# ---- adder ----
`src/rtl/control_test_adder.sv`:
```
// rtl/control_test_adder.sv - combinational width-bit adder with carry in/out
//
// Ports:
//   cin  - carry in (set to 1 with b inverted to subtract)
//   a, b - operands
//   s    - sum, low width bits
//   cout - carry out (for subtraction: 1 means a >= original b)
module adder #(
    parameter int width = 32
) (
    input  logic             cin,
    input  logic [width-1:0] a,
    input  logic [width-1:0] b,
    output logic [width-1:0] s,
    output logic             cout
);

    assign {cout, s} = {1'b0, a} + {1'b0, b} + {{width{1'b0}}, cin};

endmodule

```
`config.mk`:
```
export PLATFORM = sky130hd
export DESIGN_NAME = adder
export DESIGN_NICKNAME = d
export VERILOG_FILES = /design/src/rtl/control_test_adder.sv
export SDC_FILE = /design/constraint.sdc
export NUM_CORES = 1
export LEC_CHECK = 0
export ABC_AREA = 1
export CORE_MARGIN = 10
export CORE_UTILIZATION = 46
export DETAILED_ROUTE_END_ITERATION = 6
export GPL_ROUTABILITY_DRIVEN = 0
export GPL_TIMING_DRIVEN = 0
export PLACE_DENSITY = 0.83
export SYNTH_ARGS = -nofsm -noshare
export SYNTH_HDL_FRONTEND = slang
export SYNTH_SLANG_ARGS = --single-unit
```
`constraint.sdc`:
```
create_clock -name vclk -period 2.78
set_input_delay 0.556 -clock vclk [all_inputs]
set_output_delay 0.556 -clock vclk [all_outputs]
set_load 0.005 [all_outputs]
```
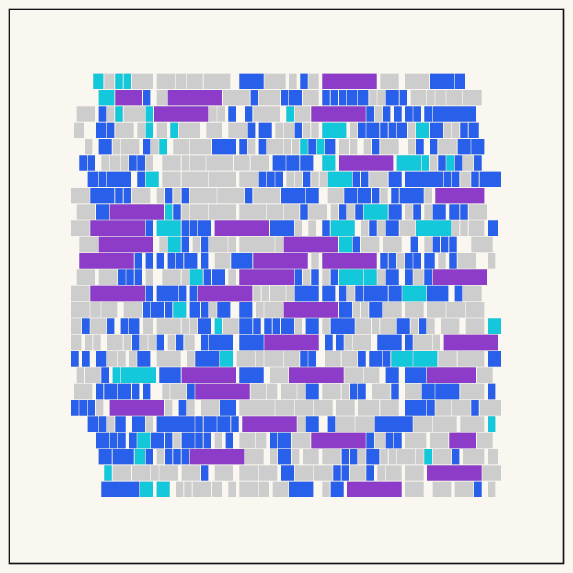
(adder/logic_types.png)
Scale: 6 px per um.
| family | colour | cells | most used |
|---|---|---|---|
| NOR gates | cyan | 46 | nor2_1 |
| NAND gates | blue | 269 | nand2_1 |
| adder and majority cells | purple | 33 | ha_4 |
logic share of the area: 62.9%
Commonest Layout Cell: nand2_1
Finished Layout Cells: 716

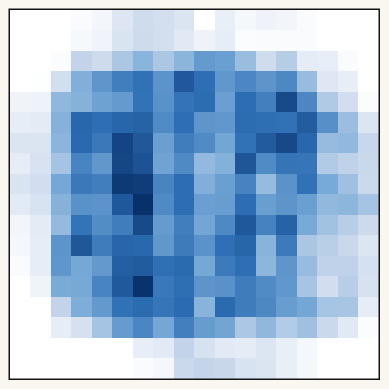
(adder/metal_density.png)
Scale: 4 px per um. 18 x 18 tiles, from white (low) to dark blue (high), scaled to the fullest tile. Values are wire area over tile area, all layers added.
densest ninth of the die: middle
mean over tiles: 0.44
fullest tile: 1.1
GRT Total Usage: 29.3%
mean routed wirelength per cell: 27.0 um
via count: 4,764

-- per-stage QoR --
step                      setup WS (ps)  setup TNS [ps]
final                              -331           -5630
after global routing               -444           -7210
after CTS                         -82.1            -482
after detailed placement          -1080          -20500
after global placement            -1050          -19870
after floorplan                    97.5               0
-- logic make-up (layout without fill, tap and decap cells) --
| family | count (synthesis) | after routing |
|---|---|---|
| buffers and inverters | 117 | 256 |
| XOR/XNOR | 15 | 15 |
| AND-OR/OR-AND | 24 | 24 |
| AND/OR/NAND/NOR | 316 | 316 |
| other | 0 | 2 |
| adder cells (fa/ha/maj) | 33 | 33 |
==> notes.md <==
run metrics: status finished, violations left, failing checks DRC, setup timing, Tapcell Cnt 70, Synth top cell by count nand2_1, crit path buf inv count 3, logic gate share of total power 100.0%, post-DP HPWL 7.65 mm, most used routing layer met2, critical path arrival 2550 ps, CP Cell Sequence dlygate4sd2_1 -> ha_4 -> nand2_1 -> nand2_1 -> inv_1 -> nand2_1 -> nand2_1 -> nand2_1 -> a21oi_1 -> nand2_2 -> nand2_1 -> nand2_1 -> buf_2, M2 GR Usage 51.8%, met3 GRT Util 6.19%, Mapped Cells 505, final hold violation count 0, DRC viols 161, top comb family, area simple AND/OR/NAND/NOR gates, metal3 WL 3.10 mm, PnR worst setup slack -331 ps, final tally of setup violations 27, final net count 744

# ---- sumador_parametrizado ----
<file path="config.mk">
export PLATFORM = sky130hd
export DESIGN_NAME = sumador_parametrizado
export DESIGN_NICKNAME = d
export VERILOG_FILES = /design/src/rtl/sumador_pkg.sv /design/src/rtl/btn_debounce.sv /design/src/rtl/sumador_parametrizado.sv
export SDC_FILE = /design/constraint.sdc
export NUM_CORES = 1
export LEC_CHECK = 0
export CORE_AREA = 2 2 39 41
export CTS_CLUSTER_DIAMETER = 200
export DETAILED_ROUTE_END_ITERATION = 12
export DIE_AREA = 0 0 41 43
export PLACE_DENSITY = 0.65
export SLEW_MARGIN = 20
export SYNTH_ARGS = -nofsm -noshare
export SYNTH_HDL_FRONTEND = slang
export SYNTH_HIERARCHICAL = 1
export SYNTH_SLANG_ARGS = --single-unit
</file>
<file path="constraint.sdc">
create_clock -name clk -period 3.3 [get_ports clk]
set_clock_uncertainty 0.1 [all_clocks]
set_input_delay 0.66 -clock clk [delete_from_list [all_inputs] [get_ports clk]]
set_output_delay 0.66 -clock clk [all_outputs]
set_load 0.02 [all_outputs]
</file>
<file path="src/rtl/sumador_pkg.sv">
// Shared types for sumador_parametrizado: debounce FSM state encoding and
// a helper that sizes the debounce counter.
package sumador_pkg;

  typedef enum logic [1:0] {
    IDLE  = 2'd0,
    CHECK = 2'd1,
    HELD  = 2'd2
  } deb_state_e;

  // A single-cycle debounce still needs a 1-bit counter to stay legal.
  function automatic int unsigned cnt_width(input int unsigned cycles);
    return (cycles > 1) ? $clog2(cycles) : 1;
  endfunction

endpackage

</file>
<file path="src/rtl/btn_debounce.sv">
// Push-button front end: 2-flop synchronizer, IDLE/CHECK/HELD debounce FSM
// and its stable-cycle counter; emits one single-cycle inc pulse per press.
module btn_debounce
  import sumador_pkg::*;
#(
  parameter int unsigned DEBOUNCE_CYCLES = 4
) (
  input  logic clk,
  input  logic rst,
  input  logic i_btn,
  output logic o_inc
);

  localparam int unsigned CntW = cnt_width(DEBOUNCE_CYCLES);
  localparam logic [CntW-1:0] CntLast = CntW'(DEBOUNCE_CYCLES - 1);

  logic            r_sync1;
  logic            r_sync2;
  deb_state_e      r_state;
  logic [CntW-1:0] r_cnt;
  deb_state_e      w_state_d;
  logic [CntW-1:0] w_cnt_d;
  logic            w_inc;

  always_ff @(posedge clk or negedge rst) begin
    if (!rst) begin
      r_sync1 <= 1'b0;
      r_sync2 <= 1'b0;
      r_state <= IDLE;
      r_cnt   <= '0;
    end else begin
      r_sync1 <= i_btn;
      r_sync2 <= r_sync1;
      r_state <= w_state_d;
      r_cnt   <= w_cnt_d;
    end
  end

  always_comb begin
    w_state_d = r_state;
    w_cnt_d   = r_cnt;
    case (r_state)
      IDLE: begin
        if (r_sync2) begin
          w_state_d = CHECK;
          w_cnt_d   = '0;
        end
      end
      CHECK: begin
        if (!r_sync2) begin
          w_state_d = IDLE;
        end else if (r_cnt == CntLast) begin
          w_state_d = HELD;
        end else begin
          w_cnt_d = r_cnt + CntW'(1);
        end
      end
      HELD: begin
        if (!r_sync2) begin
          w_state_d = IDLE;
        end
      end
      default: w_state_d = IDLE;
    endcase
  end

  // Pulse is asserted only on the CHECK->HELD transition, so at most once per press.
  always_comb begin
    w_inc = 1'b0;
    if ((r_state == CHECK) && r_sync2 && (r_cnt == CntLast)) begin
      w_inc = 1'b1;
    end
  end

  assign o_inc = w_inc;

endmodule

</file>
<file path="src/rtl/sumador_parametrizado.sv">
// Debounced push-button counter with synchronous load and sticky overflow.
// Define SUMADOR_SAT_EN to saturate at all-ones instead of wrapping to zero.
module sumador_parametrizado
  import sumador_pkg::*;
#(
  parameter int unsigned N               = 4,
  parameter int unsigned DEBOUNCE_CYCLES = 4
) (
  input  logic         clk,
  input  logic         rst,
  input  logic         load,
  input  logic [N-1:0] data_in,
  input  logic         btn_add,
  output logic [N-1:0] data_out,
  output logic         overflow
);

  logic [N-1:0] r_count;
  logic         r_ovf;
  logic [N-1:0] w_count_d;
  logic         w_ovf_d;
  logic         w_inc;
  logic         w_at_max;

  btn_debounce #(
    .DEBOUNCE_CYCLES(DEBOUNCE_CYCLES)
  ) u_btn_debounce (
    .clk  (clk),
    .rst  (rst),
    .i_btn(btn_add),
    .o_inc(w_inc)
  );

  assign w_at_max = &r_count;

  // Load has priority; a coincident increment is dropped, not queued.
  always_comb begin
    w_count_d = r_count;
    w_ovf_d   = r_ovf;
    if (load) begin
      w_count_d = data_in;
      w_ovf_d   = 1'b0;
    end else if (w_inc) begin
      if (w_at_max) begin
        w_ovf_d = 1'b1;
`ifdef SUMADOR_SAT_EN
        w_count_d = r_count;
`else
        w_count_d = '0;
`endif
      end else begin
        w_count_d = r_count + N'(1);
      end
    end
  end

  always_ff @(posedge clk or negedge rst) begin
    if (!rst) begin
      r_count <= '0;
      r_ovf   <= 1'b0;
    end else begin
      r_count <= w_count_d;
      r_ovf   <= w_ovf_d;
    end
  end

  assign data_out = r_count;
  assign overflow = r_ovf;

endmodule

</file>
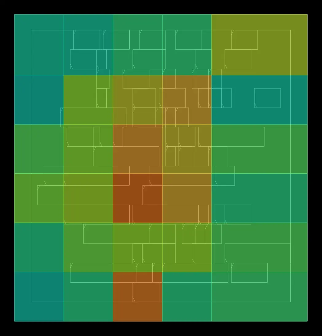
(sumador_parametrizado/congestion.png)
post-layout util: 48.1%
GRT Total Usage: 14.1%
most used routing layer: met2

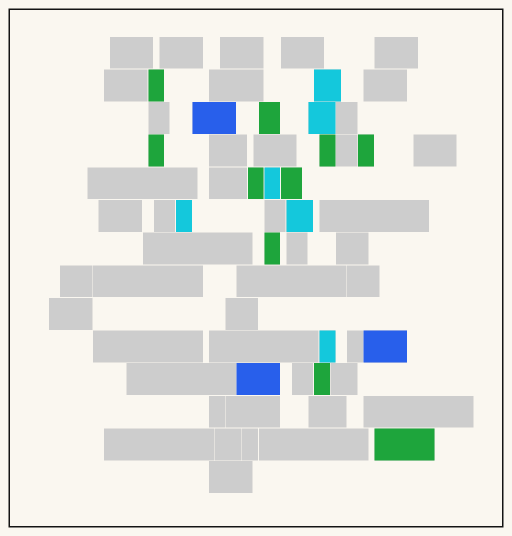
(sumador_parametrizado/logic_types.png)
Scale: 12 px per um.
| family | colour | cells |
|---|---|---|
| NAND gates | green | 10 |
| NOR gates | cyan | 6 |
| multiplexers | blue | 3 |
logic share of the area: 32.5%
Finished Layout Cells: 79
Commonest Layout Cell: clkdlybuf4s50_1

## cell families after synthesis
| kind of cell | count (synthesis) | synth area share [%] |
|---|---|---|
| compound gates | 10 | 11.3 |
| buf+inv | 3 | 3.68 |
| xor+xnor | 1 | 1.72 |
| mux | 3 | 5.88 |
| simple gates | 18 | 18.6 |
| flops | 11 | 53.9 |
| fa+ha+maj | 2 | 4.90 |
## per-layer routing
metal,vias up,wire [um],part of all wire (%)
met2,8,404,46
met3,2,42,4.8
met5,-,0,0
met4,0,22,2.5
li1,192,-,-
met1,179,409,47
==> notes.md <==
run metrics: area of placed instances 639 um2, DR pass1 iterations 4, crit path capture data_out[0], status complete, no violations, ANT nets after route 0, Tool Warnings 26, Starting DRT DRC Count 6, TritonCTS clock tree done, most frequent cells in the layout clkdlybuf4s50_1 (12), dfrtp_1 (11), nand2_1 (7), cell area after synthesis 510 um2, Ports 13, clk buf depth 2, Reg2Reg Setup Slack 1750 ps, switching power 0.0819 mW, mean routed wirelength per cell 11.1 um, min-delay worst type flip-flop to flip-flop, Post-synth area hogs dfrtp_1 (54%), mux2i_1 (5.9%), nand2_1 (5.1%), Post-Syn Area per Cell 10.6 um2, CTS H-tree depth 1, antenna violations before repair 0, critical path arrival 1330 ps, sequential power 0.161 mW, Tapcell Cnt 16

# ---- sum_window_accumulator ----
File: config.mk
export PLATFORM = sky130hd
export DESIGN_NAME = sum_window_accumulator
export DESIGN_NICKNAME = d
export VERILOG_FILES = /design/src/rtl/sum_window_pkg.sv /design/src/rtl/sum_window_out_reg.sv /design/src/rtl/sum_window_accumulator.sv
export SDC_FILE = /design/constraint.sdc
export NUM_CORES = 1
export LEC_CHECK = 0
export CAP_MARGIN = 20
export CORE_MARGIN = 2
export CORE_UTILIZATION = 45
export DETAILED_ROUTE_END_ITERATION = 8
export PLACE_DENSITY = 0.77
export SLEW_MARGIN = 20
export SYNTH_ARGS = -nofsm -noshare
export SYNTH_HDL_FRONTEND = slang
export SYNTH_HIERARCHICAL = 1
export SYNTH_SLANG_ARGS = --single-unit
export TNS_END_PERCENT = 30
File: constraint.sdc
create_clock -name i_clk -period 5.4 [get_ports i_clk]
set_input_delay 1.08 -clock i_clk [delete_from_list [all_inputs] [get_ports i_clk]]
set_output_delay 1.08 -clock i_clk [all_outputs]
set_load 0.02 [all_outputs]
File: src/rtl/sum_window_pkg.sv
// Shared helpers for the sum window accumulator: accumulator width and the
// round-half-up / saturate rule used to form the window mean.
package sum_window_pkg;

    localparam int CALC_W = 64;

    function automatic int f_acc_width(input int width_in, input int log2_frames);
        return width_in + log2_frames;
    endfunction

    // value arrives already sign/zero-extended to CALC_W, so the rounding add never wraps
    function automatic logic [CALC_W-1:0] f_round_shift(
        input logic [CALC_W-1:0] value,
        input int                width_in,
        input int                log2_frames,
        input bit                is_signed
    );
        logic [CALC_W-1:0] r;
        logic [CALC_W-1:0] hi;
        logic [CALC_W-1:0] lo;
        r  = value;
        hi = '0;
        lo = '0;
        if (log2_frames != 0) begin
            r = value + (CALC_W'(1) << (log2_frames - 1));
            if (is_signed)
                r = CALC_W'($signed(r) >>> log2_frames);
            else
                r = r >> log2_frames;
        end
        if (is_signed) begin
            hi = (CALC_W'(1) << (width_in - 1)) - CALC_W'(1);
            lo = ~hi;
            if ($signed(r) > $signed(hi))
                r = hi;
            else if ($signed(r) < $signed(lo))
                r = lo;
        end else begin
            hi = (CALC_W'(1) << width_in) - CALC_W'(1);
            if (r > hi)
                r = hi;
        end
        return r;
    endfunction

endpackage

File: src/rtl/sum_window_out_reg.sv
// One-entry valid/ready holding register; a load in the same cycle as a
// consume wins, so valid stays high with the new data.
module sum_window_out_reg #(
    parameter int WIDTH = 8
) (
    input  logic             clk,
    input  logic             rst,
    input  logic             load,
    input  logic [WIDTH-1:0] load_data,
    input  logic             ready,
    output logic             valid,
    output logic [WIDTH-1:0] data
);

    always_ff @(posedge clk or posedge rst) begin
        if (rst) begin
            valid <= 1'b0;
            data  <= '0;
        end else if (load) begin
            valid <= 1'b1;
            data  <= load_data;
        end else if (valid && ready) begin
            valid <= 1'b0;
        end
    end

endmodule

File: src/rtl/sum_window_accumulator.sv
// Accumulates 2^LOG2_FRAMES samples and emits the window total and rounded mean.
// Optional SUM_WINDOW_PEAK_EN adds o_peak, the largest sample of each window.
module sum_window_accumulator
    import sum_window_pkg::*;
#(
    parameter int WIDTH_IN    = 19,
    parameter int IS_SIGNED   = 1,
    parameter int LOG2_FRAMES = 4,
    parameter int WIDTH_ACC   = f_acc_width(WIDTH_IN, LOG2_FRAMES)
) (
    input  logic                 i_clk,
    input  logic                 i_rst,
    input  logic                 i_ena,
    input  logic                 i_clr,
    input  logic                 i_valid,
    input  logic [WIDTH_IN-1:0]  i_data,
    output logic                 o_ready,
    output logic                 o_valid,
    input  logic                 i_ready,
    output logic [WIDTH_ACC-1:0] o_sum,
    output logic [WIDTH_IN-1:0]  o_mean,
    output logic [LOG2_FRAMES:0] o_count
`ifdef SUM_WINDOW_PEAK_EN
    ,
    output logic [WIDTH_IN-1:0]  o_peak
`endif
);

    localparam int              CNT_W = LOG2_FRAMES + 1;
    localparam logic [CNT_W-1:0] LAST = CNT_W'((1 << LOG2_FRAMES) - 1);

    typedef struct packed {
        logic [WIDTH_ACC-1:0] sum;
        logic [WIDTH_IN-1:0]  mean;
`ifdef SUM_WINDOW_PEAK_EN
        logic [WIDTH_IN-1:0]  peak;
`endif
    } bundle_t;

    logic [WIDTH_ACC-1:0] acc_reg;
    logic [CNT_W-1:0]     cnt_reg;
    logic [WIDTH_ACC-1:0] ext_data;
    logic [WIDTH_ACC-1:0] nxt;
    logic [WIDTH_IN-1:0]  mean_next;
    logic                 last;
    logic                 accept;
    logic                 load;
    bundle_t              result_next;
    bundle_t              result_reg;

    // Only a finished window that cannot be parked in the output register stalls
    assign last    = (cnt_reg == LAST);
    assign o_ready = i_clr || !(last && o_valid && !i_ready);
    assign accept  = i_ena && i_valid && o_ready && !i_clr;
    assign load    = accept && last;
    assign nxt     = acc_reg + ext_data;

    generate
        if (IS_SIGNED != 0) begin : g_signed
            assign ext_data  = WIDTH_ACC'($signed(i_data));
            assign mean_next = WIDTH_IN'(f_round_shift(CALC_W'($signed(nxt)),
                                                       WIDTH_IN, LOG2_FRAMES, 1'b1));
        end else begin : g_unsigned
            assign ext_data  = WIDTH_ACC'(i_data);
            assign mean_next = WIDTH_IN'(f_round_shift(CALC_W'(nxt),
                                                       WIDTH_IN, LOG2_FRAMES, 1'b0));
        end
    endgenerate

`ifdef SUM_WINDOW_PEAK_EN
    logic [WIDTH_IN-1:0] peak_reg;
    logic [WIDTH_IN-1:0] peak_next;
    logic                greater;

    generate
        if (IS_SIGNED != 0) begin : g_peak_signed
            assign greater = $signed(i_data) > $signed(peak_reg);
        end else begin : g_peak_unsigned
            assign greater = i_data > peak_reg;
        end
    endgenerate

    // The first sample of a window (cnt == 0, also after a clear) reseeds the max
    assign peak_next = (cnt_reg == '0 || greater) ? i_data : peak_reg;

    always_ff @(posedge i_clk or posedge i_rst) begin
        if (i_rst)
            peak_reg <= '0;
        else if (accept)
            peak_reg <= peak_next;
    end
`endif

    always_comb begin
        result_next      = '0;
        result_next.sum  = nxt;
        result_next.mean = mean_next;
`ifdef SUM_WINDOW_PEAK_EN
        result_next.peak = peak_next;
`endif
    end

    always_ff @(posedge i_clk or posedge i_rst) begin
        if (i_rst) begin
            acc_reg <= '0;
            cnt_reg <= '0;
        end else if (i_ena && i_clr) begin
            acc_reg <= '0;
            cnt_reg <= '0;
        end else if (accept) begin
            if (last) begin
                acc_reg <= '0;
                cnt_reg <= '0;
            end else begin
                acc_reg <= nxt;
                cnt_reg <= cnt_reg + CNT_W'(1);
            end
        end
    end

    sum_window_out_reg #(
        .WIDTH($bits(bundle_t))
    ) u_out_reg (
        .clk      (i_clk),
        .rst      (i_rst),
        .load     (load),
        .load_data(result_next),
        .ready    (i_ready),
        .valid    (o_valid),
        .data     (result_reg)
    );

    assign o_sum   = result_reg.sum;
    assign o_mean  = result_reg.mean;
    assign o_count = cnt_reg;
`ifdef SUM_WINDOW_PEAK_EN
    assign o_peak  = result_reg.peak;
`endif

endmodule
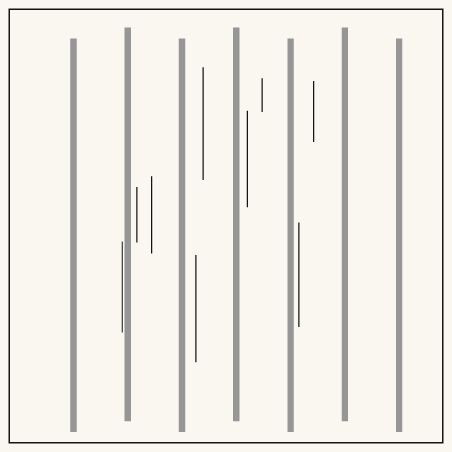
(sum_window_accumulator/layer_met4.png)
Scale: 4 px per um. Supply wires on this layer in grey.
share of all routed wire: 1.5%
longest straight run: 27.9 um
via count: 3,823
WL final: 12.0 mm

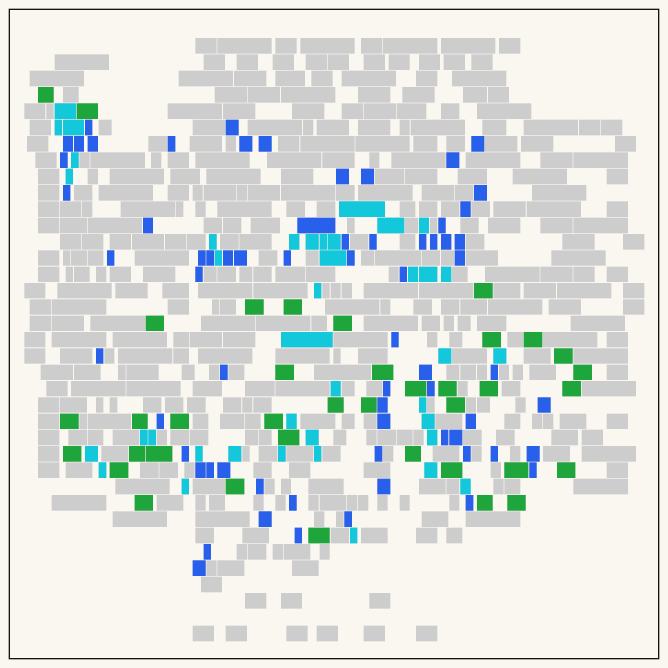
(sum_window_accumulator/logic_types.png)
Scale: 6 px per um.
| family | colour | cells | most used |
|---|---|---|---|
| NOR gates | cyan | 40 | nor2_1 |
| NAND gates | blue | 67 | nand2_1 |
| AND-OR and OR-AND gates | green | 38 | a22o_1 |
Commonest Layout Cell: clkdlybuf4s50_1
Finished Layout Cells: 674
logic share of the area: 48.7%

==> notes.md <==
run metrics: status complete, no violations, worst slew pin tran 1060 ps, antenna violations before repair 0, Gate Area 2880 um2, Yosys cell types 68, Layout fillers 885, CP max FO 9, sequential area share after synthesis 36.5%, worst r2r src acc_reg[0], peak supply drop 165 uV, clock latency on the worst-skew pair 340 ps, Logic power comb 0.927 mW, metal3 WL 629 um, Via-to-Cell Ratio 5.67, PwrDens 325 nW/um2, Req. time, crit path 5630 ps, vias in the first global route 3,912, final net count 586, critical path arrival 4940 ps, ys cells 456, top cell type by total area after synthesis dfrtp_1, Layout clock area frac 2.88%, #MultiIn Comb 349, Die W 108 um, Worst slew margin 29.0%, setup_tns 0 ps, Mapped Cells 456, pre-CTS WS 368 ps, logic gate share of total power 48.3%, Critical Path Sink Type flip-flop
==> per-stage QoR <==
step                      cell area (um2)  utilization, %  total power [mW]
final                                5910            56.7              1.92
after global routing                 5910            56.7              2.04
after CTS                            5910            56.7              1.92
after detailed placement             5740            55.1              1.54
after global placement               5740            55.1              1.52
after floorplan                      4870               -              1.26
==> worst reg2reg max path, delay by kind of cell (launching register included) <==
family / cells / cell delay, ps
simple gates: 5 / 1450
compound gates: 4 / 1080
fa+ha+maj: 2 / 570
flops: 1 / 360
mux: 1 / 280
buf+inv: 1 / 50

# ---- aes_subbytes_serial_flat ----
==> aes_subbytes_serial_flat/metal_density.png <==
Scale: 1.5 px per um. 23 x 23 tiles, from white (low) to dark blue (high), scaled to the fullest tile. Values are wire area over tile area, all layers added.
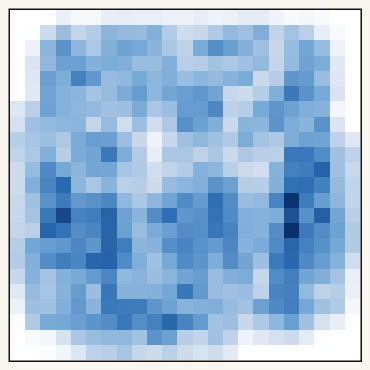
==> aes_subbytes_serial_flat/layer_met4.png <==
Scale: 2 px per um. Supply wires on this layer in grey.
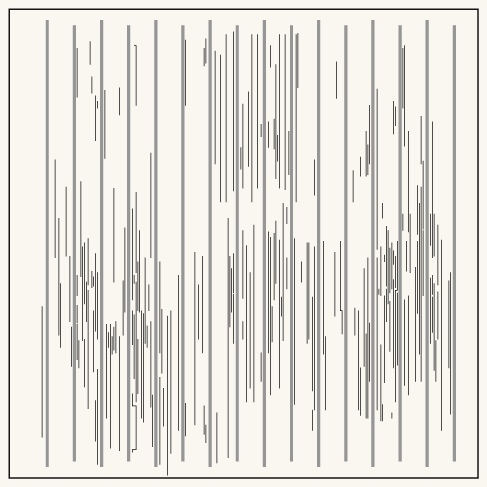
<file path="src/rtl/aes_sbox_pkg.sv">
// Shared definitions for the byte-serial AES SubBytes stage: sizes, FSM
// state names, a byte picker and a combinational AES S-box built from
// GF(2^8) inversion followed by the affine transform.
package aes_sbox_pkg;

    localparam int AES_BYTES = 16;
    localparam int BYTE_W    = 8;

    typedef enum logic [1:0] {
        IDLE = 2'd0,
        SUB  = 2'd1,
        DONE = 2'd2
    } sb_state_e;

    // Byte idx of a 128-bit AES state, byte 0 in the least significant bits.
    function automatic logic [7:0] byte_of(input logic [127:0] state, input int idx);
        return state[idx*BYTE_W +: BYTE_W];
    endfunction

    // GF(2^8) multiply modulo x^8 + x^4 + x^3 + x + 1.
    function automatic logic [7:0] gf_mul(input logic [7:0] a, input logic [7:0] b);
        logic [7:0] p;
        logic [7:0] aa;
        p  = 8'h00;
        aa = a;
        for (int i = 0; i < 8; i++) begin
            if (b[i]) p = p ^ aa;
            aa = {aa[6:0], 1'b0} ^ (aa[7] ? 8'h1b : 8'h00);
        end
        return p;
    endfunction

    // Multiplicative inverse as x^254 (x^2 * x^4 * ... * x^128); maps 0 to 0.
    function automatic logic [7:0] gf_inv(input logic [7:0] x);
        logic [7:0] r;
        logic [7:0] y;
        r = 8'h01;
        y = x;
        for (int i = 0; i < 7; i++) begin
            y = gf_mul(y, y);
            r = gf_mul(r, y);
        end
        return r;
    endfunction

    // AES forward S-box: inversion then affine transform with constant 0x63.
    function automatic logic [7:0] sbox(input logic [7:0] x);
        logic [7:0] b;
        b = gf_inv(x);
        return b ^ {b[6:0], b[7]} ^ {b[5:0], b[7:6]} ^ {b[4:0], b[7:5]}
                 ^ {b[3:0], b[7:4]} ^ 8'h63;
    endfunction

endpackage

</file>
<file path="src/rtl/aes_subbytes_serial_if.sv">
// Upstream/downstream valid-ready bus of the SubBytes stage. The master
// side is whoever supplies states and consumes results; the slave is the stage.
interface aes_subbytes_serial_if;
    import aes_sbox_pkg::*;

    logic                        in_valid;
    logic                        in_ready;
    logic [AES_BYTES*BYTE_W-1:0] in_data;
    logic                        out_valid;
    logic                        out_ready;
    logic [AES_BYTES*BYTE_W-1:0] out_data;

    modport master (
        output in_valid, in_data, out_ready,
        input  in_ready, out_valid, out_data
    );

    modport slave (
        input  in_valid, in_data, out_ready,
        output in_ready, out_valid, out_data
    );

endinterface

</file>
<file path="src/rtl/aes_sbox_lane.sv">
// One S-box lane: input gating (zero or hold-last when inactive), the
// combinational S-box, and an optional output register for glitch isolation.
module aes_sbox_lane
    import aes_sbox_pkg::*;
#(
    parameter int SBOX_OUT_REG = 0,
    parameter int ZERO_IDLE    = 1
) (
    input  logic       clk,
    input  logic       rst,
    input  logic       i_active,
    input  logic [7:0] i_byte,
    output logic [7:0] o_laneIn,
    output logic [7:0] o_sbox
);

    logic [7:0] r_last;
    logic [7:0] r_out;
    logic [7:0] w_in;
    logic [7:0] w_sbox;

    assign w_in     = i_active ? i_byte : ((ZERO_IDLE != 0) ? 8'h00 : r_last);
    assign w_sbox   = sbox(w_in);
    assign o_laneIn = w_in;
    assign o_sbox   = (SBOX_OUT_REG != 0) ? r_out : w_sbox;

    // Remember the last fed byte so the lane can hold it when ZERO_IDLE is off.
    always_ff @(posedge clk) begin
        if (rst)           r_last <= 8'h00;
        else if (i_active) r_last <= i_byte;
    end

    // Optional pipeline register between the S-box and the write-back.
    always_ff @(posedge clk) begin
        if (rst) r_out <= 8'h00;
        else     r_out <= w_sbox;
    end

endmodule

</file>
<file path="src/rtl/aes_subbytes_serial.sv">
// Byte-serial AES SubBytes: loads one 128-bit state, streams LANES bytes per
// cycle through the S-box lanes, writes results back in place, then presents
// the substituted state and zeroizes it once it has been taken.
module aes_subbytes_serial
    import aes_sbox_pkg::*;
#(
    parameter int LANES        = 1,
    parameter int SBOX_OUT_REG = 0,
    parameter int ZERO_IDLE    = 1
) (
    input  logic                 clk,
    input  logic                 rst,
    aes_subbytes_serial_if.slave bus,
    output logic [3:0]           dbg_byte_idx
);

    localparam int N     = AES_BYTES / LANES;
    localparam int CNT_W = (N > 1) ? $clog2(N) : 1;
    localparam int ST_W  = AES_BYTES * BYTE_W;

    localparam logic [1:0] ST_IDLE = 2'(IDLE);
    localparam logic [1:0] ST_SUB  = 2'(SUB);
    localparam logic [1:0] ST_DONE = 2'(DONE);

    if (!(LANES == 1 || LANES == 2 || LANES == 4 || LANES == 8 || LANES == 16)) begin : g_badLanes
        $error("aes_subbytes_serial: LANES must be 1, 2, 4, 8 or 16");
    end

    logic [1:0]         r_fsm;
    logic [CNT_W-1:0]   r_cnt;
    logic               r_feed;
    logic               r_wbPend;
    logic [3:0]         r_wbBase;
    logic [ST_W-1:0]    r_state;

    logic               w_feed;
    logic               w_last;
    logic [3:0]         w_base;
    logic               w_wbEn;
    logic [3:0]         w_wbBase;
    logic [ST_W-1:0]    w_byteMask;
    logic [ST_W-1:0]    w_wbData;
    logic [LANES*8-1:0] w_laneIn;
    logic [LANES*8-1:0] w_laneOut;

    assign w_feed = (r_fsm == ST_SUB) && r_feed;
    assign w_last = (int'(r_cnt) == N - 1);
    assign w_base = 4'(int'(r_cnt) * LANES);

    assign bus.in_ready  = (r_fsm == ST_IDLE);
    assign bus.out_valid = (r_fsm == ST_DONE);
    assign bus.out_data  = (r_fsm == ST_DONE) ? r_state : '0;
    assign dbg_byte_idx  = w_feed ? w_base : 4'd0;

    for (genvar k = 0; k < LANES; k++) begin : g_lane
        aes_sbox_lane #(
            .SBOX_OUT_REG (SBOX_OUT_REG),
            .ZERO_IDLE    (ZERO_IDLE)
        ) u_lane (
            .clk      (clk),
            .rst      (rst),
            .i_active (w_feed),
            .i_byte   (byte_of(r_state, int'(w_base) + k)),
            .o_laneIn (w_laneIn[k*8 +: 8]),
            .o_sbox   (w_laneOut[k*8 +: 8])
        );
    end

    // Decode which bytes of the state register are overwritten this cycle;
    // with the output register the write-back trails the feed by one cycle.
    always_comb begin
        w_wbEn     = (SBOX_OUT_REG != 0) ? r_wbPend : w_feed;
        w_wbBase   = (SBOX_OUT_REG != 0) ? r_wbBase : w_base;
        w_byteMask = '0;
        w_wbData   = '0;
        if (w_wbEn) begin
            for (int k = 0; k < LANES; k++) begin
                w_byteMask[(int'(w_wbBase) + k)*BYTE_W +: BYTE_W] = 8'hff;
                w_wbData[(int'(w_wbBase) + k)*BYTE_W +: BYTE_W]   = w_laneOut[k*8 +: 8];
            end
        end
    end

    // Control FSM, beat counter and in-place state register.
    always_ff @(posedge clk) begin
        if (rst) begin
            r_fsm    <= ST_IDLE;
            r_cnt    <= '0;
            r_feed   <= 1'b0;
            r_wbPend <= 1'b0;
            r_wbBase <= 4'd0;
            r_state  <= '0;
        end else begin
            case (r_fsm)
                ST_IDLE: begin
                    if (bus.in_valid) begin
                        r_state <= bus.in_data;
                        r_cnt   <= '0;
                        r_feed  <= 1'b1;
                        r_fsm   <= ST_SUB;
                    end
                end
                ST_SUB: begin
                    r_state  <= (r_state & ~w_byteMask) | w_wbData;
                    r_wbPend <= w_feed;
                    r_wbBase <= w_base;
                    if (w_feed) begin
                        if (w_last) begin
                            r_cnt  <= '0;
                            r_feed <= 1'b0;
                            if (SBOX_OUT_REG == 0) r_fsm <= ST_DONE;
                        end else begin
                            r_cnt <= r_cnt + 1'b1;
                        end
                    end else if (r_wbPend) begin
                        r_fsm <= ST_DONE;
                    end
                end
                ST_DONE: begin
                    if (bus.out_ready) begin
                        r_state <= '0;
                        r_fsm   <= ST_IDLE;
                    end
                end
                default: r_fsm <= ST_IDLE;
            endcase
        end
    end

endmodule
</file>
<file path="src/flat_wrapper.sv">
// flat-port wrapper written by rule: the top's interface ports become plain ports
module aes_subbytes_serial_flat import aes_sbox_pkg::*;
#(
    parameter int LANES        = 1,
    parameter int SBOX_OUT_REG = 0,
    parameter int ZERO_IDLE    = 1
)
  (clk, rst, dbg_byte_idx, bus_in_valid, bus_in_data, bus_out_ready, bus_in_ready, bus_out_valid, bus_out_data);
  aes_subbytes_serial_if bus_i ();
  input  logic clk;
  input  logic rst;
  output logic [3:0] dbg_byte_idx;
  input wire logic [$bits(bus_i.in_valid)-1:0] bus_in_valid;
  input wire logic [$bits(bus_i.in_data)-1:0] bus_in_data;
  input wire logic [$bits(bus_i.out_ready)-1:0] bus_out_ready;
  output wire logic [$bits(bus_i.in_ready)-1:0] bus_in_ready;
  output wire logic [$bits(bus_i.out_valid)-1:0] bus_out_valid;
  output wire logic [$bits(bus_i.out_data)-1:0] bus_out_data;
  assign bus_i.in_valid = bus_in_valid;
  assign bus_i.in_data = bus_in_data;
  assign bus_i.out_ready = bus_out_ready;
  assign bus_in_ready = bus_i.in_ready;
  assign bus_out_valid = bus_i.out_valid;
  assign bus_out_data = bus_i.out_data;
  aes_subbytes_serial #(.LANES(LANES), .SBOX_OUT_REG(SBOX_OUT_REG), .ZERO_IDLE(ZERO_IDLE)) u_core (.clk(clk), .rst(rst), .bus(bus_i), .dbg_byte_idx(dbg_byte_idx));
endmodule
</file>
<file path="config.mk">
export PLATFORM = sky130hd
export DESIGN_NAME = aes_subbytes_serial_flat
export DESIGN_NICKNAME = d
export VERILOG_FILES = /design/src/rtl/aes_sbox_pkg.sv /design/src/rtl/aes_subbytes_serial_if.sv /design/src/rtl/aes_sbox_lane.sv /design/src/rtl/aes_subbytes_serial.sv /design/src/flat_wrapper.sv
export SDC_FILE = /design/constraint.sdc
export NUM_CORES = 1
export LEC_CHECK = 0
export CORE_MARGIN = 5
export CORE_UTILIZATION = 52
export DETAILED_ROUTE_END_ITERATION = 10
export PLACE_DENSITY = 0.77
export SETUP_SLACK_MARGIN = 0.5
export SKIP_LAST_GASP = 1
export SLEW_MARGIN = 20
export SYNTH_ARGS = -nofsm -noshare
export SYNTH_HDL_FRONTEND = slang
export SYNTH_SLANG_ARGS = --single-unit
</file>
<file path="constraint.sdc">
create_clock -name clk -period 16.6 [get_ports clk]
set_input_delay 1.66 -clock clk [delete_from_list [all_inputs] [get_ports clk]]
set_output_delay 1.66 -clock clk [all_outputs]
set_load 0.02 [all_outputs]
</file>
==> notes.md <==
run metrics: status complete, no violations, final tally of setup violations 0, Crit path depth 65, Ports 266, cell area after synthesis 26,000 um2, slowest stage cell on the critical path xor3_4, antenna violations before repair 8, Non-clock buffer share 17.7%, Syn Nets 3,529, Yosys cell types 118, area fraction of the dominant cell type after synthesis 12.2%, ys flop type dfxtp_1, first-pass GRT wire length 162 mm, Reg area 2730 um2, Chip Height 234 um
About aes_subbytes_serial_flat/metal_density.png:
fullest tile: 0.89
tiles over half the peak: 33%
nearly empty tiles: 6.6%
mean over tiles: 0.36
WL final: 112 mm
via count: 29,383

About aes_subbytes_serial_flat/layer_met4.png:
wire length on this layer: 7,080 um
longest straight run: 120 um
share of all routed wire: 6.4%
main direction: vertical

cell usage in the layout, fill, tap and decap left out, types with 31 or more instances in the layout:
cell type / n
o22ai_1: 48
mux2i_1: 93
nor2_1: 439
xnor2_4: 31
o21ai_0: 131
a211oi_1: 54
xnor2_1: 300
nand3_1: 77
buf_4: 352
xnor3_2: 36
and2_1: 150
dfxtp_1: 133
nor3_1: 77
o211ai_1: 35
xnor3_1: 57
a22oi_1: 79
a21oi_1: 221
nand2_1: 252
xor2_1: 75
clkdlybuf4s50_1: 264
xnor2_2: 71
inv_1: 35

# ---- rename_table ----
### config.mk
export PLATFORM = sky130hd
export DESIGN_NAME = rename_table
export DESIGN_NICKNAME = d
export VERILOG_FILES = /design/src/rtl/rename_table_pkg.sv /design/src/rtl/rat_bypass_sel.sv /design/src/rtl/rename_table.sv
export SDC_FILE = /design/constraint.sdc
export NUM_CORES = 1
export LEC_CHECK = 0
export CAP_MARGIN = 5
export CORE_ASPECT_RATIO = 0.6
export CORE_MARGIN = 2
export CORE_UTILIZATION = 30
export DETAILED_ROUTE_END_ITERATION = 7
export SYNTH_ARGS = -nofsm -noshare
export SYNTH_HDL_FRONTEND = slang
export SYNTH_SLANG_ARGS = --single-unit
### constraint.sdc
create_clock -name clk -period 6.8 [get_ports clk]
set_clock_uncertainty 0.1 [all_clocks]
set_input_delay 1.02 -clock clk [delete_from_list [all_inputs] [get_ports clk]]
set_output_delay 1.02 -clock clk [all_outputs]
set_load 0.02 [all_outputs]
### src/rtl/rename_table_pkg.sv
// Shared types for the register alias table: architectural/ROB identifiers and
// the per-register {spec, tag} mapping entry.
`ifndef ROB_ID_WIDTH
`define ROB_ID_WIDTH 6
`endif

package rename_table_pkg;

    localparam int ROB_ID_W = `ROB_ID_WIDTH;
    localparam int N_ARCH   = 32;
    localparam int ARF_ID_W = $clog2(N_ARCH);

    typedef logic [ARF_ID_W-1:0] arf_id_t;
    typedef logic [ROB_ID_W-1:0] rob_id_t;

    typedef struct packed {
        logic    spec;
        rob_id_t tag;
    } rat_entry_t;

    localparam arf_id_t    ARF_X0          = '0;
    localparam rat_entry_t RAT_ENTRY_CLEAR = '0;

endpackage

### src/rtl/rat_bypass_sel.sv
// Per-lane, per-source producer select: the youngest older lane in the dispatch
// group that writes this source overrides the table entry; x0 never maps.
module rat_bypass_sel #(
    parameter int LANE = 0,
    parameter int W    = 2,
    parameter int A    = 5,
    parameter int T    = 6
) (
    input  logic [A-1:0]   src,
    input  logic [W-1:0]   wr_en,
    input  logic [W*A-1:0] wr_rd,
    input  logic [W*T-1:0] wr_tag,
    input  logic           tbl_spec,
    input  logic [T-1:0]   tbl_tag,
    output logic           spec,
    output logic [T-1:0]   tag
);

    always_comb begin
        // NOTE: both outputs get a value before any condition, so no latch is inferred.
        spec = tbl_spec;
        tag  = tbl_tag;
        // Ascending scan: a later (younger) matching lane overwrites an earlier one.
        for (int j = 0; j < W; j++) begin
            if (j < LANE && wr_en[j] && wr_rd[j*A +: A] == src) begin
                spec = 1'b1;
                tag  = wr_tag[j*T +: T];
            end
        end
        if (src == '0) begin
            spec = 1'b0;
        end
        // A non-speculative source reports tag 0, hiding stale tags left by flush.
        if (!spec) begin
            tag = '0;
        end
    end

endmodule

### src/rtl/rename_table.sv
// Register alias table: renames DISPATCH_WIDTH instructions per cycle with
// intra-group bypass and clears mappings for up to RETIRE_WIDTH retiring entries.
module rename_table
    import rename_table_pkg::*;
#(
    parameter int DISPATCH_WIDTH = 2,
    parameter int RETIRE_WIDTH   = 2,
    parameter int N_ARCH_REGS    = N_ARCH,
    parameter int ROB_ID_WIDTH   = ROB_ID_W,
    parameter int ARF_ID_WIDTH   = $clog2(N_ARCH_REGS)
) (
    input  logic                                   clk,
    input  logic                                   rst,
    input  logic [DISPATCH_WIDTH-1:0]              ren_valid,
    input  logic [DISPATCH_WIDTH*ARF_ID_WIDTH-1:0] ren_rs1,
    input  logic [DISPATCH_WIDTH*ARF_ID_WIDTH-1:0] ren_rs2,
    input  logic [DISPATCH_WIDTH-1:0]              ren_rd_valid,
    input  logic [DISPATCH_WIDTH*ARF_ID_WIDTH-1:0] ren_rd,
    input  logic [DISPATCH_WIDTH*ROB_ID_WIDTH-1:0] ren_rob_id,
    output logic [DISPATCH_WIDTH-1:0]              src1_spec,
    output logic [DISPATCH_WIDTH-1:0]              src2_spec,
    output logic [DISPATCH_WIDTH*ROB_ID_WIDTH-1:0] src1_rob_id,
    output logic [DISPATCH_WIDTH*ROB_ID_WIDTH-1:0] src2_rob_id,
    input  logic [RETIRE_WIDTH-1:0]                ret_valid,
    input  logic [RETIRE_WIDTH*ARF_ID_WIDTH-1:0]   ret_arf_id,
    input  logic [RETIRE_WIDTH*ROB_ID_WIDTH-1:0]   ret_rob_id,
    input  logic                                   flush
);

    localparam int W = DISPATCH_WIDTH;
    localparam int R = RETIRE_WIDTH;
    localparam int A = ARF_ID_WIDTH;
    localparam int T = ROB_ID_WIDTH;

    rat_entry_t       rat_q [N_ARCH_REGS];
    logic [W-1:0]     wr_en;

    assign wr_en = ren_valid & ren_rd_valid;

    for (genvar i = 0; i < W; i++) begin : g_lane
        rat_entry_t ent1;
        rat_entry_t ent2;

        assign ent1 = rat_q[ren_rs1[i*A +: A]];
        assign ent2 = rat_q[ren_rs2[i*A +: A]];

        rat_bypass_sel #(.LANE(i), .W(W), .A(A), .T(T)) u_src1 (
            .src      (ren_rs1[i*A +: A]),
            .wr_en    (wr_en),
            .wr_rd    (ren_rd),
            .wr_tag   (ren_rob_id),
            .tbl_spec (ent1.spec),
            .tbl_tag  (ent1.tag),
            .spec     (src1_spec[i]),
            .tag      (src1_rob_id[i*T +: T])
        );

        rat_bypass_sel #(.LANE(i), .W(W), .A(A), .T(T)) u_src2 (
            .src      (ren_rs2[i*A +: A]),
            .wr_en    (wr_en),
            .wr_rd    (ren_rd),
            .wr_tag   (ren_rob_id),
            .tbl_spec (ent2.spec),
            .tbl_tag  (ent2.tag),
            .spec     (src2_spec[i]),
            .tag      (src2_rob_id[i*T +: T])
        );
    end

    always_ff @(posedge clk) begin
        if (rst) begin
            // NOTE: the table is reset in full because tags must read 0 after reset.
            for (int r = 0; r < N_ARCH_REGS; r++) begin
                rat_q[r] <= RAT_ENTRY_CLEAR;
            end
        end else if (flush) begin
            for (int r = 0; r < N_ARCH_REGS; r++) begin
                rat_q[r].spec <= 1'b0;
            end
        end else begin
            // NOTE: non-blocking updates mean the retire tag compare sees start-of-cycle
            // state, and the rename writes issued after it win on the same register.
            for (int j = 0; j < R; j++) begin
                if (ret_valid[j] && ret_arf_id[j*A +: A] != ARF_X0 &&
                    rat_q[ret_arf_id[j*A +: A]].tag == ret_rob_id[j*T +: T]) begin
                    rat_q[ret_arf_id[j*A +: A]].spec <= 1'b0;
                end
            end
            for (int i = 0; i < W; i++) begin
                if (wr_en[i] && ren_rd[i*A +: A] != ARF_X0) begin
                    rat_q[ren_rd[i*A +: A]] <= '{spec: 1'b1, tag: ren_rob_id[i*T +: T]};
                end
            end
        end
    end

endmodule

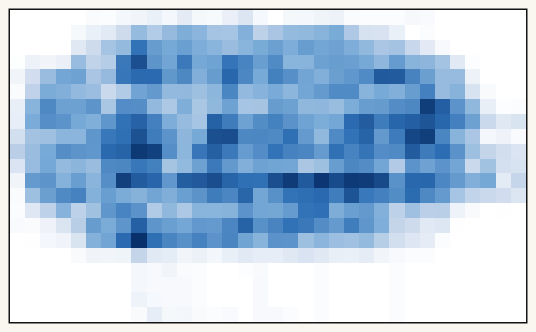
(rename_table/metal_density.png)
Scale: 1.5 px per um. 34 x 21 tiles, from white (low) to dark blue (high), scaled to the fullest tile. Values are wire area over tile area, all layers added.
mean over tiles: 0.27
fullest tile: 0.80
tiles over half the peak: 36%
nearly empty tiles: 27%
densest ninth of the die: middle
mean routed wirelength per cell: 39.6 um
via count: 18,831
GRT Total Usage: 28.3%
WL final: 103 mm

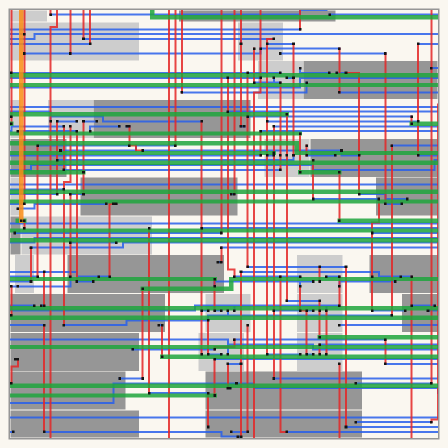
(rename_table/detail.png)
Window x 157 to 187, y 47 to 77 um. Cells in grey, sequential cells in the stronger grey; small squares are vias.
| layer | colour |
|---|---|
| metal 4 | orange |
| metal 2 | red |
| metal 1 | blue |
| metal 3 | green |
most frequent: edfxtp_1 (11), a22o_1 (9)
cells with their middle in the window: 23
netlist names of flops here include: rat_q (11)
sequential cells in the window: 11

==> notes.md <==
run metrics: area fraction of the dominant cell type after synthesis 32.8%, ys flop type edfxtp_1, Biggest register rat_q, clock latency on the worst-skew pair 570 ps, cell area after synthesis 20,800 um2, Worst setup startpoint ren_rs2[0], sequential area share after synthesis 30.8%, ys flops 224, Ys Warns 0, yosys stat chip area 20,800 um2, Finished Layout Cells 2,609, crit path buf inv count 2, setup_tns 0 ps, min-delay worst type flip-flop to flip-flop, post-layout instance area 23,500 um2, global route overflow 0, RSZ-0062 raised after global routing false, GPL Wtd Cong 1.05, M2 GR Usage 35.1%, Hold EP rat_q[0][6], Ant. Diodes 3, met2 WL post-DR 38.4 mm, status complete, no violations, CP Class primary input to output pin, post-DP HPWL 78.1 mm, TritonCTS clock tree done, Area growth syn-to-layout 13.0%, P_int 2.80 mW, Ports 101, sequential power 1.73 mW, critical path arrival 4380 ps, post-layout util 34.4%
## logic make-up (layout without fill, tap and decap cells)
family,count (synthesis),in the layout
other cells,1,9
mux,464,464
compound gates,359,359
flops,224,224
xor+xnor,16,16
buf+inv,189,220
simple gates,405,405
## worst max-delay path by stage
stage	end	slack, ps	depth (start not counted)
floorplan	src1_spec[1]	2220	10
global placement	rat_q[10][6]	1380	10
detailed placement	src1_rob_id[11]	1360	7
CTS	src1_rob_id[11]	1330	7
global route	src1_rob_id[11]	1200	7
finish	src2_rob_id[0]	1300	6

# ---- serial_subtractor ----
<file path="config.mk">
export PLATFORM = sky130hd
export DESIGN_NAME = serial_subtractor
export DESIGN_NICKNAME = d
export VERILOG_FILES = /design/src/rtl/serial_subtractor_pkg.sv /design/src/rtl/serial_subtractor_fs.sv /design/src/rtl/serial_subtractor.sv
export SDC_FILE = /design/constraint.sdc
export NUM_CORES = 1
export LEC_CHECK = 0
export CAP_MARGIN = 10
export CORE_MARGIN = 5
export CORE_UTILIZATION = 38
export DETAILED_ROUTE_END_ITERATION = 8
export HOLD_SLACK_MARGIN = 0.15
export PLACE_DENSITY = 0.62
export SKIP_CTS_REPAIR_TIMING = 1
export SLEW_MARGIN = 0
export SYNTH_ARGS = -nofsm -noshare
export SYNTH_HDL_FRONTEND = slang
export SYNTH_SLANG_ARGS = --single-unit
</file>
<file path="constraint.sdc">
create_clock -name clk -period 2 [get_ports clk]
set_input_delay 0.6 -clock clk [delete_from_list [all_inputs] [get_ports clk]]
set_output_delay 0.6 -clock clk [all_outputs]
set_load 0.005 [all_outputs]
</file>
<file path="src/rtl/serial_subtractor_pkg.sv">
// Shared definitions for the bit-serial subtractor.
//   state_t       : 2-bit FSM encoding (IDLE=0, SHIFT=1, DONE=2; 3 is unused
//                   and is steered back to IDLE by the next-state logic)
//   DEFAULT_WIDTH : default operand/result width
package serial_subtractor_pkg;

    typedef enum logic [1:0] {
        S_IDLE  = 2'd0,
        S_SHIFT = 2'd1,
        S_DONE  = 2'd2
    } state_t;

    localparam int DEFAULT_WIDTH = 8;

endpackage

</file>
<file path="src/rtl/serial_subtractor_fs.sv">
// Gate-level full-subtractor cell: d = a - b - bin, one bit.
//   a, b, bin : input bits (minuend, subtrahend, borrow-in)
//   d         : difference bit
//   bout      : borrow-out
module fs (
    output logic d,
    output logic bout,
    input  logic a,
    input  logic b,
    input  logic bin
);

    logic a_xor_b;
    logic a_n;
    logic axb_n;
    logic borrow_ab;
    logic borrow_in;

    xor g_x1 (a_xor_b, a, b);
    xor g_x2 (d, a_xor_b, bin);
    not g_n1 (a_n, a);
    not g_n2 (axb_n, a_xor_b);
    // Borrow when a=0,b=1, or when a==b and a borrow comes in.
    and g_a1 (borrow_ab, a_n, b);
    and g_a2 (borrow_in, axb_n, bin);
    or  g_o1 (bout, borrow_ab, borrow_in);

endmodule

</file>
<file path="src/rtl/serial_subtractor.sv">
// Bit-serial WIDTH-bit subtractor: diff = a - b (mod 2^WIDTH), bout = (a < b).
// One bit per clock, LSB first, through a single full-subtractor cell; the
// borrow is carried between bits in a flip-flop.
//   clk   : clock, rising edge
//   rst   : asynchronous active-high reset
//   start : request, sampled only in IDLE
//   a, b  : operands, latched on the edge that accepts start
//   busy  : high while shifting
//   done  : one-cycle pulse, diff/bout valid
//   diff  : registered result, held until the next completion
//   bout  : registered final borrow (unsigned a < b)
module serial_subtractor
    import serial_subtractor_pkg::*;
#(
    parameter int WIDTH = DEFAULT_WIDTH
) (
    input  logic             clk,
    input  logic             rst,
    input  logic             start,
    input  logic [WIDTH-1:0] a,
    input  logic [WIDTH-1:0] b,
    output logic             busy,
    output logic             done,
    output logic [WIDTH-1:0] diff,
    output logic             bout
);

    localparam int CW = $clog2(WIDTH);

    state_t           state_reg, state_next;
    logic [WIDTH-1:0] a_sh_reg;
    logic [WIDTH-1:0] b_sh_reg;
    logic [WIDTH-1:0] d_sh_reg;
    logic             borrow_reg;
    logic [CW-1:0]    cnt_reg;
    logic [WIDTH-1:0] diff_reg;
    logic             bout_reg;

    logic cell_d;
    logic cell_bout;
    logic last_bit;

    fs u_fs (
        .d    (cell_d),
        .bout (cell_bout),
        .a    (a_sh_reg[0]),
        .b    (b_sh_reg[0]),
        .bin  (borrow_reg)
    );

    assign last_bit = (cnt_reg == CW'(WIDTH - 1));

    always_comb begin
        state_next = state_reg;
        case (state_reg)
            S_IDLE:  if (start) state_next = S_SHIFT;
            S_SHIFT: if (last_bit) state_next = S_DONE;
            S_DONE:  state_next = S_IDLE;
            default: state_next = S_IDLE;
        endcase
    end

    always_ff @(posedge clk or posedge rst) begin
        if (rst) begin
            state_reg  <= S_IDLE;
            a_sh_reg   <= '0;
            b_sh_reg   <= '0;
            d_sh_reg   <= '0;
            borrow_reg <= 1'b0;
            cnt_reg    <= '0;
            diff_reg   <= '0;
            bout_reg   <= 1'b0;
        end else begin
            state_reg <= state_next;
            case (state_reg)
                S_IDLE: begin
                    if (start) begin
                        a_sh_reg   <= a;
                        b_sh_reg   <= b;
                        borrow_reg <= 1'b0;
                        cnt_reg    <= '0;
                    end
                end
                S_SHIFT: begin
                    a_sh_reg   <= a_sh_reg >> 1;
                    b_sh_reg   <= b_sh_reg >> 1;
                    d_sh_reg   <= {cell_d, d_sh_reg[WIDTH-1:1]};
                    borrow_reg <= cell_bout;
                    cnt_reg    <= cnt_reg + CW'(1);
                    // Capture the fully assembled word including this edge's bit.
                    if (last_bit) begin
                        diff_reg <= {cell_d, d_sh_reg[WIDTH-1:1]};
                        bout_reg <= cell_bout;
                    end
                end
                default: ;
            endcase
        end
    end

    assign busy = (state_reg == S_SHIFT);
    assign done = (state_reg == S_DONE);
    assign diff = diff_reg;
    assign bout = bout_reg;

endmodule

</file>
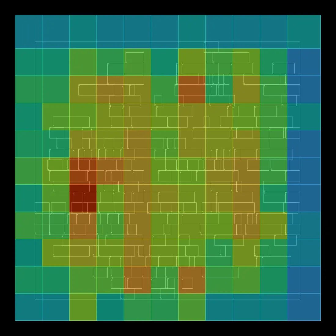
(serial_subtractor/congestion.png)
most used routing layer: met2
met3 GRT Util: 3.47%
post-layout util: 50.5%
Global Route met1 Usage: 16.2%
M2 GR Usage: 20.6%

==> notes.md <==
run metrics: TritonCTS buffer count 5, min Tclk post-route 1940 ps, Gate Area 676 um2, mean routed wirelength per cell 14.3 um, WL final 3.47 mm, post-DP HPWL 2.48 mm, DRC viols 0, port bufs 29, # rows 24, Logic power comb 1.34 mW, Flop pwr share 41.2%, Hold Path Origin bout, final tally of setup violations 0, status complete, no violations, chip area 6000 um2, Sw Ratio 32.3%, P_int 2.15 mW, flop share of the area 42.9%, logic share of the area 30.5%, min-delay worst type flip-flop to flip-flop, Worst setup startpoint state_reg[1], DR pass1 iterations 4, # clk buffers 7, Layout fillers 400, logic gate share of total power 42.1%, final net count 212
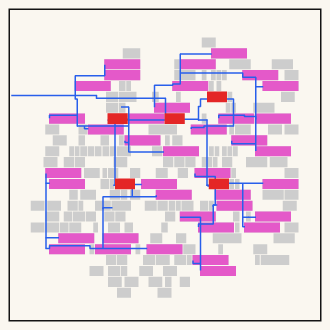
(serial_subtractor/clk_routes.png)
Scale: 4 px per um.
[clock wires] blue | length: 441 um
[flip-flops] magenta | count: 38
[clock drivers] red | count: 5
routed clock nets: 6
Clk power: 0.533 mW
clock latency on the worst-skew pair: 280 ps
Clk pwr share: 16.8%
Setup Skew: 7.40 ps

==> per-layer routing <==
| metal | vias to the layer above | wire, um | global-route usage [%] |
|---|---|---|---|
| met5 | - | 0 | 0 |
| li1 | 594 | - | - |
| met1 | 606 | 1600 | 16.2 |
| met3 | 4 | 142 | 3.47 |
| met4 | 0 | 32 | 4.30 |
| met2 | 25 | 1690 | 20.6 |
==> worst max-delay path, cell delays in order, from the launching register on <==
cell and delay, ps:
dfrtp_1 390, nor2b_2 170, clkdlybuf4s50_1 510

# ---- inst_mem_pipelined ----
==> inst_mem_pipelined/layer_met4.png <==
Scale: 1 px per um. Supply wires on this layer in grey.
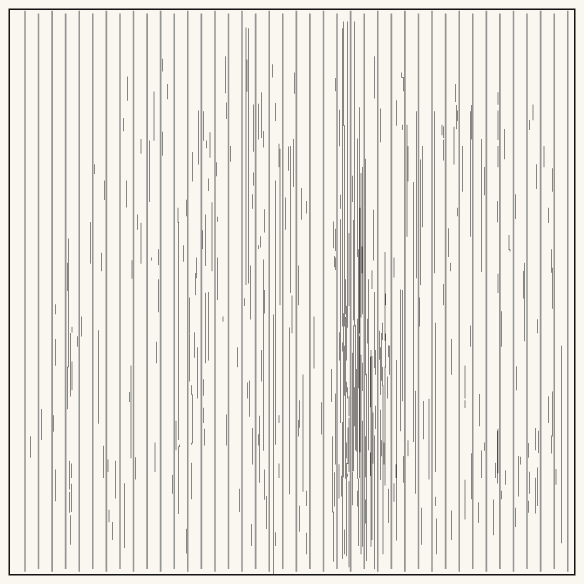
==> inst_mem_pipelined/congestion.png <==
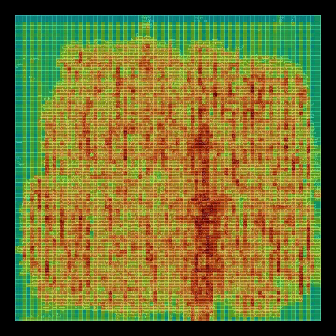
==> src/rtl/inst_mem_pipelined_pkg.sv <==
// Shared definitions for the pipelined instruction memory: FSM encoding,
// idle/fault instruction constant and the word-index width helper.
package inst_mem_pipelined_pkg;

  typedef enum logic [1:0] {
    IDLE = 2'd0,
    WAIT = 2'd1,
    RESP = 2'd2
  } state_e;

  localparam logic [31:0] NOP_WORD_DEFAULT = 32'h0000_0000;

  function automatic int unsigned idx_width(input int unsigned depth);
    return $clog2(depth);
  endfunction

endpackage

==> src/rtl/inst_mem_array.sv <==
// Instruction word storage: synchronous write, asynchronous read.
// Optional per-word even parity when INST_MEM_PARITY_EN is defined.
module inst_mem_array
  import inst_mem_pipelined_pkg::*;
#(
  parameter int                    DATA_WIDTH = 32,
  parameter int                    DEPTH      = 128,
  parameter int                    AW         = idx_width(DEPTH),
  parameter logic [DATA_WIDTH-1:0] NOP_WORD   = DATA_WIDTH'(NOP_WORD_DEFAULT)
) (
  input  logic                  clk_i,
  input  logic                  we_i,
  input  logic [AW-1:0]         waddr_i,
  input  logic [DATA_WIDTH-1:0] wdata_i,
`ifdef INST_MEM_PARITY_EN
  input  logic                  parity_flip_i,
`endif
  input  logic [AW-1:0]         raddr_i,
  output logic [DATA_WIDTH-1:0] rdata_o,
  output logic                  perr_o
);

  // Words are stored XORed with NOP_WORD so the all-zero power-up state
  // reads back as NOP_WORD without needing a memory initialiser.
  logic [DATA_WIDTH-1:0] mem_q [DEPTH];

  always_ff @(posedge clk_i) begin
    if (we_i) mem_q[waddr_i] <= wdata_i ^ NOP_WORD;
  end

  assign rdata_o = mem_q[raddr_i] ^ NOP_WORD;

`ifdef INST_MEM_PARITY_EN
  // Stored bit is the even parity of the word, folded with parity(NOP_WORD)
  // so a zero power-up bit is consistent with the NOP_WORD contents.
  logic par_q [DEPTH];

  always_ff @(posedge clk_i) begin
    if (we_i) par_q[waddr_i] <= (^wdata_i) ^ (^NOP_WORD) ^ parity_flip_i;
  end

  assign perr_o = (^rdata_o) ^ (^NOP_WORD) ^ par_q[raddr_i];
`else
  assign perr_o = 1'b0;
`endif

endmodule

==> src/rtl/inst_mem_pipelined.sv <==
// Pipelined instruction memory: valid/ready fetch with LATENCY-cycle response,
// fault decode, flush and run-time load port. Parity via INST_MEM_PARITY_EN.
module inst_mem_pipelined
  import inst_mem_pipelined_pkg::*;
#(
  parameter int                    DATA_WIDTH = 32,
  parameter int                    DEPTH      = 128,
  parameter int                    LATENCY    = 1,
  parameter logic [DATA_WIDTH-1:0] NOP_WORD   = DATA_WIDTH'(NOP_WORD_DEFAULT)
) (
  input  logic                          Clk,
  input  logic                          Reset,
  input  logic                          ReqValid,
  output logic                          ReqReady,
  input  logic [31:0]                   ReqAddr,
  output logic                          RspValid,
  input  logic                          RspReady,
  output logic [DATA_WIDTH-1:0]         RspInst,
  output logic                          RspFault,
  input  logic                          Flush,
  input  logic                          LoadEn,
  input  logic [idx_width(DEPTH)-1:0]   LoadAddr,
`ifdef INST_MEM_PARITY_EN
  input  logic                          LoadParityFlip,
`endif
  input  logic [DATA_WIDTH-1:0]         LoadData
);

  localparam int AW = idx_width(DEPTH);

  state_e                state_q, state_d;
  logic [1:0]            cnt_q, cnt_d;
  logic [DATA_WIDTH-1:0] inst_q, inst_d;
  logic                  fault_q, fault_d;

  logic [AW-1:0]         rd_idx;
  logic [DATA_WIDTH-1:0] rd_data;
  logic                  rd_perr;
  logic                  req_fault;
  logic                  req_ready;
  logic                  accept;

  assign rd_idx = ReqAddr[AW+1:2];

  inst_mem_array #(
    .DATA_WIDTH (DATA_WIDTH),
    .DEPTH      (DEPTH),
    .AW         (AW),
    .NOP_WORD   (NOP_WORD)
  ) u_array (
    .clk_i         (Clk),
    .we_i          (LoadEn),
    .waddr_i       (LoadAddr),
    .wdata_i       (LoadData),
`ifdef INST_MEM_PARITY_EN
    .parity_flip_i (LoadParityFlip),
`endif
    .raddr_i       (rd_idx),
    .rdata_o       (rd_data),
    .perr_o        (rd_perr)
  );

  assign req_fault = (ReqAddr[1:0] != 2'b00) || (|ReqAddr[31:AW+2]) || rd_perr;

  always_comb begin
    req_ready = 1'b0;
    case (state_q)
      IDLE:    req_ready = 1'b1;
      RESP:    req_ready = RspReady;
      default: req_ready = 1'b0;
    endcase
  end

  assign accept = ReqValid && req_ready && !Flush;

  always_comb begin
    state_d = state_q;
    cnt_d   = cnt_q;
    inst_d  = inst_q;
    fault_d = fault_q;
    if (Flush) begin
      state_d = IDLE;
      cnt_d   = 2'd0;
      inst_d  = NOP_WORD;
      fault_d = 1'b0;
    end else begin
      case (state_q)
        WAIT: begin
          cnt_d = cnt_q - 2'd1;
          if (cnt_q == 2'd1) state_d = RESP;
        end
        RESP: if (RspReady) state_d = IDLE;
        default: ;
      endcase
      // Accept overrides the RESP->IDLE move so back-to-back fetches have no gap.
      if (accept) begin
        inst_d  = req_fault ? NOP_WORD : rd_data;
        fault_d = req_fault;
        state_d = (LATENCY == 1) ? RESP : WAIT;
        cnt_d   = 2'(LATENCY - 1);
      end
    end
  end

  always_ff @(posedge Clk or posedge Reset) begin
    if (Reset) begin
      state_q <= IDLE;
      cnt_q   <= 2'd0;
      inst_q  <= NOP_WORD;
      fault_q <= 1'b0;
    end else begin
      state_q <= state_d;
      cnt_q   <= cnt_d;
      inst_q  <= inst_d;
      fault_q <= fault_d;
    end
  end

  assign ReqReady = req_ready;
  assign RspValid = (state_q == RESP);
  assign RspInst  = (state_q == RESP) ? inst_q : NOP_WORD;
  assign RspFault = (state_q == RESP) && fault_q;

endmodule

==> config.mk <==
export PLATFORM = sky130hd
export DESIGN_NAME = inst_mem_pipelined
export DESIGN_NICKNAME = d
export VERILOG_FILES = /design/src/rtl/inst_mem_pipelined_pkg.sv /design/src/rtl/inst_mem_array.sv /design/src/rtl/inst_mem_pipelined.sv
export SDC_FILE = /design/constraint.sdc
export NUM_CORES = 2
export LEC_CHECK = 0
export ABC_CLOCK_PERIOD_IN_PS = 1900
export CAP_MARGIN = 10
export CORE_UTILIZATION = 50
export CTS_BUF_LIST = sky130_fd_sc_hd__clkbuf_4
export DETAILED_ROUTE_END_ITERATION = 7
export PLACE_DENSITY = 0.67
export SLEW_MARGIN = 5
export SYNTH_ARGS = -nofsm -noshare
export SYNTH_HDL_FRONTEND = slang
export SYNTH_SLANG_ARGS = --single-unit
==> constraint.sdc <==
create_clock -name Clk -period 1.9 [get_ports Clk]
set_input_delay 0.19 -clock Clk [delete_from_list [all_inputs] [get_ports Clk]]
set_output_delay 0.19 -clock Clk [all_outputs]
set_load 0.005 [all_outputs]
==> notes.md <==
run metrics: failing checks setup timing, status finished, violations left, final tally of setup violations 67, Ant. Diodes 13, # clk buffers 1,528, sequential power 101 mW, area fraction of the dominant cell type after synthesis 77.9%, met2 WL post-DR 205 mm, Gate Area 34,000 um2, Critical Path Sink Type output pin, PnR worst setup slack -921 ps, Synth top cell by count edfxtp_1, min Tclk post-route 2820 ps, seq_cells 4,130, P_int 143 mW, RSZ-0062 raised after global routing true, Layout clock area frac 6.55%, critical path arrival 2630 ps, DRC viols 0, Init Core Util 50.2%, Top class by area registers, pre-CTS WS -1590 ps, post-CTS sizing 249, Sink Count 4,130, postcts setup bufs 9, Finished Layout Cells 13,939, Ports 112, worst reg-to-reg path cell count 10, Reg2Reg Setup Slack -550 ps, ys cells 7,243
Notes on inst_mem_pipelined/layer_met4.png above:
main direction: vertical
nets with wire on the layer: 245
wire length on this layer: 17,600 um
via count: 85,723
WL final: 429 mm

Notes on inst_mem_pipelined/congestion.png above:
mean routed wirelength per cell: 30.7 um
most used routing layer: met2
met3 GRT Util: 5.72%
GRT Total Usage: 27.3%

==> flip-flops by register name (all words and copies together), names as in the netlist <==
signal,count
fault_q,1
u_array.mem_q,4096
state_q,1
inst_q,32
==> tightest hold or removal path, stage by stage <==
cell     delay (ps)
buf_16          170
buf_4           240
mux4_2          240
o22ai_1          80
nor2_1           80
nor3_1           80
buf_4           190
o31ai_1         200

# ---- bitstream_gen ----
### config.mk
export PLATFORM = sky130hd
export DESIGN_NAME = bitstream_gen
export DESIGN_NICKNAME = d
export VERILOG_FILES = /design/src/rtl/bitstream_gen.sv
export SDC_FILE = /design/constraint.sdc
export NUM_CORES = 1
export LEC_CHECK = 0
export ABC_AREA = 1
export CAP_MARGIN = 20
export CORE_ASPECT_RATIO = 1.75
export CORE_MARGIN = 2
export CORE_UTILIZATION = 30
export DETAILED_ROUTE_END_ITERATION = 12
export GPL_ROUTABILITY_DRIVEN = 0
export PLACE_DENSITY = 0.5
export SETUP_SLACK_MARGIN = 0.3
export SLEW_MARGIN = 5
export SYNTH_ARGS = -nofsm -noshare
export SYNTH_HDL_FRONTEND = slang
export SYNTH_SLANG_ARGS = --single-unit
export TNS_END_PERCENT = 30
### constraint.sdc
create_clock -name clk -period 2.75 [get_ports clk]
set_clock_uncertainty 0.2 [all_clocks]
set_input_delay 0.55 -clock clk [delete_from_list [all_inputs] [get_ports clk]]
set_output_delay 0.55 -clock clk [all_outputs]
set_load 0.05 [all_outputs]
### src/rtl/bitstream_gen.sv
// bitstream_gen: 4-channel unary bitstream generator, one value set per 2**WIDTH-slot frame.
// Define BITSTREAM_LFSR_EN to scramble slot order with a maximal-length LFSR reference.
module bitstream_gen #(
  parameter int               WIDTH = 4,
  parameter logic [WIDTH-1:0] SEED  = 4'b1001
) (
  input  logic             clk,
  input  logic             rst,
  input  logic             in_valid,
  output logic             in_ready,
  input  logic [WIDTH-1:0] val1,
  input  logic [WIDTH-1:0] val2,
  input  logic [WIDTH-1:0] val3,
  input  logic [WIDTH-1:0] val4,
  output logic             bs1,
  output logic             bs2,
  output logic             bs3,
  output logic             bs4,
  output logic             en_out
);
  localparam int               FRAME = 2**WIDTH;
  localparam logic [WIDTH-1:0] LAST  = WIDTH'(FRAME-1);
  typedef enum logic {IDLE, RUN} state_t;
  state_t                      state_q;
  logic [WIDTH-1:0]            cnt_q, ref_d;
  logic                        pend_vld_q, en_q, acc, due, src;
  logic [3:0]                  bs_q, bs_d;
  logic [3:0][WIDTH-1:0]       vals, act_q, shd_q, act_d;
  if (SEED == '0) begin : g_bad_seed
    $error("SEED must be nonzero");
  end
  assign vals     = {val4, val3, val2, val1};
  assign in_ready = !pend_vld_q;
  assign acc      = in_valid && in_ready;
  assign due      = state_q == IDLE || cnt_q == LAST;
  assign src      = pend_vld_q || acc;
  assign act_d    = (due && src) ? (pend_vld_q ? shd_q : vals) : act_q;
`ifdef BITSTREAM_LFSR_EN
  // lfsr_q holds the reference of the visible slot; the last slot forces 0 so every value appears once
  localparam logic [WIDTH-1:0] PEN = WIDTH'(FRAME-2);
  logic [WIDTH-1:0] lfsr_q, lfsr_step;
  assign lfsr_step = {lfsr_q[WIDTH-2:0], lfsr_q[WIDTH-1] ^ lfsr_q[WIDTH-2]};
  assign ref_d     = due ? SEED : (cnt_q == PEN ? '0 : lfsr_step);
  always_ff @(posedge clk or negedge rst)
    if (!rst) lfsr_q <= SEED;
    else      lfsr_q <= ref_d;
`else
  assign ref_d = due ? '0 : cnt_q + 1'b1;
`endif
  always_comb begin
    for (int i = 0; i < 4; i++) bs_d[i] = act_d[i] > ref_d;
  end
  always_ff @(posedge clk or negedge rst) begin
    if (!rst) begin
      state_q    <= IDLE;
      cnt_q      <= '0;
      pend_vld_q <= 1'b0;
      act_q      <= '0;
      shd_q      <= '0;
      bs_q       <= '0;
      en_q       <= 1'b0;
    end else if (due) begin
      state_q    <= src ? RUN : IDLE;
      cnt_q      <= '0;
      pend_vld_q <= 1'b0;
      act_q      <= act_d;
      bs_q       <= src ? bs_d : '0;
      en_q       <= src;
    end else begin
      cnt_q <= cnt_q + 1'b1;
      bs_q  <= bs_d;
      if (acc) begin
        shd_q      <= vals;
        pend_vld_q <= 1'b1;
      end
    end
  end
  assign {bs4, bs3, bs2, bs1} = bs_q;
  assign en_out               = en_q;
endmodule

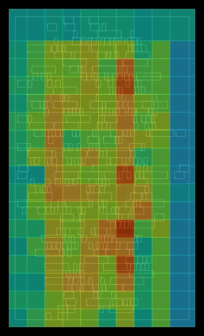
(bitstream_gen/congestion.png)
most used routing layer: met2
post-layout util: 36.7%

==> notes.md <==
run metrics: Top class by area logic gates, Ant. Diodes 0, status finished, violations left, Max Cap Viol 0, top cell type by total area after synthesis dfrtp_1, ys cells 314, Layout fillers 846, final hold violation count 16, met2 WL post-DR 2.55 mm, placed cells 423, Fin Hold WS -14.5 ps, largest registers act_q (16), shd_q (16), TritonCTS buffer count 5, Leakage 1.57 nW, antenna violations before repair 0, # clk buffers 8, area of placed instances 2700 um2, Starting DRT DRC Count 77, min Tclk post-route 2360 ps, Worst slew margin 66.7%, top cell family by delay on the critical path buffers and inverters, WL final 5.09 mm, GRT Total Usage 13.2%, count of plain and timing-repair buffers 30, highest routed layer met4, peak supply drop 357 uV, clock tree root buffer cell clkbuf_16, sequential area share after synthesis 43.6%, failing checks hold timing, Critical Path Sink Type output pin, Post-Syn Area per Cell 7.67 um2, seq_cells 42, Worst setup startpoint state_q, layout cells sized above 1 8.50%, Layout clock area frac 5.77%, Mapped Cells 314, met3 GRT Util 2.38%
power breakdown:
part	internal [mW]	switching, mW	leakage (nW)	total (mW)
clock network	0.411	0.240	0.0832	0.650
logic	0.164	0.266	0.976	0.430
registers	0.707	0.0345	0.511	0.742
placed cells by master, fill, tap and decap left out, drive strengths merged:
cell type,count
nand2,116
inv,43
dfrtp,42
nand3,32
nor2,27
clkdlybuf4s50,22
o21ai,22
ha,17
clkbuf,8
buf,8
a21oi,4
synth_stat cells (all sizes together):
library cell / number
a21oi: 4
buf: 11
dfrtp: 42
ha: 17
inv: 43
nand2: 116
nand3: 32
nor2: 27
o21ai: 22

# ---- sgm_path_aggregator_8 ----
$ cat config.mk
export PLATFORM = sky130hd
export DESIGN_NAME = sgm_path_aggregator_8
export DESIGN_NICKNAME = d
export VERILOG_FILES = /design/src/rtl/sgm_path_aggregator_8.sv
export SDC_FILE = /design/constraint.sdc
export NUM_CORES = 1
export LEC_CHECK = 0
export CAP_MARGIN = 10
export CORE_AREA = 2 2 210 212
export CTS_CLUSTER_DIAMETER = 40
export DETAILED_ROUTE_END_ITERATION = 12
export DIE_AREA = 0 0 212 214
export PLACE_DENSITY = 0.62
export SYNTH_ARGS = -nofsm -noshare
export SYNTH_HDL_FRONTEND = slang
export SYNTH_SLANG_ARGS = --single-unit
$ cat constraint.sdc
create_clock -name clk -period 42 [get_ports clk]
set_clock_uncertainty 0.2 [all_clocks]
set_input_delay 6.3 -clock clk [delete_from_list [all_inputs] [get_ports clk]]
set_output_delay 6.3 -clock clk [all_outputs]
set_load 0.02 [all_outputs]
$ cat src/rtl/sgm_path_aggregator_8.sv
// Left-to-right SGM path cost aggregator for 8 disparities, one pixel per cycle.
// Define SGM_AGG_SATURATE_EN to clamp overflowing results instead of wrapping them.
module sgm_path_aggregator_8 #(
    parameter int COST_WIDTH = 6,
    parameter int ACC_WIDTH  = 8,
    parameter int P1         = 4,
    parameter int P2         = 16
) (
    input  logic                    clk,
    input  logic                    rst_n,
    input  logic                    in_valid,
    input  logic                    in_sol,
    input  logic [8*COST_WIDTH-1:0] in_costs,
    output logic                    out_valid,
    output logic                    out_sol,
    output logic [8*ACC_WIDTH-1:0]  out_costs
);

    localparam int EW = ACC_WIDTH + 2;
    localparam logic [EW-1:0] P1_E   = EW'(P1);
    localparam logic [EW-1:0] P2_E   = EW'(P2);
    localparam logic [EW-1:0] INF_E  = {EW{1'b1}};

    logic                   r_valid;
    logic                   r_sol;
    logic [8*ACC_WIDTH-1:0] r_costs;
    logic                   r_first_pending;

    logic [COST_WIDTH-1:0]  w_c      [8];
    logic [EW-1:0]          w_prev   [8];
    logic [EW-1:0]          w_left   [8];
    logic [EW-1:0]          w_right  [8];
    logic [EW-1:0]          w_cand   [8];
    logic [EW-1:0]          w_diff   [8];
    logic [ACC_WIDTH-1:0]   w_res    [8];
    logic [EW-1:0]          w_min_l1 [4];
    logic [EW-1:0]          w_min_l2 [2];
    logic [EW-1:0]          w_lmin;
    logic                   w_start;
    logic [8*ACC_WIDTH-1:0] w_next_costs;

    assign w_start = in_sol | r_first_pending;

    genvar g;
    generate
        for (g = 0; g < 8; g++) begin : g_unpack
            assign w_c[g]    = in_costs[COST_WIDTH*g +: COST_WIDTH];
            assign w_prev[g] = EW'(r_costs[ACC_WIDTH*g +: ACC_WIDTH]);
        end

        // Min tree over L(p-1); strict '<' keeps the lower disparity on ties.
        for (g = 0; g < 4; g++) begin : g_min_l1
            assign w_min_l1[g] = (w_prev[2*g+1] < w_prev[2*g]) ? w_prev[2*g+1] : w_prev[2*g];
        end
        for (g = 0; g < 2; g++) begin : g_min_l2
            assign w_min_l2[g] = (w_min_l1[2*g+1] < w_min_l1[2*g]) ? w_min_l1[2*g+1] : w_min_l1[2*g];
        end
        assign w_lmin = (w_min_l2[1] < w_min_l2[0]) ? w_min_l2[1] : w_min_l2[0];

        for (g = 0; g < 8; g++) begin : g_lane
            logic [EW-1:0] w_m0;
            logic [EW-1:0] w_m1;

            // Edge disparities have no outer neighbour; an all-ones value never wins.
            if (g == 0) begin : g_no_left
                assign w_left[g] = INF_E;
            end else begin : g_has_left
                assign w_left[g] = w_prev[g-1] + P1_E;
            end
            if (g == 7) begin : g_no_right
                assign w_right[g] = INF_E;
            end else begin : g_has_right
                assign w_right[g] = w_prev[g+1] + P1_E;
            end

            assign w_m0      = (w_left[g] < w_prev[g]) ? w_left[g] : w_prev[g];
            assign w_m1      = (w_right[g] < (w_lmin + P2_E)) ? w_right[g] : (w_lmin + P2_E);
            assign w_cand[g] = (w_m1 < w_m0) ? w_m1 : w_m0;
            assign w_diff[g] = w_cand[g] - w_lmin;

`ifdef SGM_AGG_SATURATE_EN
            logic [EW-1:0] w_sum;
            assign w_sum    = EW'(w_c[g]) + w_diff[g];
            assign w_res[g] = (w_sum > EW'({ACC_WIDTH{1'b1}})) ? {ACC_WIDTH{1'b1}}
                                                                 : w_sum[ACC_WIDTH-1:0];
`else
            assign w_res[g] = ACC_WIDTH'(EW'(w_c[g]) + w_diff[g]);
`endif

            assign w_next_costs[ACC_WIDTH*g +: ACC_WIDTH] =
                w_start ? ACC_WIDTH'(w_c[g]) : w_res[g];
        end
    endgenerate

    // The output register doubles as the L(p-1) state, so it only moves on valid pixels.
    always_ff @(posedge clk or negedge rst_n) begin
        if (!rst_n) begin
            r_valid         <= 1'b0;
            r_sol           <= 1'b0;
            r_costs         <= '0;
            r_first_pending <= 1'b1;
        end else begin
            r_valid <= in_valid;
            r_sol   <= in_valid & in_sol;
            if (in_valid) begin
                r_costs         <= w_next_costs;
                r_first_pending <= 1'b0;
            end
        end
    end

    assign out_valid = r_valid;
    assign out_sol   = r_sol;
    assign out_costs = r_costs;

endmodule

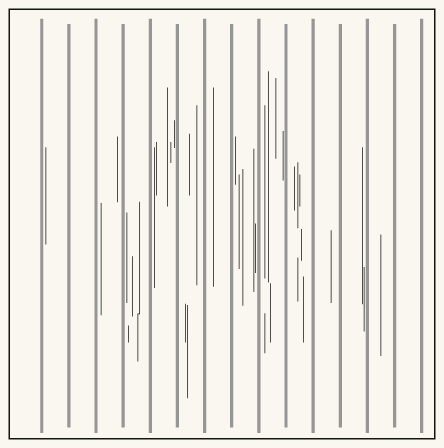
(sgm_path_aggregator_8/layer_met4.png)
Scale: 2 px per um. Supply wires on this layer in grey.
share of all routed wire: 3.1%
wire length on this layer: 1,650 um
main direction: vertical
nets with wire on the layer: 31
longest straight run: 105 um
WL final: 52.8 mm
via count: 14,249

==> notes.md <==
run metrics: status complete, no violations, ys flop type dfrtp_1, Crit path depth 55, post-DP HPWL 40.8 mm, vias in the first global route 14,115, final hold violation count 0, Worst-path clk slew 60 ps, worst r2r src out_costs[50], seq_cells 67, clk buf depth 2, Mux cell area share 8.88%, antenna violations before repair 0, startpoint types flip-flop, count of plain and timing-repair buffers 137, postcts setup bufs 0, CP Class flip-flop to flip-flop, simple share 14.2%, Slew Limit Fails 0, Fin Hold WS 299 ps, Reg area 1680 um2, yosys stat chip area 14,900 um2, Area growth syn-to-layout 14.3%, crit path buf inv count 5, aoi share 23.3%, Logic inverters 174, max incr delay on CP 940 ps, setup_tns 0 ps, most used routing layer met2, GPL Wtd Cong 0.947, top cell family by delay on the critical path AND-OR/OR-AND gates, Starting DRT DRC Count 1,077, met3 GRT Util 3.39%, post-CTS sizing 0, Ys Warns 0, Layout clock area frac 1.74%, post-layout instance area 17,000 um2, xor/xnor share 5.89%, top cells by count ha_1 (295), inv_1 (173), nand2_1 (156), o21ai_0 (149), a21oi_1 (129), worst reg-to-reg path cell count 55, Die W 212 um, TritonCTS clock tree done, fin crit share 39.6%, Post-synth area hogs ha_1 (25%), dfrtp_1 (11%), mux2i_1 (6.9%), Adders+Majority by Area 30.2%
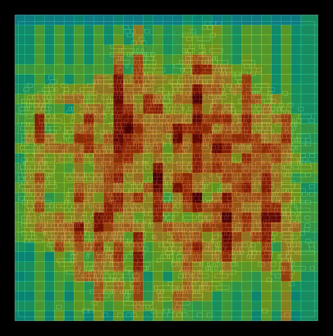
(sgm_path_aggregator_8/congestion.png)
M2 GR Usage: 38.5%
GRT Total Usage: 23.5%
mean routed wirelength per cell: 20.9 um
Global Route met1 Usage: 31.1%

-- worst paths after layout --
kind / endpoint / slack (ps)
setup reg to reg: out_costs[55] / 25350
hold reg to reg: r_first_pending / 300
max in group asynchronous: out_costs[19] / 35010
hold / removal: r_first_pending / 300
min in group asynchronous: out_costs[49] / 5880
setup / recovery: out_costs[55] / 25350

# ---- ls_port_arbiter_flat ----
==> ls_port_arbiter_flat/clk_routes.png <==
Scale: 1 px per um.
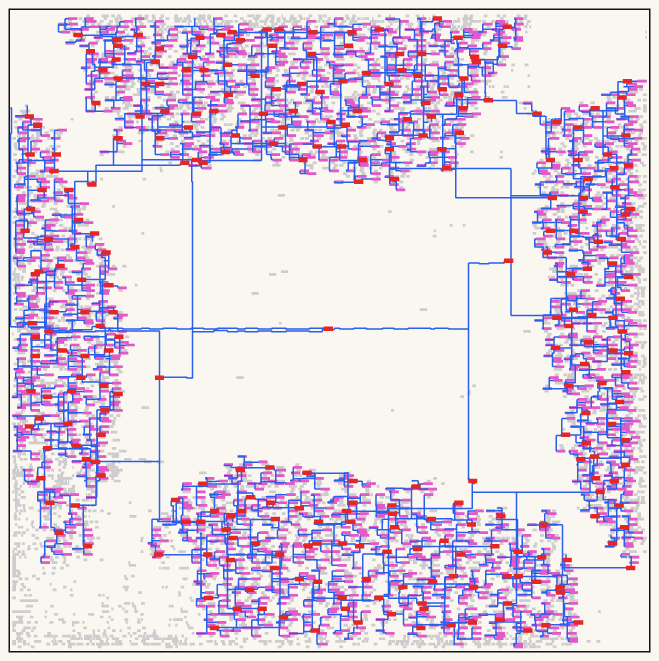
==> ls_port_arbiter_flat/layer_met4.png <==
Scale: 1 px per um. Supply wires on this layer in grey.
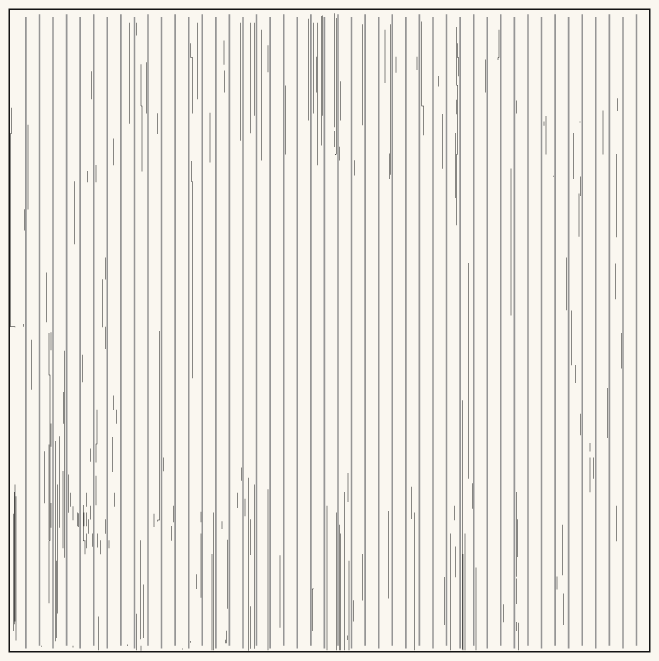
==> ls_port_arbiter_flat/metal_density.png <==
Scale: 0.5 px per um. 32 x 32 tiles, from white (low) to dark blue (high), scaled to the fullest tile. Values are wire area over tile area, all layers added.
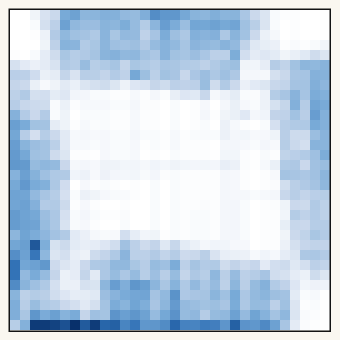
[config.mk]
export PLATFORM = sky130hd
export DESIGN_NAME = ls_port_arbiter_flat
export DESIGN_NICKNAME = d
export VERILOG_FILES = /design/src/rtl/ls_port_arbiter_pkg.sv /design/src/rtl/ls_port_arbiter_if.sv /design/src/rtl/ls_line_assembler.sv /design/src/rtl/ls_port_arbiter.sv /design/src/flat_wrapper.sv
export SDC_FILE = /design/constraint.sdc
export NUM_CORES = 2
export LEC_CHECK = 0
export CAP_MARGIN = 10
export CORE_AREA = 2 2 637 639
export CTS_CLUSTER_DIAMETER = 50
export DETAILED_ROUTE_END_ITERATION = 16
export DIE_AREA = 0 0 639 641
export PLACE_DENSITY_LB_ADDON = 0.3
export SLEW_MARGIN = 10
export SYNTH_ARGS = -nofsm -noshare
export SYNTH_HDL_FRONTEND = slang
export SYNTH_SLANG_ARGS = --single-unit
[constraint.sdc]
create_clock -name clk -period 7.1 [get_ports clk]
set_input_delay 1.775 -clock clk [delete_from_list [all_inputs] [get_ports clk]]
set_output_delay 1.775 -clock clk [all_outputs]
set_load 0.02 [all_outputs]
[src/rtl/ls_port_arbiter_pkg.sv]
// Shared types and constants for the local-store port arbiter.
// Spec bit 0 is the MSB of every bus, so [0:N] fields are held here as [N:0].
package ls_port_arbiter_pkg;

  localparam int LINE_BITS = 1024;
  localparam int QW_BITS   = 128;

  typedef enum logic [1:0] {
    IDLE  = 2'd0,
    BURST = 2'd1,
    DRAIN = 2'd2
  } arb_state_e;

  typedef logic [QW_BITS-1:0]   qw_t;
  typedef logic [LINE_BITS-1:0] line_t;

  // Local-store quadword address: wrap to the store size, drop the byte offset.
  function automatic logic [31:0] qw_addr(input logic [31:0] addr, input logic [31:0] ls_bytes);
    return addr & (ls_bytes - 32'd1) & 32'hFFFF_FFF0;
  endfunction

endpackage

[src/rtl/ls_port_arbiter_if.sv]
// Bundle of LSU, fetch and local-store signals around the port arbiter.
// slave is the arbiter side; master is the requester/memory side.
interface ls_port_arbiter_if;
  import ls_port_arbiter_pkg::*;

  logic        lsu_req;
  logic        lsu_wr;
  logic [31:0] lsu_addr;
  qw_t         lsu_wdata;
  logic        lsu_gnt;
  logic        lsu_rvalid;
  qw_t         lsu_rdata;

  logic        ifu_req;
  logic [31:0] ifu_addr;
  logic        ifu_gnt;
  line_t       ifu_line;
  logic        ifu_line_valid;
  logic        flush;

  logic [31:0] ls_addr;
  logic        ls_wr_en;
  qw_t         ls_data_wr;
  qw_t         ls_data_rd;

  modport slave (
    input  lsu_req, lsu_wr, lsu_addr, lsu_wdata,
    output lsu_gnt, lsu_rvalid, lsu_rdata,
    input  ifu_req, ifu_addr, flush,
    output ifu_gnt, ifu_line, ifu_line_valid,
    output ls_addr, ls_wr_en, ls_data_wr,
    input  ls_data_rd
  );

  modport master (
    output lsu_req, lsu_wr, lsu_addr, lsu_wdata,
    input  lsu_gnt, lsu_rvalid, lsu_rdata,
    output ifu_req, ifu_addr, flush,
    input  ifu_gnt, ifu_line, ifu_line_valid,
    input  ls_addr, ls_wr_en, ls_data_wr,
    output ls_data_rd
  );

endinterface

[src/rtl/ls_line_assembler.sv]
// Collects refill beats one cycle after issue into a line; line_valid pulses the cycle after the last beat lands.
// Flush kills the pending capture and the beat issued alongside it; the output line keeps its last complete value.
module ls_line_assembler
  import ls_port_arbiter_pkg::*;
#(
  parameter int BEATS = 8,
  parameter int IDX_W = 3
) (
  input  logic                       clk,
  input  logic                       rst_n,
  input  logic                       i_issue,
  input  logic [IDX_W-1:0]           i_idx,
  input  logic                       i_flush,
  input  qw_t                        i_data,
  output logic [BEATS*QW_BITS-1:0]   o_line,
  output logic                       o_line_valid
);

  localparam int LINE_W = BEATS * QW_BITS;

  logic              r_pend;
  logic [IDX_W-1:0]  r_pend_idx;
  logic [LINE_W-1:0] r_asm;
  logic [LINE_W-1:0] r_line;
  logic              r_line_vld;

  logic              w_capture;
  logic              w_last;
  logic [LINE_W-1:0] w_asm_nxt;

  assign w_capture = r_pend & ~i_flush;
  assign w_last    = w_capture && (r_pend_idx == IDX_W'(BEATS - 1));

  // Beat k lands in the k-th quadword from the top of the line.
  always_comb begin
    w_asm_nxt = r_asm;
    for (int k = 0; k < BEATS; k++) begin
      if (r_pend_idx == IDX_W'(k)) begin
        w_asm_nxt[LINE_W-1-QW_BITS*k -: QW_BITS] = i_data;
      end
    end
  end

  always_ff @(posedge clk or negedge rst_n) begin
    if (!rst_n) begin
      r_pend     <= 1'b0;
      r_pend_idx <= '0;
      r_asm      <= '0;
      r_line     <= '0;
      r_line_vld <= 1'b0;
    end else begin
      r_pend     <= i_issue & ~i_flush;
      r_pend_idx <= i_idx;
      r_line_vld <= w_last;
      if (w_capture) begin
        r_asm <= w_asm_nxt;
      end
      if (w_last) begin
        r_line <= w_asm_nxt;
      end
    end
  end

  assign o_line       = r_line;
  assign o_line_valid = r_line_vld;

endmodule

[src/rtl/ls_port_arbiter.sv]
// Shares the 128-bit local-store port between single-cycle LSU accesses and BEATS-beat fetch refills.
// LSU is granted combinationally and waits during a burst; fetch wins after STARVE_LIMIT LSU grants.
module ls_port_arbiter
  import ls_port_arbiter_pkg::*;
#(
  parameter int BEATS        = 8,
  parameter int STARVE_LIMIT = 4,
  parameter int LS_BYTES     = 32768
) (
  input  logic              clk,
  input  logic              rst_n,
  ls_port_arbiter_if.slave  bus
);

  localparam int                  BEAT_W     = (BEATS > 1) ? $clog2(BEATS) : 1;
  localparam int                  STARVE_W   = $clog2(STARVE_LIMIT + 1);
  localparam logic [31:0]         LS_SIZE    = 32'(LS_BYTES);
  localparam logic [31:0]         LINE_MASK  = ~(32'(BEATS * 16) - 32'd1);
  localparam logic [BEAT_W-1:0]   LAST_BEAT  = BEAT_W'(BEATS - 1);
  localparam logic [STARVE_W-1:0] STARVE_MAX = STARVE_W'(STARVE_LIMIT);

  arb_state_e          r_state;
  arb_state_e          w_state_nxt;
  logic [BEAT_W-1:0]   r_beat;
  logic [BEAT_W-1:0]   w_beat_nxt;
  logic [31:0]         r_base;
  logic [STARVE_W-1:0] r_starve_cnt;
  logic                r_rvalid;

  logic                w_ifu_ok;
  logic                w_lsu_win;
  logic                w_ifu_win;
  logic                w_issue;
  logic [BEAT_W-1:0]   w_issue_idx;
  logic [31:0]         w_issue_addr;
  logic [31:0]         w_line_base;
  logic [31:0]         w_beat_off;

  assign w_ifu_ok    = bus.ifu_req & ~bus.flush;
  assign w_line_base = qw_addr(bus.ifu_addr, LS_SIZE) & LINE_MASK;
  assign w_beat_off  = {{(32-BEAT_W-4){1'b0}}, r_beat, 4'b0000};

  always_comb begin
    w_state_nxt  = r_state;
    w_beat_nxt   = '0;
    w_lsu_win    = 1'b0;
    w_ifu_win    = 1'b0;
    w_issue      = 1'b0;
    w_issue_idx  = '0;
    w_issue_addr = '0;
    unique case (r_state)
      IDLE: begin
        if (w_ifu_ok && (!bus.lsu_req || r_starve_cnt == STARVE_MAX)) begin
          w_ifu_win    = 1'b1;
          w_issue      = 1'b1;
          w_issue_addr = w_line_base;
          w_beat_nxt   = BEAT_W'(1);
          w_state_nxt  = (BEATS > 1) ? BURST : DRAIN;
        end else if (bus.lsu_req) begin
          w_lsu_win = 1'b1;
        end
      end
      BURST: begin
        w_issue      = 1'b1;
        w_issue_idx  = r_beat;
        w_issue_addr = qw_addr(r_base + w_beat_off, LS_SIZE);
        if (bus.flush) begin
          w_state_nxt = IDLE;
        end else if (r_beat == LAST_BEAT) begin
          w_state_nxt = DRAIN;
        end else begin
          w_beat_nxt = r_beat + 1'b1;
        end
      end
      // Last beat's data is on the bus this cycle but the address port is free.
      DRAIN: begin
        w_lsu_win   = bus.lsu_req;
        w_state_nxt = IDLE;
      end
      default: w_state_nxt = IDLE;
    endcase
    // Keep combinational outputs quiet while reset is asserted.
    if (!rst_n) begin
      w_lsu_win    = 1'b0;
      w_ifu_win    = 1'b0;
      w_issue      = 1'b0;
      w_issue_addr = '0;
    end
  end

  always_ff @(posedge clk or negedge rst_n) begin
    if (!rst_n) begin
      r_state      <= IDLE;
      r_beat       <= '0;
      r_base       <= '0;
      r_starve_cnt <= '0;
      r_rvalid     <= 1'b0;
    end else begin
      r_state  <= w_state_nxt;
      r_beat   <= w_beat_nxt;
      r_rvalid <= w_lsu_win & ~bus.lsu_wr;
      if (w_ifu_win) begin
        r_base <= w_line_base;
      end
      if (w_ifu_win) begin
        r_starve_cnt <= '0;
      end else if (w_lsu_win && bus.ifu_req && r_starve_cnt != STARVE_MAX) begin
        r_starve_cnt <= r_starve_cnt + 1'b1;
      end
    end
  end

  assign bus.lsu_gnt    = w_lsu_win;
  assign bus.ifu_gnt    = w_ifu_win;
  assign bus.ls_addr    = w_lsu_win ? qw_addr(bus.lsu_addr, LS_SIZE) : w_issue_addr;
  assign bus.ls_wr_en   = w_lsu_win & bus.lsu_wr;
  assign bus.ls_data_wr = w_lsu_win ? bus.lsu_wdata : '0;
  assign bus.lsu_rvalid = r_rvalid;
  assign bus.lsu_rdata  = r_rvalid ? bus.ls_data_rd : '0;

  ls_line_assembler #(
    .BEATS (BEATS),
    .IDX_W (BEAT_W)
  ) u_line_asm (
    .clk          (clk),
    .rst_n        (rst_n),
    .i_issue      (w_issue),
    .i_idx        (w_issue_idx),
    .i_flush      (bus.flush),
    .i_data       (bus.ls_data_rd),
    .o_line       (bus.ifu_line),
    .o_line_valid (bus.ifu_line_valid)
  );

endmodule

[src/flat_wrapper.sv]
// flat-port wrapper written by rule: the top's interface ports become plain ports
module ls_port_arbiter_flat import ls_port_arbiter_pkg::*;
#(
  parameter int BEATS        = 8,
  parameter int STARVE_LIMIT = 4,
  parameter int LS_BYTES     = 32768
)
  (clk, rst_n, bus_lsu_req, bus_lsu_wr, bus_lsu_addr, bus_lsu_wdata, bus_lsu_gnt, bus_lsu_rvalid, bus_lsu_rdata, bus_ifu_req, bus_ifu_addr, bus_flush, bus_ifu_gnt, bus_ifu_line, bus_ifu_line_valid, bus_ls_addr, bus_ls_wr_en, bus_ls_data_wr, bus_ls_data_rd);
  ls_port_arbiter_if bus_i ();
  input  logic clk;
  input  logic rst_n;
  input wire logic [$bits(bus_i.lsu_req)-1:0] bus_lsu_req;
  input wire logic [$bits(bus_i.lsu_wr)-1:0] bus_lsu_wr;
  input wire logic [$bits(bus_i.lsu_addr)-1:0] bus_lsu_addr;
  input wire logic [$bits(bus_i.lsu_wdata)-1:0] bus_lsu_wdata;
  output wire logic [$bits(bus_i.lsu_gnt)-1:0] bus_lsu_gnt;
  output wire logic [$bits(bus_i.lsu_rvalid)-1:0] bus_lsu_rvalid;
  output wire logic [$bits(bus_i.lsu_rdata)-1:0] bus_lsu_rdata;
  input wire logic [$bits(bus_i.ifu_req)-1:0] bus_ifu_req;
  input wire logic [$bits(bus_i.ifu_addr)-1:0] bus_ifu_addr;
  input wire logic [$bits(bus_i.flush)-1:0] bus_flush;
  output wire logic [$bits(bus_i.ifu_gnt)-1:0] bus_ifu_gnt;
  output wire logic [$bits(bus_i.ifu_line)-1:0] bus_ifu_line;
  output wire logic [$bits(bus_i.ifu_line_valid)-1:0] bus_ifu_line_valid;
  output wire logic [$bits(bus_i.ls_addr)-1:0] bus_ls_addr;
  output wire logic [$bits(bus_i.ls_wr_en)-1:0] bus_ls_wr_en;
  output wire logic [$bits(bus_i.ls_data_wr)-1:0] bus_ls_data_wr;
  input wire logic [$bits(bus_i.ls_data_rd)-1:0] bus_ls_data_rd;
  assign bus_i.lsu_req = bus_lsu_req;
  assign bus_i.lsu_wr = bus_lsu_wr;
  assign bus_i.lsu_addr = bus_lsu_addr;
  assign bus_i.lsu_wdata = bus_lsu_wdata;
  assign bus_lsu_gnt = bus_i.lsu_gnt;
  assign bus_lsu_rvalid = bus_i.lsu_rvalid;
  assign bus_lsu_rdata = bus_i.lsu_rdata;
  assign bus_i.ifu_req = bus_ifu_req;
  assign bus_i.ifu_addr = bus_ifu_addr;
  assign bus_i.flush = bus_flush;
  assign bus_ifu_gnt = bus_i.ifu_gnt;
  assign bus_ifu_line = bus_i.ifu_line;
  assign bus_ifu_line_valid = bus_i.ifu_line_valid;
  assign bus_ls_addr = bus_i.ls_addr;
  assign bus_ls_wr_en = bus_i.ls_wr_en;
  assign bus_ls_data_wr = bus_i.ls_data_wr;
  assign bus_i.ls_data_rd = bus_ls_data_rd;
  ls_port_arbiter #(.BEATS(BEATS), .STARVE_LIMIT(STARVE_LIMIT), .LS_BYTES(LS_BYTES)) u_core (.clk(clk), .rst_n(rst_n), .bus(bus_i));
endmodule
==> notes.md <==
run metrics: post-CTS sizing 0, Pwr Total 28.0 mW, yosys stat chip area 79,000 um2, Gate Area 28,300 um2, Global Route met1 Usage 17.4%, Synth top cell by count mux2_2, clock tree root buffer cell clkbuf_16, Max Cap Viol 0, P_int 21.3 mW, worst slew pin tran 1090 ps, Logic inverters 13, ANT nets after route 0, Post-synth ARST share 100%, #MultiIn Comb 2,664, status complete, no violations, Post-synth area hogs dfrtp_1 (62%), mux2_2 (33%), and2_1 (2.1%), cell area after synthesis 79,000 um2, worst reg-to-reg path cell count 5, CP Class primary input to output pin, first-pass GRT wire length 433 mm, PnR worst setup slack 538 ps, placed cells 11,651, sequential power 11.8 mW, Ant. Diodes 46
Notes on ls_port_arbiter_flat/clk_routes.png above:
[clock drivers] red | count: 285
[clock wires] blue | length: 30.0 mm
[flip-flops] magenta | count: 1,942
routed clock nets: 286
clock latency on the worst-skew pair: 900 ps
Clk power: 14.5 mW
Clk pwr share: 51.8%
Setup Skew: 39.1 ps

Notes on ls_port_arbiter_flat/layer_met4.png above:
wire length on this layer: 11,000 um
main direction: vertical
share of all routed wire: 3.5%
via count: 48,903
WL final: 318 mm

Notes on ls_port_arbiter_flat/metal_density.png above:
tiles over half the peak: 9.0%
nearly empty tiles: 16%
emptiest ninth of the die: middle
mean over tiles: 0.13
GRT Total Usage: 15.0%
mean routed wirelength per cell: 26.0 um

kinds of logic (layout without fill, tap and decap cells):
| family | count (synthesis) | in the layout | synth area share, % |
|---|---|---|---|
| flip-flops | 1942 | 1942 | 61.5 |
| AND-OR/OR-AND | 32 | 32 | 0.323 |
| buffers and inverters | 450 | 2271 | 2.73 |
| AND/OR/NAND/NOR | 295 | 295 | 2.37 |
| other | 1 | 67 | 0.00475 |
| adder cells (fa/ha/maj) | 4 | 4 | 0.0634 |
| multiplexers | 2312 | 2312 | 33.0 |

# ---- flow_led_multi ----
<file path="src/rtl/flow_led_multi.sv">
// flow_led_multi: LED_NUM-wide flow light with four run-time patterns,
// programmable step prescaler, pause, speed scaling and output polarity.
module flow_led_multi #(
    parameter int LED_NUM  = 4,
    parameter int STEP_CNT = 25_000_000,
    parameter bit LED_ACT  = 1'b1
) (
    input  logic               sys_clk,
    input  logic               sys_rst,
    input  logic               en,
    input  logic [1:0]         mode,
    input  logic [1:0]         speed,
    output logic [LED_NUM-1:0] led,
    output logic               step
);

    localparam int CW = (STEP_CNT > 1) ? $clog2(STEP_CNT) : 1;

    typedef enum logic [1:0] {
        M_ROL  = 2'b00,
        M_ROR  = 2'b01,
        M_PING = 2'b10,
        M_BAR  = 2'b11
    } mode_e;

    localparam logic [LED_NUM-1:0] LSB_ONE = LED_NUM'(1);
    localparam logic [LED_NUM-1:0] MSB_ONE = LSB_ONE << (LED_NUM - 1);

    logic [CW-1:0]      cnt_q,  cnt_d;
    logic [LED_NUM-1:0] pat_q,  pat_d;
    logic [LED_NUM-1:0] led_q,  led_d;
    mode_e              mode_q, mode_d;
    logic               down_q, down_d;
    logic               step_q, step_d;
    logic [31:0]        term;
    logic               tick;

    // Starting pattern each mode loads when it is first selected.
    function automatic logic [LED_NUM-1:0] init_pat(input mode_e m);
        logic [LED_NUM-1:0] p;
        unique case (m)
            M_ROL:   p = LSB_ONE;
            M_ROR:   p = MSB_ONE;
            M_PING:  p = LSB_ONE;
            M_BAR:   p = '0;
            default: p = LSB_ONE;
        endcase
        return p;
    endfunction

    // Prescaler terminal compare; >= lets a speed raise tick at once.
    always_comb begin
        term = (32'(STEP_CNT) >> speed) - 32'd1;
        tick = en && (32'(cnt_q) >= term);
    end

    // Next-state logic for counter, pattern, mode, direction and strobe.
    always_comb begin
        cnt_d  = cnt_q;
        pat_d  = pat_q;
        mode_d = mode_q;
        down_d = down_q;
        step_d = 1'b0;

        if (en) begin
            cnt_d = tick ? '0 : cnt_q + CW'(1);
        end

        if (tick) begin
            step_d = 1'b1;
            if (mode != mode_q) begin
                // A new mode restarts from its own init pattern.
                mode_d = mode_e'(mode);
                pat_d  = init_pat(mode_e'(mode));
                down_d = 1'b0;
            end else begin
                unique case (mode_q)
                    M_ROL: begin
                        pat_d = (pat_q << 1) | (pat_q >> (LED_NUM - 1));
                    end
                    M_ROR: begin
                        pat_d = (pat_q >> 1) | (pat_q << (LED_NUM - 1));
                    end
                    M_PING: begin
                        if (LED_NUM > 1) begin
                            if (!down_q) begin
                                pat_d = pat_q << 1;
                                if (pat_d[LED_NUM-1]) begin
                                    down_d = 1'b1;
                                end
                            end else begin
                                pat_d = pat_q >> 1;
                                if (pat_d[0]) begin
                                    down_d = 1'b0;
                                end
                            end
                        end
                    end
                    M_BAR: begin
                        if (&pat_q) begin
                            pat_d = '0;
                        end else begin
                            pat_d = (pat_q << 1) | LSB_ONE;
                        end
                    end
                    default: pat_d = pat_q;
                endcase
            end
        end

        led_d = LED_ACT ? pat_d : ~pat_d;
    end

    // State registers; led and step are registered together with pattern.
    always_ff @(posedge sys_clk) begin
        if (sys_rst) begin
            cnt_q  <= '0;
            pat_q  <= LSB_ONE;
            mode_q <= M_ROL;
            down_q <= 1'b0;
            step_q <= 1'b0;
            led_q  <= LED_ACT ? LSB_ONE : ~LSB_ONE;
        end else begin
            cnt_q  <= cnt_d;
            pat_q  <= pat_d;
            mode_q <= mode_d;
            down_q <= down_d;
            step_q <= step_d;
            led_q  <= led_d;
        end
    end

    assign led  = led_q;
    assign step = step_q;

endmodule

</file>
<file path="config.mk">
export PLATFORM = sky130hd
export DESIGN_NAME = flow_led_multi
export DESIGN_NICKNAME = d
export VERILOG_FILES = /design/src/rtl/flow_led_multi.sv
export SDC_FILE = /design/constraint.sdc
export NUM_CORES = 1
export LEC_CHECK = 0
export CAP_MARGIN = 10
export CORE_ASPECT_RATIO = 2
export CORE_MARGIN = 3
export CORE_UTILIZATION = 55
export CTS_BUF_LIST = sky130_fd_sc_hd__clkbuf_4
export DETAILED_ROUTE_END_ITERATION = 6
export PLACE_DENSITY = 0.77
export SYNTH_ARGS = -nofsm -noshare
export SYNTH_HDL_FRONTEND = slang
export SYNTH_SLANG_ARGS = --single-unit
</file>
<file path="constraint.sdc">
create_clock -name sys_clk -period 3.62 [get_ports sys_clk]
set_clock_uncertainty 0.2 [all_clocks]
set_input_delay 0.724 -clock sys_clk [delete_from_list [all_inputs] [get_ports sys_clk]]
set_output_delay 0.724 -clock sys_clk [all_outputs]
set_load 0.01 [all_outputs]
</file>
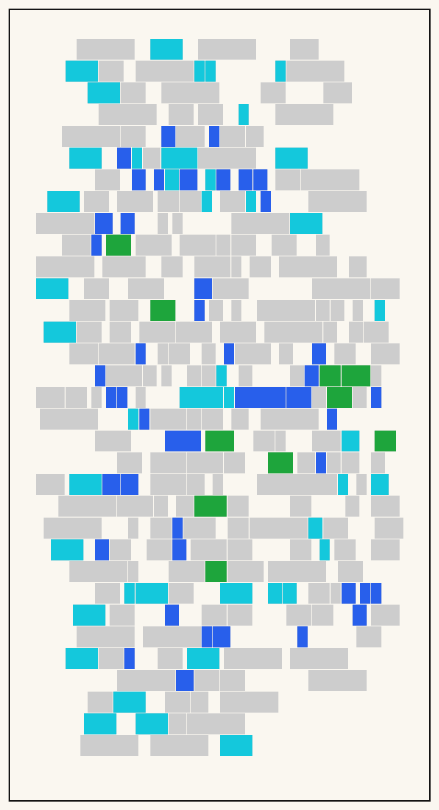
(flow_led_multi/logic_types.png)
Scale: 8 px per um.
| family | colour | cells | most used |
|---|---|---|---|
| NAND gates | blue | 44 | nand2_1 |
| AND-OR and OR-AND gates | green | 10 | a21o_1 |
| NOR gates | cyan | 43 | nor2_4 |
Commonest Layout Cell: dfxtp_1
logic share of the area: 60.2%
Finished Layout Cells: 325

==> notes.md <==
run metrics: number of flops mapped to enable cells by yosys 0, status complete, no violations, sequential power 0.367 mW, flip-flop count of the largest register after layout 25, Mapped Cells 253, via count 1,858, # clk buffers 6, aoi share 13.5%, DRC viols 0, post-CTS sizing 0, logic gate share of total power 10.7%, sequential area share after synthesis 27.9%, RSZ-0062 raised after global routing false, post-layout util 62.5%, Post-synth ARST share 0%, Mux cell area share 0.846%, Ports 12, Area growth syn-to-layout 8.99%, Flop pwr share 58.4%, Global Route met1 Usage 19.0%, M2 GR Usage 38.5%, clk buf depth 2, Req. time, crit path 3690 ps, # rows 33, clock latency on the worst-skew pair 320 ps, Via-to-Cell Ratio 5.72, Fin Hold WS 366 ps, seq_cells 33, Layout fillers 367, Init Core Util 57.3%, Sink Count 33, simple share 30.0%, CP Class primary input to flip-flop, GPL Wtd Cong 0.860, clock tree root buffer cell clkbuf_4, Chip Height 98.8 um, CP max FO 7, #MultiIn Comb 200, DR pass1 iterations 4, Yosys cell types 55, CP dominant cell by count ha_1, ys flops 33, final hold violation count 0, most used routing layer met2, min-delay worst type flip-flop to flip-flop
-- metal layers --
metal | vias to the layer above | part of all wire [%]
li1 | 943 | -
met1 | 886 | 37
met2 | 20 | 58
met3 | 9 | 2.0
met4 | 0 | 2.5
met5 | - | 0
-- worst paths after layout --
kind / start / end / slack, ps / cells after the start
worst min-delay path: cnt_q[1] / cnt_q[1] / 370 / 2
worst max-delay path: speed[0] / down_q / 330 / 12
worst min register to register: cnt_q[1] / cnt_q[1] / 370 / 2
worst max register to register: cnt_q[5] / down_q / 1150 / 8

# ---- dmem_arbiter_flat ----
==> dmem_arbiter_flat/clk_routes.png <==
Scale: 4 px per um.
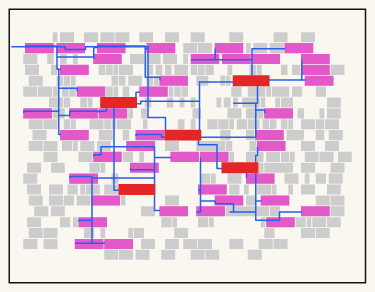
==> dmem_arbiter_flat/congestion.png <==
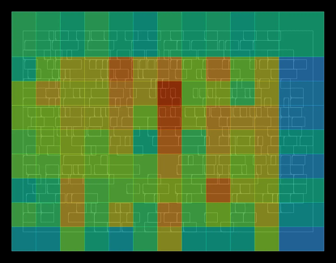
==> dmem_arbiter_flat/metal_density.png <==
Scale: 4 px per um. 18 x 14 tiles, from white (low) to dark blue (high), scaled to the fullest tile. Values are wire area over tile area, all layers added.
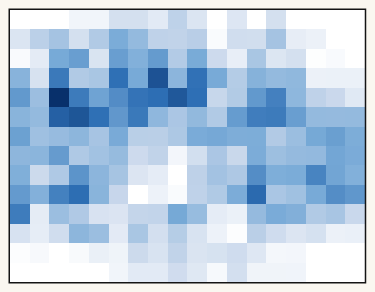
<file path="src/rtl/dmem_arbiter_if.sv">
// Bus bundle between the two requesters, the dmem_arbiter and the data_memory.
// slave = arbiter view, master = requester/memory side view.
interface dmem_arbiter_if #(
  parameter int ADDR_W = 8,
  parameter int DATA_W = 8
);
  logic              req0;
  logic              req1;
  logic              we0;
  logic              we1;
  logic [ADDR_W-1:0] addr0;
  logic [ADDR_W-1:0] addr1;
  logic [DATA_W-1:0] wdata0;
  logic [DATA_W-1:0] wdata1;
  logic              ack0;
  logic              ack1;
  logic [DATA_W-1:0] rdata0;
  logic [DATA_W-1:0] rdata1;
  logic              err0;
  logic              err1;
  logic              mem_w;
  logic [ADDR_W-1:0] mem_addr;
  logic [DATA_W-1:0] mem_din;
  logic [DATA_W-1:0] mem_dout;
  logic              busy;

  modport slave (
    input  req0, req1, we0, we1, addr0, addr1, wdata0, wdata1, mem_dout,
    output ack0, ack1, rdata0, rdata1, err0, err1, mem_w, mem_addr, mem_din, busy
  );

  modport master (
    output req0, req1, we0, we1, addr0, addr1, wdata0, wdata1, mem_dout,
    input  ack0, ack1, rdata0, rdata1, err0, err1, mem_w, mem_addr, mem_din, busy
  );
endinterface

</file>
<file path="src/rtl/dmem_arbiter.sv">
// Two-port arbiter in front of the single-port registered data_memory.
// Define DMEM_ARB_RR_EN for round-robin arbitration; otherwise port 0 has fixed priority.
module dmem_arbiter #(
  parameter int ADDR_W    = 8,
  parameter int DATA_W    = 8,
  parameter int MEM_DEPTH = 32
) (
  input  logic           clk,
  input  logic           rst_n,
  dmem_arbiter_if.slave  bus
);

  localparam logic [1:0] IDLE    = 2'd0;
  localparam logic [1:0] ACCESS  = 2'd1;
  localparam logic [1:0] CAPTURE = 2'd2;
  localparam logic [1:0] RESP    = 2'd3;

  localparam logic [ADDR_W:0] DEPTH_L = (ADDR_W+1)'(MEM_DEPTH);

  logic [1:0]        state_q, state_d;
  logic              last_grant_q, last_grant_d;
  logic              win_q, win_d;
  logic              we_q, we_d;
  logic              oor_q, oor_d;
  logic              ack0_q, ack0_d, ack1_q, ack1_d;
  logic              err0_q, err0_d, err1_q, err1_d;
  logic [DATA_W-1:0] rdata0_q, rdata0_d, rdata1_q, rdata1_d;
  logic              mem_w_q, mem_w_d;
  logic [ADDR_W-1:0] mem_addr_q, mem_addr_d;
  logic [DATA_W-1:0] mem_din_q, mem_din_d;
  logic              busy_q, busy_d;

  logic              grant1;
  logic              sel_we;
  logic              sel_oor;
  logic [ADDR_W-1:0] sel_addr;
  logic [DATA_W-1:0] sel_wdata;

`ifdef DMEM_ARB_RR_EN
  // On a tie the port that did not win last time gets the grant.
  assign grant1 = bus.req1 & (~bus.req0 | ~last_grant_q);
`else
  assign grant1 = bus.req1 & ~bus.req0;
`endif

  assign sel_we    = grant1 ? bus.we1    : bus.we0;
  assign sel_addr  = grant1 ? bus.addr1  : bus.addr0;
  assign sel_wdata = grant1 ? bus.wdata1 : bus.wdata0;
  assign sel_oor   = {1'b0, sel_addr} >= DEPTH_L;

  always_comb begin
    // NOTE: every signal gets a default before the case so no path leaves it unassigned (no latches).
    state_d      = state_q;
    last_grant_d = last_grant_q;
    win_d        = win_q;
    we_d         = we_q;
    oor_d        = oor_q;
    rdata0_d     = rdata0_q;
    rdata1_d     = rdata1_q;
    mem_w_d      = mem_w_q;
    mem_addr_d   = mem_addr_q;
    mem_din_d    = mem_din_q;
    ack0_d       = 1'b0;
    ack1_d       = 1'b0;
    err0_d       = 1'b0;
    err1_d       = 1'b0;

    case (state_q)
      IDLE: begin
        if (bus.req0 || bus.req1) begin
          win_d        = grant1;
          last_grant_d = grant1;
          we_d         = sel_we;
          oor_d        = sel_oor;
          mem_addr_d   = sel_addr;
          mem_din_d    = sel_wdata;
          mem_w_d      = ~(sel_we & ~sel_oor);
          state_d      = ACCESS;
        end
      end
      ACCESS: begin
        mem_w_d = 1'b1;
        if (we_q || oor_q) begin
          // Writes and rejected accesses have nothing to capture; answer directly.
          ack0_d  = ~win_q;
          ack1_d  = win_q;
          err0_d  = oor_q & ~win_q;
          err1_d  = oor_q & win_q;
          if (oor_q && win_q)  rdata1_d = '0;
          if (oor_q && !win_q) rdata0_d = '0;
          state_d = RESP;
        end else begin
          state_d = CAPTURE;
        end
      end
      CAPTURE: begin
        if (win_q) rdata1_d = bus.mem_dout;
        else       rdata0_d = bus.mem_dout;
        ack0_d  = ~win_q;
        ack1_d  = win_q;
        state_d = RESP;
      end
      default: state_d = IDLE;
    endcase

    busy_d = (state_d != IDLE);
  end

  always_ff @(posedge clk) begin
    // NOTE: state flops use non-blocking assignments so every flop samples pre-edge values.
    if (!rst_n) begin
      state_q      <= IDLE;
      last_grant_q <= 1'b1;
      win_q        <= 1'b0;
      we_q         <= 1'b0;
      oor_q        <= 1'b0;
      ack0_q       <= 1'b0;
      ack1_q       <= 1'b0;
      err0_q       <= 1'b0;
      err1_q       <= 1'b0;
      rdata0_q     <= '0;
      rdata1_q     <= '0;
      mem_w_q      <= 1'b1;
      mem_addr_q   <= '0;
      mem_din_q    <= '0;
      busy_q       <= 1'b0;
    end else begin
      state_q      <= state_d;
      last_grant_q <= last_grant_d;
      win_q        <= win_d;
      we_q         <= we_d;
      oor_q        <= oor_d;
      ack0_q       <= ack0_d;
      ack1_q       <= ack1_d;
      err0_q       <= err0_d;
      err1_q       <= err1_d;
      rdata0_q     <= rdata0_d;
      rdata1_q     <= rdata1_d;
      mem_w_q      <= mem_w_d;
      mem_addr_q   <= mem_addr_d;
      mem_din_q    <= mem_din_d;
      busy_q       <= busy_d;
    end
  end

  assign bus.ack0     = ack0_q;
  assign bus.ack1     = ack1_q;
  assign bus.err0     = err0_q;
  assign bus.err1     = err1_q;
  assign bus.rdata0   = rdata0_q;
  assign bus.rdata1   = rdata1_q;
  assign bus.mem_w    = mem_w_q;
  assign bus.mem_addr = mem_addr_q;
  assign bus.mem_din  = mem_din_q;
  assign bus.busy     = busy_q;

endmodule

</file>
<file path="src/flat_wrapper.sv">
// flat-port wrapper written by rule: the top's interface ports become plain ports
module dmem_arbiter_flat 
#(
  parameter int ADDR_W    = 8,
  parameter int DATA_W    = 8,
  parameter int MEM_DEPTH = 32
)
  (clk, rst_n, bus_req0, bus_req1, bus_we0, bus_we1, bus_addr0, bus_addr1, bus_wdata0, bus_wdata1, bus_mem_dout, bus_ack0, bus_ack1, bus_rdata0, bus_rdata1, bus_err0, bus_err1, bus_mem_w, bus_mem_addr, bus_mem_din, bus_busy);
  dmem_arbiter_if #(.ADDR_W(ADDR_W), .DATA_W(DATA_W)) bus_i ();
  input  logic clk;
  input  logic rst_n;
  input wire logic [$bits(bus_i.req0)-1:0] bus_req0;
  input wire logic [$bits(bus_i.req1)-1:0] bus_req1;
  input wire logic [$bits(bus_i.we0)-1:0] bus_we0;
  input wire logic [$bits(bus_i.we1)-1:0] bus_we1;
  input wire logic [$bits(bus_i.addr0)-1:0] bus_addr0;
  input wire logic [$bits(bus_i.addr1)-1:0] bus_addr1;
  input wire logic [$bits(bus_i.wdata0)-1:0] bus_wdata0;
  input wire logic [$bits(bus_i.wdata1)-1:0] bus_wdata1;
  input wire logic [$bits(bus_i.mem_dout)-1:0] bus_mem_dout;
  output wire logic [$bits(bus_i.ack0)-1:0] bus_ack0;
  output wire logic [$bits(bus_i.ack1)-1:0] bus_ack1;
  output wire logic [$bits(bus_i.rdata0)-1:0] bus_rdata0;
  output wire logic [$bits(bus_i.rdata1)-1:0] bus_rdata1;
  output wire logic [$bits(bus_i.err0)-1:0] bus_err0;
  output wire logic [$bits(bus_i.err1)-1:0] bus_err1;
  output wire logic [$bits(bus_i.mem_w)-1:0] bus_mem_w;
  output wire logic [$bits(bus_i.mem_addr)-1:0] bus_mem_addr;
  output wire logic [$bits(bus_i.mem_din)-1:0] bus_mem_din;
  output wire logic [$bits(bus_i.busy)-1:0] bus_busy;
  assign bus_i.req0 = bus_req0;
  assign bus_i.req1 = bus_req1;
  assign bus_i.we0 = bus_we0;
  assign bus_i.we1 = bus_we1;
  assign bus_i.addr0 = bus_addr0;
  assign bus_i.addr1 = bus_addr1;
  assign bus_i.wdata0 = bus_wdata0;
  assign bus_i.wdata1 = bus_wdata1;
  assign bus_i.mem_dout = bus_mem_dout;
  assign bus_ack0 = bus_i.ack0;
  assign bus_ack1 = bus_i.ack1;
  assign bus_rdata0 = bus_i.rdata0;
  assign bus_rdata1 = bus_i.rdata1;
  assign bus_err0 = bus_i.err0;
  assign bus_err1 = bus_i.err1;
  assign bus_mem_w = bus_i.mem_w;
  assign bus_mem_addr = bus_i.mem_addr;
  assign bus_mem_din = bus_i.mem_din;
  assign bus_busy = bus_i.busy;
  dmem_arbiter #(.ADDR_W(ADDR_W), .DATA_W(DATA_W), .MEM_DEPTH(MEM_DEPTH)) u_core (.clk(clk), .rst_n(rst_n), .bus(bus_i));
endmodule
</file>
<file path="config.mk">
export PLATFORM = sky130hd
export DESIGN_NAME = dmem_arbiter_flat
export DESIGN_NICKNAME = d
export VERILOG_FILES = /design/src/rtl/dmem_arbiter_if.sv /design/src/rtl/dmem_arbiter.sv /design/src/flat_wrapper.sv
export SDC_FILE = /design/constraint.sdc
export NUM_CORES = 1
export LEC_CHECK = 0
export CAP_MARGIN = 20
export CORE_ASPECT_RATIO = 0.75
export CORE_MARGIN = 3
export CORE_UTILIZATION = 35
export CTS_BUF_LIST = sky130_fd_sc_hd__clkbuf_16
export DETAILED_ROUTE_END_ITERATION = 12
export PLACE_DENSITY = 0.7
export SYNTH_ARGS = -nofsm -noshare
export SYNTH_HDL_FRONTEND = slang
export SYNTH_SLANG_ARGS = --single-unit
</file>
<file path="constraint.sdc">
create_clock -name clk -period 1.8 [get_ports clk]
set_input_delay 0.18 -clock clk [delete_from_list [all_inputs] [get_ports clk]]
set_output_delay 0.18 -clock clk [all_outputs]
set_load 0.01 [all_outputs]
</file>
==> notes.md <==
run metrics: status complete, no violations, Ant. Diodes 0, ys flop type dfxtp_1, Pwr Total 3.70 mW, Mapped Cells 200, Ports 84, final tally of setup violations 0, ys cells 200, startpoint types flip-flop, met2 WL post-DR 1.97 mm, count of plain and timing-repair buffers 90, Global Route met1 Usage 20.3%, GPL Wtd Cong 0.784, highest routed layer met4, Via-to-Cell Ratio 4.94, Reg2Reg Setup Slack 170 ps, TritonCTS buffer count 5, cts hold-fix bufs 0, clock latency on the worst-skew pair 280 ps, worst slew pin tran 477 ps, Ys Warns 0, PwrDens 1290 nW/um2, seq_cells 43, PnR worst setup slack 170 ps, max incr delay on CP 410 ps, clk buf depth 2, DR pass1 iterations 4, Layout clock area frac 5.73%, final net count 334, port bufs 83, chip area 6030 um2, # clk buffers 5, Hold Path Origin u_core.bus.rdata1[6], Tapcell Cnt 57, setup_tns 0 ps, metal3 WL 484 um, min-delay worst type flip-flop to flip-flop, Slew Limit Fails 0, # rows 21, cell area after synthesis 1790 um2, Yosys cell types 27, Chip Height 68.0 um, TritonCTS clock tree done
About dmem_arbiter_flat/clk_routes.png:
[flip-flops] magenta | count: 43
[clock wires] blue | length: 521 um
[clock drivers] red | count: 5
routed clock nets: 6
Clk power: 0.995 mW
Setup Skew: 6.27 ps
Clk pwr share: 26.9%

About dmem_arbiter_flat/congestion.png:
GRT Total Usage: 15.6%
M2 GR Usage: 23.1%

About dmem_arbiter_flat/metal_density.png:
fullest tile: 0.41
nearly empty tiles: 12%
emptiest ninth of the die: top right
mean over tiles: 0.13
WL final: 4.67 mm
mean routed wirelength per cell: 13.7 um
via count: 1,688

[flip-flops by register name, summed over array words and instances, names as in the netlist]
signal and cells:
u_core.bus.mem_w 1, u_core.oor_q 1, u_core.we_q 1, u_core.bus.ack0 1, u_core.state_q 2, u_core.bus.rdata1 8
u_core.bus.ack1 1, u_core.win_q 1, u_core.bus.err0 1, u_core.bus.mem_din 8, u_core.bus.mem_addr 8, u_core.bus.err1 1
u_core.bus.rdata0 8, u_core.bus.busy 1
[where the power goes]
group	switching (mW)	internal, mW
clock	0.348	0.646
combinational	0.700	0.699
sequential	0.132	1.18

# ---- seg7_scan_feeder ----
==> config.mk <==
export PLATFORM = sky130hd
export DESIGN_NAME = seg7_scan_feeder
export DESIGN_NICKNAME = d
export VERILOG_FILES = /design/src/rtl/seg7_pkg.sv /design/src/rtl/hex_to_seg7.sv /design/src/rtl/seg7_scan_feeder.sv
export SDC_FILE = /design/constraint.sdc
export NUM_CORES = 1
export LEC_CHECK = 0
export CAP_MARGIN = 20
export CORE_MARGIN = 2
export CORE_UTILIZATION = 30
export CTS_CLUSTER_DIAMETER = 100
export DETAILED_ROUTE_END_ITERATION = 7
export SLEW_MARGIN = 40
export SYNTH_ARGS = -nofsm -noshare
export SYNTH_HDL_FRONTEND = slang
export SYNTH_SLANG_ARGS = --single-unit
export TNS_END_PERCENT = 100
==> constraint.sdc <==
create_clock -name i_clk -period 5.7 [get_ports i_clk]
set_input_delay 1.14 -clock i_clk [delete_from_list [all_inputs] [get_ports i_clk]]
set_output_delay 1.14 -clock i_clk [all_outputs]
set_load 0.02 [all_outputs]
==> src/rtl/seg7_pkg.sv <==
// Shared types and constants for the 7-segment scan feeder.
package seg7_pkg;

  // Handshake sequencer states.
  typedef enum logic [2:0] {
    ST_IDLE,
    ST_STROBE,
    ST_WAIT_BUSY,
    ST_WAIT_DONE,
    ST_NEXT
  } state_e;

  // Active-high patterns {dp,g,f,e,d,c,b,a} for hex digits 0..F.
  localparam logic [7:0] SEG_TABLE [16] = '{
    8'h3F, 8'h06, 8'h5B, 8'h4F, 8'h66, 8'h6D, 8'h7D, 8'h07,
    8'h7F, 8'h6F, 8'h77, 8'h7C, 8'h39, 8'h5E, 8'h79, 8'h71
  };

  localparam logic [7:0] SEG_OFF = 8'h00;
  localparam int         DP_BIT  = 7;

endpackage

==> src/rtl/hex_to_seg7.sv <==
// Combinational hex nibble to active-high 7-segment pattern with decimal point.
module hex_to_seg7
  import seg7_pkg::*;
(
  input  logic [3:0] i_nibble,
  input  logic       i_dp,
  input  logic       i_blank,
  output logic [7:0] o_seg
);

  // Table lookup, overlay the decimal point, then blank overrides everything.
  always_comb begin
    // NOTE: every output of a combinational block gets a value on entry, so no path can leave it unassigned and infer a latch.
    o_seg         = SEG_TABLE[i_nibble];
    o_seg[DP_BIT] = i_dp;
    if (i_blank) begin
      o_seg = SEG_OFF;
    end
  end

endmodule

==> src/rtl/seg7_scan_feeder.sv <==
// Multiplexed hex display scanner: each refresh slot sends a segment byte then a
// one-hot digit-select byte to a 74HC595 driver over its en/rdy handshake.
module seg7_scan_feeder
  import seg7_pkg::*;
#(
  parameter int N_DIGITS     = 4,
  parameter int REFRESH_DIV  = 50000,
  parameter bit COMMON_ANODE = 1'b0
) (
  input  logic                  i_clk,
  input  logic                  i_rst_n,
  input  logic [4*N_DIGITS-1:0] i_value,
  input  logic [N_DIGITS-1:0]   i_dp_mask,
  input  logic                  i_blank,
  input  logic                  i_rdy,
  output logic [7:0]            o_data,
  output logic                  o_en,
  output logic                  o_frame_done,
  output logic                  o_busy
);

  localparam int DIV_W = $clog2(REFRESH_DIV);
  localparam int DIG_W = (N_DIGITS > 1) ? $clog2(N_DIGITS) : 1;

  localparam logic [DIV_W-1:0] DIV_LAST = DIV_W'(REFRESH_DIV - 1);
  localparam logic [DIG_W-1:0] DIG_LAST = DIG_W'(N_DIGITS - 1);
  localparam logic [7:0]       DIG_MASK = 8'((9'h1 << N_DIGITS) - 9'h1);

  state_e                state_q, state_d;
  logic                  byte_sel_q, byte_sel_d;
  logic [DIG_W-1:0]      digit_q, digit_d;
  logic [DIV_W-1:0]      div_q, div_d;
  logic                  pend_q, pend_d;
  logic [4*N_DIGITS-1:0] value_q, value_d;
  logic [N_DIGITS-1:0]   dp_q, dp_d;
  logic                  blank_q, blank_d;
  logic [7:0]            data_q, data_d;

  logic                  tick;
  logic                  snap_now;
  logic [4*N_DIGITS-1:0] value_src;
  logic [N_DIGITS-1:0]   dp_src;
  logic                  blank_src;
  logic [3:0]            nibble;
  logic                  dp_sel;
  logic [7:0]            seg_raw;
  logic [7:0]            seg_byte;
  logic [7:0]            dig_byte;

  // Free-running refresh divider; tick marks the last count of each period.
  always_comb begin
    tick  = (div_q == DIV_LAST);
    div_d = tick ? '0 : div_q + 1'b1;
  end

  // Byte sources. The digit-0 segment byte is loaded on the same edge that takes
  // the snapshot, so it reads the live inputs; every later byte of the frame
  // reads the snapshot.
  always_comb begin
    logic [4*N_DIGITS-1:0] value_shift;
    logic [N_DIGITS-1:0]   dp_shift;
    snap_now    = (state_q == ST_IDLE) && (digit_q == '0);
    value_src   = snap_now ? i_value   : value_q;
    dp_src      = snap_now ? i_dp_mask : dp_q;
    blank_src   = snap_now ? i_blank   : blank_q;
    value_shift = value_src >> {digit_q, 2'b00};
    dp_shift    = dp_src >> digit_q;
    nibble      = value_shift[3:0];
    dp_sel      = dp_shift[0];
    seg_byte    = COMMON_ANODE ? ~seg_raw : seg_raw;
    dig_byte    = COMMON_ANODE ? ~((8'h01 << digit_q) & DIG_MASK)
                               :  ((8'h01 << digit_q) & DIG_MASK);
  end

  hex_to_seg7 u_hex_to_seg7 (
    .i_nibble (nibble),
    .i_dp     (dp_sel),
    .i_blank  (blank_src),
    .o_seg    (seg_raw)
  );

  // Slot sequencer: start on tick or pending, strobe each byte, track rdy, advance digit.
  always_comb begin
    state_d      = state_q;
    byte_sel_d   = byte_sel_q;
    digit_d      = digit_q;
    pend_d       = pend_q;
    value_d      = value_q;
    dp_d         = dp_q;
    blank_d      = blank_q;
    data_d       = data_q;
    o_en         = 1'b0;
    o_frame_done = 1'b0;

    // One-deep memory of a tick that lands while a slot is in flight.
    if (tick && (state_q != ST_IDLE)) begin
      pend_d = 1'b1;
    end

    case (state_q)
      ST_IDLE: begin
        if (tick || pend_q) begin
          pend_d     = 1'b0;
          byte_sel_d = 1'b0;
          data_d     = seg_byte;
          state_d    = ST_STROBE;
          if (digit_q == '0) begin
            value_d = i_value;
            dp_d    = i_dp_mask;
            blank_d = i_blank;
          end
        end
      end
      ST_STROBE: begin
        if (i_rdy) begin
          o_en    = 1'b1;
          state_d = ST_WAIT_BUSY;
        end
      end
      ST_WAIT_BUSY: begin
        if (!i_rdy) begin
          state_d = ST_WAIT_DONE;
        end
      end
      ST_WAIT_DONE: begin
        if (i_rdy) begin
          if (!byte_sel_q) begin
            byte_sel_d = 1'b1;
            data_d     = dig_byte;
            state_d    = ST_STROBE;
          end else begin
            state_d = ST_NEXT;
          end
        end
      end
      ST_NEXT: begin
        if (digit_q == DIG_LAST) begin
          digit_d      = '0;
          o_frame_done = 1'b1;
        end else begin
          digit_d = digit_q + 1'b1;
        end
        state_d = ST_IDLE;
      end
      default: begin
        state_d = ST_IDLE;
      end
    endcase
  end

  // State registers; reset aborts any transfer in progress.
  always_ff @(posedge i_clk or negedge i_rst_n) begin
    // NOTE: registers use non-blocking assignments so every flop samples the pre-edge values regardless of statement order.
    if (!i_rst_n) begin
      state_q    <= ST_IDLE;
      byte_sel_q <= 1'b0;
      digit_q    <= '0;
      div_q      <= '0;
      pend_q     <= 1'b0;
      value_q    <= '0;
      dp_q       <= '0;
      blank_q    <= 1'b0;
      data_q     <= 8'h00;
    end else begin
      state_q    <= state_d;
      byte_sel_q <= byte_sel_d;
      digit_q    <= digit_d;
      div_q      <= div_d;
      pend_q     <= pend_d;
      value_q    <= value_d;
      dp_q       <= dp_d;
      blank_q    <= blank_d;
      data_q     <= data_d;
    end
  end

  assign o_data = data_q;
  assign o_busy = (state_q != ST_IDLE);

endmodule

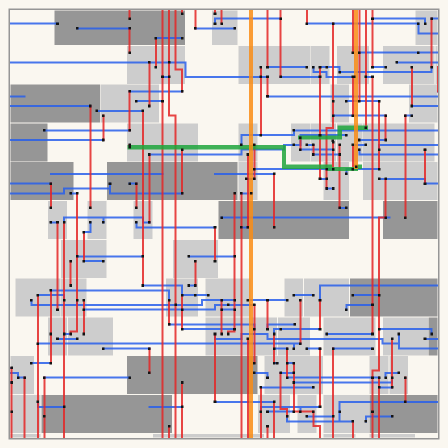
(seg7_scan_feeder/detail.png)
Window x 36 to 66, y 16 to 46 um. Cells in grey, sequential cells in the stronger grey; small squares are vias.
| layer | colour |
|---|---|
| metal 4 | orange |
| metal 3 | green |
| metal 1 | blue |
| metal 2 | red |
most frequent: dfrtp_1 (8), nor2_1 (7)
cells with their middle in the window: 51
netlist names of flops here include: div_q (6)
sequential cells in the window: 8

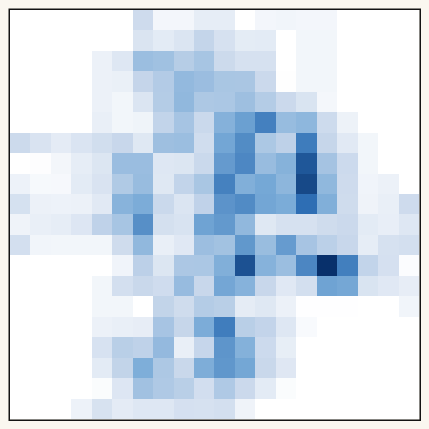
(seg7_scan_feeder/metal_density.png)
Scale: 4 px per um. 20 x 20 tiles, from white (low) to dark blue (high), scaled to the fullest tile. Values are wire area over tile area, all layers added.
tiles over half the peak: 7.7%
densest ninth of the die: middle
nearly empty tiles: 33%
mean over tiles: 0.084
fullest tile: 0.47
WL final: 5.67 mm
via count: 1,981
mean routed wirelength per cell: 13.8 um

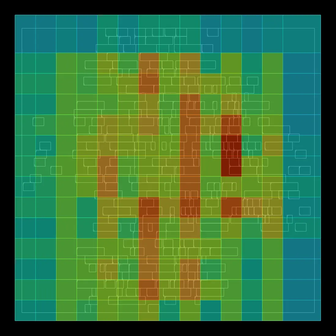
(seg7_scan_feeder/congestion.png)
most used routing layer: met2
met3 GRT Util: 2.33%
GRT Total Usage: 11.3%
Global Route met1 Usage: 16.1%
post-layout util: 37.2%

==> registers in the layout, summed over array words and instances, names as in the netlist <==
signal,flops
o_data,8
blank_q,1
value_q,16
pend_q,1
div_q,16
dp_q,4
byte_sel_q,1
digit_q,2
state_q,3
==> placed cells by master, fill, tap and decap left out, types with 8 or more instances in the layout <==
cell	n
clkdlybuf4s50_1	33
nor2_1	20
inv_1	13
ha_1	11
mux4_2	8
mux2_1	19
o21ai_0	9
dfrtp_1	52
nand2_1	13
mux2i_1	12
nand3_1	8
==> notes.md <==
run metrics: Adders+Majority by Area 4.74%, Pwr Total 1.15 mW, Crit path depth 4, Leakage 1.57 nW, vias in the first global route 1,898, min Tclk post-route 3700 ps, xor/xnor share 4.22%, final net count 316, Clk power 0.270 mW, Syn Nets 283, Post-Syn Area per Cell 11.7 um2, Finished Layout Cells 411, fin crit share 64.9%, crit path capture o_en, Top Consumer combinational logic, critical path arrival 2560 ps, met2 WL post-DR 2.57 mm, antenna violations before repair 0, flop share of the area 37.5%, Layout clock area frac 3.50%, TritonCTS clock tree done, status complete, no violations, Hold Path Origin dp_q[1], postcts setup bufs 0

# ---- bit_debouncer_flat ----
==> bit_debouncer_flat/logic_types.png <==
Scale: 10 px per um.
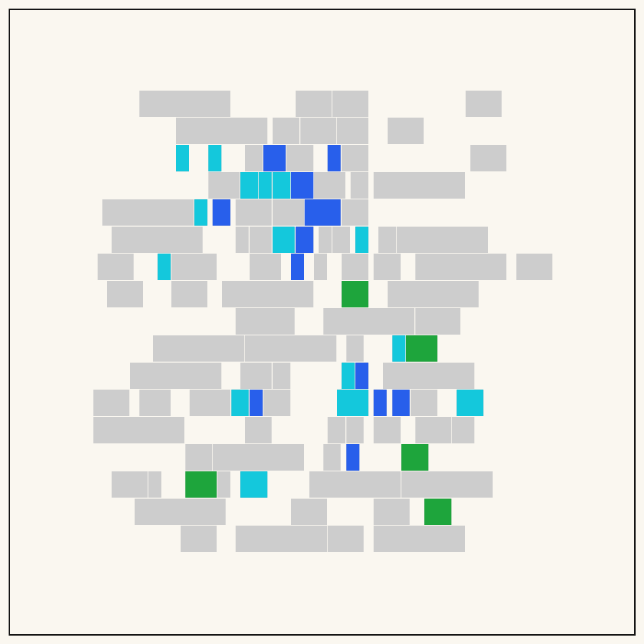
[src/rtl/bit_debouncer_pkg.sv]
// debounce_pkg: shared state encoding and glitch counter sizing for the debouncer
package debounce_pkg;
  typedef enum logic [1:0] {IDLE_LO, WAIT_HI, IDLE_HI, WAIT_LO} state_t;
  localparam int GLITCH_W = 8;
  localparam logic [GLITCH_W-1:0] GLITCH_MAX = 8'hFF;
endpackage

[src/rtl/bit_debouncer_if.sv]
// bit_debouncer_if: raw input, glitch clear and conditioned outputs of the debouncer
interface bit_debouncer_if;
  import debounce_pkg::*;
  logic raw_in;
  logic glitch_clr;
  logic level_o;
  logic rise_o;
  logic fall_o;
  logic busy_o;
  logic [GLITCH_W-1:0] glitch_cnt_o;
  modport master(output raw_in, glitch_clr, input level_o, rise_o, fall_o, busy_o, glitch_cnt_o);
  modport slave(input raw_in, glitch_clr, output level_o, rise_o, fall_o, busy_o, glitch_cnt_o);
endinterface

[src/rtl/bit_debouncer_sync.sv]
// bit_sync: reusable multi-flop synchroniser for an asynchronous single-bit input
module bit_sync #(
  parameter int   STAGES    = 2,
  parameter logic RESET_VAL = 1'b0
) (
  input  logic clk,
  input  logic rst,
  input  logic d,
  output logic q
);
  logic [STAGES-1:0] ff;
  always_ff @(posedge clk or posedge rst)
    if (rst) ff <= {STAGES{RESET_VAL}};
    else     ff <= {ff[STAGES-2:0], d};
  assign q = ff[STAGES-1];
endmodule

[src/rtl/bit_debouncer.sv]
// bit_debouncer: synchronises raw_in and only accepts levels stable for STABLE_CYCLES samples
module bit_debouncer
  import debounce_pkg::*;
#(
  parameter int   SYNC_STAGES   = 2,
  parameter int   STABLE_CYCLES = 16,
  parameter logic RESET_LEVEL   = 1'b0
) (
  input logic clk,
  input logic rst,
  bit_debouncer_if.slave bus
);
  localparam int CW = $clog2(STABLE_CYCLES + 1);
  localparam logic [CW-1:0] LAST = CW'(STABLE_CYCLES - 1);
  localparam bit FAST = STABLE_CYCLES == 1;
  logic s;
  logic abort;
  state_t state;
  logic [CW-1:0] cnt;
  logic level, rise, fall, busy;
  logic [GLITCH_W-1:0] glitch;
  bit_sync #(.STAGES(SYNC_STAGES), .RESET_VAL(RESET_LEVEL)) u_sync (
    .clk(clk), .rst(rst), .d(bus.raw_in), .q(s)
  );
  assign abort = (state == WAIT_HI && !s) || (state == WAIT_LO && s);
  always_ff @(posedge clk or posedge rst)
    if (rst) begin
      state <= RESET_LEVEL ? IDLE_HI : IDLE_LO;
      cnt   <= '0;
      level <= RESET_LEVEL;
      rise  <= 1'b0;
      fall  <= 1'b0;
      busy  <= 1'b0;
    end else begin
      rise <= 1'b0;
      fall <= 1'b0;
      case (state)
        IDLE_LO:
          if (s) begin
            if (FAST) begin
              state <= IDLE_HI;
              level <= 1'b1;
              rise  <= 1'b1;
            end else begin
              state <= WAIT_HI;
              cnt   <= CW'(1);
              busy  <= 1'b1;
            end
          end
        WAIT_HI:
          if (!s) begin
            state <= IDLE_LO;
            cnt   <= '0;
            busy  <= 1'b0;
          end else if (cnt == LAST) begin
            state <= IDLE_HI;
            level <= 1'b1;
            rise  <= 1'b1;
            cnt   <= '0;
            busy  <= 1'b0;
          end else cnt <= cnt + 1'b1;
        IDLE_HI:
          if (!s) begin
            if (FAST) begin
              state <= IDLE_LO;
              level <= 1'b0;
              fall  <= 1'b1;
            end else begin
              state <= WAIT_LO;
              cnt   <= CW'(1);
              busy  <= 1'b1;
            end
          end
        WAIT_LO:
          if (s) begin
            state <= IDLE_HI;
            cnt   <= '0;
            busy  <= 1'b0;
          end else if (cnt == LAST) begin
            state <= IDLE_LO;
            level <= 1'b0;
            fall  <= 1'b1;
            cnt   <= '0;
            busy  <= 1'b0;
          end else cnt <= cnt + 1'b1;
      endcase
    end
  // clear takes priority so a glitch aborting in the clear cycle is dropped
  always_ff @(posedge clk or posedge rst)
    if (rst)                                glitch <= '0;
    else if (bus.glitch_clr)                glitch <= '0;
    else if (abort && glitch != GLITCH_MAX) glitch <= glitch + 1'b1;
  assign bus.level_o      = level;
  assign bus.rise_o       = rise;
  assign bus.fall_o       = fall;
  assign bus.busy_o       = busy;
  assign bus.glitch_cnt_o = glitch;
endmodule

[src/flat_wrapper.sv]
// flat-port wrapper written by rule: the top's interface ports become plain ports
module bit_debouncer_flat import debounce_pkg::*;
#(
  parameter int   SYNC_STAGES   = 2,
  parameter int   STABLE_CYCLES = 16,
  parameter logic RESET_LEVEL   = 1'b0
)
  (clk, rst, bus_raw_in, bus_glitch_clr, bus_level_o, bus_rise_o, bus_fall_o, bus_busy_o, bus_glitch_cnt_o);
  bit_debouncer_if bus_i ();
  input logic clk;
  input logic rst;
  input wire logic [$bits(bus_i.raw_in)-1:0] bus_raw_in;
  input wire logic [$bits(bus_i.glitch_clr)-1:0] bus_glitch_clr;
  output wire logic [$bits(bus_i.level_o)-1:0] bus_level_o;
  output wire logic [$bits(bus_i.rise_o)-1:0] bus_rise_o;
  output wire logic [$bits(bus_i.fall_o)-1:0] bus_fall_o;
  output wire logic [$bits(bus_i.busy_o)-1:0] bus_busy_o;
  output wire logic [$bits(bus_i.glitch_cnt_o)-1:0] bus_glitch_cnt_o;
  assign bus_i.raw_in = bus_raw_in;
  assign bus_i.glitch_clr = bus_glitch_clr;
  assign bus_level_o = bus_i.level_o;
  assign bus_rise_o = bus_i.rise_o;
  assign bus_fall_o = bus_i.fall_o;
  assign bus_busy_o = bus_i.busy_o;
  assign bus_glitch_cnt_o = bus_i.glitch_cnt_o;
  bit_debouncer #(.SYNC_STAGES(SYNC_STAGES), .STABLE_CYCLES(STABLE_CYCLES), .RESET_LEVEL(RESET_LEVEL)) u_core (.clk(clk), .rst(rst), .bus(bus_i));
endmodule
[config.mk]
export PLATFORM = sky130hd
export DESIGN_NAME = bit_debouncer_flat
export DESIGN_NICKNAME = d
export VERILOG_FILES = /design/src/rtl/bit_debouncer_pkg.sv /design/src/rtl/bit_debouncer_if.sv /design/src/rtl/bit_debouncer_sync.sv /design/src/rtl/bit_debouncer.sv /design/src/flat_wrapper.sv
export SDC_FILE = /design/constraint.sdc
export NUM_CORES = 1
export LEC_CHECK = 0
export CORE_MARGIN = 8
export CORE_UTILIZATION = 46
export CTS_BUF_LIST = sky130_fd_sc_hd__clkbuf_4 sky130_fd_sc_hd__clkbuf_8
export CTS_CLUSTER_DIAMETER = 50
export DETAILED_ROUTE_END_ITERATION = 8
export GPL_TIMING_DRIVEN = 0
export MAX_ROUTING_LAYER = met4
export PLACE_DENSITY_LB_ADDON = 0.2
export REMOVE_ABC_BUFFERS = 1
export SLEW_MARGIN = 20
export SYNTH_ARGS = -nofsm -noshare
export SYNTH_HDL_FRONTEND = slang
export SYNTH_SLANG_ARGS = --single-unit
[constraint.sdc]
create_clock -name clk -period 5 [get_ports clk]
set_clock_uncertainty 0.05 [all_clocks]
set_input_delay 1.5 -clock clk [delete_from_list [all_inputs] [get_ports clk]]
set_output_delay 1.5 -clock clk [all_outputs]
set_load 0.03 [all_outputs]
==> notes.md <==
run metrics: status complete, no violations, Worst-path clk slew 110 ps, Post-synth area hogs dfrtp_1 (53%), nor2_1 (3.0%), ha_1 (2.5%), Mapped Cells 92, antenna violations before repair 0, seq_cells 21, DR pass1 iterations 4, Metal-1 WL 845 um, Leakage 0.491 nW, Via-to-Cell Ratio 5.58, highest routed layer met4, simple share 17.7%, Logic power comb 0.0284 mW, P_int 0.224 mW, # rows 17, most frequent cells in the layout dfrtp_1 (21), clkdlybuf4s50_1 (15), nor2_1 (8)
Notes on bit_debouncer_flat/logic_types.png above:
| family | colour | cells | most used |
|---|---|---|---|
| NAND gates | blue | 12 | nand2_1 |
| NOR gates | cyan | 15 | nor2_1 |
| AND-OR and OR-AND gates | green | 5 | o21a_1 |
Finished Layout Cells: 137
Commonest Layout Cell: dfrtp_1
logic share of the area: 36.1%

[synth_stat cells, drive strengths merged]
cell,count
a22o,1
nor4b,1
clkdlybuf4s25,1
nor3,3
nor2,8
or3,1
ha,2
and3,1
inv,5
a21boi,1
a21o,1
o31ai,2
a2111oi,1
mux2,1
xnor2,2
and4,1
a31oi,1
nand2,6
nand3,4
a211o,1
dfrtp,21
xor2,2
nand4,2
o311ai,1
a21oi,4
or4,1
buf,1
o21ai,5
nor3b,2
o41ai,1
o21a,2
and4b,1
o21bai,1
nor4,1
a211oi,1
mux2i,2

# ---- qam_demapper_serial ----
==> qam_demapper_serial/detail.png <==
Window x 43 to 73, y 20 to 50 um. Cells in grey, sequential cells in the stronger grey; small squares are vias.
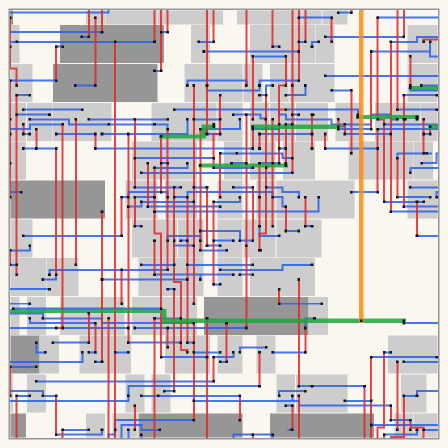
==> qam_demapper_serial/congestion.png <==
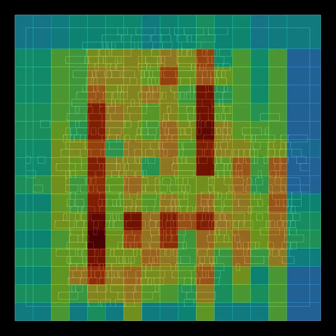
**src/rtl/qam_demap_pkg.sv**
```systemverilog
`default_nettype none
// ============================================================================
// Module      : qam_demap_pkg
// Description : Shared mode encodings, FSM state type and helper functions
//               for the serial QAM demapper.
// Revision    : 1.0 - initial release
// ============================================================================
package qam_demap_pkg;

    localparam logic [1:0] MODE_QPSK = 2'b00;
    localparam logic [1:0] MODE_16   = 2'b01;
    localparam logic [1:0] MODE_64   = 2'b10;
    localparam logic [1:0] MODE_RSVD = 2'b11;

    typedef enum logic [1:0] {
        ST_IDLE  = 2'd0,
        ST_CAL   = 2'd1,
        ST_DEMAP = 2'd2,
        ST_SHIFT = 2'd3
    } state_t;

    // Reserved mode falls back to QPSK framing.
    function automatic logic [2:0] bps_of(input logic [1:0] m);
        case (m)
            MODE_16: bps_of = 3'd4;
            MODE_64: bps_of = 3'd6;
            default: bps_of = 3'd2;
        endcase
    endfunction

    function automatic logic [2:0] gray3(input logic [2:0] k);
        gray3 = k ^ {1'b0, k[2:1]};
    endfunction

endpackage
`default_nettype wire

```
**src/rtl/qam_axis_slicer.sv**
```systemverilog
`default_nettype none
// ============================================================================
// Module      : qam_axis_slicer
// Description : Per-axis offset removal, saturation, decision slicing and
//               Gray encoding. Purely combinational.
// Revision    : 1.0 - initial release
// ============================================================================
module qam_axis_slicer
    import qam_demap_pkg::*;
#(
    parameter int IN_W      = 8,
    parameter int STEP_LOG2 = 4
) (
    input  logic [IN_W-1:0] sample,
    input  logic [IN_W-1:0] offset,
    input  logic [1:0]      mode,
    output logic [2:0]      gray,
    output logic [1:0]      width
);

    logic signed [IN_W:0]   w_diff;
    logic signed [IN_W-1:0] w_sat;
    logic signed [IN_W-1:0] w_sh16;
    logic signed [IN_W-1:0] w_sh64;
    logic signed [IN_W-1:0] w_k16;
    logic signed [IN_W-1:0] w_k64;
    logic [2:0]             w_c16;
    logic [2:0]             w_c64;
    logic [2:0]             w_k;

    assign w_diff = $signed({sample[IN_W-1], sample}) - $signed({offset[IN_W-1], offset});

    // Differing top two bits of the widened difference mean it left the IN_W range.
    always_comb begin
        if (w_diff[IN_W] != w_diff[IN_W-1]) begin
            w_sat = w_diff[IN_W] ? {1'b1, {(IN_W-1){1'b0}}} : {1'b0, {(IN_W-1){1'b1}}};
        end else begin
            w_sat = w_diff[IN_W-1:0];
        end
    end

    assign w_sh16 = w_sat >>> (STEP_LOG2 + 1);
    assign w_sh64 = w_sat >>> STEP_LOG2;
    assign w_k16  = w_sh16 + $signed(IN_W'(2));
    assign w_k64  = w_sh64 + $signed(IN_W'(4));

    assign w_c16 = w_k16[IN_W-1]        ? 3'd0 :
                   (|w_k16[IN_W-2:2])   ? 3'd3 : {1'b0, w_k16[1:0]};
    assign w_c64 = w_k64[IN_W-1]        ? 3'd0 :
                   (|w_k64[IN_W-2:3])   ? 3'd7 : w_k64[2:0];

    always_comb begin
        w_k   = {2'b00, ~w_sat[IN_W-1]};
        width = 2'd1;
        case (mode)
            MODE_16: begin
                w_k   = w_c16;
                width = 2'd2;
            end
            MODE_64: begin
                w_k   = w_c64;
                width = 2'd3;
            end
            default: begin
                w_k   = {2'b00, ~w_sat[IN_W-1]};
                width = 2'd1;
            end
        endcase
    end

    assign gray = gray3(w_k);

endmodule
`default_nettype wire

```
**src/rtl/qam_demapper_serial.sv**
```systemverilog
`default_nettype none
// ============================================================================
// Module      : qam_demapper_serial
// Description : Multi-mode hard-decision QAM demapper with DC-offset
//               calibration and MSB-first serial output. Defining
//               QAM_DEMAP_PARITY_EN appends an even-parity bit to each frame.
// Revision    : 1.0 - initial release
// ============================================================================
module qam_demapper_serial
    import qam_demap_pkg::*;
#(
    parameter int IN_W      = 8,
    parameter int STEP_LOG2 = 4,
    parameter int CAL_LOG2  = 2
) (
    input  logic            dclk,
    input  logic            rst,
    input  logic            s_valid,
    output logic            s_ready,
    input  logic [IN_W-1:0] i_in,
    input  logic [IN_W-1:0] q_in,
    input  logic [1:0]      mode,
    input  logic            cal_req,
    output logic            cal_done,
    output logic            data_out,
    output logic            data_valid,
    output logic            sym_start,
    output logic            err_mode
);

    localparam int ACC_W = IN_W + CAL_LOG2;

    state_t              r_state;
    state_t              w_next;
    logic [IN_W-1:0]     r_i;
    logic [IN_W-1:0]     r_q;
    logic [IN_W-1:0]     r_off_i;
    logic [IN_W-1:0]     r_off_q;
    logic [1:0]          r_mode;
    logic [ACC_W-1:0]    r_acc_i;
    logic [ACC_W-1:0]    r_acc_q;
    logic [ACC_W-1:0]    w_sum_i;
    logic [ACC_W-1:0]    w_sum_q;
    logic [CAL_LOG2-1:0] r_cal_cnt;
    logic [6:0]          r_shift;
    logic [6:0]          w_sym;
    logic [6:0]          w_frame;
    logic [2:0]          r_cnt;
    logic [2:0]          r_len;
    logic [2:0]          w_bps;
    logic [2:0]          w_len;
    logic                r_cal_pend;
    logic                r_cal_done;
    logic                r_err;
    logic                r_ready_en;
    logic [2:0]          w_gi;
    logic [2:0]          w_gq;
    logic [2:0]          w_i_left;
    logic [2:0]          w_q_left;
    logic [1:0]          w_wi;
    logic [1:0]          w_wq;
    logic                w_ready;
    logic                w_last;
    logic                w_pend;
    logic                w_take;

    qam_axis_slicer #(.IN_W(IN_W), .STEP_LOG2(STEP_LOG2)) u_slice_i (
        .sample (r_i),
        .offset (r_off_i),
        .mode   (r_mode),
        .gray   (w_gi),
        .width  (w_wi)
    );

    qam_axis_slicer #(.IN_W(IN_W), .STEP_LOG2(STEP_LOG2)) u_slice_q (
        .sample (r_q),
        .offset (r_off_q),
        .mode   (r_mode),
        .gray   (w_gq),
        .width  (w_wq)
    );

    // Left-align each axis code, then butt the Q code right after the I code.
    assign w_i_left = w_gi << (2'd3 - w_wi);
    assign w_q_left = w_gq << (2'd3 - w_wq);
    assign w_sym    = {w_i_left, 4'b0000} | ({w_q_left, 4'b0000} >> w_wi);
    assign w_bps    = bps_of(r_mode);

`ifdef QAM_DEMAP_PARITY_EN
    logic w_par;
    assign w_par   = ^w_sym;
    assign w_frame = w_sym | ((7'b1000000 >> w_bps) & {7{w_par}});
    assign w_len   = w_bps + 3'd1;
`else
    assign w_frame = w_sym;
    assign w_len   = w_bps;
`endif

    assign w_take = s_valid & r_ready_en;
    assign w_last = (r_cnt == (r_len - 3'd1));
    assign w_pend = r_cal_pend | cal_req;

    always_ff @(posedge dclk) begin
        if (rst) begin
            r_state <= ST_IDLE;
        end else begin
            r_state <= w_next;
        end
    end

    always_comb begin
        w_next  = r_state;
        w_ready = 1'b0;
        case (r_state)
            ST_IDLE: begin
                w_ready = 1'b1;
                if (cal_req) begin
                    w_next = ST_CAL;
                end else if (w_take) begin
                    w_next = ST_DEMAP;
                end
            end
            ST_CAL: begin
                w_ready = 1'b1;
                if (w_take && (&r_cal_cnt)) begin
                    w_next = ST_IDLE;
                end
            end
            ST_DEMAP: begin
                w_next = ST_SHIFT;
            end
            ST_SHIFT: begin
                if (w_last) begin
                    w_ready = ~w_pend;
                    if (w_pend) begin
                        w_next = ST_CAL;
                    end else if (w_take) begin
                        w_next = ST_DEMAP;
                    end else begin
                        w_next = ST_IDLE;
                    end
                end
            end
            default: begin
                w_next = ST_IDLE;
            end
        endcase
    end

    assign s_ready    = w_ready & r_ready_en;
    assign data_valid = (r_state == ST_SHIFT);
    assign sym_start  = data_valid & (r_cnt == 3'd0);
    assign data_out   = data_valid & r_shift[6];
    assign cal_done   = r_cal_done;
    assign err_mode   = r_err;

    assign w_sum_i = r_acc_i + {{CAL_LOG2{i_in[IN_W-1]}}, i_in};
    assign w_sum_q = r_acc_q + {{CAL_LOG2{q_in[IN_W-1]}}, q_in};

    always_ff @(posedge dclk) begin
        if (rst) begin
            r_i        <= '0;
            r_q        <= '0;
            r_mode     <= MODE_QPSK;
            r_off_i    <= '0;
            r_off_q    <= '0;
            r_acc_i    <= '0;
            r_acc_q    <= '0;
            r_cal_cnt  <= '0;
            r_shift    <= '0;
            r_cnt      <= '0;
            r_len      <= 3'd2;
            r_cal_pend <= 1'b0;
            r_cal_done <= 1'b0;
            r_err      <= 1'b0;
            r_ready_en <= 1'b0;
        end else begin
            r_ready_en <= 1'b1;
            r_cal_done <= 1'b0;

            // DEMAP is only ever entered through a symbol handshake.
            if (w_next == ST_DEMAP) begin
                r_i    <= i_in;
                r_q    <= q_in;
                r_mode <= mode;
                if (mode == MODE_RSVD) begin
                    r_err <= 1'b1;
                end
            end

            if (r_state == ST_DEMAP) begin
                r_shift <= w_frame;
                r_len   <= w_len;
                r_cnt   <= 3'd0;
            end else if (r_state == ST_SHIFT) begin
                r_shift <= {r_shift[5:0], 1'b0};
                r_cnt   <= r_cnt + 3'd1;
            end

            if (w_next == ST_CAL) begin
                r_cal_pend <= 1'b0;
            end else if (cal_req && ((r_state == ST_DEMAP) || (r_state == ST_SHIFT))) begin
                r_cal_pend <= 1'b1;
            end

            if ((r_state == ST_CAL) && w_take) begin
                if (&r_cal_cnt) begin
                    r_off_i    <= w_sum_i[ACC_W-1:CAL_LOG2];
                    r_off_q    <= w_sum_q[ACC_W-1:CAL_LOG2];
                    r_acc_i    <= '0;
                    r_acc_q    <= '0;
                    r_cal_cnt  <= '0;
                    r_cal_done <= 1'b1;
                end else begin
                    r_acc_i   <= w_sum_i;
                    r_acc_q   <= w_sum_q;
                    r_cal_cnt <= r_cal_cnt + CAL_LOG2'(1);
                end
            end
        end
    end

endmodule
`default_nettype wire

```
**config.mk**
```make
export PLATFORM = sky130hd
export DESIGN_NAME = qam_demapper_serial
export DESIGN_NICKNAME = d
export VERILOG_FILES = /design/src/rtl/qam_demap_pkg.sv /design/src/rtl/qam_axis_slicer.sv /design/src/rtl/qam_demapper_serial.sv
export SDC_FILE = /design/constraint.sdc
export NUM_CORES = 1
export LEC_CHECK = 0
export CORE_MARGIN = 4
export CORE_UTILIZATION = 40
export DETAILED_ROUTE_END_ITERATION = 8
export PLACE_DENSITY = 0.67
export SLEW_MARGIN = 20
export SYNTH_ARGS = -nofsm -noshare
export SYNTH_HDL_FRONTEND = slang
export SYNTH_SLANG_ARGS = --single-unit
```
**constraint.sdc**
```tcl
create_clock -name dclk -period 10.98 [get_ports dclk]
set_input_delay 1.098 -clock dclk [delete_from_list [all_inputs] [get_ports dclk]]
set_output_delay 1.098 -clock dclk [all_outputs]
set_load 0.02 [all_outputs]
```
==> notes.md <==
run metrics: status complete, no violations, flop share of the area 27.8%, Req. time, crit path 11,220 ps, pre-CTS WS 6850 ps, Layout clock area frac 4.78%, first-pass GRT wire length 17.4 mm, Non-clock buffer share 5.61%, # rows 39, Init Core Util 41.0%, vias in the first global route 3,854, Top class by area logic gates, Slew Limit Fails 0, FF-to-FF End r_shift[5], Sink Count 73, port bufs 27, clock tree root buffer cell clkbuf_16, top cells by count nor2_1 (78), dfxtp_1 (73), nand2_1 (55), ha_1 (43), a21oi_1 (37), Max Cap Viol 0, Worst slew margin 40.6%, Yosys cell types 66, final net count 650, GPL Wtd Cong 0.832, Finished Layout Cells 728, Fin Hold WS 453 ps
Notes on qam_demapper_serial/detail.png above:
| layer | colour |
|---|---|
| metal 3 | green |
| metal 1 | blue |
| metal 4 | orange |
| metal 2 | red |
netlist names of flops here include: r_i (3), r_off_i (3)
sequential cells in the window: 6
most frequent: inv_1 (7)
cells with their middle in the window: 69

Notes on qam_demapper_serial/congestion.png above:
GRT Total Usage: 15.9%
M2 GR Usage: 29.0%
met3 GRT Util: 2.23%
post-layout util: 45.9%
mean routed wirelength per cell: 13.9 um

[sequential cells by signal (all words and copies together) (netlist names), 2 cells and up]
| signal | count |
|---|---|
| r_cnt | 3 |
| r_i | 8 |
| r_state | 2 |
| r_shift | 6 |
| r_cal_cnt | 2 |
| r_acc_i | 10 |
| r_acc_q | 10 |
| r_len | 2 |
| r_mode | 2 |
| r_off_q | 8 |
| r_off_i | 8 |
| r_q | 8 |
[report_power, final]
group | internal [mW] | switching (mW)
logic | 0.0648 | 0.0775
clock network | 0.155 | 0.102
registers | 0.272 | 0.00637
total | 0.492 | 0.186

# ---- carry_alu_n ----
### src/rtl/carry_alu_pkg.sv
// Shared types for the slice-serial carry ALU: slice width, opcodes, FSM states.
// Optional overflow flag output is enabled by defining CARRY_ALU_OVERFLOW_EN.
package carry_alu_pkg;

    localparam int SLICE_W = 4;

    typedef enum logic [2:0] {
        OP_ADD  = 3'b000,
        OP_ADC  = 3'b001,
        OP_SUB  = 3'b010,
        OP_SBB  = 3'b011,
        OP_AND  = 3'b100,
        OP_OR   = 3'b101,
        OP_XOR  = 3'b110,
        OP_PASS = 3'b111
    } opcode_e;

    typedef enum logic {
        IDLE = 1'b0,
        BUSY = 1'b1
    } state_e;

    function automatic logic is_arith(input opcode_e op);
        return ~op[2];
    endfunction

    function automatic logic is_sub(input opcode_e op);
        return (op == OP_SUB) || (op == OP_SBB);
    endfunction

    // Carry fed into slice 0; subtraction is A + ~B + 1 (SUB) or A + ~B + ~cin (SBB).
    function automatic logic init_carry(input opcode_e op, input logic cin);
        case (op)
            OP_ADC:  return cin;
            OP_SUB:  return 1'b1;
            OP_SBB:  return ~cin;
            default: return 1'b0;
        endcase
    endfunction

endpackage

### src/rtl/carry_alu_slice.sv
// Combinational 4-bit ALU slice; also exposes the carry into its MSB so the
// top slice can derive signed overflow.
module carry_alu_slice
    import carry_alu_pkg::*;
(
    input  logic [SLICE_W-1:0] i_a,
    input  logic [SLICE_W-1:0] i_b,
    input  logic               i_cin,
    input  opcode_e            i_opcode,
    output logic [SLICE_W-1:0] o_y,
    output logic               o_cout,
    output logic               o_cmsb
);

    logic [SLICE_W-1:0] w_b;
    logic [SLICE_W-1:0] w_lo;
    logic               w_c_msb;
    logic               w_sum_msb;
    logic               w_c_out;

    assign w_b       = is_sub(i_opcode) ? ~i_b : i_b;
    // Lower bits added one bit wider so the carry into the MSB falls out directly.
    assign w_lo      = {1'b0, i_a[SLICE_W-2:0]} + {1'b0, w_b[SLICE_W-2:0]} + SLICE_W'(i_cin);
    assign w_c_msb   = w_lo[SLICE_W-1];
    assign w_sum_msb = i_a[SLICE_W-1] ^ w_b[SLICE_W-1] ^ w_c_msb;
    assign w_c_out   = (i_a[SLICE_W-1] & w_b[SLICE_W-1]) |
                       (w_c_msb & (i_a[SLICE_W-1] ^ w_b[SLICE_W-1]));

    always_comb begin
        o_y    = '0;
        o_cout = 1'b0;
        o_cmsb = 1'b0;
        case (i_opcode)
            OP_ADD, OP_ADC, OP_SUB, OP_SBB: begin
                o_y    = {w_sum_msb, w_lo[SLICE_W-2:0]};
                o_cout = w_c_out;
                o_cmsb = w_c_msb;
            end
            OP_AND:  o_y = i_a & i_b;
            OP_OR:   o_y = i_a | i_b;
            OP_XOR:  o_y = i_a ^ i_b;
            default: o_y = i_b;
        endcase
    end

endmodule

### src/rtl/carry_alu_n.sv
// Slice-serial carry ALU: WIDTH/4 slices processed LSB first, one per enabled clock.
// Define CARRY_ALU_OVERFLOW_EN to add the tx_overflowflag output.
module carry_alu_n
    import carry_alu_pkg::*;
#(
    parameter int WIDTH = 16
) (
    input  logic             aclk,
    input  logic             areset,
    input  logic             rx_enable,
    input  logic             rx_strobe,
    input  logic             rx_write,
    input  logic             rx_carryflag,
    input  logic [2:0]       rx_opcode,
    input  logic [WIDTH-1:0] rx_operand0,
    input  logic [WIDTH-1:0] rx_operand1,
    output logic [WIDTH-1:0] tx_result,
    output logic             tx_carryflag,
    output logic             tx_zeroflag,
    output logic             tx_signflag,
`ifdef CARRY_ALU_OVERFLOW_EN
    output logic             tx_overflowflag,
`endif
    output logic             tx_ready
);

    localparam int N     = WIDTH / SLICE_W;
    localparam int CNT_W = (N > 1) ? $clog2(N) : 1;
    localparam logic [CNT_W-1:0] LAST = CNT_W'(N - 1);

    state_e             r_state;
    logic [CNT_W-1:0]   r_cnt;
    logic [WIDTH-1:0]   r_a;
    logic [WIDTH-1:0]   r_b;
    opcode_e            r_op;
    logic               r_write;
    logic               r_carry;
    logic               r_zero;
    logic [WIDTH-1:0]   r_acc;
    logic [WIDTH-1:0]   r_result;
    logic               r_cflag;
    logic               r_zflag;
    logic               r_sflag;
    logic               r_ovflag;
    logic               r_ready;

    logic [SLICE_W-1:0]       w_y;
    logic                     w_cout;
    logic                     w_cmsb;
    logic [WIDTH+SLICE_W-1:0] w_acc_ext;
    logic [WIDTH-1:0]         w_acc_next;
    logic                     w_zero_next;

    carry_alu_slice u_slice (
        .i_a      (r_a[SLICE_W-1:0]),
        .i_b      (r_b[SLICE_W-1:0]),
        .i_cin    (r_carry),
        .i_opcode (r_op),
        .o_y      (w_y),
        .o_cout   (w_cout),
        .o_cmsb   (w_cmsb)
    );

    // Result bits enter at the top and shift down, so slice k lands at bits 4k+3:4k after N steps.
    assign w_acc_ext   = {w_y, r_acc};
    assign w_acc_next  = w_acc_ext[WIDTH+SLICE_W-1:SLICE_W];
    assign w_zero_next = r_zero & (w_y == '0);

    always_ff @(posedge aclk or posedge areset) begin
        if (areset) begin
            r_state  <= IDLE;
            r_cnt    <= '0;
            r_a      <= '0;
            r_b      <= '0;
            r_op     <= OP_ADD;
            r_write  <= 1'b0;
            r_carry  <= 1'b0;
            r_zero   <= 1'b1;
            r_acc    <= '0;
            r_result <= '0;
            r_cflag  <= 1'b0;
            r_zflag  <= 1'b0;
            r_sflag  <= 1'b0;
            r_ovflag <= 1'b0;
            r_ready  <= 1'b1;
        end else if (rx_enable) begin
            case (r_state)
                IDLE: begin
                    if (rx_strobe) begin
                        r_a     <= rx_operand0;
                        r_b     <= rx_operand1;
                        r_op    <= opcode_e'(rx_opcode);
                        r_write <= rx_write;
                        r_carry <= init_carry(opcode_e'(rx_opcode), rx_carryflag);
                        r_cnt   <= '0;
                        r_zero  <= 1'b1;
                        r_ready <= 1'b0;
                        r_state <= BUSY;
                    end
                end
                BUSY: begin
                    r_a     <= r_a >> SLICE_W;
                    r_b     <= r_b >> SLICE_W;
                    r_carry <= w_cout;
                    r_zero  <= w_zero_next;
                    r_acc   <= w_acc_next;
                    r_cnt   <= r_cnt + CNT_W'(1);
                    if (r_cnt == LAST) begin
                        if (r_write) begin
                            r_result <= w_acc_next;
                        end
                        r_cflag  <= is_sub(r_op) ? ~w_cout : w_cout;
                        r_zflag  <= w_zero_next;
                        r_sflag  <= w_y[SLICE_W-1];
                        r_ovflag <= is_arith(r_op) & (w_cmsb ^ w_cout);
                        r_ready  <= 1'b1;
                        r_state  <= IDLE;
                    end
                end
                default: r_state <= IDLE;
            endcase
        end
    end

    assign tx_result    = r_result;
    assign tx_carryflag = r_cflag;
    assign tx_zeroflag  = r_zflag;
    assign tx_signflag  = r_sflag;
    assign tx_ready     = r_ready;
`ifdef CARRY_ALU_OVERFLOW_EN
    assign tx_overflowflag = r_ovflag;
`else
    logic w_ov_unused;
    assign w_ov_unused = r_ovflag;
`endif

endmodule

### config.mk
export PLATFORM = sky130hd
export DESIGN_NAME = carry_alu_n
export DESIGN_NICKNAME = d
export VERILOG_FILES = /design/src/rtl/carry_alu_pkg.sv /design/src/rtl/carry_alu_slice.sv /design/src/rtl/carry_alu_n.sv
export SDC_FILE = /design/constraint.sdc
export NUM_CORES = 1
export LEC_CHECK = 0
export ABC_AREA = 1
export CORE_MARGIN = 4
export CORE_UTILIZATION = 50
export CTS_CLUSTER_SIZE = 28
export DETAILED_ROUTE_END_ITERATION = 8
export PLACE_DENSITY = 0.8
export SETUP_SLACK_MARGIN = 0.02
export SLEW_MARGIN = 15
export SYNTH_ARGS = -nofsm -noshare
export SYNTH_HDL_FRONTEND = slang
export SYNTH_SLANG_ARGS = --single-unit
### constraint.sdc
create_clock -name aclk -period 3 [get_ports aclk]
set_input_delay 0.3 -clock aclk [delete_from_list [all_inputs] [get_ports aclk]]
set_output_delay 0.3 -clock aclk [all_outputs]
set_load 0.01 [all_outputs]
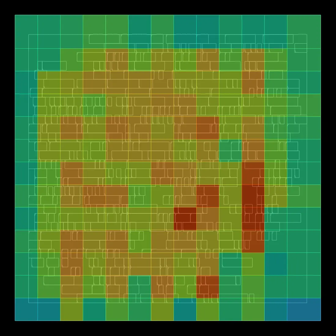
(carry_alu_n/congestion.png)
GRT Total Usage: 19.4%
M2 GR Usage: 29.5%
post-layout util: 64.3%
mean routed wirelength per cell: 13.9 um

==> notes.md <==
run metrics: Starting DRT DRC Count 162, first-pass GRT wire length 13.2 mm, Synth top cell by count nand2_1, Logic power comb 2.42 mW, placed cells 541, Reg2Reg Setup Slack 410 ps, critical path arrival 2880 ps, Req. time, crit path 3290 ps, Area growth syn-to-layout 22.9%, highest routed layer met4, Clk power 0.685 mW, worst r2r src r_op[2], met2 WL post-DR 3.67 mm, status complete, no violations, worst slew pin tran 515 ps, post-layout instance area 4440 um2, pre-CTS WS 432 ps, Metal-1 WL 3.56 mm, chip area 8650 um2, post-DP HPWL 5.60 mm, Post-synth ARST share 100%, metal3 WL 442 um, Fin Hold WS 356 ps, Max Cap Viol 0, Setup Skew 7.17 ps, xor/xnor share 0.970%
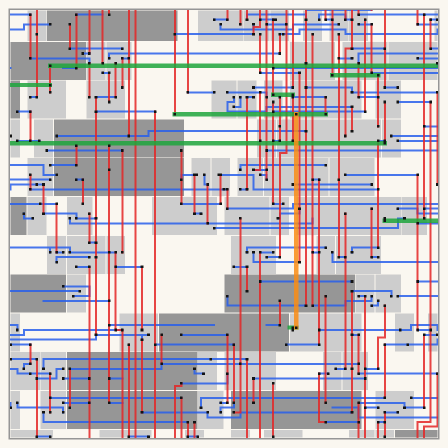
(carry_alu_n/detail.png)
Window x 31 to 61, y 13 to 43 um. Cells in grey, sequential cells in the stronger grey; small squares are vias.
| layer | colour |
|---|---|
| metal 3 | green |
| metal 4 | orange |
| metal 1 | blue |
| metal 2 | red |
netlist names of flops here include: r_a (4), r_b (3)
sequential cells in the window: 9
cells with their middle in the window: 68
most frequent: nand2_1 (11), inv_1 (10), dfrtp_1 (9)

[final cells by class]
cell class	count	area (um2)
fillers	610	2470
clock buffers	10	128
clock inverters	6	42.5
multi-input cells	258	1480
inverters	47	178
well taps	96	120
flip-flops and latches	73	1830
repair buffers	67	666
[cell usage in the layout (no fill, tap or decap), types with 8 or more instances in the layout]
cell type / instances
a21oi_1: 13
a31oi_1: 13
clkbuf_8: 9
clkdlybuf4s50_1: 60
dfrtp_1: 71
ha_1: 11
inv_1: 42
nand2_1: 75
nand2_2: 8
nand3_1: 20
nor2_1: 30
o211ai_1: 16
o21ai_0: 36

# ---- ex_mem_stage_flat ----
<file path="config.mk">
export PLATFORM = sky130hd
export DESIGN_NAME = ex_mem_stage_flat
export DESIGN_NICKNAME = d
export VERILOG_FILES = /design/src/rtl/ex_mem_stage_pkg.sv /design/src/rtl/ex_mem_stage_if.sv /design/src/rtl/ex_mem_stage_skid_reg.sv /design/src/rtl/ex_mem_stage.sv /design/src/flat_wrapper.sv
export SDC_FILE = /design/constraint.sdc
export NUM_CORES = 1
export LEC_CHECK = 0
export CAP_MARGIN = 10
export CORE_ASPECT_RATIO = 0.6
export CORE_UTILIZATION = 55
export CTS_CLUSTER_DIAMETER = 150
export DETAILED_ROUTE_END_ITERATION = 6
export PLACE_DENSITY = 0.85
export SYNTH_ARGS = -nofsm -noshare
export SYNTH_HDL_FRONTEND = slang
export SYNTH_SLANG_ARGS = --single-unit
</file>
<file path="constraint.sdc">
create_clock -name clk -period 4 [get_ports clk]
set_input_delay 0.8 -clock clk [delete_from_list [all_inputs] [get_ports clk]]
set_output_delay 0.8 -clock clk [all_outputs]
set_load 0.02 [all_outputs]
</file>
<file path="src/rtl/ex_mem_stage_pkg.sv">
// Shared EX->MEM pipeline types: control bundle, access size and skid occupancy states.
package pipe_pkg;

  typedef enum logic [1:0] {
    MS_B = 2'b00,
    MS_H = 2'b01,
    MS_W = 2'b10,
    MS_D = 2'b11
  } mem_size_e;

  typedef enum logic [1:0] {
    EMPTY = 2'd0,
    FULL1 = 2'd1,
    FULL2 = 2'd2
  } skid_state_e;

  typedef struct packed {
    logic      RegWrite;
    logic      MemtoReg;
    logic      MemWrite;
    logic      MemRead;
    mem_size_e MemSize;
  } ex_mem_ctrl_t;

  localparam int unsigned CTRL_W = $bits(ex_mem_ctrl_t);

  // Zero the side-effecting control flags of a bubble; MemSize is treated as data and kept
  function automatic ex_mem_ctrl_t bubbleCtrl(input ex_mem_ctrl_t c, input logic v);
    ex_mem_ctrl_t r;
    r          = c;
    r.RegWrite = c.RegWrite & v;
    r.MemtoReg = c.MemtoReg & v;
    r.MemWrite = c.MemWrite & v;
    r.MemRead  = c.MemRead & v;
    return r;
  endfunction

endpackage

</file>
<file path="src/rtl/ex_mem_stage_if.sv">
// EX->MEM stage bus: EX-side offer, MEM-side presentation, and both handshakes.
interface ex_mem_stage_if #(
  parameter int unsigned XLEN       = 64,
  parameter int unsigned REG_ADDR_W = 5
);

  logic                  in_valid;
  logic                  in_ready;
  logic                  RegWrite;
  logic                  MemtoReg;
  logic                  MemWrite;
  logic                  MemRead;
  logic [1:0]            MemSize;
  logic [XLEN-1:0]       AluResult;
  logic [XLEN-1:0]       Datain;
  logic [REG_ADDR_W-1:0] Rd_in;

  logic                  out_valid;
  logic                  out_ready;
  logic                  RegWrite_Out;
  logic                  MemtoReg_Out;
  logic                  MemWrite_Out;
  logic                  MemRead_Out;
  logic [1:0]            MemSize_Out;
  logic [XLEN-1:0]       AluOut;
  logic [XLEN-1:0]       DataOut;
  logic [REG_ADDR_W-1:0] Rd_out;

  // Surrounding pipeline: drives EX offer and MEM acceptance
  modport master (
    output in_valid, RegWrite, MemtoReg, MemWrite, MemRead, MemSize,
           AluResult, Datain, Rd_in, out_ready,
    input  in_ready, out_valid, RegWrite_Out, MemtoReg_Out, MemWrite_Out,
           MemRead_Out, MemSize_Out, AluOut, DataOut, Rd_out
  );

  // The stage itself
  modport slave (
    input  in_valid, RegWrite, MemtoReg, MemWrite, MemRead, MemSize,
           AluResult, Datain, Rd_in, out_ready,
    output in_ready, out_valid, RegWrite_Out, MemtoReg_Out, MemWrite_Out,
           MemRead_Out, MemSize_Out, AluOut, DataOut, Rd_out
  );

endinterface

</file>
<file path="src/rtl/ex_mem_stage_skid_reg.sv">
// One payload register plus its valid bit; load wins over clear.
module skid_reg #(
  parameter int unsigned W = 8
) (
  input  logic         clk,
  input  logic         reset,
  input  logic         load,
  input  logic         clr,
  input  logic [W-1:0] d,
  output logic         valid,
  output logic [W-1:0] q
);

  // Payload holds its last value when the entry is cleared
  always_ff @(posedge clk or negedge reset) begin
    if (!reset) begin
      valid <= 1'b0;
      q     <= '0;
    end else if (load) begin
      valid <= 1'b1;
      q     <= d;
    end else if (clr) begin
      valid <= 1'b0;
    end
  end

endmodule

</file>
<file path="src/rtl/ex_mem_stage.sv">
// EX->MEM pipeline stage: valid/ready handshake, flush, optional 2-entry skid buffer.
module ex_mem_stage
  import pipe_pkg::*;
#(
  parameter int unsigned XLEN       = 64,
  parameter int unsigned REG_ADDR_W = 5,
  parameter bit          SKID       = 1'b1,
  parameter bit          ZERO_RD_WR = 1'b0
) (
  input logic           clk,
  input logic           reset,
  input logic           flush,
  ex_mem_stage_if.slave bus
);

  typedef struct packed {
    ex_mem_ctrl_t          ctrl;
    logic [XLEN-1:0]       alu;
    logic [XLEN-1:0]       data;
    logic [REG_ADDR_W-1:0] rd;
  } payload_t;

  localparam int unsigned PAYLOAD_W = $bits(payload_t);

  payload_t     inPayload;
  payload_t     outPayload;
  ex_mem_ctrl_t outCtrl;
  logic         outValid;
  logic         accept;
  logic         pop;

  // Pack the EX offer; a write to x0 is demoted to no write unless configured otherwise
  always_comb begin
    inPayload               = '0;
    inPayload.ctrl.RegWrite = bus.RegWrite & (ZERO_RD_WR | (bus.Rd_in != '0));
    inPayload.ctrl.MemtoReg = bus.MemtoReg;
    inPayload.ctrl.MemWrite = bus.MemWrite;
    inPayload.ctrl.MemRead  = bus.MemRead;
    inPayload.ctrl.MemSize  = mem_size_e'(bus.MemSize);
    inPayload.alu           = bus.AluResult;
    inPayload.data          = bus.Datain;
    inPayload.rd            = bus.Rd_in;
  end

  assign pop    = outValid & bus.out_ready;
  assign accept = bus.in_valid & bus.in_ready & ~flush;

  if (SKID) begin : g_skid
    skid_state_e          stateQ;
    skid_state_e          stateNext;
    logic                 inReadyQ;
    logic                 mainLoad;
    logic                 mainClr;
    logic                 skidLoad;
    logic                 skidClr;
    logic                 skidValid;
    payload_t             mainD;
    logic [PAYLOAD_W-1:0] mainQ;
    logic [PAYLOAD_W-1:0] skidQ;

    // Occupancy register; in_ready is registered so it never depends on out_ready
    always_ff @(posedge clk or negedge reset) begin
      if (!reset) begin
        stateQ   <= EMPTY;
        inReadyQ <= 1'b0;
      end else begin
        stateQ   <= stateNext;
        inReadyQ <= (stateNext != FULL2);
      end
    end

    // Occupancy transitions and register load/clear strobes; flush overrides everything
    always_comb begin
      stateNext = stateQ;
      mainLoad  = 1'b0;
      mainClr   = 1'b0;
      skidLoad  = 1'b0;
      skidClr   = 1'b0;
      mainD     = inPayload;
      if (flush) begin
        stateNext = EMPTY;
        mainClr   = 1'b1;
        skidClr   = 1'b1;
      end else begin
        case (stateQ)
          EMPTY: begin
            if (accept) begin
              mainLoad  = 1'b1;
              stateNext = FULL1;
            end
          end
          FULL1: begin
            if (accept && pop) begin
              mainLoad = 1'b1;
            end else if (accept) begin
              skidLoad  = 1'b1;
              stateNext = FULL2;
            end else if (pop) begin
              mainClr   = 1'b1;
              stateNext = EMPTY;
            end
          end
          FULL2: begin
            if (pop && skidValid) begin
              mainLoad  = 1'b1;
              mainD     = payload_t'(skidQ);
              skidClr   = 1'b1;
              stateNext = FULL1;
            end
          end
          default: begin
            stateNext = EMPTY;
            mainClr   = 1'b1;
            skidClr   = 1'b1;
          end
        endcase
      end
    end

    skid_reg #(.W(PAYLOAD_W)) uMain (
      .clk   (clk),
      .reset (reset),
      .load  (mainLoad),
      .clr   (mainClr),
      .d     (mainD),
      .valid (outValid),
      .q     (mainQ)
    );

    skid_reg #(.W(PAYLOAD_W)) uSkid (
      .clk   (clk),
      .reset (reset),
      .load  (skidLoad),
      .clr   (skidClr),
      .d     (inPayload),
      .valid (skidValid),
      .q     (skidQ)
    );

    assign bus.in_ready = inReadyQ;
    assign outPayload   = payload_t'(mainQ);
  end else begin : g_single
    logic                 rstDoneQ;
    logic [PAYLOAD_W-1:0] mainQ;

    // Keeps the combinational in_ready low until the first edge after reset release
    always_ff @(posedge clk or negedge reset) begin
      if (!reset) begin
        rstDoneQ <= 1'b0;
      end else begin
        rstDoneQ <= 1'b1;
      end
    end

    skid_reg #(.W(PAYLOAD_W)) uMain (
      .clk   (clk),
      .reset (reset),
      .load  (accept),
      .clr   (flush | pop),
      .d     (inPayload),
      .valid (outValid),
      .q     (mainQ)
    );

    assign bus.in_ready = rstDoneQ & (~outValid | bus.out_ready);
    assign outPayload   = payload_t'(mainQ);
  end

  assign outCtrl          = bubbleCtrl(outPayload.ctrl, outValid);
  assign bus.out_valid    = outValid;
  assign bus.RegWrite_Out = outCtrl.RegWrite;
  assign bus.MemtoReg_Out = outCtrl.MemtoReg;
  assign bus.MemWrite_Out = outCtrl.MemWrite;
  assign bus.MemRead_Out  = outCtrl.MemRead;
  assign bus.MemSize_Out  = outCtrl.MemSize;
  assign bus.AluOut       = outPayload.alu;
  assign bus.DataOut      = outPayload.data;
  assign bus.Rd_out       = outPayload.rd;

endmodule

</file>
<file path="src/flat_wrapper.sv">
// flat-port wrapper written by rule: the top's interface ports become plain ports
module ex_mem_stage_flat import pipe_pkg::*;
#(
  parameter int unsigned XLEN       = 64,
  parameter int unsigned REG_ADDR_W = 5,
  parameter bit          SKID       = 1'b1,
  parameter bit          ZERO_RD_WR = 1'b0
)
  (clk, reset, flush, bus_in_valid, bus_RegWrite, bus_MemtoReg, bus_MemWrite, bus_MemRead, bus_MemSize, bus_AluResult, bus_Datain, bus_Rd_in, bus_out_ready, bus_in_ready, bus_out_valid, bus_RegWrite_Out, bus_MemtoReg_Out, bus_MemWrite_Out, bus_MemRead_Out, bus_MemSize_Out, bus_AluOut, bus_DataOut, bus_Rd_out);
  ex_mem_stage_if #(.XLEN(XLEN), .REG_ADDR_W(REG_ADDR_W)) bus_i ();
  input logic clk;
  input logic reset;
  input logic flush;
  input wire logic [$bits(bus_i.in_valid)-1:0] bus_in_valid;
  input wire logic [$bits(bus_i.RegWrite)-1:0] bus_RegWrite;
  input wire logic [$bits(bus_i.MemtoReg)-1:0] bus_MemtoReg;
  input wire logic [$bits(bus_i.MemWrite)-1:0] bus_MemWrite;
  input wire logic [$bits(bus_i.MemRead)-1:0] bus_MemRead;
  input wire logic [$bits(bus_i.MemSize)-1:0] bus_MemSize;
  input wire logic [$bits(bus_i.AluResult)-1:0] bus_AluResult;
  input wire logic [$bits(bus_i.Datain)-1:0] bus_Datain;
  input wire logic [$bits(bus_i.Rd_in)-1:0] bus_Rd_in;
  input wire logic [$bits(bus_i.out_ready)-1:0] bus_out_ready;
  output wire logic [$bits(bus_i.in_ready)-1:0] bus_in_ready;
  output wire logic [$bits(bus_i.out_valid)-1:0] bus_out_valid;
  output wire logic [$bits(bus_i.RegWrite_Out)-1:0] bus_RegWrite_Out;
  output wire logic [$bits(bus_i.MemtoReg_Out)-1:0] bus_MemtoReg_Out;
  output wire logic [$bits(bus_i.MemWrite_Out)-1:0] bus_MemWrite_Out;
  output wire logic [$bits(bus_i.MemRead_Out)-1:0] bus_MemRead_Out;
  output wire logic [$bits(bus_i.MemSize_Out)-1:0] bus_MemSize_Out;
  output wire logic [$bits(bus_i.AluOut)-1:0] bus_AluOut;
  output wire logic [$bits(bus_i.DataOut)-1:0] bus_DataOut;
  output wire logic [$bits(bus_i.Rd_out)-1:0] bus_Rd_out;
  assign bus_i.in_valid = bus_in_valid;
  assign bus_i.RegWrite = bus_RegWrite;
  assign bus_i.MemtoReg = bus_MemtoReg;
  assign bus_i.MemWrite = bus_MemWrite;
  assign bus_i.MemRead = bus_MemRead;
  assign bus_i.MemSize = bus_MemSize;
  assign bus_i.AluResult = bus_AluResult;
  assign bus_i.Datain = bus_Datain;
  assign bus_i.Rd_in = bus_Rd_in;
  assign bus_i.out_ready = bus_out_ready;
  assign bus_in_ready = bus_i.in_ready;
  assign bus_out_valid = bus_i.out_valid;
  assign bus_RegWrite_Out = bus_i.RegWrite_Out;
  assign bus_MemtoReg_Out = bus_i.MemtoReg_Out;
  assign bus_MemWrite_Out = bus_i.MemWrite_Out;
  assign bus_MemRead_Out = bus_i.MemRead_Out;
  assign bus_MemSize_Out = bus_i.MemSize_Out;
  assign bus_AluOut = bus_i.AluOut;
  assign bus_DataOut = bus_i.DataOut;
  assign bus_Rd_out = bus_i.Rd_out;
  ex_mem_stage #(.XLEN(XLEN), .REG_ADDR_W(REG_ADDR_W), .SKID(SKID), .ZERO_RD_WR(ZERO_RD_WR)) u_core (.clk(clk), .reset(reset), .flush(flush), .bus(bus_i));
endmodule
</file>
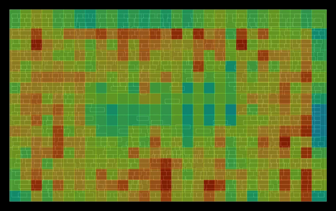
(ex_mem_stage_flat/congestion.png)
post-layout util: 69.4%
M2 GR Usage: 33.8%
GRT Total Usage: 22.2%
Global Route met1 Usage: 30.6%
mean routed wirelength per cell: 19.4 um

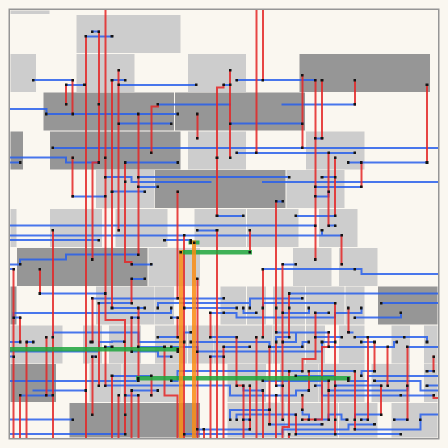
(ex_mem_stage_flat/detail.png)
Window x 86 to 116, y 22 to 52 um. Cells in grey, sequential cells in the stronger grey; small squares are vias.
| layer | colour |
|---|---|
| metal 1 | blue |
| metal 2 | red |
| metal 3 | green |
| metal 4 | orange |
sequential cells in the window: 7
netlist names of flops here include: u_core.g_skid.uMain.q (3), u_core.g_skid.uSkid.q (2)
cells with their middle in the window: 50
most frequent: mux2_2 (8), dfrtp_1 (7), clkdlybuf4s50_1 (5)

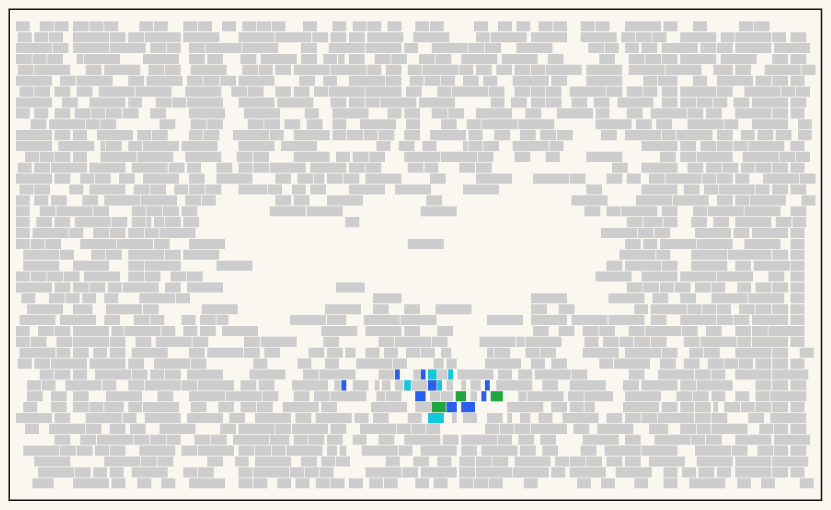
(ex_mem_stage_flat/logic_types.png)
Scale: 4 px per um.
| family | colour | cells |
|---|---|---|
| AND-OR and OR-AND gates | green | 3 |
| NOR gates | cyan | 5 |
| NAND gates | blue | 9 |
Commonest Layout Cell: mux2_2
logic share of the area: 30.1%
Finished Layout Cells: 1,392

==> notes.md <==
run metrics: Logic power comb 2.54 mW, Top class by area registers, Starting DRT DRC Count 319, top comb family, area multiplexers, Clk power 2.53 mW, met2 WL post-DR 12.0 mm, Non-clock buffer share 18.4%, status complete, no violations, ys flops 283, Layout clock area frac 5.39%, logic gate share of total power 27.2%, Via-to-Cell Ratio 5.29, worst r2r src u_core.g_skid.uMain.valid, # rows 43, Yosys cell types 27, count of plain and timing-repair buffers 296
## worst min path at each step
stage | cells after the start | to | slack, ps
after floorplan | 2 | u_core.g_skid.uSkid.q[138] | 450
after global placement | 1 | u_core.g_skid.uSkid.q[104] | 480
after detailed placement | 1 | u_core.g_skid.uSkid.q[24] | 490
after CTS | 1 | u_core.g_skid.uSkid.q[8] | 280
after global routing | 1 | u_core.g_skid.uMain.q[6] | 310
final | 1 | u_core.g_skid.uMain.q[6] | 250
## worst max-delay path: stages
cell	delay, ps
clkdlybuf4s50_1	540
nand3_2	160
or3_4	410
buf_4	410
mux2_1	480
mux2_2	280

# ---- signed_bcd_display_unit ----
<file path="src/rtl/signed_bcd_display_unit_pkg.sv">
// -----------------------------------------------------------------------------
// signed_bcd_display_unit_pkg
// Shared definitions for the signed BCD display stage:
//   - state_t      : conversion FSM states (IDLE, CONVERT, LOAD, DONE)
//   - SEG_*        : active-low seven-segment patterns {g,f,e,d,c,b,a}
//   - ITERATIONS   : number of shift-add-3 steps for an 8-bit magnitude
//   - addThree     : the double-dabble nibble correction step
// -----------------------------------------------------------------------------
package signed_bcd_display_unit_pkg;

   typedef enum logic [1:0] {
      IDLE    = 2'd0,
      CONVERT = 2'd1,
      LOAD    = 2'd2,
      DONE    = 2'd3
   } state_t;

   localparam logic [6:0] SEG_BLANK = 7'b1111111;
   localparam logic [6:0] SEG_MINUS = 7'b0111111;
   localparam logic [6:0] SEG_ZERO  = 7'b1000000;

   localparam int unsigned ITERATIONS = 8;

   // A BCD nibble of 5 or more would overflow past 9 after the next doubling,
   // so it is pre-biased by 3 to carry correctly into the next decade.
   function automatic logic [3:0] addThree(input logic [3:0] nibble);
      return (nibble >= 4'd5) ? (nibble + 4'd3) : nibble;
   endfunction

endpackage

</file>
<file path="src/rtl/signed_bcd_display_unit_seg7.sv">
// -----------------------------------------------------------------------------
// seg7_digit_decoder
// Combinational BCD-to-seven-segment decoder, active-low outputs.
// Ports:
//   digit_i [3:0] : BCD digit 0..9
//   blank_i       : force the display dark
//   seg_o   [6:0] : segments {g,f,e,d,c,b,a}, 0 = lit
// Codes 10..15 cannot come from a correct conversion; they show dark so a
// fault is visible as a missing digit rather than a misleading one.
// -----------------------------------------------------------------------------
module seg7_digit_decoder
   import signed_bcd_display_unit_pkg::*;
(
   input  logic [3:0] digit_i,
   input  logic       blank_i,
   output logic [6:0] seg_o
);

   // Digit lookup; blanking overrides the digit entirely.
   always_comb begin
      seg_o = SEG_BLANK;
      if (!blank_i) begin
         case (digit_i)
            4'd0:    seg_o = SEG_ZERO;
            4'd1:    seg_o = 7'b1111001;
            4'd2:    seg_o = 7'b0100100;
            4'd3:    seg_o = 7'b0110000;
            4'd4:    seg_o = 7'b0011001;
            4'd5:    seg_o = 7'b0010010;
            4'd6:    seg_o = 7'b0000010;
            4'd7:    seg_o = 7'b1111000;
            4'd8:    seg_o = 7'b0000000;
            4'd9:    seg_o = 7'b0010000;
            default: seg_o = SEG_BLANK;
         endcase
      end
   end

endmodule

</file>
<file path="src/rtl/signed_bcd_display_unit.sv">
// -----------------------------------------------------------------------------
// signed_bcd_display_unit
// Converts an 8-bit value to sign-magnitude BCD with an iterative
// double-dabble engine and drives four active-low seven-segment displays.
// All visible outputs are registered and only change in the LOAD state, so the
// displays never show partial conversion results.
// Ports:
//   clock_i, reset_i (async, active-high)
//   start_i         : convert request, honoured only in IDLE
//   value_i  [7:0]  : number to convert, sampled on the accepting edge
//   busy_o          : conversion in progress (CONVERT/LOAD)
//   done_o          : one-cycle pulse, new result visible
//   negative_o      : sign of last result
//   ones_o, tens_o, hundreds_o [3:0] : BCD digits of last result
//   hex0_o..hex2_o [6:0] : ones/tens/hundreds segments
//   hex3_o [6:0]    : minus sign or blank
// -----------------------------------------------------------------------------
module signed_bcd_display_unit
   import signed_bcd_display_unit_pkg::*;
#(
   parameter bit SIGNED_MODE   = 1'b1,
   parameter bit BLANK_LEADING = 1'b1
) (
   input  logic       clock_i,
   input  logic       reset_i,
   input  logic       start_i,
   input  logic [7:0] value_i,
   output logic       busy_o,
   output logic       done_o,
   output logic       negative_o,
   output logic [3:0] ones_o,
   output logic [3:0] tens_o,
   output logic [3:0] hundreds_o,
   output logic [6:0] hex0_o,
   output logic [6:0] hex1_o,
   output logic [6:0] hex2_o,
   output logic [6:0] hex3_o
);

   localparam logic [3:0] LAST_ITER    = 4'(ITERATIONS - 1);
   localparam logic [6:0] LEAD_RESET   = BLANK_LEADING ? SEG_BLANK : SEG_ZERO;

   state_t      state_q, state_d;
   logic [3:0]  cnt_q, cnt_d;
   logic [7:0]  mag_q, mag_d;
   logic [11:0] scratch_q, scratch_d;
   logic        sign_q, sign_d;
   logic        neg_q, neg_d;
   logic [3:0]  ones_q, ones_d;
   logic [3:0]  tens_q, tens_d;
   logic [3:0]  hundreds_q, hundreds_d;
   logic [6:0]  hex0_q, hex0_d;
   logic [6:0]  hex1_q, hex1_d;
   logic [6:0]  hex2_q, hex2_d;
   logic [6:0]  hex3_q, hex3_d;

   logic        signIn;
   logic [7:0]  magIn;
   logic [11:0] adjustedBcd;
   logic [19:0] shiftedWord;
   logic        blankHundreds;
   logic        blankTens;
   logic [6:0]  segOnes;
   logic [6:0]  segTens;
   logic [6:0]  segHundreds;

   // In unsigned mode bit 7 is plain magnitude, so the sign is forced low.
   // Negating 0x80 wraps to 0x80, which reads correctly as 128 unsigned.
   assign signIn = SIGNED_MODE & value_i[7];
   assign magIn  = signIn ? 8'(~value_i + 8'd1) : value_i;

   // One double-dabble step: correct every decade, then shift the magnitude's
   // MSB into the BCD scratch register.
   assign adjustedBcd = {addThree(scratch_q[11:8]), addThree(scratch_q[7:4]),
                         addThree(scratch_q[3:0])};
   assign shiftedWord = {adjustedBcd, mag_q} << 1;

   // Leading-zero suppression on the freshly converted digits; the tens digit
   // stays lit whenever a nonzero hundreds digit precedes it.
   assign blankHundreds = BLANK_LEADING && (scratch_q[11:8] == 4'd0);
   assign blankTens     = blankHundreds && (scratch_q[7:4] == 4'd0);

   seg7_digit_decoder uOnesDecoder (
      .digit_i (scratch_q[3:0]),
      .blank_i (1'b0),
      .seg_o   (segOnes)
   );

   seg7_digit_decoder uTensDecoder (
      .digit_i (scratch_q[7:4]),
      .blank_i (blankTens),
      .seg_o   (segTens)
   );

   seg7_digit_decoder uHundredsDecoder (
      .digit_i (scratch_q[11:8]),
      .blank_i (blankHundreds),
      .seg_o   (segHundreds)
   );

   // State register and datapath registers; reset discards any conversion in
   // flight and returns the displays to a plain "0".
   always_ff @(posedge clock_i or posedge reset_i) begin
      if (reset_i) begin
         state_q    <= IDLE;
         cnt_q      <= '0;
         mag_q      <= '0;
         scratch_q  <= '0;
         sign_q     <= 1'b0;
         neg_q      <= 1'b0;
         ones_q     <= '0;
         tens_q     <= '0;
         hundreds_q <= '0;
         hex0_q     <= SEG_ZERO;
         hex1_q     <= LEAD_RESET;
         hex2_q     <= LEAD_RESET;
         hex3_q     <= SEG_BLANK;
      end else begin
         state_q    <= state_d;
         cnt_q      <= cnt_d;
         mag_q      <= mag_d;
         scratch_q  <= scratch_d;
         sign_q     <= sign_d;
         neg_q      <= neg_d;
         ones_q     <= ones_d;
         tens_q     <= tens_d;
         hundreds_q <= hundreds_d;
         hex0_q     <= hex0_d;
         hex1_q     <= hex1_d;
         hex2_q     <= hex2_d;
         hex3_q     <= hex3_d;
      end
   end

   // Next-state logic. Visible outputs only move in LOAD, so a held Start or a
   // changing Value can never disturb what the displays show mid-conversion.
   always_comb begin
      state_d    = state_q;
      cnt_d      = cnt_q;
      mag_d      = mag_q;
      scratch_d  = scratch_q;
      sign_d     = sign_q;
      neg_d      = neg_q;
      ones_d     = ones_q;
      tens_d     = tens_q;
      hundreds_d = hundreds_q;
      hex0_d     = hex0_q;
      hex1_d     = hex1_q;
      hex2_d     = hex2_q;
      hex3_d     = hex3_q;

      case (state_q)
         IDLE: begin
            if (start_i) begin
               sign_d    = signIn;
               mag_d     = magIn;
               scratch_d = '0;
               cnt_d     = '0;
               state_d   = CONVERT;
            end
         end
         CONVERT: begin
            scratch_d = shiftedWord[19:8];
            mag_d     = shiftedWord[7:0];
            cnt_d     = cnt_q + 4'd1;
            if (cnt_q == LAST_ITER) begin
               state_d = LOAD;
            end
         end
         LOAD: begin
            ones_d     = scratch_q[3:0];
            tens_d     = scratch_q[7:4];
            hundreds_d = scratch_q[11:8];
            neg_d      = sign_q;
            hex0_d     = segOnes;
            hex1_d     = segTens;
            hex2_d     = segHundreds;
            hex3_d     = sign_q ? SEG_MINUS : SEG_BLANK;
            state_d    = DONE;
         end
         DONE: begin
            state_d = IDLE;
         end
         default: begin
            state_d = IDLE;
         end
      endcase
   end

   assign busy_o     = (state_q == CONVERT) || (state_q == LOAD);
   assign done_o     = (state_q == DONE);
   assign negative_o = neg_q;
   assign ones_o     = ones_q;
   assign tens_o     = tens_q;
   assign hundreds_o = hundreds_q;
   assign hex0_o     = hex0_q;
   assign hex1_o     = hex1_q;
   assign hex2_o     = hex2_q;
   assign hex3_o     = hex3_q;

endmodule

</file>
<file path="config.mk">
export PLATFORM = sky130hd
export DESIGN_NAME = signed_bcd_display_unit
export DESIGN_NICKNAME = d
export VERILOG_FILES = /design/src/rtl/signed_bcd_display_unit_pkg.sv /design/src/rtl/signed_bcd_display_unit_seg7.sv /design/src/rtl/signed_bcd_display_unit.sv
export SDC_FILE = /design/constraint.sdc
export NUM_CORES = 1
export LEC_CHECK = 0
export CORE_MARGIN = 2
export CORE_UTILIZATION = 40
export CTS_CLUSTER_SIZE = 24
export DETAILED_ROUTE_END_ITERATION = 16
export GPL_TIMING_DRIVEN = 0
export SLEW_MARGIN = 20
export SYNTH_ARGS = -nofsm -noshare
export SYNTH_HDL_FRONTEND = slang
export SYNTH_SLANG_ARGS = --single-unit
</file>
<file path="constraint.sdc">
create_clock -name clock_i -period 2.51 [get_ports clock_i]
set_input_delay 0.251 -clock clock_i [delete_from_list [all_inputs] [get_ports clock_i]]
set_output_delay 0.251 -clock clock_i [all_outputs]
set_load 0.05 [all_outputs]
</file>
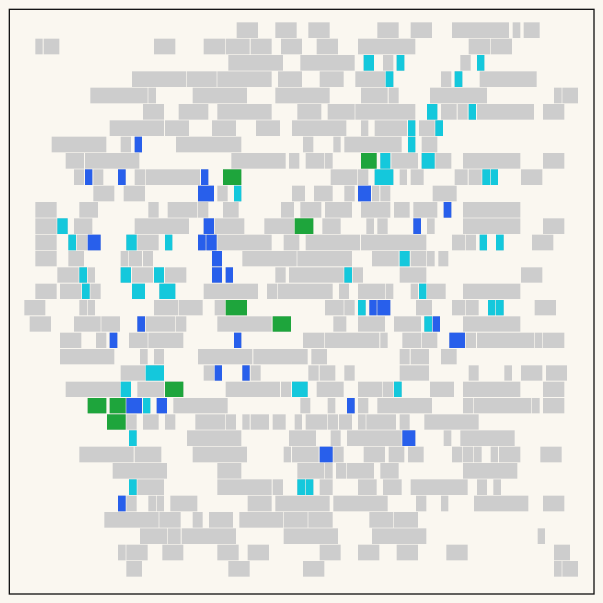
(signed_bcd_display_unit/logic_types.png)
Scale: 6 px per um.
| family | colour | cells | most used |
|---|---|---|---|
| NAND gates | blue | 30 | nand2_1 |
| AND-OR and OR-AND gates | green | 9 | a22o_1 |
| NOR gates | cyan | 44 | nor2_1 |
logic share of the area: 38.2%
Finished Layout Cells: 521
Commonest Layout Cell: clkdlybuf4s50_1

worst max-delay path, delay by kind of cell, from the launching register on:
kind / cells / cell delay, ps
DFF: 1 / 400
buffers and inverters: 2 / 880
adders and majority gates: 1 / 310
layer usage:
metal / up-vias / global-route usage, % / routed length, um
li1: 1321 / - / -
met2: 50 / 25.8 / 3470
met1: 1258 / 22.0 / 3540
met5: - / 0 / 0
met3: 10 / 2.88 / 272
met4: 0 / 6.94 / 126
==> notes.md <==
run metrics: cell area after synthesis 3480 um2, setup_tns 0 ps, Yosys cell types 50, Init Core Util 40.6%, P_int 3.50 mW, Adders+Majority by Area 7.56%, critical path arrival 1930 ps, clock tree root buffer cell clkbuf_8, Ys Warns 0, Post-synth area hogs dfrtp_1 (33%), dfstp_2 (12%), ha_1 (7.6%), Slew Limit Fails 0, final tally of setup violations 0, global route overflow 0, Reg2Reg Setup Slack 650 ps, Worst slew margin 66.8%, Gate Area 1660 um2, clock latency on the worst-skew pair 340 ps, ANT nets after route 0, xor/xnor share 2.02%, switching power 2.96 mW, Clk pwr share 15.0%, status complete, no violations, Biggest register scratch_q, vias in the first global route 2,558, sequential area share after synthesis 45.2%, Starting DRT DRC Count 114, CTS H-tree depth 3, Synth top cell by count dfrtp_1, area of placed instances 4120 um2, Flop pwr share 27.0%, Ports 54, flip-flop count of the largest register after layout 12, post-DP HPWL 5.46 mm, Setup Skew 11.1 ps, Tool Warnings 38

# ---- cbus_arbiter ----
### src/rtl/cbus_arbiter_pkg.sv
// Shared cache-bus types, size/length encodings and arbiter state enum.
package cbus_arbiter_pkg;

    // Transfer size per beat
    localparam logic [1:0] MSIZE1 = 2'd0;
    localparam logic [1:0] MSIZE2 = 2'd1;
    localparam logic [1:0] MSIZE4 = 2'd2;

    // Burst length, encoded as beats-1
    localparam logic [3:0] MLEN1 = 4'd0;
    localparam logic [3:0] MLEN2 = 4'd1;
    localparam logic [3:0] MLEN4 = 4'd3;
    localparam logic [3:0] MLEN8 = 4'd7;

    typedef struct packed {
        logic        valid;
        logic        is_write;
        logic [31:0] addr;
        logic [1:0]  size;
        logic [3:0]  len;
        logic [3:0]  strobe;
        logic [31:0] data;
    } cbus_req_t;

    typedef struct packed {
        logic        ready;
        logic        last;
        logic [31:0] data;
    } cbus_resp_t;

    typedef enum logic {
        IDLE = 1'b0,
        BUSY = 1'b1
    } arb_state_t;

endpackage

### src/rtl/cbus_arbiter_rr_select.sv
// Round-robin picker: first set bit of vld at or above ptr, wrapping to 0.
module cbus_arbiter_rr_select #(
    parameter int N_REQ = 2,
    parameter int IDX_W = (N_REQ > 1) ? $clog2(N_REQ) : 1
) (
    input  logic [N_REQ-1:0] vld,
    input  logic [IDX_W-1:0] ptr,
    output logic [IDX_W-1:0] idx,
    output logic             any_valid
);

    logic [IDX_W:0] cand;

    // Scan from the farthest offset down so the nearest valid entry wins.
    always_comb begin
        idx       = '0;
        any_valid = 1'b0;
        cand      = '0;
        for (int i = N_REQ - 1; i >= 0; i--) begin
            cand = {1'b0, ptr} + (IDX_W + 1)'(i);
            if (cand >= (IDX_W + 1)'(N_REQ))
                cand = cand - (IDX_W + 1)'(N_REQ);
            if (vld[cand[IDX_W-1:0]]) begin
                idx       = cand[IDX_W-1:0];
                any_valid = 1'b1;
            end
        end
    end

endmodule

### src/rtl/cbus_arbiter.sv
// Round-robin arbiter sharing one cache bus among N_REQ requesters.
// The grant is locked for a whole burst and released only on ready&last.
module cbus_arbiter
    import cbus_arbiter_pkg::*;
#(
    parameter int N_REQ = 2,
    parameter int IDX_W = (N_REQ > 1) ? $clog2(N_REQ) : 1
) (
    input  logic                   clk,
    input  logic                   reset,
    input  cbus_req_t  [N_REQ-1:0] ireqs,
    output cbus_resp_t [N_REQ-1:0] iresps,
    output cbus_req_t              oreq,
    input  cbus_resp_t             oresp,
    output logic                   busy,
    output logic [IDX_W-1:0]       grant_idx
);

    arb_state_t       state_q, state_d;
    logic [IDX_W-1:0] grant_q, grant_d;
    logic [IDX_W-1:0] rr_ptr_q, rr_ptr_d;
    logic [N_REQ-1:0] req_vld;
    logic [IDX_W-1:0] sel_idx;
    logic             sel_any;

    // Gather the valid bits for the selector.
    always_comb begin
        req_vld = '0;
        for (int i = 0; i < N_REQ; i++)
            req_vld[i] = ireqs[i].valid;
    end

    cbus_arbiter_rr_select #(
        .N_REQ (N_REQ),
        .IDX_W (IDX_W)
    ) u_rr_select (
        .vld       (req_vld),
        .ptr       (rr_ptr_q),
        .idx       (sel_idx),
        .any_valid (sel_any)
    );

    // Control state; reset drops an in-flight burst immediately.
    always_ff @(posedge clk or posedge reset) begin
        if (reset) begin
            state_q  <= IDLE;
            grant_q  <= '0;
            rr_ptr_q <= '0;
        end else begin
            state_q  <= state_d;
            grant_q  <= grant_d;
            rr_ptr_q <= rr_ptr_d;
        end
    end

    // Next-state and bus steering: pass-through only for the owner while BUSY.
    always_comb begin
        state_d  = state_q;
        grant_d  = grant_q;
        rr_ptr_d = rr_ptr_q;
        oreq     = '0;
        iresps   = '0;
        case (state_q)
            IDLE: begin
                if (sel_any) begin
                    grant_d = sel_idx;
                    state_d = BUSY;
                end
            end
            BUSY: begin
                oreq            = ireqs[grant_q];
                iresps[grant_q] = oresp;
                if (oresp.ready && oresp.last) begin
                    state_d = IDLE;
                    if (grant_q == IDX_W'(N_REQ - 1))
                        rr_ptr_d = '0;
                    else
                        rr_ptr_d = grant_q + 1'b1;
                end
            end
            default: state_d = IDLE;
        endcase
    end

    assign busy      = (state_q == BUSY);
    assign grant_idx = grant_q;

endmodule

### config.mk
export PLATFORM = sky130hd
export DESIGN_NAME = cbus_arbiter
export DESIGN_NICKNAME = d
export VERILOG_FILES = /design/src/rtl/cbus_arbiter_pkg.sv /design/src/rtl/cbus_arbiter_rr_select.sv /design/src/rtl/cbus_arbiter.sv
export SDC_FILE = /design/constraint.sdc
export NUM_CORES = 1
export LEC_CHECK = 0
export CORE_AREA = 2 2 129 131
export CTS_CLUSTER_SIZE = 24
export DETAILED_ROUTE_END_ITERATION = 10
export DIE_AREA = 0 0 131 133
export PLACE_DENSITY = 0.53
export SYNTH_ARGS = -nofsm -noshare
export SYNTH_HDL_FRONTEND = slang
export SYNTH_SLANG_ARGS = --single-unit
### constraint.sdc
create_clock -name clk -period 3.2 [get_ports clk]
set_input_delay 0.64 -clock clk [delete_from_list [all_inputs] [get_ports clk]]
set_output_delay 0.64 -clock clk [all_outputs]
set_load 0.01 [all_outputs]
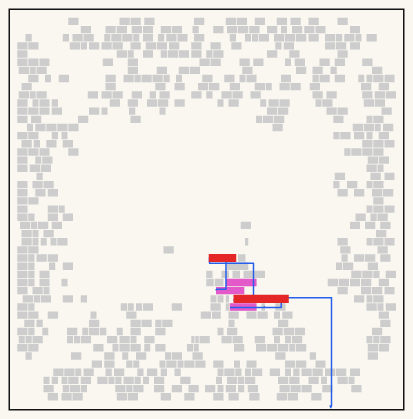
(cbus_arbiter/clk_routes.png)
Scale: 3 px per um.
[flip-flops] magenta | count: 3
[clock drivers] red | count: 3
[clock wires] blue | length: 132 um
routed clock nets: 4
Clk power: 0.196 mW
Setup Skew: 0.306 ps
clock latency on the worst-skew pair: 220 ps
Clk pwr share: 9.7%

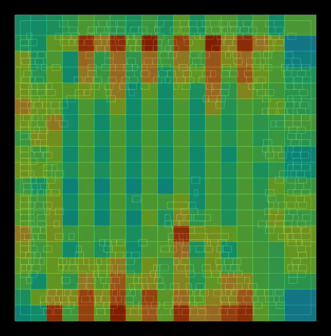
(cbus_arbiter/congestion.png)
most used routing layer: met2
M2 GR Usage: 21.4%
GRT Total Usage: 11.8%
met3 GRT Util: 3.11%

[Yosys cell counts, drive strengths merged]
cell type / n / share of area [%]
nand3: 1 / 0.25
buf: 13 / 6.1
clkbuf: 16 / 3.2
nand2: 2 / 0.38
inv: 2 / 0.38
o31a: 1 / 0.44
a2bb2oi: 1 / 0.44
dfrtp: 3 / 3.8
and3: 34 / 11
nor2: 1 / 0.19
and2b: 1 / 0.38
mux2i: 77 / 39
and2: 33 / 10
nor2b: 78 / 25
==> notes.md <==
run metrics: post-DP HPWL 9.20 mm, # clk buffers 4, area of placed instances 5480 um2, post-CTS sizing 0, worst slew pin tran 516 ps, antenna violations before repair 0, CP max FO 4, Fmax 378 MHz, highest routed layer met4, Area growth syn-to-layout 180%, Via-to-Cell Ratio 3.74, crit path capture oreq[75], aoi share 0.882%, Metal-1 WL 4.29 mm, final hold violation count 0, CP Cell Sequence clkdlybuf4s50_1 -> mux2i_1 -> nor2b_1 -> clkdlybuf4s50_1, Hold EP rr_ptr_q, WL final 11.2 mm, Worst slew margin 65.6%, Sink Count 3, post-layout util 34.4%, most frequent cells in the layout clkdlybuf4s50_1 (333), nor2b_1 (78), mux2i_1 (77), ys flops 3, Logic power comb 1.77 mW, slowest stage cell on the critical path clkdlybuf4s50_1, status complete, no violations, min Tclk post-route 2640 ps

# ---- serial_adder_ctrl_flat ----
## src/rtl/serial_add_pkg.sv

```systemverilog
// Shared types and defaults for the bit-serial adder controller.
package serial_add_pkg;

  localparam int unsigned DefaultWidth = 8;

  typedef enum logic [1:0] {
    StIdle,
    StRun,
    StDone
  } state_e;

endpackage

```

## src/rtl/serial_adder_ctrl_if.sv

```systemverilog
// Operand/result handshake bundle between a producer/consumer and the serial adder.
interface serial_adder_ctrl_if
  import serial_add_pkg::*;
#(
  parameter int unsigned WIDTH = DefaultWidth
);

  logic             in_valid;
  logic             in_ready;
  logic [WIDTH-1:0] a;
  logic [WIDTH-1:0] b;
  logic             cin;
  logic             out_valid;
  logic             out_ready;
  logic [WIDTH-1:0] sum;
  logic             cout;
  logic             busy;

  modport master (
    output in_valid, a, b, cin, out_ready,
    input  in_ready, out_valid, sum, cout, busy
  );

  modport slave (
    input  in_valid, a, b, cin, out_ready,
    output in_ready, out_valid, sum, cout, busy
  );

endinterface

```

## src/rtl/adder_half.sv

```systemverilog
// One-bit half adder.
module adder_half (
  input  logic a,
  input  logic b,
  output logic s,
  output logic c
);

  assign s = a ^ b;
  assign c = a & b;

endmodule

```

## src/rtl/bit_full_adder.sv

```systemverilog
// One-bit full adder built from two half adders; the carries can never both be set.
module bit_full_adder (
  input  logic a,
  input  logic b,
  input  logic cin,
  output logic s,
  output logic co
);

  logic w_s0;
  logic w_c0;
  logic w_c1;

  adder_half u_ha0 (
    .a (a),
    .b (b),
    .s (w_s0),
    .c (w_c0)
  );

  adder_half u_ha1 (
    .a (w_s0),
    .b (cin),
    .s (s),
    .c (w_c1)
  );

  assign co = w_c0 | w_c1;

endmodule

```

## src/rtl/serial_adder_ctrl.sv

```systemverilog
// Bit-serial adder: one full-adder step per cycle, WIDTH cycles per operation,
// valid/ready handshakes on both operand and result sides.
module serial_adder_ctrl
  import serial_add_pkg::*;
#(
  parameter int unsigned WIDTH = DefaultWidth
) (
  input  logic               clk,
  input  logic               rst,
  serial_adder_ctrl_if.slave bus
);

  localparam int unsigned CntW = $clog2(WIDTH);
  localparam logic [CntW-1:0] CntLast = CntW'(WIDTH - 1);
  localparam logic [CntW-1:0] CntOne  = CntW'(1);

  state_e           r_state;
  logic [WIDTH-1:0] r_a;
  logic [WIDTH-1:0] r_b;
  logic [WIDTH-1:0] r_sum;
  logic             r_carry;
  logic [CntW-1:0]  r_cnt;
  logic             r_in_ready;
  logic             r_out_valid;
  logic             r_busy;

  logic w_fa_s;
  logic w_fa_co;

  bit_full_adder u_fa (
    .a   (r_a[0]),
    .b   (r_b[0]),
    .cin (r_carry),
    .s   (w_fa_s),
    .co  (w_fa_co)
  );

  always_ff @(posedge clk) begin
    if (rst) begin
      r_state     <= StIdle;
      r_a         <= '0;
      r_b         <= '0;
      r_sum       <= '0;
      r_carry     <= 1'b0;
      r_cnt       <= '0;
      r_in_ready  <= 1'b1;
      r_out_valid <= 1'b0;
      r_busy      <= 1'b0;
    end else begin
      case (r_state)
        StIdle: begin
          if (bus.in_valid) begin
            r_a        <= bus.a;
            r_b        <= bus.b;
            r_carry    <= bus.cin;
            r_cnt      <= '0;
            r_in_ready <= 1'b0;
            r_busy     <= 1'b1;
            r_state    <= StRun;
          end
        end
        StRun: begin
          // LSB-first: each result bit enters at the MSB and walks down.
          r_sum   <= {w_fa_s, r_sum[WIDTH-1:1]};
          r_carry <= w_fa_co;
          r_a     <= r_a >> 1;
          r_b     <= r_b >> 1;
          r_cnt   <= r_cnt + CntOne;
          if (r_cnt == CntLast) begin
            r_out_valid <= 1'b1;
            r_state     <= StDone;
          end
        end
        StDone: begin
          if (bus.out_ready) begin
            r_out_valid <= 1'b0;
            r_busy      <= 1'b0;
            r_in_ready  <= 1'b1;
            r_state     <= StIdle;
          end
        end
        default: begin
          r_in_ready  <= 1'b1;
          r_out_valid <= 1'b0;
          r_busy      <= 1'b0;
          r_state     <= StIdle;
        end
      endcase
    end
  end

  assign bus.in_ready  = r_in_ready;
  assign bus.out_valid = r_out_valid;
  assign bus.sum       = r_sum;
  assign bus.cout      = r_carry;
  assign bus.busy      = r_busy;

endmodule

```

## src/flat_wrapper.sv

```systemverilog
// flat-port wrapper written by rule: the top's interface ports become plain ports
module serial_adder_ctrl_flat import serial_add_pkg::*;
#(
  parameter int unsigned WIDTH = DefaultWidth
)
  (clk, rst, bus_in_valid, bus_a, bus_b, bus_cin, bus_out_ready, bus_in_ready, bus_out_valid, bus_sum, bus_cout, bus_busy);
  serial_adder_ctrl_if #(.WIDTH(WIDTH)) bus_i ();
  input  logic clk;
  input  logic rst;
  input wire logic [$bits(bus_i.in_valid)-1:0] bus_in_valid;
  input wire logic [$bits(bus_i.a)-1:0] bus_a;
  input wire logic [$bits(bus_i.b)-1:0] bus_b;
  input wire logic [$bits(bus_i.cin)-1:0] bus_cin;
  input wire logic [$bits(bus_i.out_ready)-1:0] bus_out_ready;
  output wire logic [$bits(bus_i.in_ready)-1:0] bus_in_ready;
  output wire logic [$bits(bus_i.out_valid)-1:0] bus_out_valid;
  output wire logic [$bits(bus_i.sum)-1:0] bus_sum;
  output wire logic [$bits(bus_i.cout)-1:0] bus_cout;
  output wire logic [$bits(bus_i.busy)-1:0] bus_busy;
  assign bus_i.in_valid = bus_in_valid;
  assign bus_i.a = bus_a;
  assign bus_i.b = bus_b;
  assign bus_i.cin = bus_cin;
  assign bus_i.out_ready = bus_out_ready;
  assign bus_in_ready = bus_i.in_ready;
  assign bus_out_valid = bus_i.out_valid;
  assign bus_sum = bus_i.sum;
  assign bus_cout = bus_i.cout;
  assign bus_busy = bus_i.busy;
  serial_adder_ctrl #(.WIDTH(WIDTH)) u_core (.clk(clk), .rst(rst), .bus(bus_i));
endmodule
```

## config.mk

```make
export PLATFORM = sky130hd
export DESIGN_NAME = serial_adder_ctrl_flat
export DESIGN_NICKNAME = d
export VERILOG_FILES = /design/src/rtl/serial_add_pkg.sv /design/src/rtl/serial_adder_ctrl_if.sv /design/src/rtl/adder_half.sv /design/src/rtl/bit_full_adder.sv /design/src/rtl/serial_adder_ctrl.sv /design/src/flat_wrapper.sv
export SDC_FILE = /design/constraint.sdc
export NUM_CORES = 1
export LEC_CHECK = 0
export ABC_AREA = 1
export CAP_MARGIN = 20
export CORE_UTILIZATION = 44
export CTS_CLUSTER_DIAMETER = 30
export DETAILED_ROUTE_END_ITERATION = 16
export PLACE_DENSITY = 0.72
export SLEW_MARGIN = 20
export SYNTH_ARGS = -nofsm -noshare
export SYNTH_HDL_FRONTEND = slang
export SYNTH_SLANG_ARGS = --single-unit
```

## constraint.sdc

```tcl
create_clock -name clk -period 1.6 [get_ports clk]
set_input_delay 0.32 -clock clk [delete_from_list [all_inputs] [get_ports clk]]
set_output_delay 0.32 -clock clk [all_outputs]
set_load 0.03 [all_outputs]
```

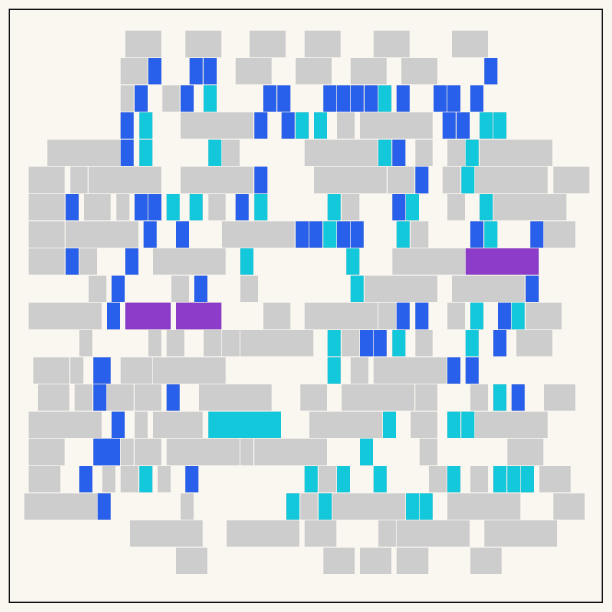
(serial_adder_ctrl_flat/logic_types.png)
Scale: 10 px per um.
| family | colour | cells | most used |
|---|---|---|---|
| NAND gates | blue | 61 | nand2_1 |
| adder and majority cells | purple | 3 | ha_1 |
| NOR gates | cyan | 48 | nor2_1 |
Finished Layout Cells: 278
Commonest Layout Cell: nand2_1
logic share of the area: 35.9%

==> notes.md <==
run metrics: Flop pwr share 53.3%, clock latency on the worst-skew pair 340 ps, Leakage 0.874 nW, postcts setup bufs 0, post-DP HPWL 1.88 mm, Adders+Majority by Area 3.13%, first-pass GRT wire length 4.57 mm, Via-to-Cell Ratio 4.71, largest net degree at the start of global routing 24, Ports 33, TritonCTS clock tree done, aoi share 12.8%, Reg2Reg Setup Slack 310 ps, Worst setup startpoint u_core.bus.cout, Mapped Cells 201, mean routed wirelength per cell 9.96 um, vias in the first global route 1,087, top cell type by total area after synthesis dfxtp_1, status complete, no violations, Worst slew margin 80.0%, xor/xnor share 0%, ys flop type dfxtp_1, yosys stat chip area 1440 um2, sequential area share after synthesis 46.0%, port bufs 32, Crit path depth 1, Clk power 0.479 mW, PwrDens 939 nW/um2, area of placed instances 1790 um2, Top Consumer registers, cts hold-fix bufs 0, core footprint 3080 um2, final hold violation count 0, global route overflow 0, Die W 59.2 um, sequential power 0.918 mW, Ys Warns 0, CTS H-tree depth 2
==> area by class of cell <==
class / count / area [um2] / area share [%]
clock buffers: 7 / 55.1 / 3.00
flip-flops and latches: 33 / 661 / 36.0
well taps: 44 / 55.1 / 3.00
inverters: 11 / 43.8 / 2.39
repair buffers: 36 / 360 / 19.6
multi-input cells: 147 / 659 / 35.9
==> per-layer routing <==
layer | up-vias | track usage (%) | routed length [um]
li1 | 700 | - | -
met4 | 0 | 12.2 | 75
met5 | - | 0 | 0
met3 | 8 | 4.59 | 116
met1 | 574 | 21.5 | 1330
met2 | 26 | 29.2 | 1250

# ---- snoop_buffer_arbiter ----
==> snoop_buffer_arbiter/detail.png <==
Window x 18 to 48, y 10 to 40 um. Cells in grey, sequential cells in the stronger grey; small squares are vias.
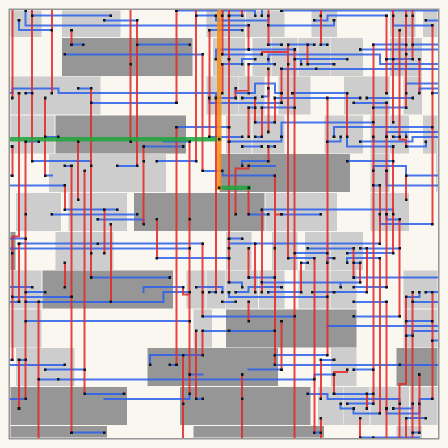
==> snoop_buffer_arbiter/congestion.png <==
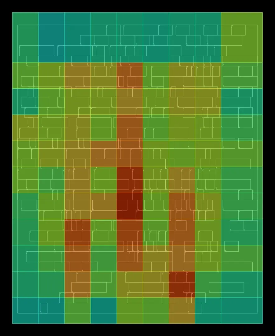
--- src/rtl/snoop_arb_pkg.sv ---
// Shared encodings for the snoop buffer arbiter: per-buffer ownership and snooper FSM states.
package snoop_arb_pkg;

  typedef enum logic [1:0] {
    BUF_FREE   = 2'd0,
    BUF_SNOOP  = 2'd1,
    BUF_READY  = 2'd2,
    BUF_FILTER = 2'd3
  } buf_state_t;

  typedef enum logic [1:0] {
    SN_IDLE   = 2'd0,
    SN_OFFER  = 2'd1,
    SN_ACTIVE = 2'd2
  } sn_state_t;

endpackage

--- src/rtl/arb_idx_fifo.sv ---
// Synchronous FIFO of buffer indices; depth must be a power of two so the pointers wrap naturally.
module arb_idx_fifo #(
  parameter int DEPTH = 4,
  parameter int WIDTH = 2
) (
  input  logic                      clk,
  input  logic                      rst,
  input  logic                      push,
  input  logic [WIDTH-1:0]          push_idx,
  input  logic                      pop,
  output logic [WIDTH-1:0]          head,
  output logic [$clog2(DEPTH):0]    count,
  output logic                      empty,
  output logic                      full
);

  localparam int AW = $clog2(DEPTH);

  logic [WIDTH-1:0] mem [DEPTH];
  logic [AW-1:0]    rd_ptr;
  logic [AW-1:0]    wr_ptr;
  logic             do_push;
  logic             do_pop;

  assign empty   = (count == '0);
  assign full    = (count == (AW+1)'(DEPTH));
  assign do_push = push && !full;
  assign do_pop  = pop && !empty;
  assign head    = mem[rd_ptr];

  always_ff @(posedge clk or negedge rst) begin
    if (!rst) begin
      rd_ptr <= '0;
      wr_ptr <= '0;
      count  <= '0;
      for (int unsigned i = 0; i < DEPTH; i++) begin
        mem[i] <= '0;
      end
    end else begin
      if (do_push) begin
        mem[wr_ptr] <= push_idx;
        wr_ptr      <= wr_ptr + 1'b1;
      end
      if (do_pop) begin
        rd_ptr <= rd_ptr + 1'b1;
      end
      case ({do_push, do_pop})
        2'b10:   count <= count + 1'b1;
        2'b01:   count <= count - 1'b1;
        default: count <= count;
      endcase
    end
  end

endmodule

--- src/rtl/snoop_buffer_arbiter.sv ---
// Hands packet buffers from a free pool to the snooper, queues completed ones in order,
// dispatches them to the filter and returns them to the pool when the filter releases them.
module snoop_buffer_arbiter #(
  parameter int NUM_BUFS  = 4,
  parameter int SEL_WIDTH = 2,
  parameter int CNT_WIDTH = 16
) (
  input  logic                 clk,
  input  logic                 rst,
  output logic                 rdy_for_sn,
  input  logic                 rdy_for_sn_ack,
  input  logic                 sn_done,
  output logic [SEL_WIDTH-1:0] sn_buf_sel,
  input  logic                 flt_rdy,
  output logic                 flt_start,
  output logic [SEL_WIDTH-1:0] flt_buf_sel,
  input  logic                 flt_done,
  input  logic [SEL_WIDTH-1:0] flt_done_buf,
  output logic [SEL_WIDTH:0]   ready_count,
  output logic [CNT_WIDTH-1:0] pkt_count,
  output logic                 err
);

  import snoop_arb_pkg::*;

  buf_state_t           buf_st  [NUM_BUFS];
  buf_state_t           buf_nxt [NUM_BUFS];
  sn_state_t            sn_st;
  logic                 init_done;
  logic                 any_free;
  logic [SEL_WIDTH-1:0] free_idx;
  logic                 sn_ack;
  logic                 sn_fin;
  logic                 rel_ok;
  logic                 fifo_push;
  logic                 fifo_pop;
  logic [SEL_WIDTH-1:0] fifo_head;
  logic                 fifo_empty;
  logic                 fifo_full;

  assign rdy_for_sn = (sn_st == SN_OFFER);
  assign sn_ack     = (sn_st == SN_OFFER) && rdy_for_sn_ack;
  assign sn_fin     = (sn_st == SN_ACTIVE) && sn_done;
  assign rel_ok     = flt_done && (buf_st[flt_done_buf] == BUF_FILTER);
  assign fifo_push  = sn_fin && !fifo_full;
  // flt_start high blocks a second dispatch before the filter has dropped flt_rdy
  assign fifo_pop   = !fifo_empty && flt_rdy && !flt_start;

  always_comb begin
    any_free = 1'b0;
    free_idx = '0;
    for (int unsigned i = 0; i < NUM_BUFS; i++) begin
      if (!any_free && buf_st[i] == BUF_FREE) begin
        any_free = 1'b1;
        free_idx = SEL_WIDTH'(i);
      end
    end
  end

  // Each event targets a buffer in a distinct state, so no two can collide on one index
  always_comb begin
    buf_nxt = buf_st;
    if (sn_ack)   buf_nxt[sn_buf_sel]   = BUF_SNOOP;
    if (sn_fin)   buf_nxt[sn_buf_sel]   = BUF_READY;
    if (fifo_pop) buf_nxt[fifo_head]    = BUF_FILTER;
    if (rel_ok)   buf_nxt[flt_done_buf] = BUF_FREE;
  end

  arb_idx_fifo #(
    .DEPTH (NUM_BUFS),
    .WIDTH (SEL_WIDTH)
  ) u_ready_fifo (
    .clk      (clk),
    .rst      (rst),
    .push     (fifo_push),
    .push_idx (sn_buf_sel),
    .pop      (fifo_pop),
    .head     (fifo_head),
    .count    (ready_count),
    .empty    (fifo_empty),
    .full     (fifo_full)
  );

  // init_done holds off the first free-buffer search so the first offer lands on the 2nd edge
  always_ff @(posedge clk or negedge rst) begin
    if (!rst) begin
      for (int unsigned i = 0; i < NUM_BUFS; i++) begin
        buf_st[i] <= BUF_FREE;
      end
      sn_st       <= SN_IDLE;
      init_done   <= 1'b0;
      sn_buf_sel  <= '0;
      flt_start   <= 1'b0;
      flt_buf_sel <= '0;
      pkt_count   <= '0;
      err         <= 1'b0;
    end else begin
      buf_st    <= buf_nxt;
      init_done <= 1'b1;
      flt_start <= fifo_pop;
      if (fifo_pop) begin
        flt_buf_sel <= fifo_head;
        pkt_count   <= pkt_count + 1'b1;
      end
      if ((sn_done && sn_st != SN_ACTIVE) || (flt_done && !rel_ok)) begin
        err <= 1'b1;
      end
      case (sn_st)
        SN_IDLE: begin
          if (init_done && any_free) begin
            sn_buf_sel <= free_idx;
            sn_st      <= SN_OFFER;
          end
        end
        SN_OFFER: begin
          if (rdy_for_sn_ack) sn_st <= SN_ACTIVE;
        end
        SN_ACTIVE: begin
          if (sn_done) sn_st <= SN_IDLE;
        end
        default: sn_st <= SN_IDLE;
      endcase
    end
  end

endmodule

--- config.mk ---
export PLATFORM = sky130hd
export DESIGN_NAME = snoop_buffer_arbiter
export DESIGN_NICKNAME = d
export VERILOG_FILES = /design/src/rtl/snoop_arb_pkg.sv /design/src/rtl/arb_idx_fifo.sv /design/src/rtl/snoop_buffer_arbiter.sv
export SDC_FILE = /design/constraint.sdc
export NUM_CORES = 1
export LEC_CHECK = 0
export CAP_MARGIN = 20
export CORE_ASPECT_RATIO = 1.25
export CORE_UTILIZATION = 45
export DETAILED_ROUTE_END_ITERATION = 16
export GPL_TIMING_DRIVEN = 0
export HOLD_SLACK_MARGIN = 0.12
export PLACE_DENSITY = 0.68
export SYNTH_ARGS = -nofsm -noshare
export SYNTH_HDL_FRONTEND = slang
export SYNTH_HIERARCHICAL = 1
export SYNTH_SLANG_ARGS = --single-unit
--- constraint.sdc ---
create_clock -name clk -period 6.55 [get_ports clk]
set_input_delay 1.6375 -clock clk [delete_from_list [all_inputs] [get_ports clk]]
set_output_delay 1.6375 -clock clk [all_outputs]
set_load 0.1 [all_outputs]
==> notes.md <==
run metrics: Biggest register pkt_count, final tally of setup violations 0, Commonest Layout Cell dfrtp_1, Reg2Reg Setup Slack 4000 ps, Init Core Util 47.9%, Logic power comb 0.728 mW, slowest stage cell on the critical path clkdlybuf4s50_1, Adders+Majority by Area 4.11%, cts hold-fix bufs 0, placed cells 298, aoi share 6.32%, clock latency on the worst-skew pair 310 ps, worst reg-to-reg path cell count 12, WL final 4.37 mm, P_int 0.720 mW, Top Consumer combinational logic, Tapcell Cnt 60, top comb family, area simple AND/OR/NAND/NOR gates, area of placed instances 2740 um2, Mux cell area share 8.22%, min Tclk post-route 3740 ps, Layout clock area frac 3.10%, most frequent cells in the layout dfrtp_1 (48), clkdlybuf4s50_1 (32), nand2_1 (17), status complete, no violations, ys flop type dfrtp_1, RSZ-0062 raised after global routing false, Worst setup startpoint flt_rdy, via count 1,583, area fraction of the dominant cell type after synthesis 51.9%, crit path buf inv count 5, top cell family by delay on the critical path buffers and inverters, Req. time, crit path 6770 ps, Top class by area registers, logic share of the area 37.6%, post-CTS sizing 0, vias in the first global route 1,606, startpoint types primary input, metal3 WL 133 um, Post-Syn Area per Cell 11.3 um2, Finished Layout Cells 306, clock tree root buffer cell clkbuf_8, Fmax 267 MHz, sequential area share after synthesis 51.9%, #MultiIn Comb 146
Notes on snoop_buffer_arbiter/detail.png above:
| layer | colour |
|---|---|
| metal 4 | orange |
| metal 2 | red |
| metal 3 | green |
| metal 1 | blue |
netlist names of flops here include: buf_st (4), u_ready_fifo/mem (4)
most frequent: dfrtp_1 (9), mux2_2 (6)
cells with their middle in the window: 61
sequential cells in the window: 9

Notes on snoop_buffer_arbiter/congestion.png above:
most used routing layer: met2
Global Route met1 Usage: 22.8%
GRT Total Usage: 18.1%
met3 GRT Util: 3.71%
mean routed wirelength per cell: 14.3 um

==> worst min path at each step <==
stage	start	end	slack, ps	depth (start not counted)
6_report	pkt_count[15]	pkt_count[15]	490	1
5_1_grt	pkt_count[11]	pkt_count[11]	520	1
4_1_cts	pkt_count[14]	pkt_count[14]	500	1
3_5_place_dp	pkt_count[14]	pkt_count[14]	490	1
3_3_place_gp	pkt_count[15]	pkt_count[15]	460	1
2_1_floorplan	u_ready_fifo/mem[2]	u_ready_fifo/mem[2]	480	1

# ---- euclid_degree_tracker ----
==> euclid_degree_tracker/detail.png <==
Window x 19 to 49, y 6 to 36 um. Cells in grey, sequential cells in the stronger grey; small squares are vias.
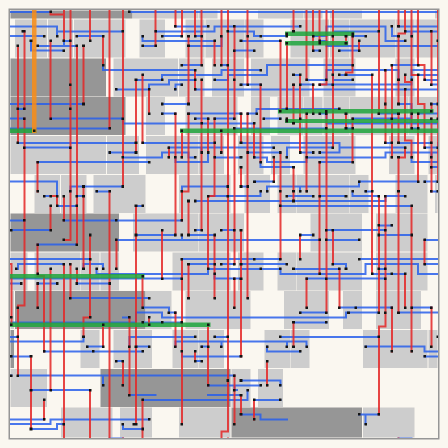
==> euclid_degree_tracker/clk_routes.png <==
Scale: 6 px per um.
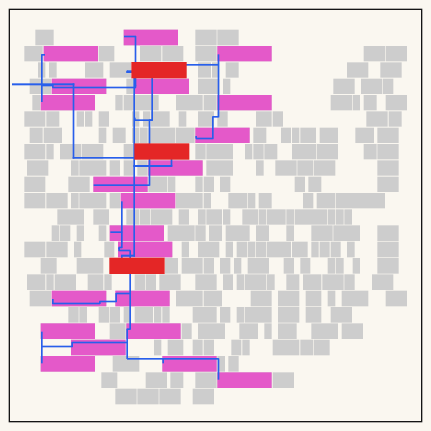
## src/rtl/euclid_degree_tracker.sv

```systemverilog
// Degree bookkeeping for the modified-Euclidean key-equation solver.
// Tracks deg R / deg Q across swap/decrement steps. It flags termination
// when min degree < T, or overflow after MAX_ITER steps.
module euclid_degree_tracker #(
    parameter int DEG_W    = 5,
    parameter int SYM_W    = 13,
    parameter int T        = 8,
    parameter int MAX_ITER = 16,
    parameter int CNT_W    = 5
) (
    input  logic             clk,
    input  logic             reset,
    input  logic             start,
    input  logic [DEG_W-1:0] deg_r_init,
    input  logic [DEG_W-1:0] deg_q_init,
    input  logic             valid_i,
    input  logic [SYM_W-1:0] lead_q_i,
    output logic [DEG_W-1:0] deg_r_o,
    output logic [DEG_W-1:0] deg_q_o,
    output logic             swap_o,
    output logic             step_o,
    output logic             stop_o,
    output logic             done_o,
    output logic             err_o,
    output logic             busy_o,
    output logic [CNT_W-1:0] iter_o
);

    typedef enum logic [1:0] {IDLE, RUN, DONE} state_t;

    localparam logic [DEG_W-1:0] T_D   = DEG_W'(T);
    localparam logic [CNT_W-1:0] MAX_C = CNT_W'(MAX_ITER);

    state_t           state;
    logic [DEG_W-1:0] deg_r, deg_q;
    logic [CNT_W-1:0] iter;
    logic             swap_r, step_r, stop_r, done_r, err_r;

    logic             swap_c;
    logic [DEG_W-1:0] r_sw, q_sw, r_nx, q_nx, min_nx, min_init;
    logic [CNT_W-1:0] iter_nx;

    // Next-step degrees: optional swap, then saturating decrement of one side
    always_comb begin
        swap_c   = (deg_r < deg_q);
        r_sw     = swap_c ? deg_q : deg_r;
        q_sw     = swap_c ? deg_r : deg_q;
        r_nx     = r_sw;
        q_nx     = q_sw;
        if (lead_q_i == '0) begin
            if (q_sw != '0) q_nx = q_sw - 1'b1;
        end else begin
            if (r_sw != '0) r_nx = r_sw - 1'b1;
        end
        min_nx   = (r_nx < q_nx) ? r_nx : q_nx;
        min_init = (deg_r_init < deg_q_init) ? deg_r_init : deg_q_init;
        iter_nx  = iter + 1'b1;
    end

    // Control FSM and registered outputs; start overrides any concurrent step
    always_ff @(posedge clk or negedge reset) begin
        if (!reset) begin
            state  <= IDLE;
            deg_r  <= '0;
            deg_q  <= '0;
            iter   <= '0;
            swap_r <= 1'b0;
            step_r <= 1'b0;
            stop_r <= 1'b0;
            done_r <= 1'b0;
            err_r  <= 1'b0;
        end else if (start) begin
            deg_r  <= deg_r_init;
            deg_q  <= deg_q_init;
            iter   <= '0;
            err_r  <= 1'b0;
            swap_r <= 1'b0;
            step_r <= 1'b0;
            if (min_init < T_D) begin
                state  <= DONE;
                done_r <= 1'b1;
                stop_r <= 1'b1;
            end else begin
                state  <= RUN;
                done_r <= 1'b0;
                stop_r <= 1'b0;
            end
        end else begin
            step_r <= 1'b0;
            stop_r <= 1'b0;
            if (state == RUN && valid_i) begin
                deg_r  <= r_nx;
                deg_q  <= q_nx;
                iter   <= iter_nx;
                swap_r <= swap_c;
                step_r <= 1'b1;
                if (min_nx < T_D) begin
                    stop_r <= 1'b1;
                    done_r <= 1'b1;
                    state  <= DONE;
                end else if (iter_nx == MAX_C) begin
                    err_r  <= 1'b1;
                    done_r <= 1'b1;
                    state  <= DONE;
                end
            end
        end
    end

    assign deg_r_o = deg_r;
    assign deg_q_o = deg_q;
    assign iter_o  = iter;
    assign swap_o  = swap_r;
    assign step_o  = step_r;
    assign stop_o  = stop_r;
    assign done_o  = done_r;
    assign err_o   = err_r;
    assign busy_o  = (state == RUN);

endmodule

```

## config.mk

```make
export PLATFORM = sky130hd
export DESIGN_NAME = euclid_degree_tracker
export DESIGN_NICKNAME = d
export VERILOG_FILES = /design/src/rtl/euclid_degree_tracker.sv
export SDC_FILE = /design/constraint.sdc
export NUM_CORES = 1
export LEC_CHECK = 0
export CORE_MARGIN = 2
export CORE_UTILIZATION = 46
export CTS_BUF_LIST = sky130_fd_sc_hd__clkbuf_16
export CTS_CLUSTER_SIZE = 24
export DETAILED_ROUTE_END_ITERATION = 10
export GPL_ROUTABILITY_DRIVEN = 0
export PLACE_DENSITY = 0.8
export SYNTH_ARGS = -nofsm -noshare
export SYNTH_HDL_FRONTEND = slang
export SYNTH_SLANG_ARGS = --single-unit
```

## constraint.sdc

```tcl
create_clock -name clk -period 11.4 [get_ports clk]
set_input_delay 2.85 -clock clk [delete_from_list [all_inputs] [get_ports clk]]
set_output_delay 2.85 -clock clk [all_outputs]
set_load 0.005 [all_outputs]
```

==> notes.md <==
run metrics: seq_cells 21, Ys Warns 0, cell area after synthesis 1910 um2, Pwr Total 0.527 mW, switching power 0.230 mW, Yosys cell types 50, postcts setup bufs 0, Worst slew margin 36.6%, TritonCTS buffer count 3, Worst setup startpoint lead_q_i[7], vias in the first global route 1,712, logic gate share of total power 63.4%, status complete, no violations, top cell type by total area after synthesis dfrtp_1, Non-clock buffer share 19.7%, xor/xnor share 3.66%, simple share 19.2%, min-delay worst type flip-flop to flip-flop, Chip Height 68.5 um, Critical Path Sink Type flip-flop
## Picture notes: euclid_degree_tracker/detail.png
| layer | colour |
|---|---|
| metal 2 | red |
| metal 4 | orange |
| metal 3 | green |
| metal 1 | blue |
netlist names of flops here include: deg_r_o (4), deg_q_o (2)
cells with their middle in the window: 80
most frequent: nor2_1 (8), mux2i_1 (8), a21oi_1 (8)
sequential cells in the window: 6

## Picture notes: euclid_degree_tracker/clk_routes.png
[clock wires] blue | length: 269 um
[flip-flops] magenta | count: 21
[clock drivers] red | count: 3
routed clock nets: 4
Setup Skew: 1.02 ps
clock latency on the worst-skew pair: 250 ps
Clk power: 0.0735 mW

[critical path, stage by stage]
cell,delay [ps]
clkdlybuf4s50_1,410
nor4_1,330
nand4_1,390
a21oi_1,370
mux2_2,400
ha_1,190
a21oi_1,140
o21ai_0,180
nor4_1,290
a21oi_1,80
o22ai_2,180
nor3b_2,250
o32ai_2,130
[layer usage]
metal	wire (um)	vias up	track usage (%)	part of all wire [%]
met5	0	-	0	0
met2	2290	61	36.8	48
li1	-	909	-	-
met3	302	7	3.25	6.3
met1	2140	869	29.0	45
met4	52	0	6.25	1.1

# ---- ksa_share_ctrl ----
### config.mk
export PLATFORM = sky130hd
export DESIGN_NAME = ksa_share_ctrl
export DESIGN_NICKNAME = d
export VERILOG_FILES = /design/src/rtl/ksa_share_ctrl.sv
export SDC_FILE = /design/constraint.sdc
export NUM_CORES = 1
export LEC_CHECK = 0
export CAP_MARGIN = 5
export CORE_MARGIN = 8
export CORE_UTILIZATION = 42
export CTS_BUF_LIST = sky130_fd_sc_hd__clkbuf_4 sky130_fd_sc_hd__clkbuf_8
export CTS_CLUSTER_SIZE = 25
export DETAILED_ROUTE_END_ITERATION = 16
export GPL_TIMING_DRIVEN = 0
export HOLD_SLACK_MARGIN = 0.06
export PLACE_DENSITY = 0.82
export SLEW_MARGIN = 20
export SYNTH_ARGS = -nofsm -noshare
export SYNTH_HDL_FRONTEND = slang
export SYNTH_SLANG_ARGS = --single-unit
### constraint.sdc
create_clock -name clk -period 1.75 [get_ports clk]
set_input_delay 0.4375 -clock clk [delete_from_list [all_inputs] [get_ports clk]]
set_output_delay 0.4375 -clock clk [all_outputs]
set_load 0.03 [all_outputs]
### src/rtl/ksa_share_ctrl.sv
// Round-robin front end that time-shares one combinational Kogge-Stone adder between two
// requesters. It registers the adder operands, captures the result and holds it behind valid/ready.
module ksa_share_ctrl #(
  parameter int unsigned WIDTH = 24
) (
  input  logic             clk,
  input  logic             rst,
  input  logic             req0,
  input  logic             req1,
  input  logic [WIDTH-1:0] a0,
  input  logic [WIDTH-1:0] b0,
  input  logic [WIDTH-1:0] a1,
  input  logic [WIDTH-1:0] b1,
  input  logic             sub0,
  input  logic             sub1,
  output logic             gnt0,
  output logic             gnt1,
  output logic [WIDTH-1:0] add_a,
  output logic [WIDTH-1:0] add_b,
  output logic             add_ci,
  input  logic [WIDTH-1:0] add_s,
  input  logic             add_co,
  output logic [WIDTH-1:0] res_s,
  output logic             res_co,
  output logic             res_ov,
  output logic             res_id,
  output logic             res_valid,
  input  logic             res_ready,
  output logic             busy
);

  typedef enum logic [1:0] {StIdle, StExec, StHold} state_e;

  state_e           state_q;
  logic             ptr_q;
  logic             owner_q;
  logic             any_req;
  logic             win;
  logic             do_latch;
  logic             sub_w;
  logic [WIDTH-1:0] a_w;
  logic [WIDTH-1:0] b_w;

  always_comb begin
    any_req  = req0 | req1;
    // A lone requester always wins; the pointer only breaks ties.
    win      = (req0 & req1) ? ptr_q : req1;
    a_w      = win ? a1 : a0;
    b_w      = win ? b1 : b0;
    sub_w    = win ? sub1 : sub0;
    do_latch = any_req & ((state_q == StIdle) | ((state_q == StHold) & res_ready));
  end

  always_ff @(posedge clk or negedge rst) begin
    if (!rst) begin
      state_q   <= StIdle;
      ptr_q     <= 1'b0;
      owner_q   <= 1'b0;
      gnt0      <= 1'b0;
      gnt1      <= 1'b0;
      add_a     <= '0;
      add_b     <= '0;
      add_ci    <= 1'b0;
      res_s     <= '0;
      res_co    <= 1'b0;
      res_ov    <= 1'b0;
      res_id    <= 1'b0;
      res_valid <= 1'b0;
      busy      <= 1'b0;
    end else begin
      gnt0 <= 1'b0;
      gnt1 <= 1'b0;
      if (do_latch) begin
        // Subtraction as A + ~B + 1, so the adder itself never needs a mode input.
        add_a   <= a_w;
        add_b   <= sub_w ? ~b_w : b_w;
        add_ci  <= sub_w;
        owner_q <= win;
        ptr_q   <= ~win;
        gnt0    <= ~win;
        gnt1    <= win;
      end
      unique case (state_q)
        StIdle: begin
          if (any_req) begin
            state_q <= StExec;
            busy    <= 1'b1;
          end
        end
        StExec: begin
          res_s     <= add_s;
          res_co    <= add_co;
          res_id    <= owner_q;
          res_ov    <= (add_a[WIDTH-1] == add_b[WIDTH-1]) & (add_s[WIDTH-1] != add_a[WIDTH-1]);
          res_valid <= 1'b1;
          state_q   <= StHold;
        end
        StHold: begin
          if (res_ready) begin
            res_valid <= 1'b0;
            if (any_req) begin
              state_q <= StExec;
            end else begin
              state_q <= StIdle;
              busy    <= 1'b0;
            end
          end
        end
        default: begin
          state_q <= StIdle;
          busy    <= 1'b0;
        end
      endcase
    end
  end

endmodule

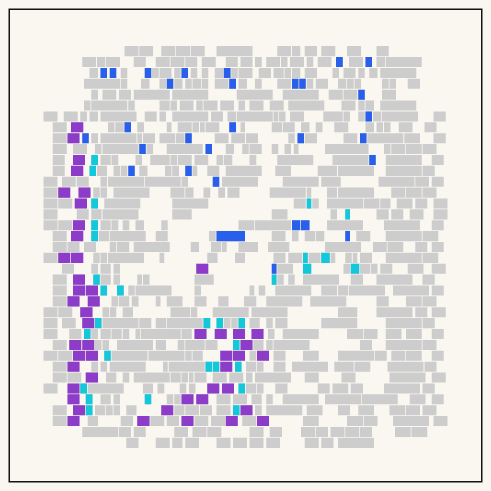
(ksa_share_ctrl/logic_types.png)
Scale: 4 px per um.
| family | colour | cells | most used |
|---|---|---|---|
| XOR/XNOR gates | purple | 48 | xor2_1 |
| NOR gates | cyan | 31 | nor3_1 |
| NAND gates | blue | 30 | nand3_1 |
Finished Layout Cells: 788
logic share of the area: 29.4%
Commonest Layout Cell: clkdlybuf4s50_1

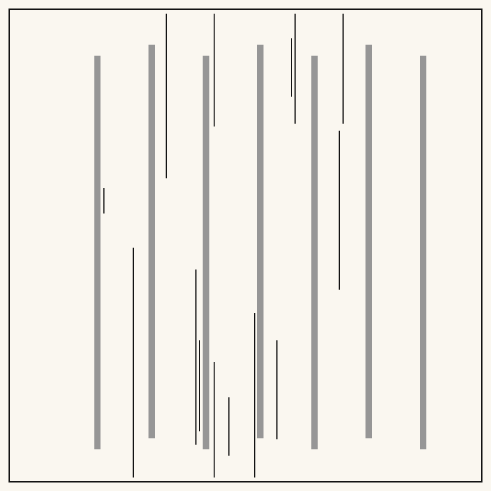
(ksa_share_ctrl/layer_met4.png)
Scale: 4 px per um. Supply wires on this layer in grey.
main direction: vertical
share of all routed wire: 2.9%
wire length on this layer: 414 um
WL final: 14.5 mm
via count: 4,193

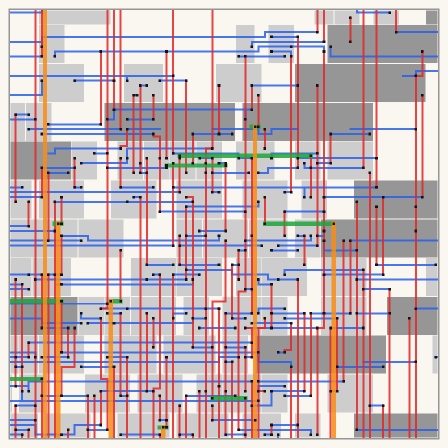
(ksa_share_ctrl/detail.png)
Window x 44 to 74, y 20 to 50 um. Cells in grey, sequential cells in the stronger grey; small squares are vias.
| layer | colour |
|---|---|
| metal 3 | green |
| metal 2 | red |
| metal 4 | orange |
| metal 1 | blue |
sequential cells in the window: 9
netlist names of flops here include: add_b (6), res_s (2)
most frequent: xor2_1 (13), dfrtp_1 (9), nor3_1 (8)
cells with their middle in the window: 68

==> notes.md <==
run metrics: status complete, no violations, global route overflow 0, Fmax 571 MHz, most used routing layer met2, Fin Hold WS 54.6 ps, met3 GRT Util 5.23%, crit path capture add_a[18], met2 WL post-DR 7.20 mm, worst reg-to-reg path cell count 4, Reg2Reg Setup Slack 130 ps, Setup Skew 10.1 ps, aoi share 20.8%, seq_cells 84, Sw Ratio 45.7%, final tally of setup violations 0, # rows 37, largest registers add_a (24), add_b (24), res_s (24), cell area after synthesis 4350 um2, Yosys cell types 27, flop share of the area 31.3%, post-DP HPWL 11.2 mm, Post-synth area hogs dfrtp_1 (48%), xor2_1 (9.7%), mux2_2 (6.7%), Tool Warnings 27, FF-to-FF End add_b[13], vias in the first global route 4,539, Global Route met1 Usage 23.6%, Post-synth ARST share 100%, max incr delay on CP 530 ps, peak supply drop 695 uV, Synth top cell by count dfrtp_1, CP Cell Sequence clkdlybuf4s50_1 -> nand2b_1 -> buf_4 -> buf_1 -> a21oi_1 -> a31oi_1, PwrDens 1620 nW/um2, startpoint types primary input, clock latency on the worst-skew pair 350 ps, crit path buf inv count 3, count of plain and timing-repair buffers 251, Post-Syn Area per Cell 10.1 um2, placed cells 771, pre-CTS WS -357 ps, Slew Limit Fails 0, P_int 5.91 mW, top cells by count dfrtp_1 (84), a21oi_1 (54), o21ai_0 (51), xor2_1 (48), mux2_2 (26)
## timing repair
item / CTS / global route
gates resized: 80 / 14
pin swaps: 0 / 0
gates cloned: 0 / 0
setup endpoints to repair: 80 / 45
buffers inserted: 0 / 1
## stage by stage
step                utilization [%]  setup TNS [ps]
finish                         65.9               0
global route                   65.9           -1820
CTS                            65.7               0
detailed placement             64.6          -14380
global placement               64.4         -240770
floorplan                         -               0

# ---- eth_frame_scheduler ----
==> eth_frame_scheduler/detail.png <==
Window x 22 to 52, y 18 to 48 um. Cells in grey, sequential cells in the stronger grey; small squares are vias.
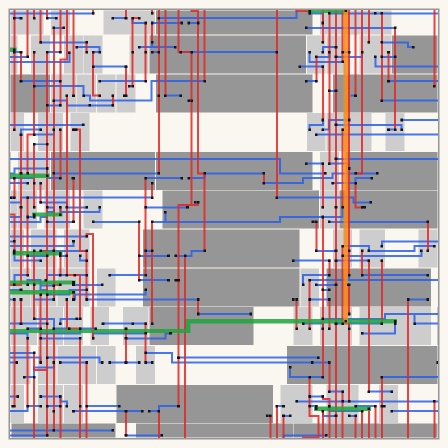
==> eth_frame_scheduler/metal_density.png <==
Scale: 3 px per um. 15 x 22 tiles, from white (low) to dark blue (high), scaled to the fullest tile. Values are wire area over tile area, all layers added.
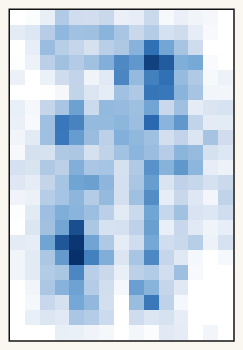
<file path="src/rtl/eth_frame_scheduler.sv">
// eth_frame_scheduler: packs received frames into ring slots in BRAM and hands them to the dump engine in arrival order
module eth_frame_scheduler #(
  parameter int RAM_SIZE = 4096,
  parameter int SLOT_COUNT = 2,
  parameter int AW = $clog2(RAM_SIZE)
) (
  input logic clk,
  input logic reset,
  input logic [7:0] in_val,
  input logic in_valid,
  input logic in_done,
  input logic dump_enable,
  input logic dump_done,
  output logic ram_write_enable,
  output logic [AW-1:0] ram_write_addr,
  output logic [7:0] ram_write_val,
  output logic dump_start,
  output logic [AW-1:0] dump_read_start,
  output logic [AW-1:0] dump_read_end,
  output logic dump_busy,
  output logic [$clog2(SLOT_COUNT):0] frames_pending,
  output logic [15:0] drop_count
);
  localparam int SLOT_SIZE = RAM_SIZE / SLOT_COUNT;
  localparam int SW = $clog2(SLOT_COUNT);
  localparam int LW = AW - SW;
  localparam int OW = LW + 1;
  localparam int PW = SW + 1;
  localparam logic [1:0] W_IDLE = 2'd0;
  localparam logic [1:0] W_RECV = 2'd1;
  localparam logic [1:0] W_DROP = 2'd2;
  localparam logic [0:0] R_IDLE = 1'b0;
  localparam logic [0:0] R_WAIT = 1'b1;
  logic [1:0] w_state;
  logic [0:0] r_state;
  logic [SW-1:0] wr_slot;
  logic [SW-1:0] rd_slot;
  logic [SLOT_COUNT-1:0] valid;
  logic [OW-1:0] len [SLOT_COUNT];
  logic [OW-1:0] offset;
  logic [OW-1:0] wr_off;
  logic [OW-1:0] next_off;
  logic slot_free;
  logic room;
  logic start_frame;
  logic overflow;
  logic take;
  logic commit;
  logic drop_begin;
  logic drop_end;
  logic issue;
  logic finish_dump;
  // Decode this cycle's write/read events; a byte arriving with in_done is written before the commit
  always_comb begin
    slot_free = !valid[wr_slot];
    room = offset != OW'(SLOT_SIZE);
    start_frame = w_state == W_IDLE && in_valid && slot_free;
    overflow = w_state == W_RECV && in_valid && !room;
    take = start_frame || (w_state == W_RECV && in_valid && room);
    commit = in_done && (start_frame || (w_state == W_RECV && !overflow));
    drop_begin = in_valid && ((w_state == W_IDLE && !slot_free) || overflow);
    drop_end = in_done && (w_state == W_DROP || drop_begin);
    wr_off = start_frame ? '0 : offset;
    next_off = wr_off + OW'(take);
    issue = r_state == R_IDLE && dump_enable && valid[rd_slot];
    finish_dump = r_state == R_WAIT && dump_done;
    dump_busy = r_state == R_WAIT;
  end
  // Write side: place bytes into the current slot, drop frames with no room, count drops
  always_ff @(posedge clk)
    if (reset) begin
      w_state <= W_IDLE;
      offset <= '0;
      wr_slot <= '0;
      drop_count <= '0;
      ram_write_enable <= 1'b0;
      ram_write_addr <= '0;
      ram_write_val <= '0;
    end else begin
      w_state <= commit || drop_end ? W_IDLE : drop_begin ? W_DROP : start_frame ? W_RECV : w_state;
      offset <= next_off;
      wr_slot <= wr_slot + SW'(commit);
      drop_count <= drop_count + 16'(drop_end && drop_count != 16'hFFFF);
      ram_write_enable <= take;
      ram_write_addr <= {wr_slot, wr_off[LW-1:0]};
      ram_write_val <= in_val;
    end
  // Committed frame lengths; only meaningful while the slot is valid
  always_ff @(posedge clk)
    if (commit) len[wr_slot] <= next_off;
  // Slot occupancy: commit and release always target different slots, so both can apply at once
  always_ff @(posedge clk)
    if (reset) begin
      valid <= '0;
      frames_pending <= '0;
    end else begin
      valid <= (valid | (SLOT_COUNT'(commit) << wr_slot)) & ~(SLOT_COUNT'(finish_dump) << rd_slot);
      frames_pending <= frames_pending + PW'(commit) - PW'(finish_dump);
    end
  // Read side: issue one dump per committed slot and hold its range until the engine finishes
  always_ff @(posedge clk)
    if (reset) begin
      r_state <= R_IDLE;
      rd_slot <= '0;
      dump_start <= 1'b0;
      dump_read_start <= '0;
      dump_read_end <= '0;
    end else begin
      r_state <= issue ? R_WAIT : finish_dump ? R_IDLE : r_state;
      rd_slot <= rd_slot + SW'(finish_dump);
      dump_start <= issue;
      if (issue) begin
        dump_read_start <= {rd_slot, {LW{1'b0}}};
        dump_read_end <= {rd_slot, {LW{1'b0}}} + AW'(len[rd_slot]);
      end
    end
endmodule

</file>
<file path="config.mk">
export PLATFORM = sky130hd
export DESIGN_NAME = eth_frame_scheduler
export DESIGN_NICKNAME = d
export VERILOG_FILES = /design/src/rtl/eth_frame_scheduler.sv
export SDC_FILE = /design/constraint.sdc
export NUM_CORES = 1
export LEC_CHECK = 0
export ABC_AREA = 1
export CAP_MARGIN = 40
export CORE_ASPECT_RATIO = 1.5
export CORE_MARGIN = 1.5
export CORE_UTILIZATION = 51
export DETAILED_ROUTE_END_ITERATION = 6
export PLACE_DENSITY = 0.79
export SLEW_MARGIN = 20
export SYNTH_ARGS = -nofsm -noshare
export SYNTH_HDL_FRONTEND = slang
export SYNTH_SLANG_ARGS = --single-unit
</file>
<file path="constraint.sdc">
create_clock -name clk -period 3.03 [get_ports clk]
set_clock_uncertainty 0.1 [all_clocks]
set_input_delay 0.4545 -clock clk [delete_from_list [all_inputs] [get_ports clk]]
set_output_delay 0.4545 -clock clk [all_outputs]
set_load 0.005 [all_outputs]
</file>
==> notes.md <==
run metrics: #MultiIn Comb 275, Post-Syn Area per Cell 8.57 um2, largest registers len (24), drop_count (16), Tapcell Cnt 100, TritonCTS buffer count 9, crit path buf inv count 2, final net count 549, Leakage 2.03 nW, sequential power 1.53 mW, Init Core Util 53.3%, Metal-1 WL 3.23 mm, final tally of setup violations 0, Layout clock area frac 3.83%, Hold Path Origin offset[0], Layout fillers 614, Mapped Cells 455, Logic power comb 0.560 mW, status complete, no violations, Biggest register len, Reg2Reg Setup Slack 340 ps, final hold violation count 0, chip area 8190 um2, area of placed instances 4620 um2, top cell family by delay on the critical path simple AND/OR/NAND/NOR gates, met2 WL post-DR 3.95 mm, M2 GR Usage 35.3%, count of plain and timing-repair buffers 72, aoi share 7.57%, Non-clock buffer share 14.6%, Die W 74.4 um, Tool Warnings 29
About eth_frame_scheduler/detail.png:
| layer | colour |
|---|---|
| metal 4 | orange |
| metal 1 | blue |
| metal 2 | red |
| metal 3 | green |
netlist names of flops here include: len (11), dump_read_end (2), offset (2)
cells with their middle in the window: 69
most frequent: nand2_1 (14), inv_1 (13), edfxtp_1 (11)
sequential cells in the window: 15

About eth_frame_scheduler/metal_density.png:
emptiest ninth of the die: bottom right
mean over tiles: 0.15
tiles over half the peak: 13%
fullest tile: 0.57
nearly empty tiles: 12%
mean routed wirelength per cell: 12.3 um
WL final: 7.72 mm
GRT Total Usage: 19.9%

==> final timing paths <==
| path | to | cells past startpoint |
|---|---|---|
| worst max-delay path | drop_count[13] | 16 |
| worst min-delay path | ram_write_addr[0] | 2 |
| worst max register to register | drop_count[13] | 16 |
| worst min register to register | ram_write_addr[0] | 2 |
==> through the flow <==
stage | utilization (%) | hold WS (ps) | setup WS (ps) | TNS [ps]
floorplan | - | 339 | 761 | 0
global placement | 63.2 | 353 | 112 | 0
detailed placement | 63.2 | 373 | -33.1 | -33.1
CTS | 65.7 | 387 | 377 | 0
global route | 65.7 | 397 | 87.8 | 0
finish | 65.7 | 388 | 339 | 0

# ---- bnn_act_packer ----
==> bnn_act_packer/detail.png <==
Window x 39 to 69, y 14 to 44 um. Cells in grey, sequential cells in the stronger grey; small squares are vias.
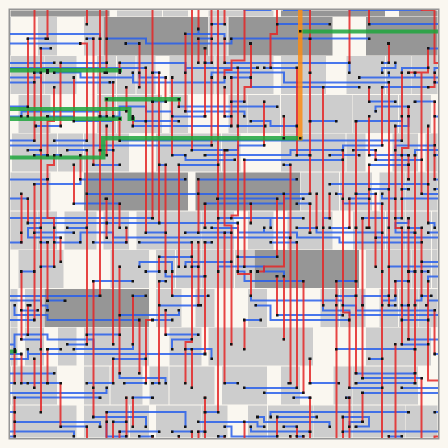
==> bnn_act_packer/logic_types.png <==
Scale: 6 px per um.
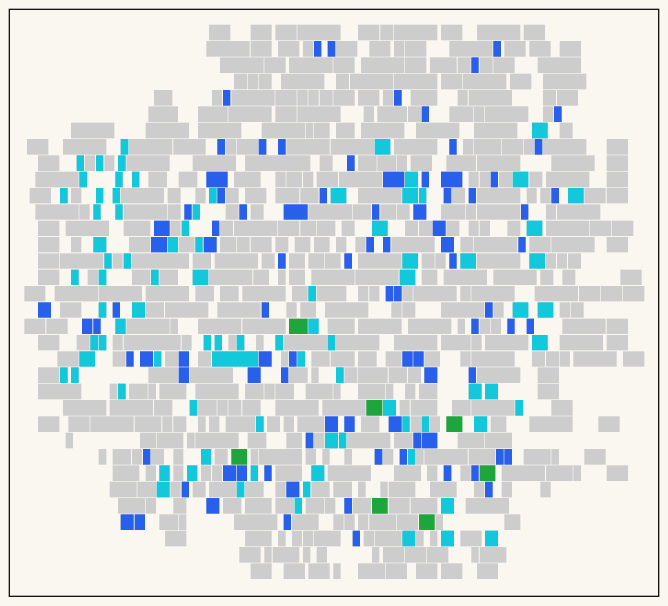
### config.mk
export PLATFORM = sky130hd
export DESIGN_NAME = bnn_act_packer
export DESIGN_NICKNAME = d
export VERILOG_FILES = /design/src/rtl/bnn_pkg.sv /design/src/rtl/bnn_bit_packer.sv /design/src/rtl/bnn_act_packer.sv
export SDC_FILE = /design/constraint.sdc
export NUM_CORES = 1
export LEC_CHECK = 0
export ABC_AREA = 0
export CAP_MARGIN = 20
export CORE_ASPECT_RATIO = 0.9
export CORE_MARGIN = 2
export CORE_UTILIZATION = 54
export CTS_CLUSTER_SIZE = 16
export DETAILED_ROUTE_END_ITERATION = 8
export PLACE_DENSITY = 0.88
export SLEW_MARGIN = 15
export SYNTH_ARGS = -nofsm -noshare
export SYNTH_HDL_FRONTEND = slang
export SYNTH_SLANG_ARGS = --single-unit
### constraint.sdc
create_clock -name clk -period 4.61 [get_ports clk]
set_input_delay 1.383 -clock clk [delete_from_list [all_inputs] [get_ports clk]]
set_output_delay 1.383 -clock clk [all_outputs]
set_load 0.02 [all_outputs]
### src/rtl/bnn_pkg.sv
// Shared types and constants for the binary-activation packer slice.
package bnn_pkg;

  localparam int POP_W      = 7;
  localparam int CHUNK_BITS = 64;
  localparam int ACC_W_DEF  = 16;

  typedef logic signed [ACC_W_DEF-1:0] dot_t;

  typedef enum logic [1:0] {
    ACCUM   = 2'd0,
    COMPARE = 2'd1,
    EMIT    = 2'd2
  } act_state_t;

  // A 7-bit popcount can encode up to 127; anything above a full chunk is clamped.
  function automatic logic [POP_W-1:0] clamp_pop(input logic [POP_W-1:0] pop);
    if (pop > 7'd64) begin
      clamp_pop = 7'd64;
    end else begin
      clamp_pop = pop;
    end
  endfunction

endpackage

### src/rtl/bnn_bit_packer.sv
// LSB-first activation bit packer: writes one bit at the current position and
// clears itself when the top level takes the completed word.
module bnn_bit_packer #(
  parameter int OUT_W = 32,
  parameter int CNT_W = 6
) (
  input  logic             clk,
  input  logic             reset,
  input  logic             wr_en,
  input  logic             wr_bit,
  input  logic             take,
  output logic [OUT_W-1:0] word_next,
  output logic [CNT_W-1:0] cnt_next,
  output logic             full_next
);

  logic [OUT_W-1:0] word_q, word_d;
  logic [CNT_W-1:0] cnt_q, cnt_d;

  // word_next/cnt_next include the bit being written this cycle so the
  // top level can copy a completed word without waiting a cycle.
  always_comb begin
    word_next = word_q;
    cnt_next  = cnt_q;
    if (wr_en) begin
      word_next = word_q | ({{(OUT_W-1){1'b0}}, wr_bit} << cnt_q);
      cnt_next  = cnt_q + {{(CNT_W-1){1'b0}}, 1'b1};
    end else begin
      word_next = word_q;
      cnt_next  = cnt_q;
    end
    full_next = (cnt_next == CNT_W'(OUT_W));
    if (take) begin
      word_d = '0;
      cnt_d  = '0;
    end else begin
      word_d = word_next;
      cnt_d  = cnt_next;
    end
  end

  always_ff @(posedge clk) begin
    if (reset) begin
      word_q <= '0;
      cnt_q  <= '0;
    end else begin
      word_q <= word_d;
      cnt_q  <= cnt_d;
    end
  end

endmodule

### src/rtl/bnn_act_packer.sv
// Accumulates per-neuron popcounts, thresholds the signed dot product and packs
// activations into words. Optional debug dot output under BNN_ACT_DOT_DBG_EN.
module bnn_act_packer
  import bnn_pkg::*;
#(
  parameter int ACC_W = 16,
  parameter int CNT_W = 8,
  parameter int OUT_W = 32
) (
  input  logic                    clk,
  input  logic                    reset,
  input  logic                    in_valid,
  output logic                    in_ready,
  input  logic [POP_W-1:0]        in_pop,
  input  logic                    in_last,
  input  logic                    in_flush,
  input  logic signed [ACC_W-1:0] cfg_threshold,
  output logic                    out_valid,
  input  logic                    out_ready,
  output logic [OUT_W-1:0]        out_word,
  output logic [5:0]              out_count,
  output logic                    err_ovf
`ifdef BNN_ACT_DOT_DBG_EN
  ,
  output logic signed [ACC_W-1:0] dbg_dot,
  output logic                    dbg_dot_valid
`endif
);

  localparam int PCNT_W   = 6;
  localparam int CHUNK_SH = $clog2(CHUNK_BITS);
  localparam logic [CNT_W-1:0] CNT_MAX = '1;

  act_state_t state_q, state_d;
  logic [ACC_W-1:0] sum_q, sum_d;
  logic [CNT_W-1:0] nchunks_q, nchunks_d;
  logic             flush_q, flush_d;
  logic [OUT_W-1:0] out_word_q, out_word_d;
  logic [5:0]       out_count_q, out_count_d;
  logic             err_ovf_q, err_ovf_d;

  logic                    beat_acc_s;
  logic [POP_W-1:0]        pop_clamped_s;
  logic signed [ACC_W-1:0] dot_s;
  logic                    act_bit_s;
  logic                    emit_s;
  logic                    pack_wr_s;
  logic [OUT_W-1:0]        pack_word_s;
  logic [PCNT_W-1:0]       pack_cnt_next_s;
  logic                    pack_full_s;

  assign beat_acc_s    = in_valid && in_ready;
  assign pop_clamped_s = clamp_pop(in_pop);
  // dot = matches - mismatches = 2*sum - 64*nchunks; fits ACC_W for <=255 chunks.
  assign dot_s = $signed((sum_q << 1) - ({{(ACC_W-CNT_W){1'b0}}, nchunks_q} << CHUNK_SH));
  assign act_bit_s = (dot_s >= cfg_threshold);
  assign emit_s    = (state_q == COMPARE) && (pack_full_s || flush_q);

  bnn_bit_packer #(.OUT_W(OUT_W), .CNT_W(PCNT_W)) u_packer (
    .clk       (clk),
    .reset     (reset),
    .wr_en     (pack_wr_s),
    .wr_bit    (act_bit_s),
    .take      (emit_s),
    .word_next (pack_word_s),
    .cnt_next  (pack_cnt_next_s),
    .full_next (pack_full_s)
  );

  always_ff @(posedge clk) begin
    if (reset) begin
      state_q <= ACCUM;
    end else begin
      state_q <= state_d;
    end
  end

  always_comb begin
    state_d = state_q;
    case (state_q)
      ACCUM:   if (beat_acc_s && in_last) state_d = COMPARE; else state_d = ACCUM;
      COMPARE: if (emit_s) state_d = EMIT; else state_d = ACCUM;
      EMIT:    if (out_ready) state_d = ACCUM; else state_d = EMIT;
      default: state_d = ACCUM;
    endcase
  end

  always_comb begin
    in_ready  = 1'b0;
    out_valid = 1'b0;
    pack_wr_s = 1'b0;
    case (state_q)
      ACCUM:   in_ready  = 1'b1;
      COMPARE: pack_wr_s = 1'b1;
      EMIT:    out_valid = 1'b1;
      default: in_ready  = 1'b0;
    endcase
  end

  always_comb begin
    sum_d       = sum_q;
    nchunks_d   = nchunks_q;
    flush_d     = flush_q;
    out_word_d  = out_word_q;
    out_count_d = out_count_q;
    err_ovf_d   = err_ovf_q;
    case (state_q)
      ACCUM: begin
        if (beat_acc_s) begin
          // A saturated chunk counter freezes the accumulator for the rest of the neuron.
          if (nchunks_q == CNT_MAX) begin
            if (!in_last) err_ovf_d = 1'b1; else err_ovf_d = err_ovf_q;
          end else begin
            sum_d     = sum_q + {{(ACC_W-POP_W){1'b0}}, pop_clamped_s};
            nchunks_d = nchunks_q + {{(CNT_W-1){1'b0}}, 1'b1};
          end
          if (in_last) flush_d = in_flush; else flush_d = flush_q;
        end else begin
          sum_d = sum_q;
        end
      end
      COMPARE: begin
        sum_d     = '0;
        nchunks_d = '0;
        flush_d   = 1'b0;
        if (emit_s) begin
          out_word_d  = pack_word_s;
          out_count_d = pack_cnt_next_s;
        end else begin
          out_word_d  = out_word_q;
          out_count_d = out_count_q;
        end
      end
      EMIT:    sum_d = sum_q;
      default: sum_d = sum_q;
    endcase
  end

  always_ff @(posedge clk) begin
    if (reset) begin
      sum_q       <= '0;
      nchunks_q   <= '0;
      flush_q     <= 1'b0;
      out_word_q  <= '0;
      out_count_q <= 6'd0;
      err_ovf_q   <= 1'b0;
    end else begin
      sum_q       <= sum_d;
      nchunks_q   <= nchunks_d;
      flush_q     <= flush_d;
      out_word_q  <= out_word_d;
      out_count_q <= out_count_d;
      err_ovf_q   <= err_ovf_d;
    end
  end

  assign out_word  = out_word_q;
  assign out_count = out_count_q;
  assign err_ovf   = err_ovf_q;

`ifdef BNN_ACT_DOT_DBG_EN
  logic signed [ACC_W-1:0] dbg_dot_q, dbg_dot_d;
  logic                    dbg_dot_valid_q, dbg_dot_valid_d;

  always_comb begin
    if (state_q == COMPARE) begin
      dbg_dot_d       = dot_s;
      dbg_dot_valid_d = 1'b1;
    end else begin
      dbg_dot_d       = dbg_dot_q;
      dbg_dot_valid_d = 1'b0;
    end
  end

  always_ff @(posedge clk) begin
    if (reset) begin
      dbg_dot_q       <= '0;
      dbg_dot_valid_q <= 1'b0;
    end else begin
      dbg_dot_q       <= dbg_dot_d;
      dbg_dot_valid_q <= dbg_dot_valid_d;
    end
  end

  assign dbg_dot       = dbg_dot_q;
  assign dbg_dot_valid = dbg_dot_valid_q;
`endif

endmodule
==> notes.md <==
run metrics: top cells by count dfxtp_1 (103), nand2_1 (60), nor2_1 (48), o21ai_1 (33), ha_1 (32), Top Consumer registers, top cell type by total area after synthesis dfxtp_1, Leakage 2.34 nW, post-DP HPWL 8.61 mm, Syn Nets 661, startpoint types flip-flop, PwrDens 274 nW/um2, FF-to-FF End out_word[28], Critical Path Sink Type flip-flop, crit path capture out_word[28], Logic inverters 33, status complete, no violations, ys flops 103, Clk pwr share 33.9%, final net count 720
About bnn_act_packer/detail.png:
| layer | colour |
|---|---|
| metal 4 | orange |
| metal 1 | blue |
| metal 3 | green |
| metal 2 | red |
most frequent: nor2_1 (11), inv_1 (10), nand2_1 (8)
sequential cells in the window: 7
cells with their middle in the window: 92
netlist names of flops here include: sum_q (5), nchunks_q (2)

About bnn_act_packer/logic_types.png:
| family | colour | cells | most used |
|---|---|---|---|
| NOR gates | cyan | 86 | nor2_1 |
| AND-OR and OR-AND gates | green | 7 | a21o_1 |
| NAND gates | blue | 90 | nand2_1 |
Finished Layout Cells: 788
Commonest Layout Cell: dfxtp_1
logic share of the area: 46.6%

worst max-delay path: stages, from the launching register on:
cell and delay [ps]:
dfxtp_1 430, inv_1 90, ha_1 280, nor2b_1 130
o21ai_0 180, a21boi_0 150, o21ai_0 310, a21oi_1 160
a211oi_1 310, xor2_1 100, ha_1 390, nand4_1 160
a21oi_1 250, nor3_1 140, o211ai_1 430, buf_4 290
o21ai_1 100
routing by layer:
metal	vias to the layer above	part of all wire (%)	track usage, %
met1	2113	47	32.6
met2	122	47	39.0
li1	2221	-	-
met4	0	1.3	5.72
met5	-	0	0
met3	14	4.6	4.63


==> notes/layouts.md <==
Pictures saved along the way, in no particular order.

Layout detail.
shot_01.png
Window x 29 to 59, y 5 to 35 um. Cells in grey, sequential cells in the stronger grey; small squares are vias.
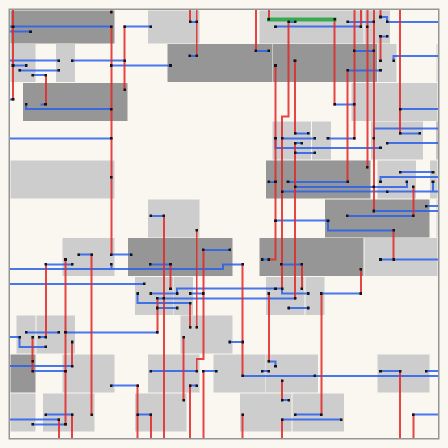
shot_02.png
Window x 24 to 54, y 8 to 38 um. Cells in grey, sequential cells in the stronger grey; small squares are vias.
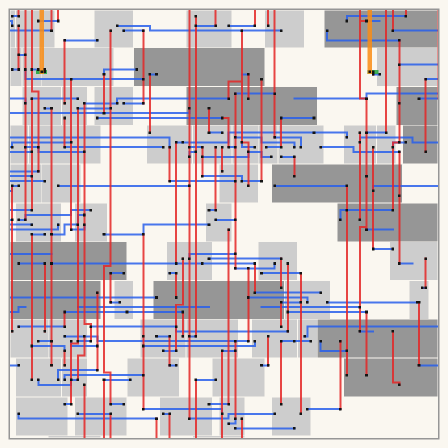
shot_03.png
Window x 21 to 51, y 22 to 52 um. Cells in grey, sequential cells in the stronger grey; small squares are vias.
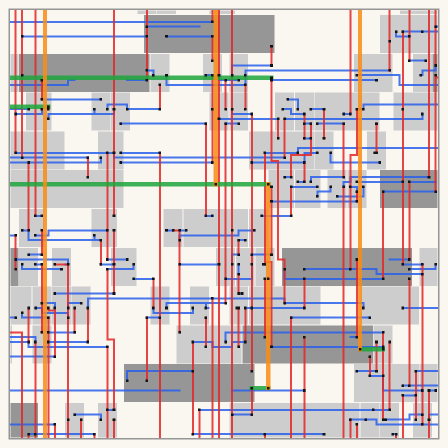
shot_04.png
Window x 34 to 64, y 14 to 44 um. Cells in grey, sequential cells in the stronger grey; small squares are vias.
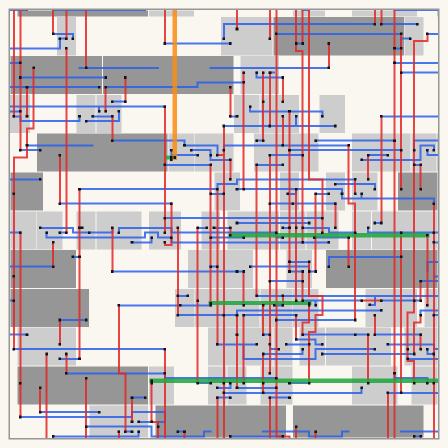
shot_05.png
Window x 39 to 69, y 17 to 47 um. Cells in grey, sequential cells in the stronger grey; small squares are vias.
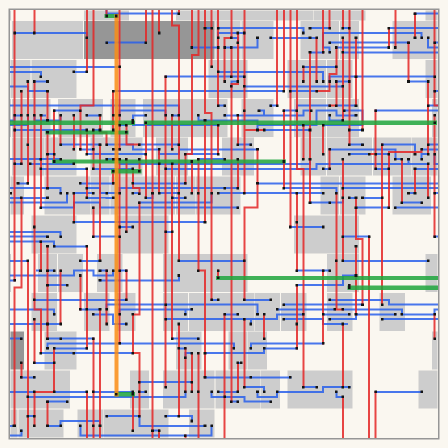
shot_06.png
Window x 15 to 45, y 3 to 33 um. Cells in grey, sequential cells in the stronger grey; small squares are vias.
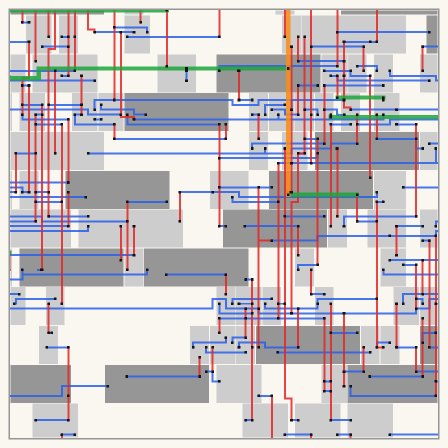
shot_03.png: bitstream_gen
shot_06.png: serial_adder_ctrl_flat
shot_02.png: serial_subtractor
shot_05.png: sum_window_accumulator
shot_04.png: signed_bcd_display_unit
shot_01.png: dmem_arbiter_flat

Key to shot_05.png:
| layer | colour |
|---|---|
| metal 3 | green |
| metal 2 | red |
| metal 4 | orange |
| metal 1 | blue |
cells with their middle in the window: 69
netlist names of flops here include: acc_reg (1)
sequential cells in the window: 1
most frequent: a21oi_1 (9), nand2_1 (6), ha_1 (5)


==> layout pictures side by side <==
Selected gate families.
panel A
Scale: 8 px per um.
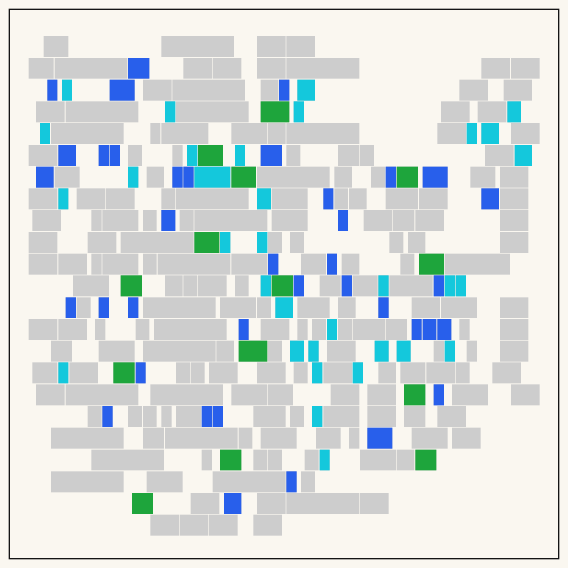
panel B
Scale: 6 px per um.
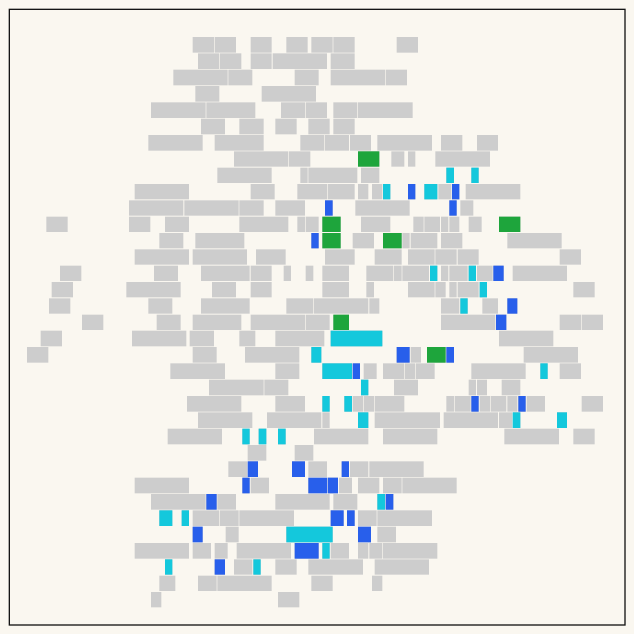
panel C
Scale: 2 px per um.
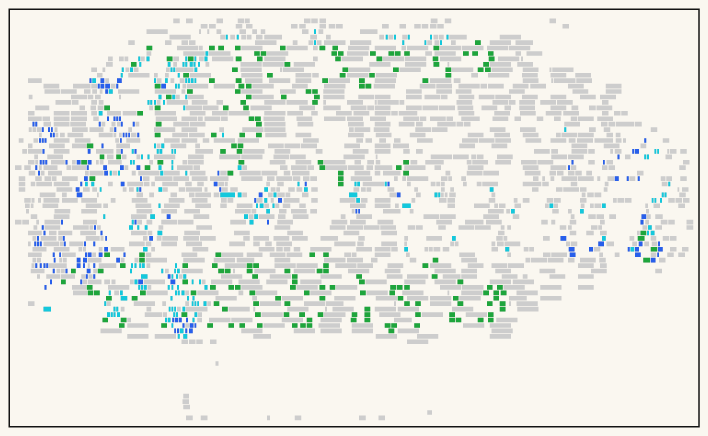
panel D
Scale: 3 px per um.
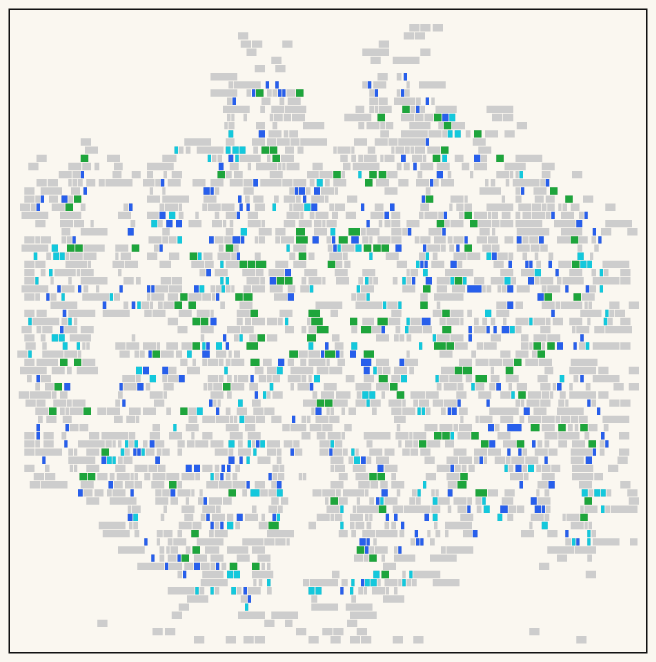
panel E
Scale: 4 px per um.
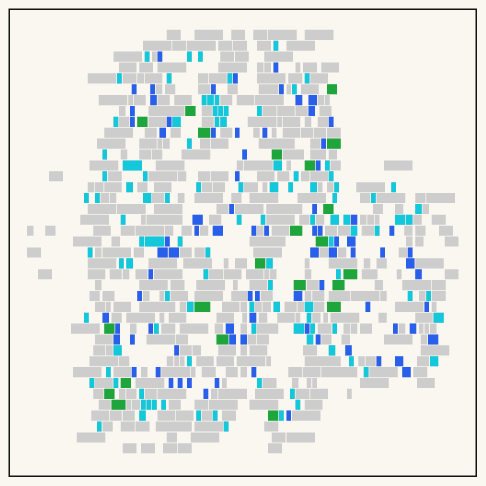
- smallest die: panel A
seg7_scan_feeder is panel B.
rename_table is panel C.
sgm_path_aggregator_8 is panel D.
qam_demapper_serial is panel E.
euclid_degree_tracker is panel A.

Power is estimated from default activity; no workload was simulated.
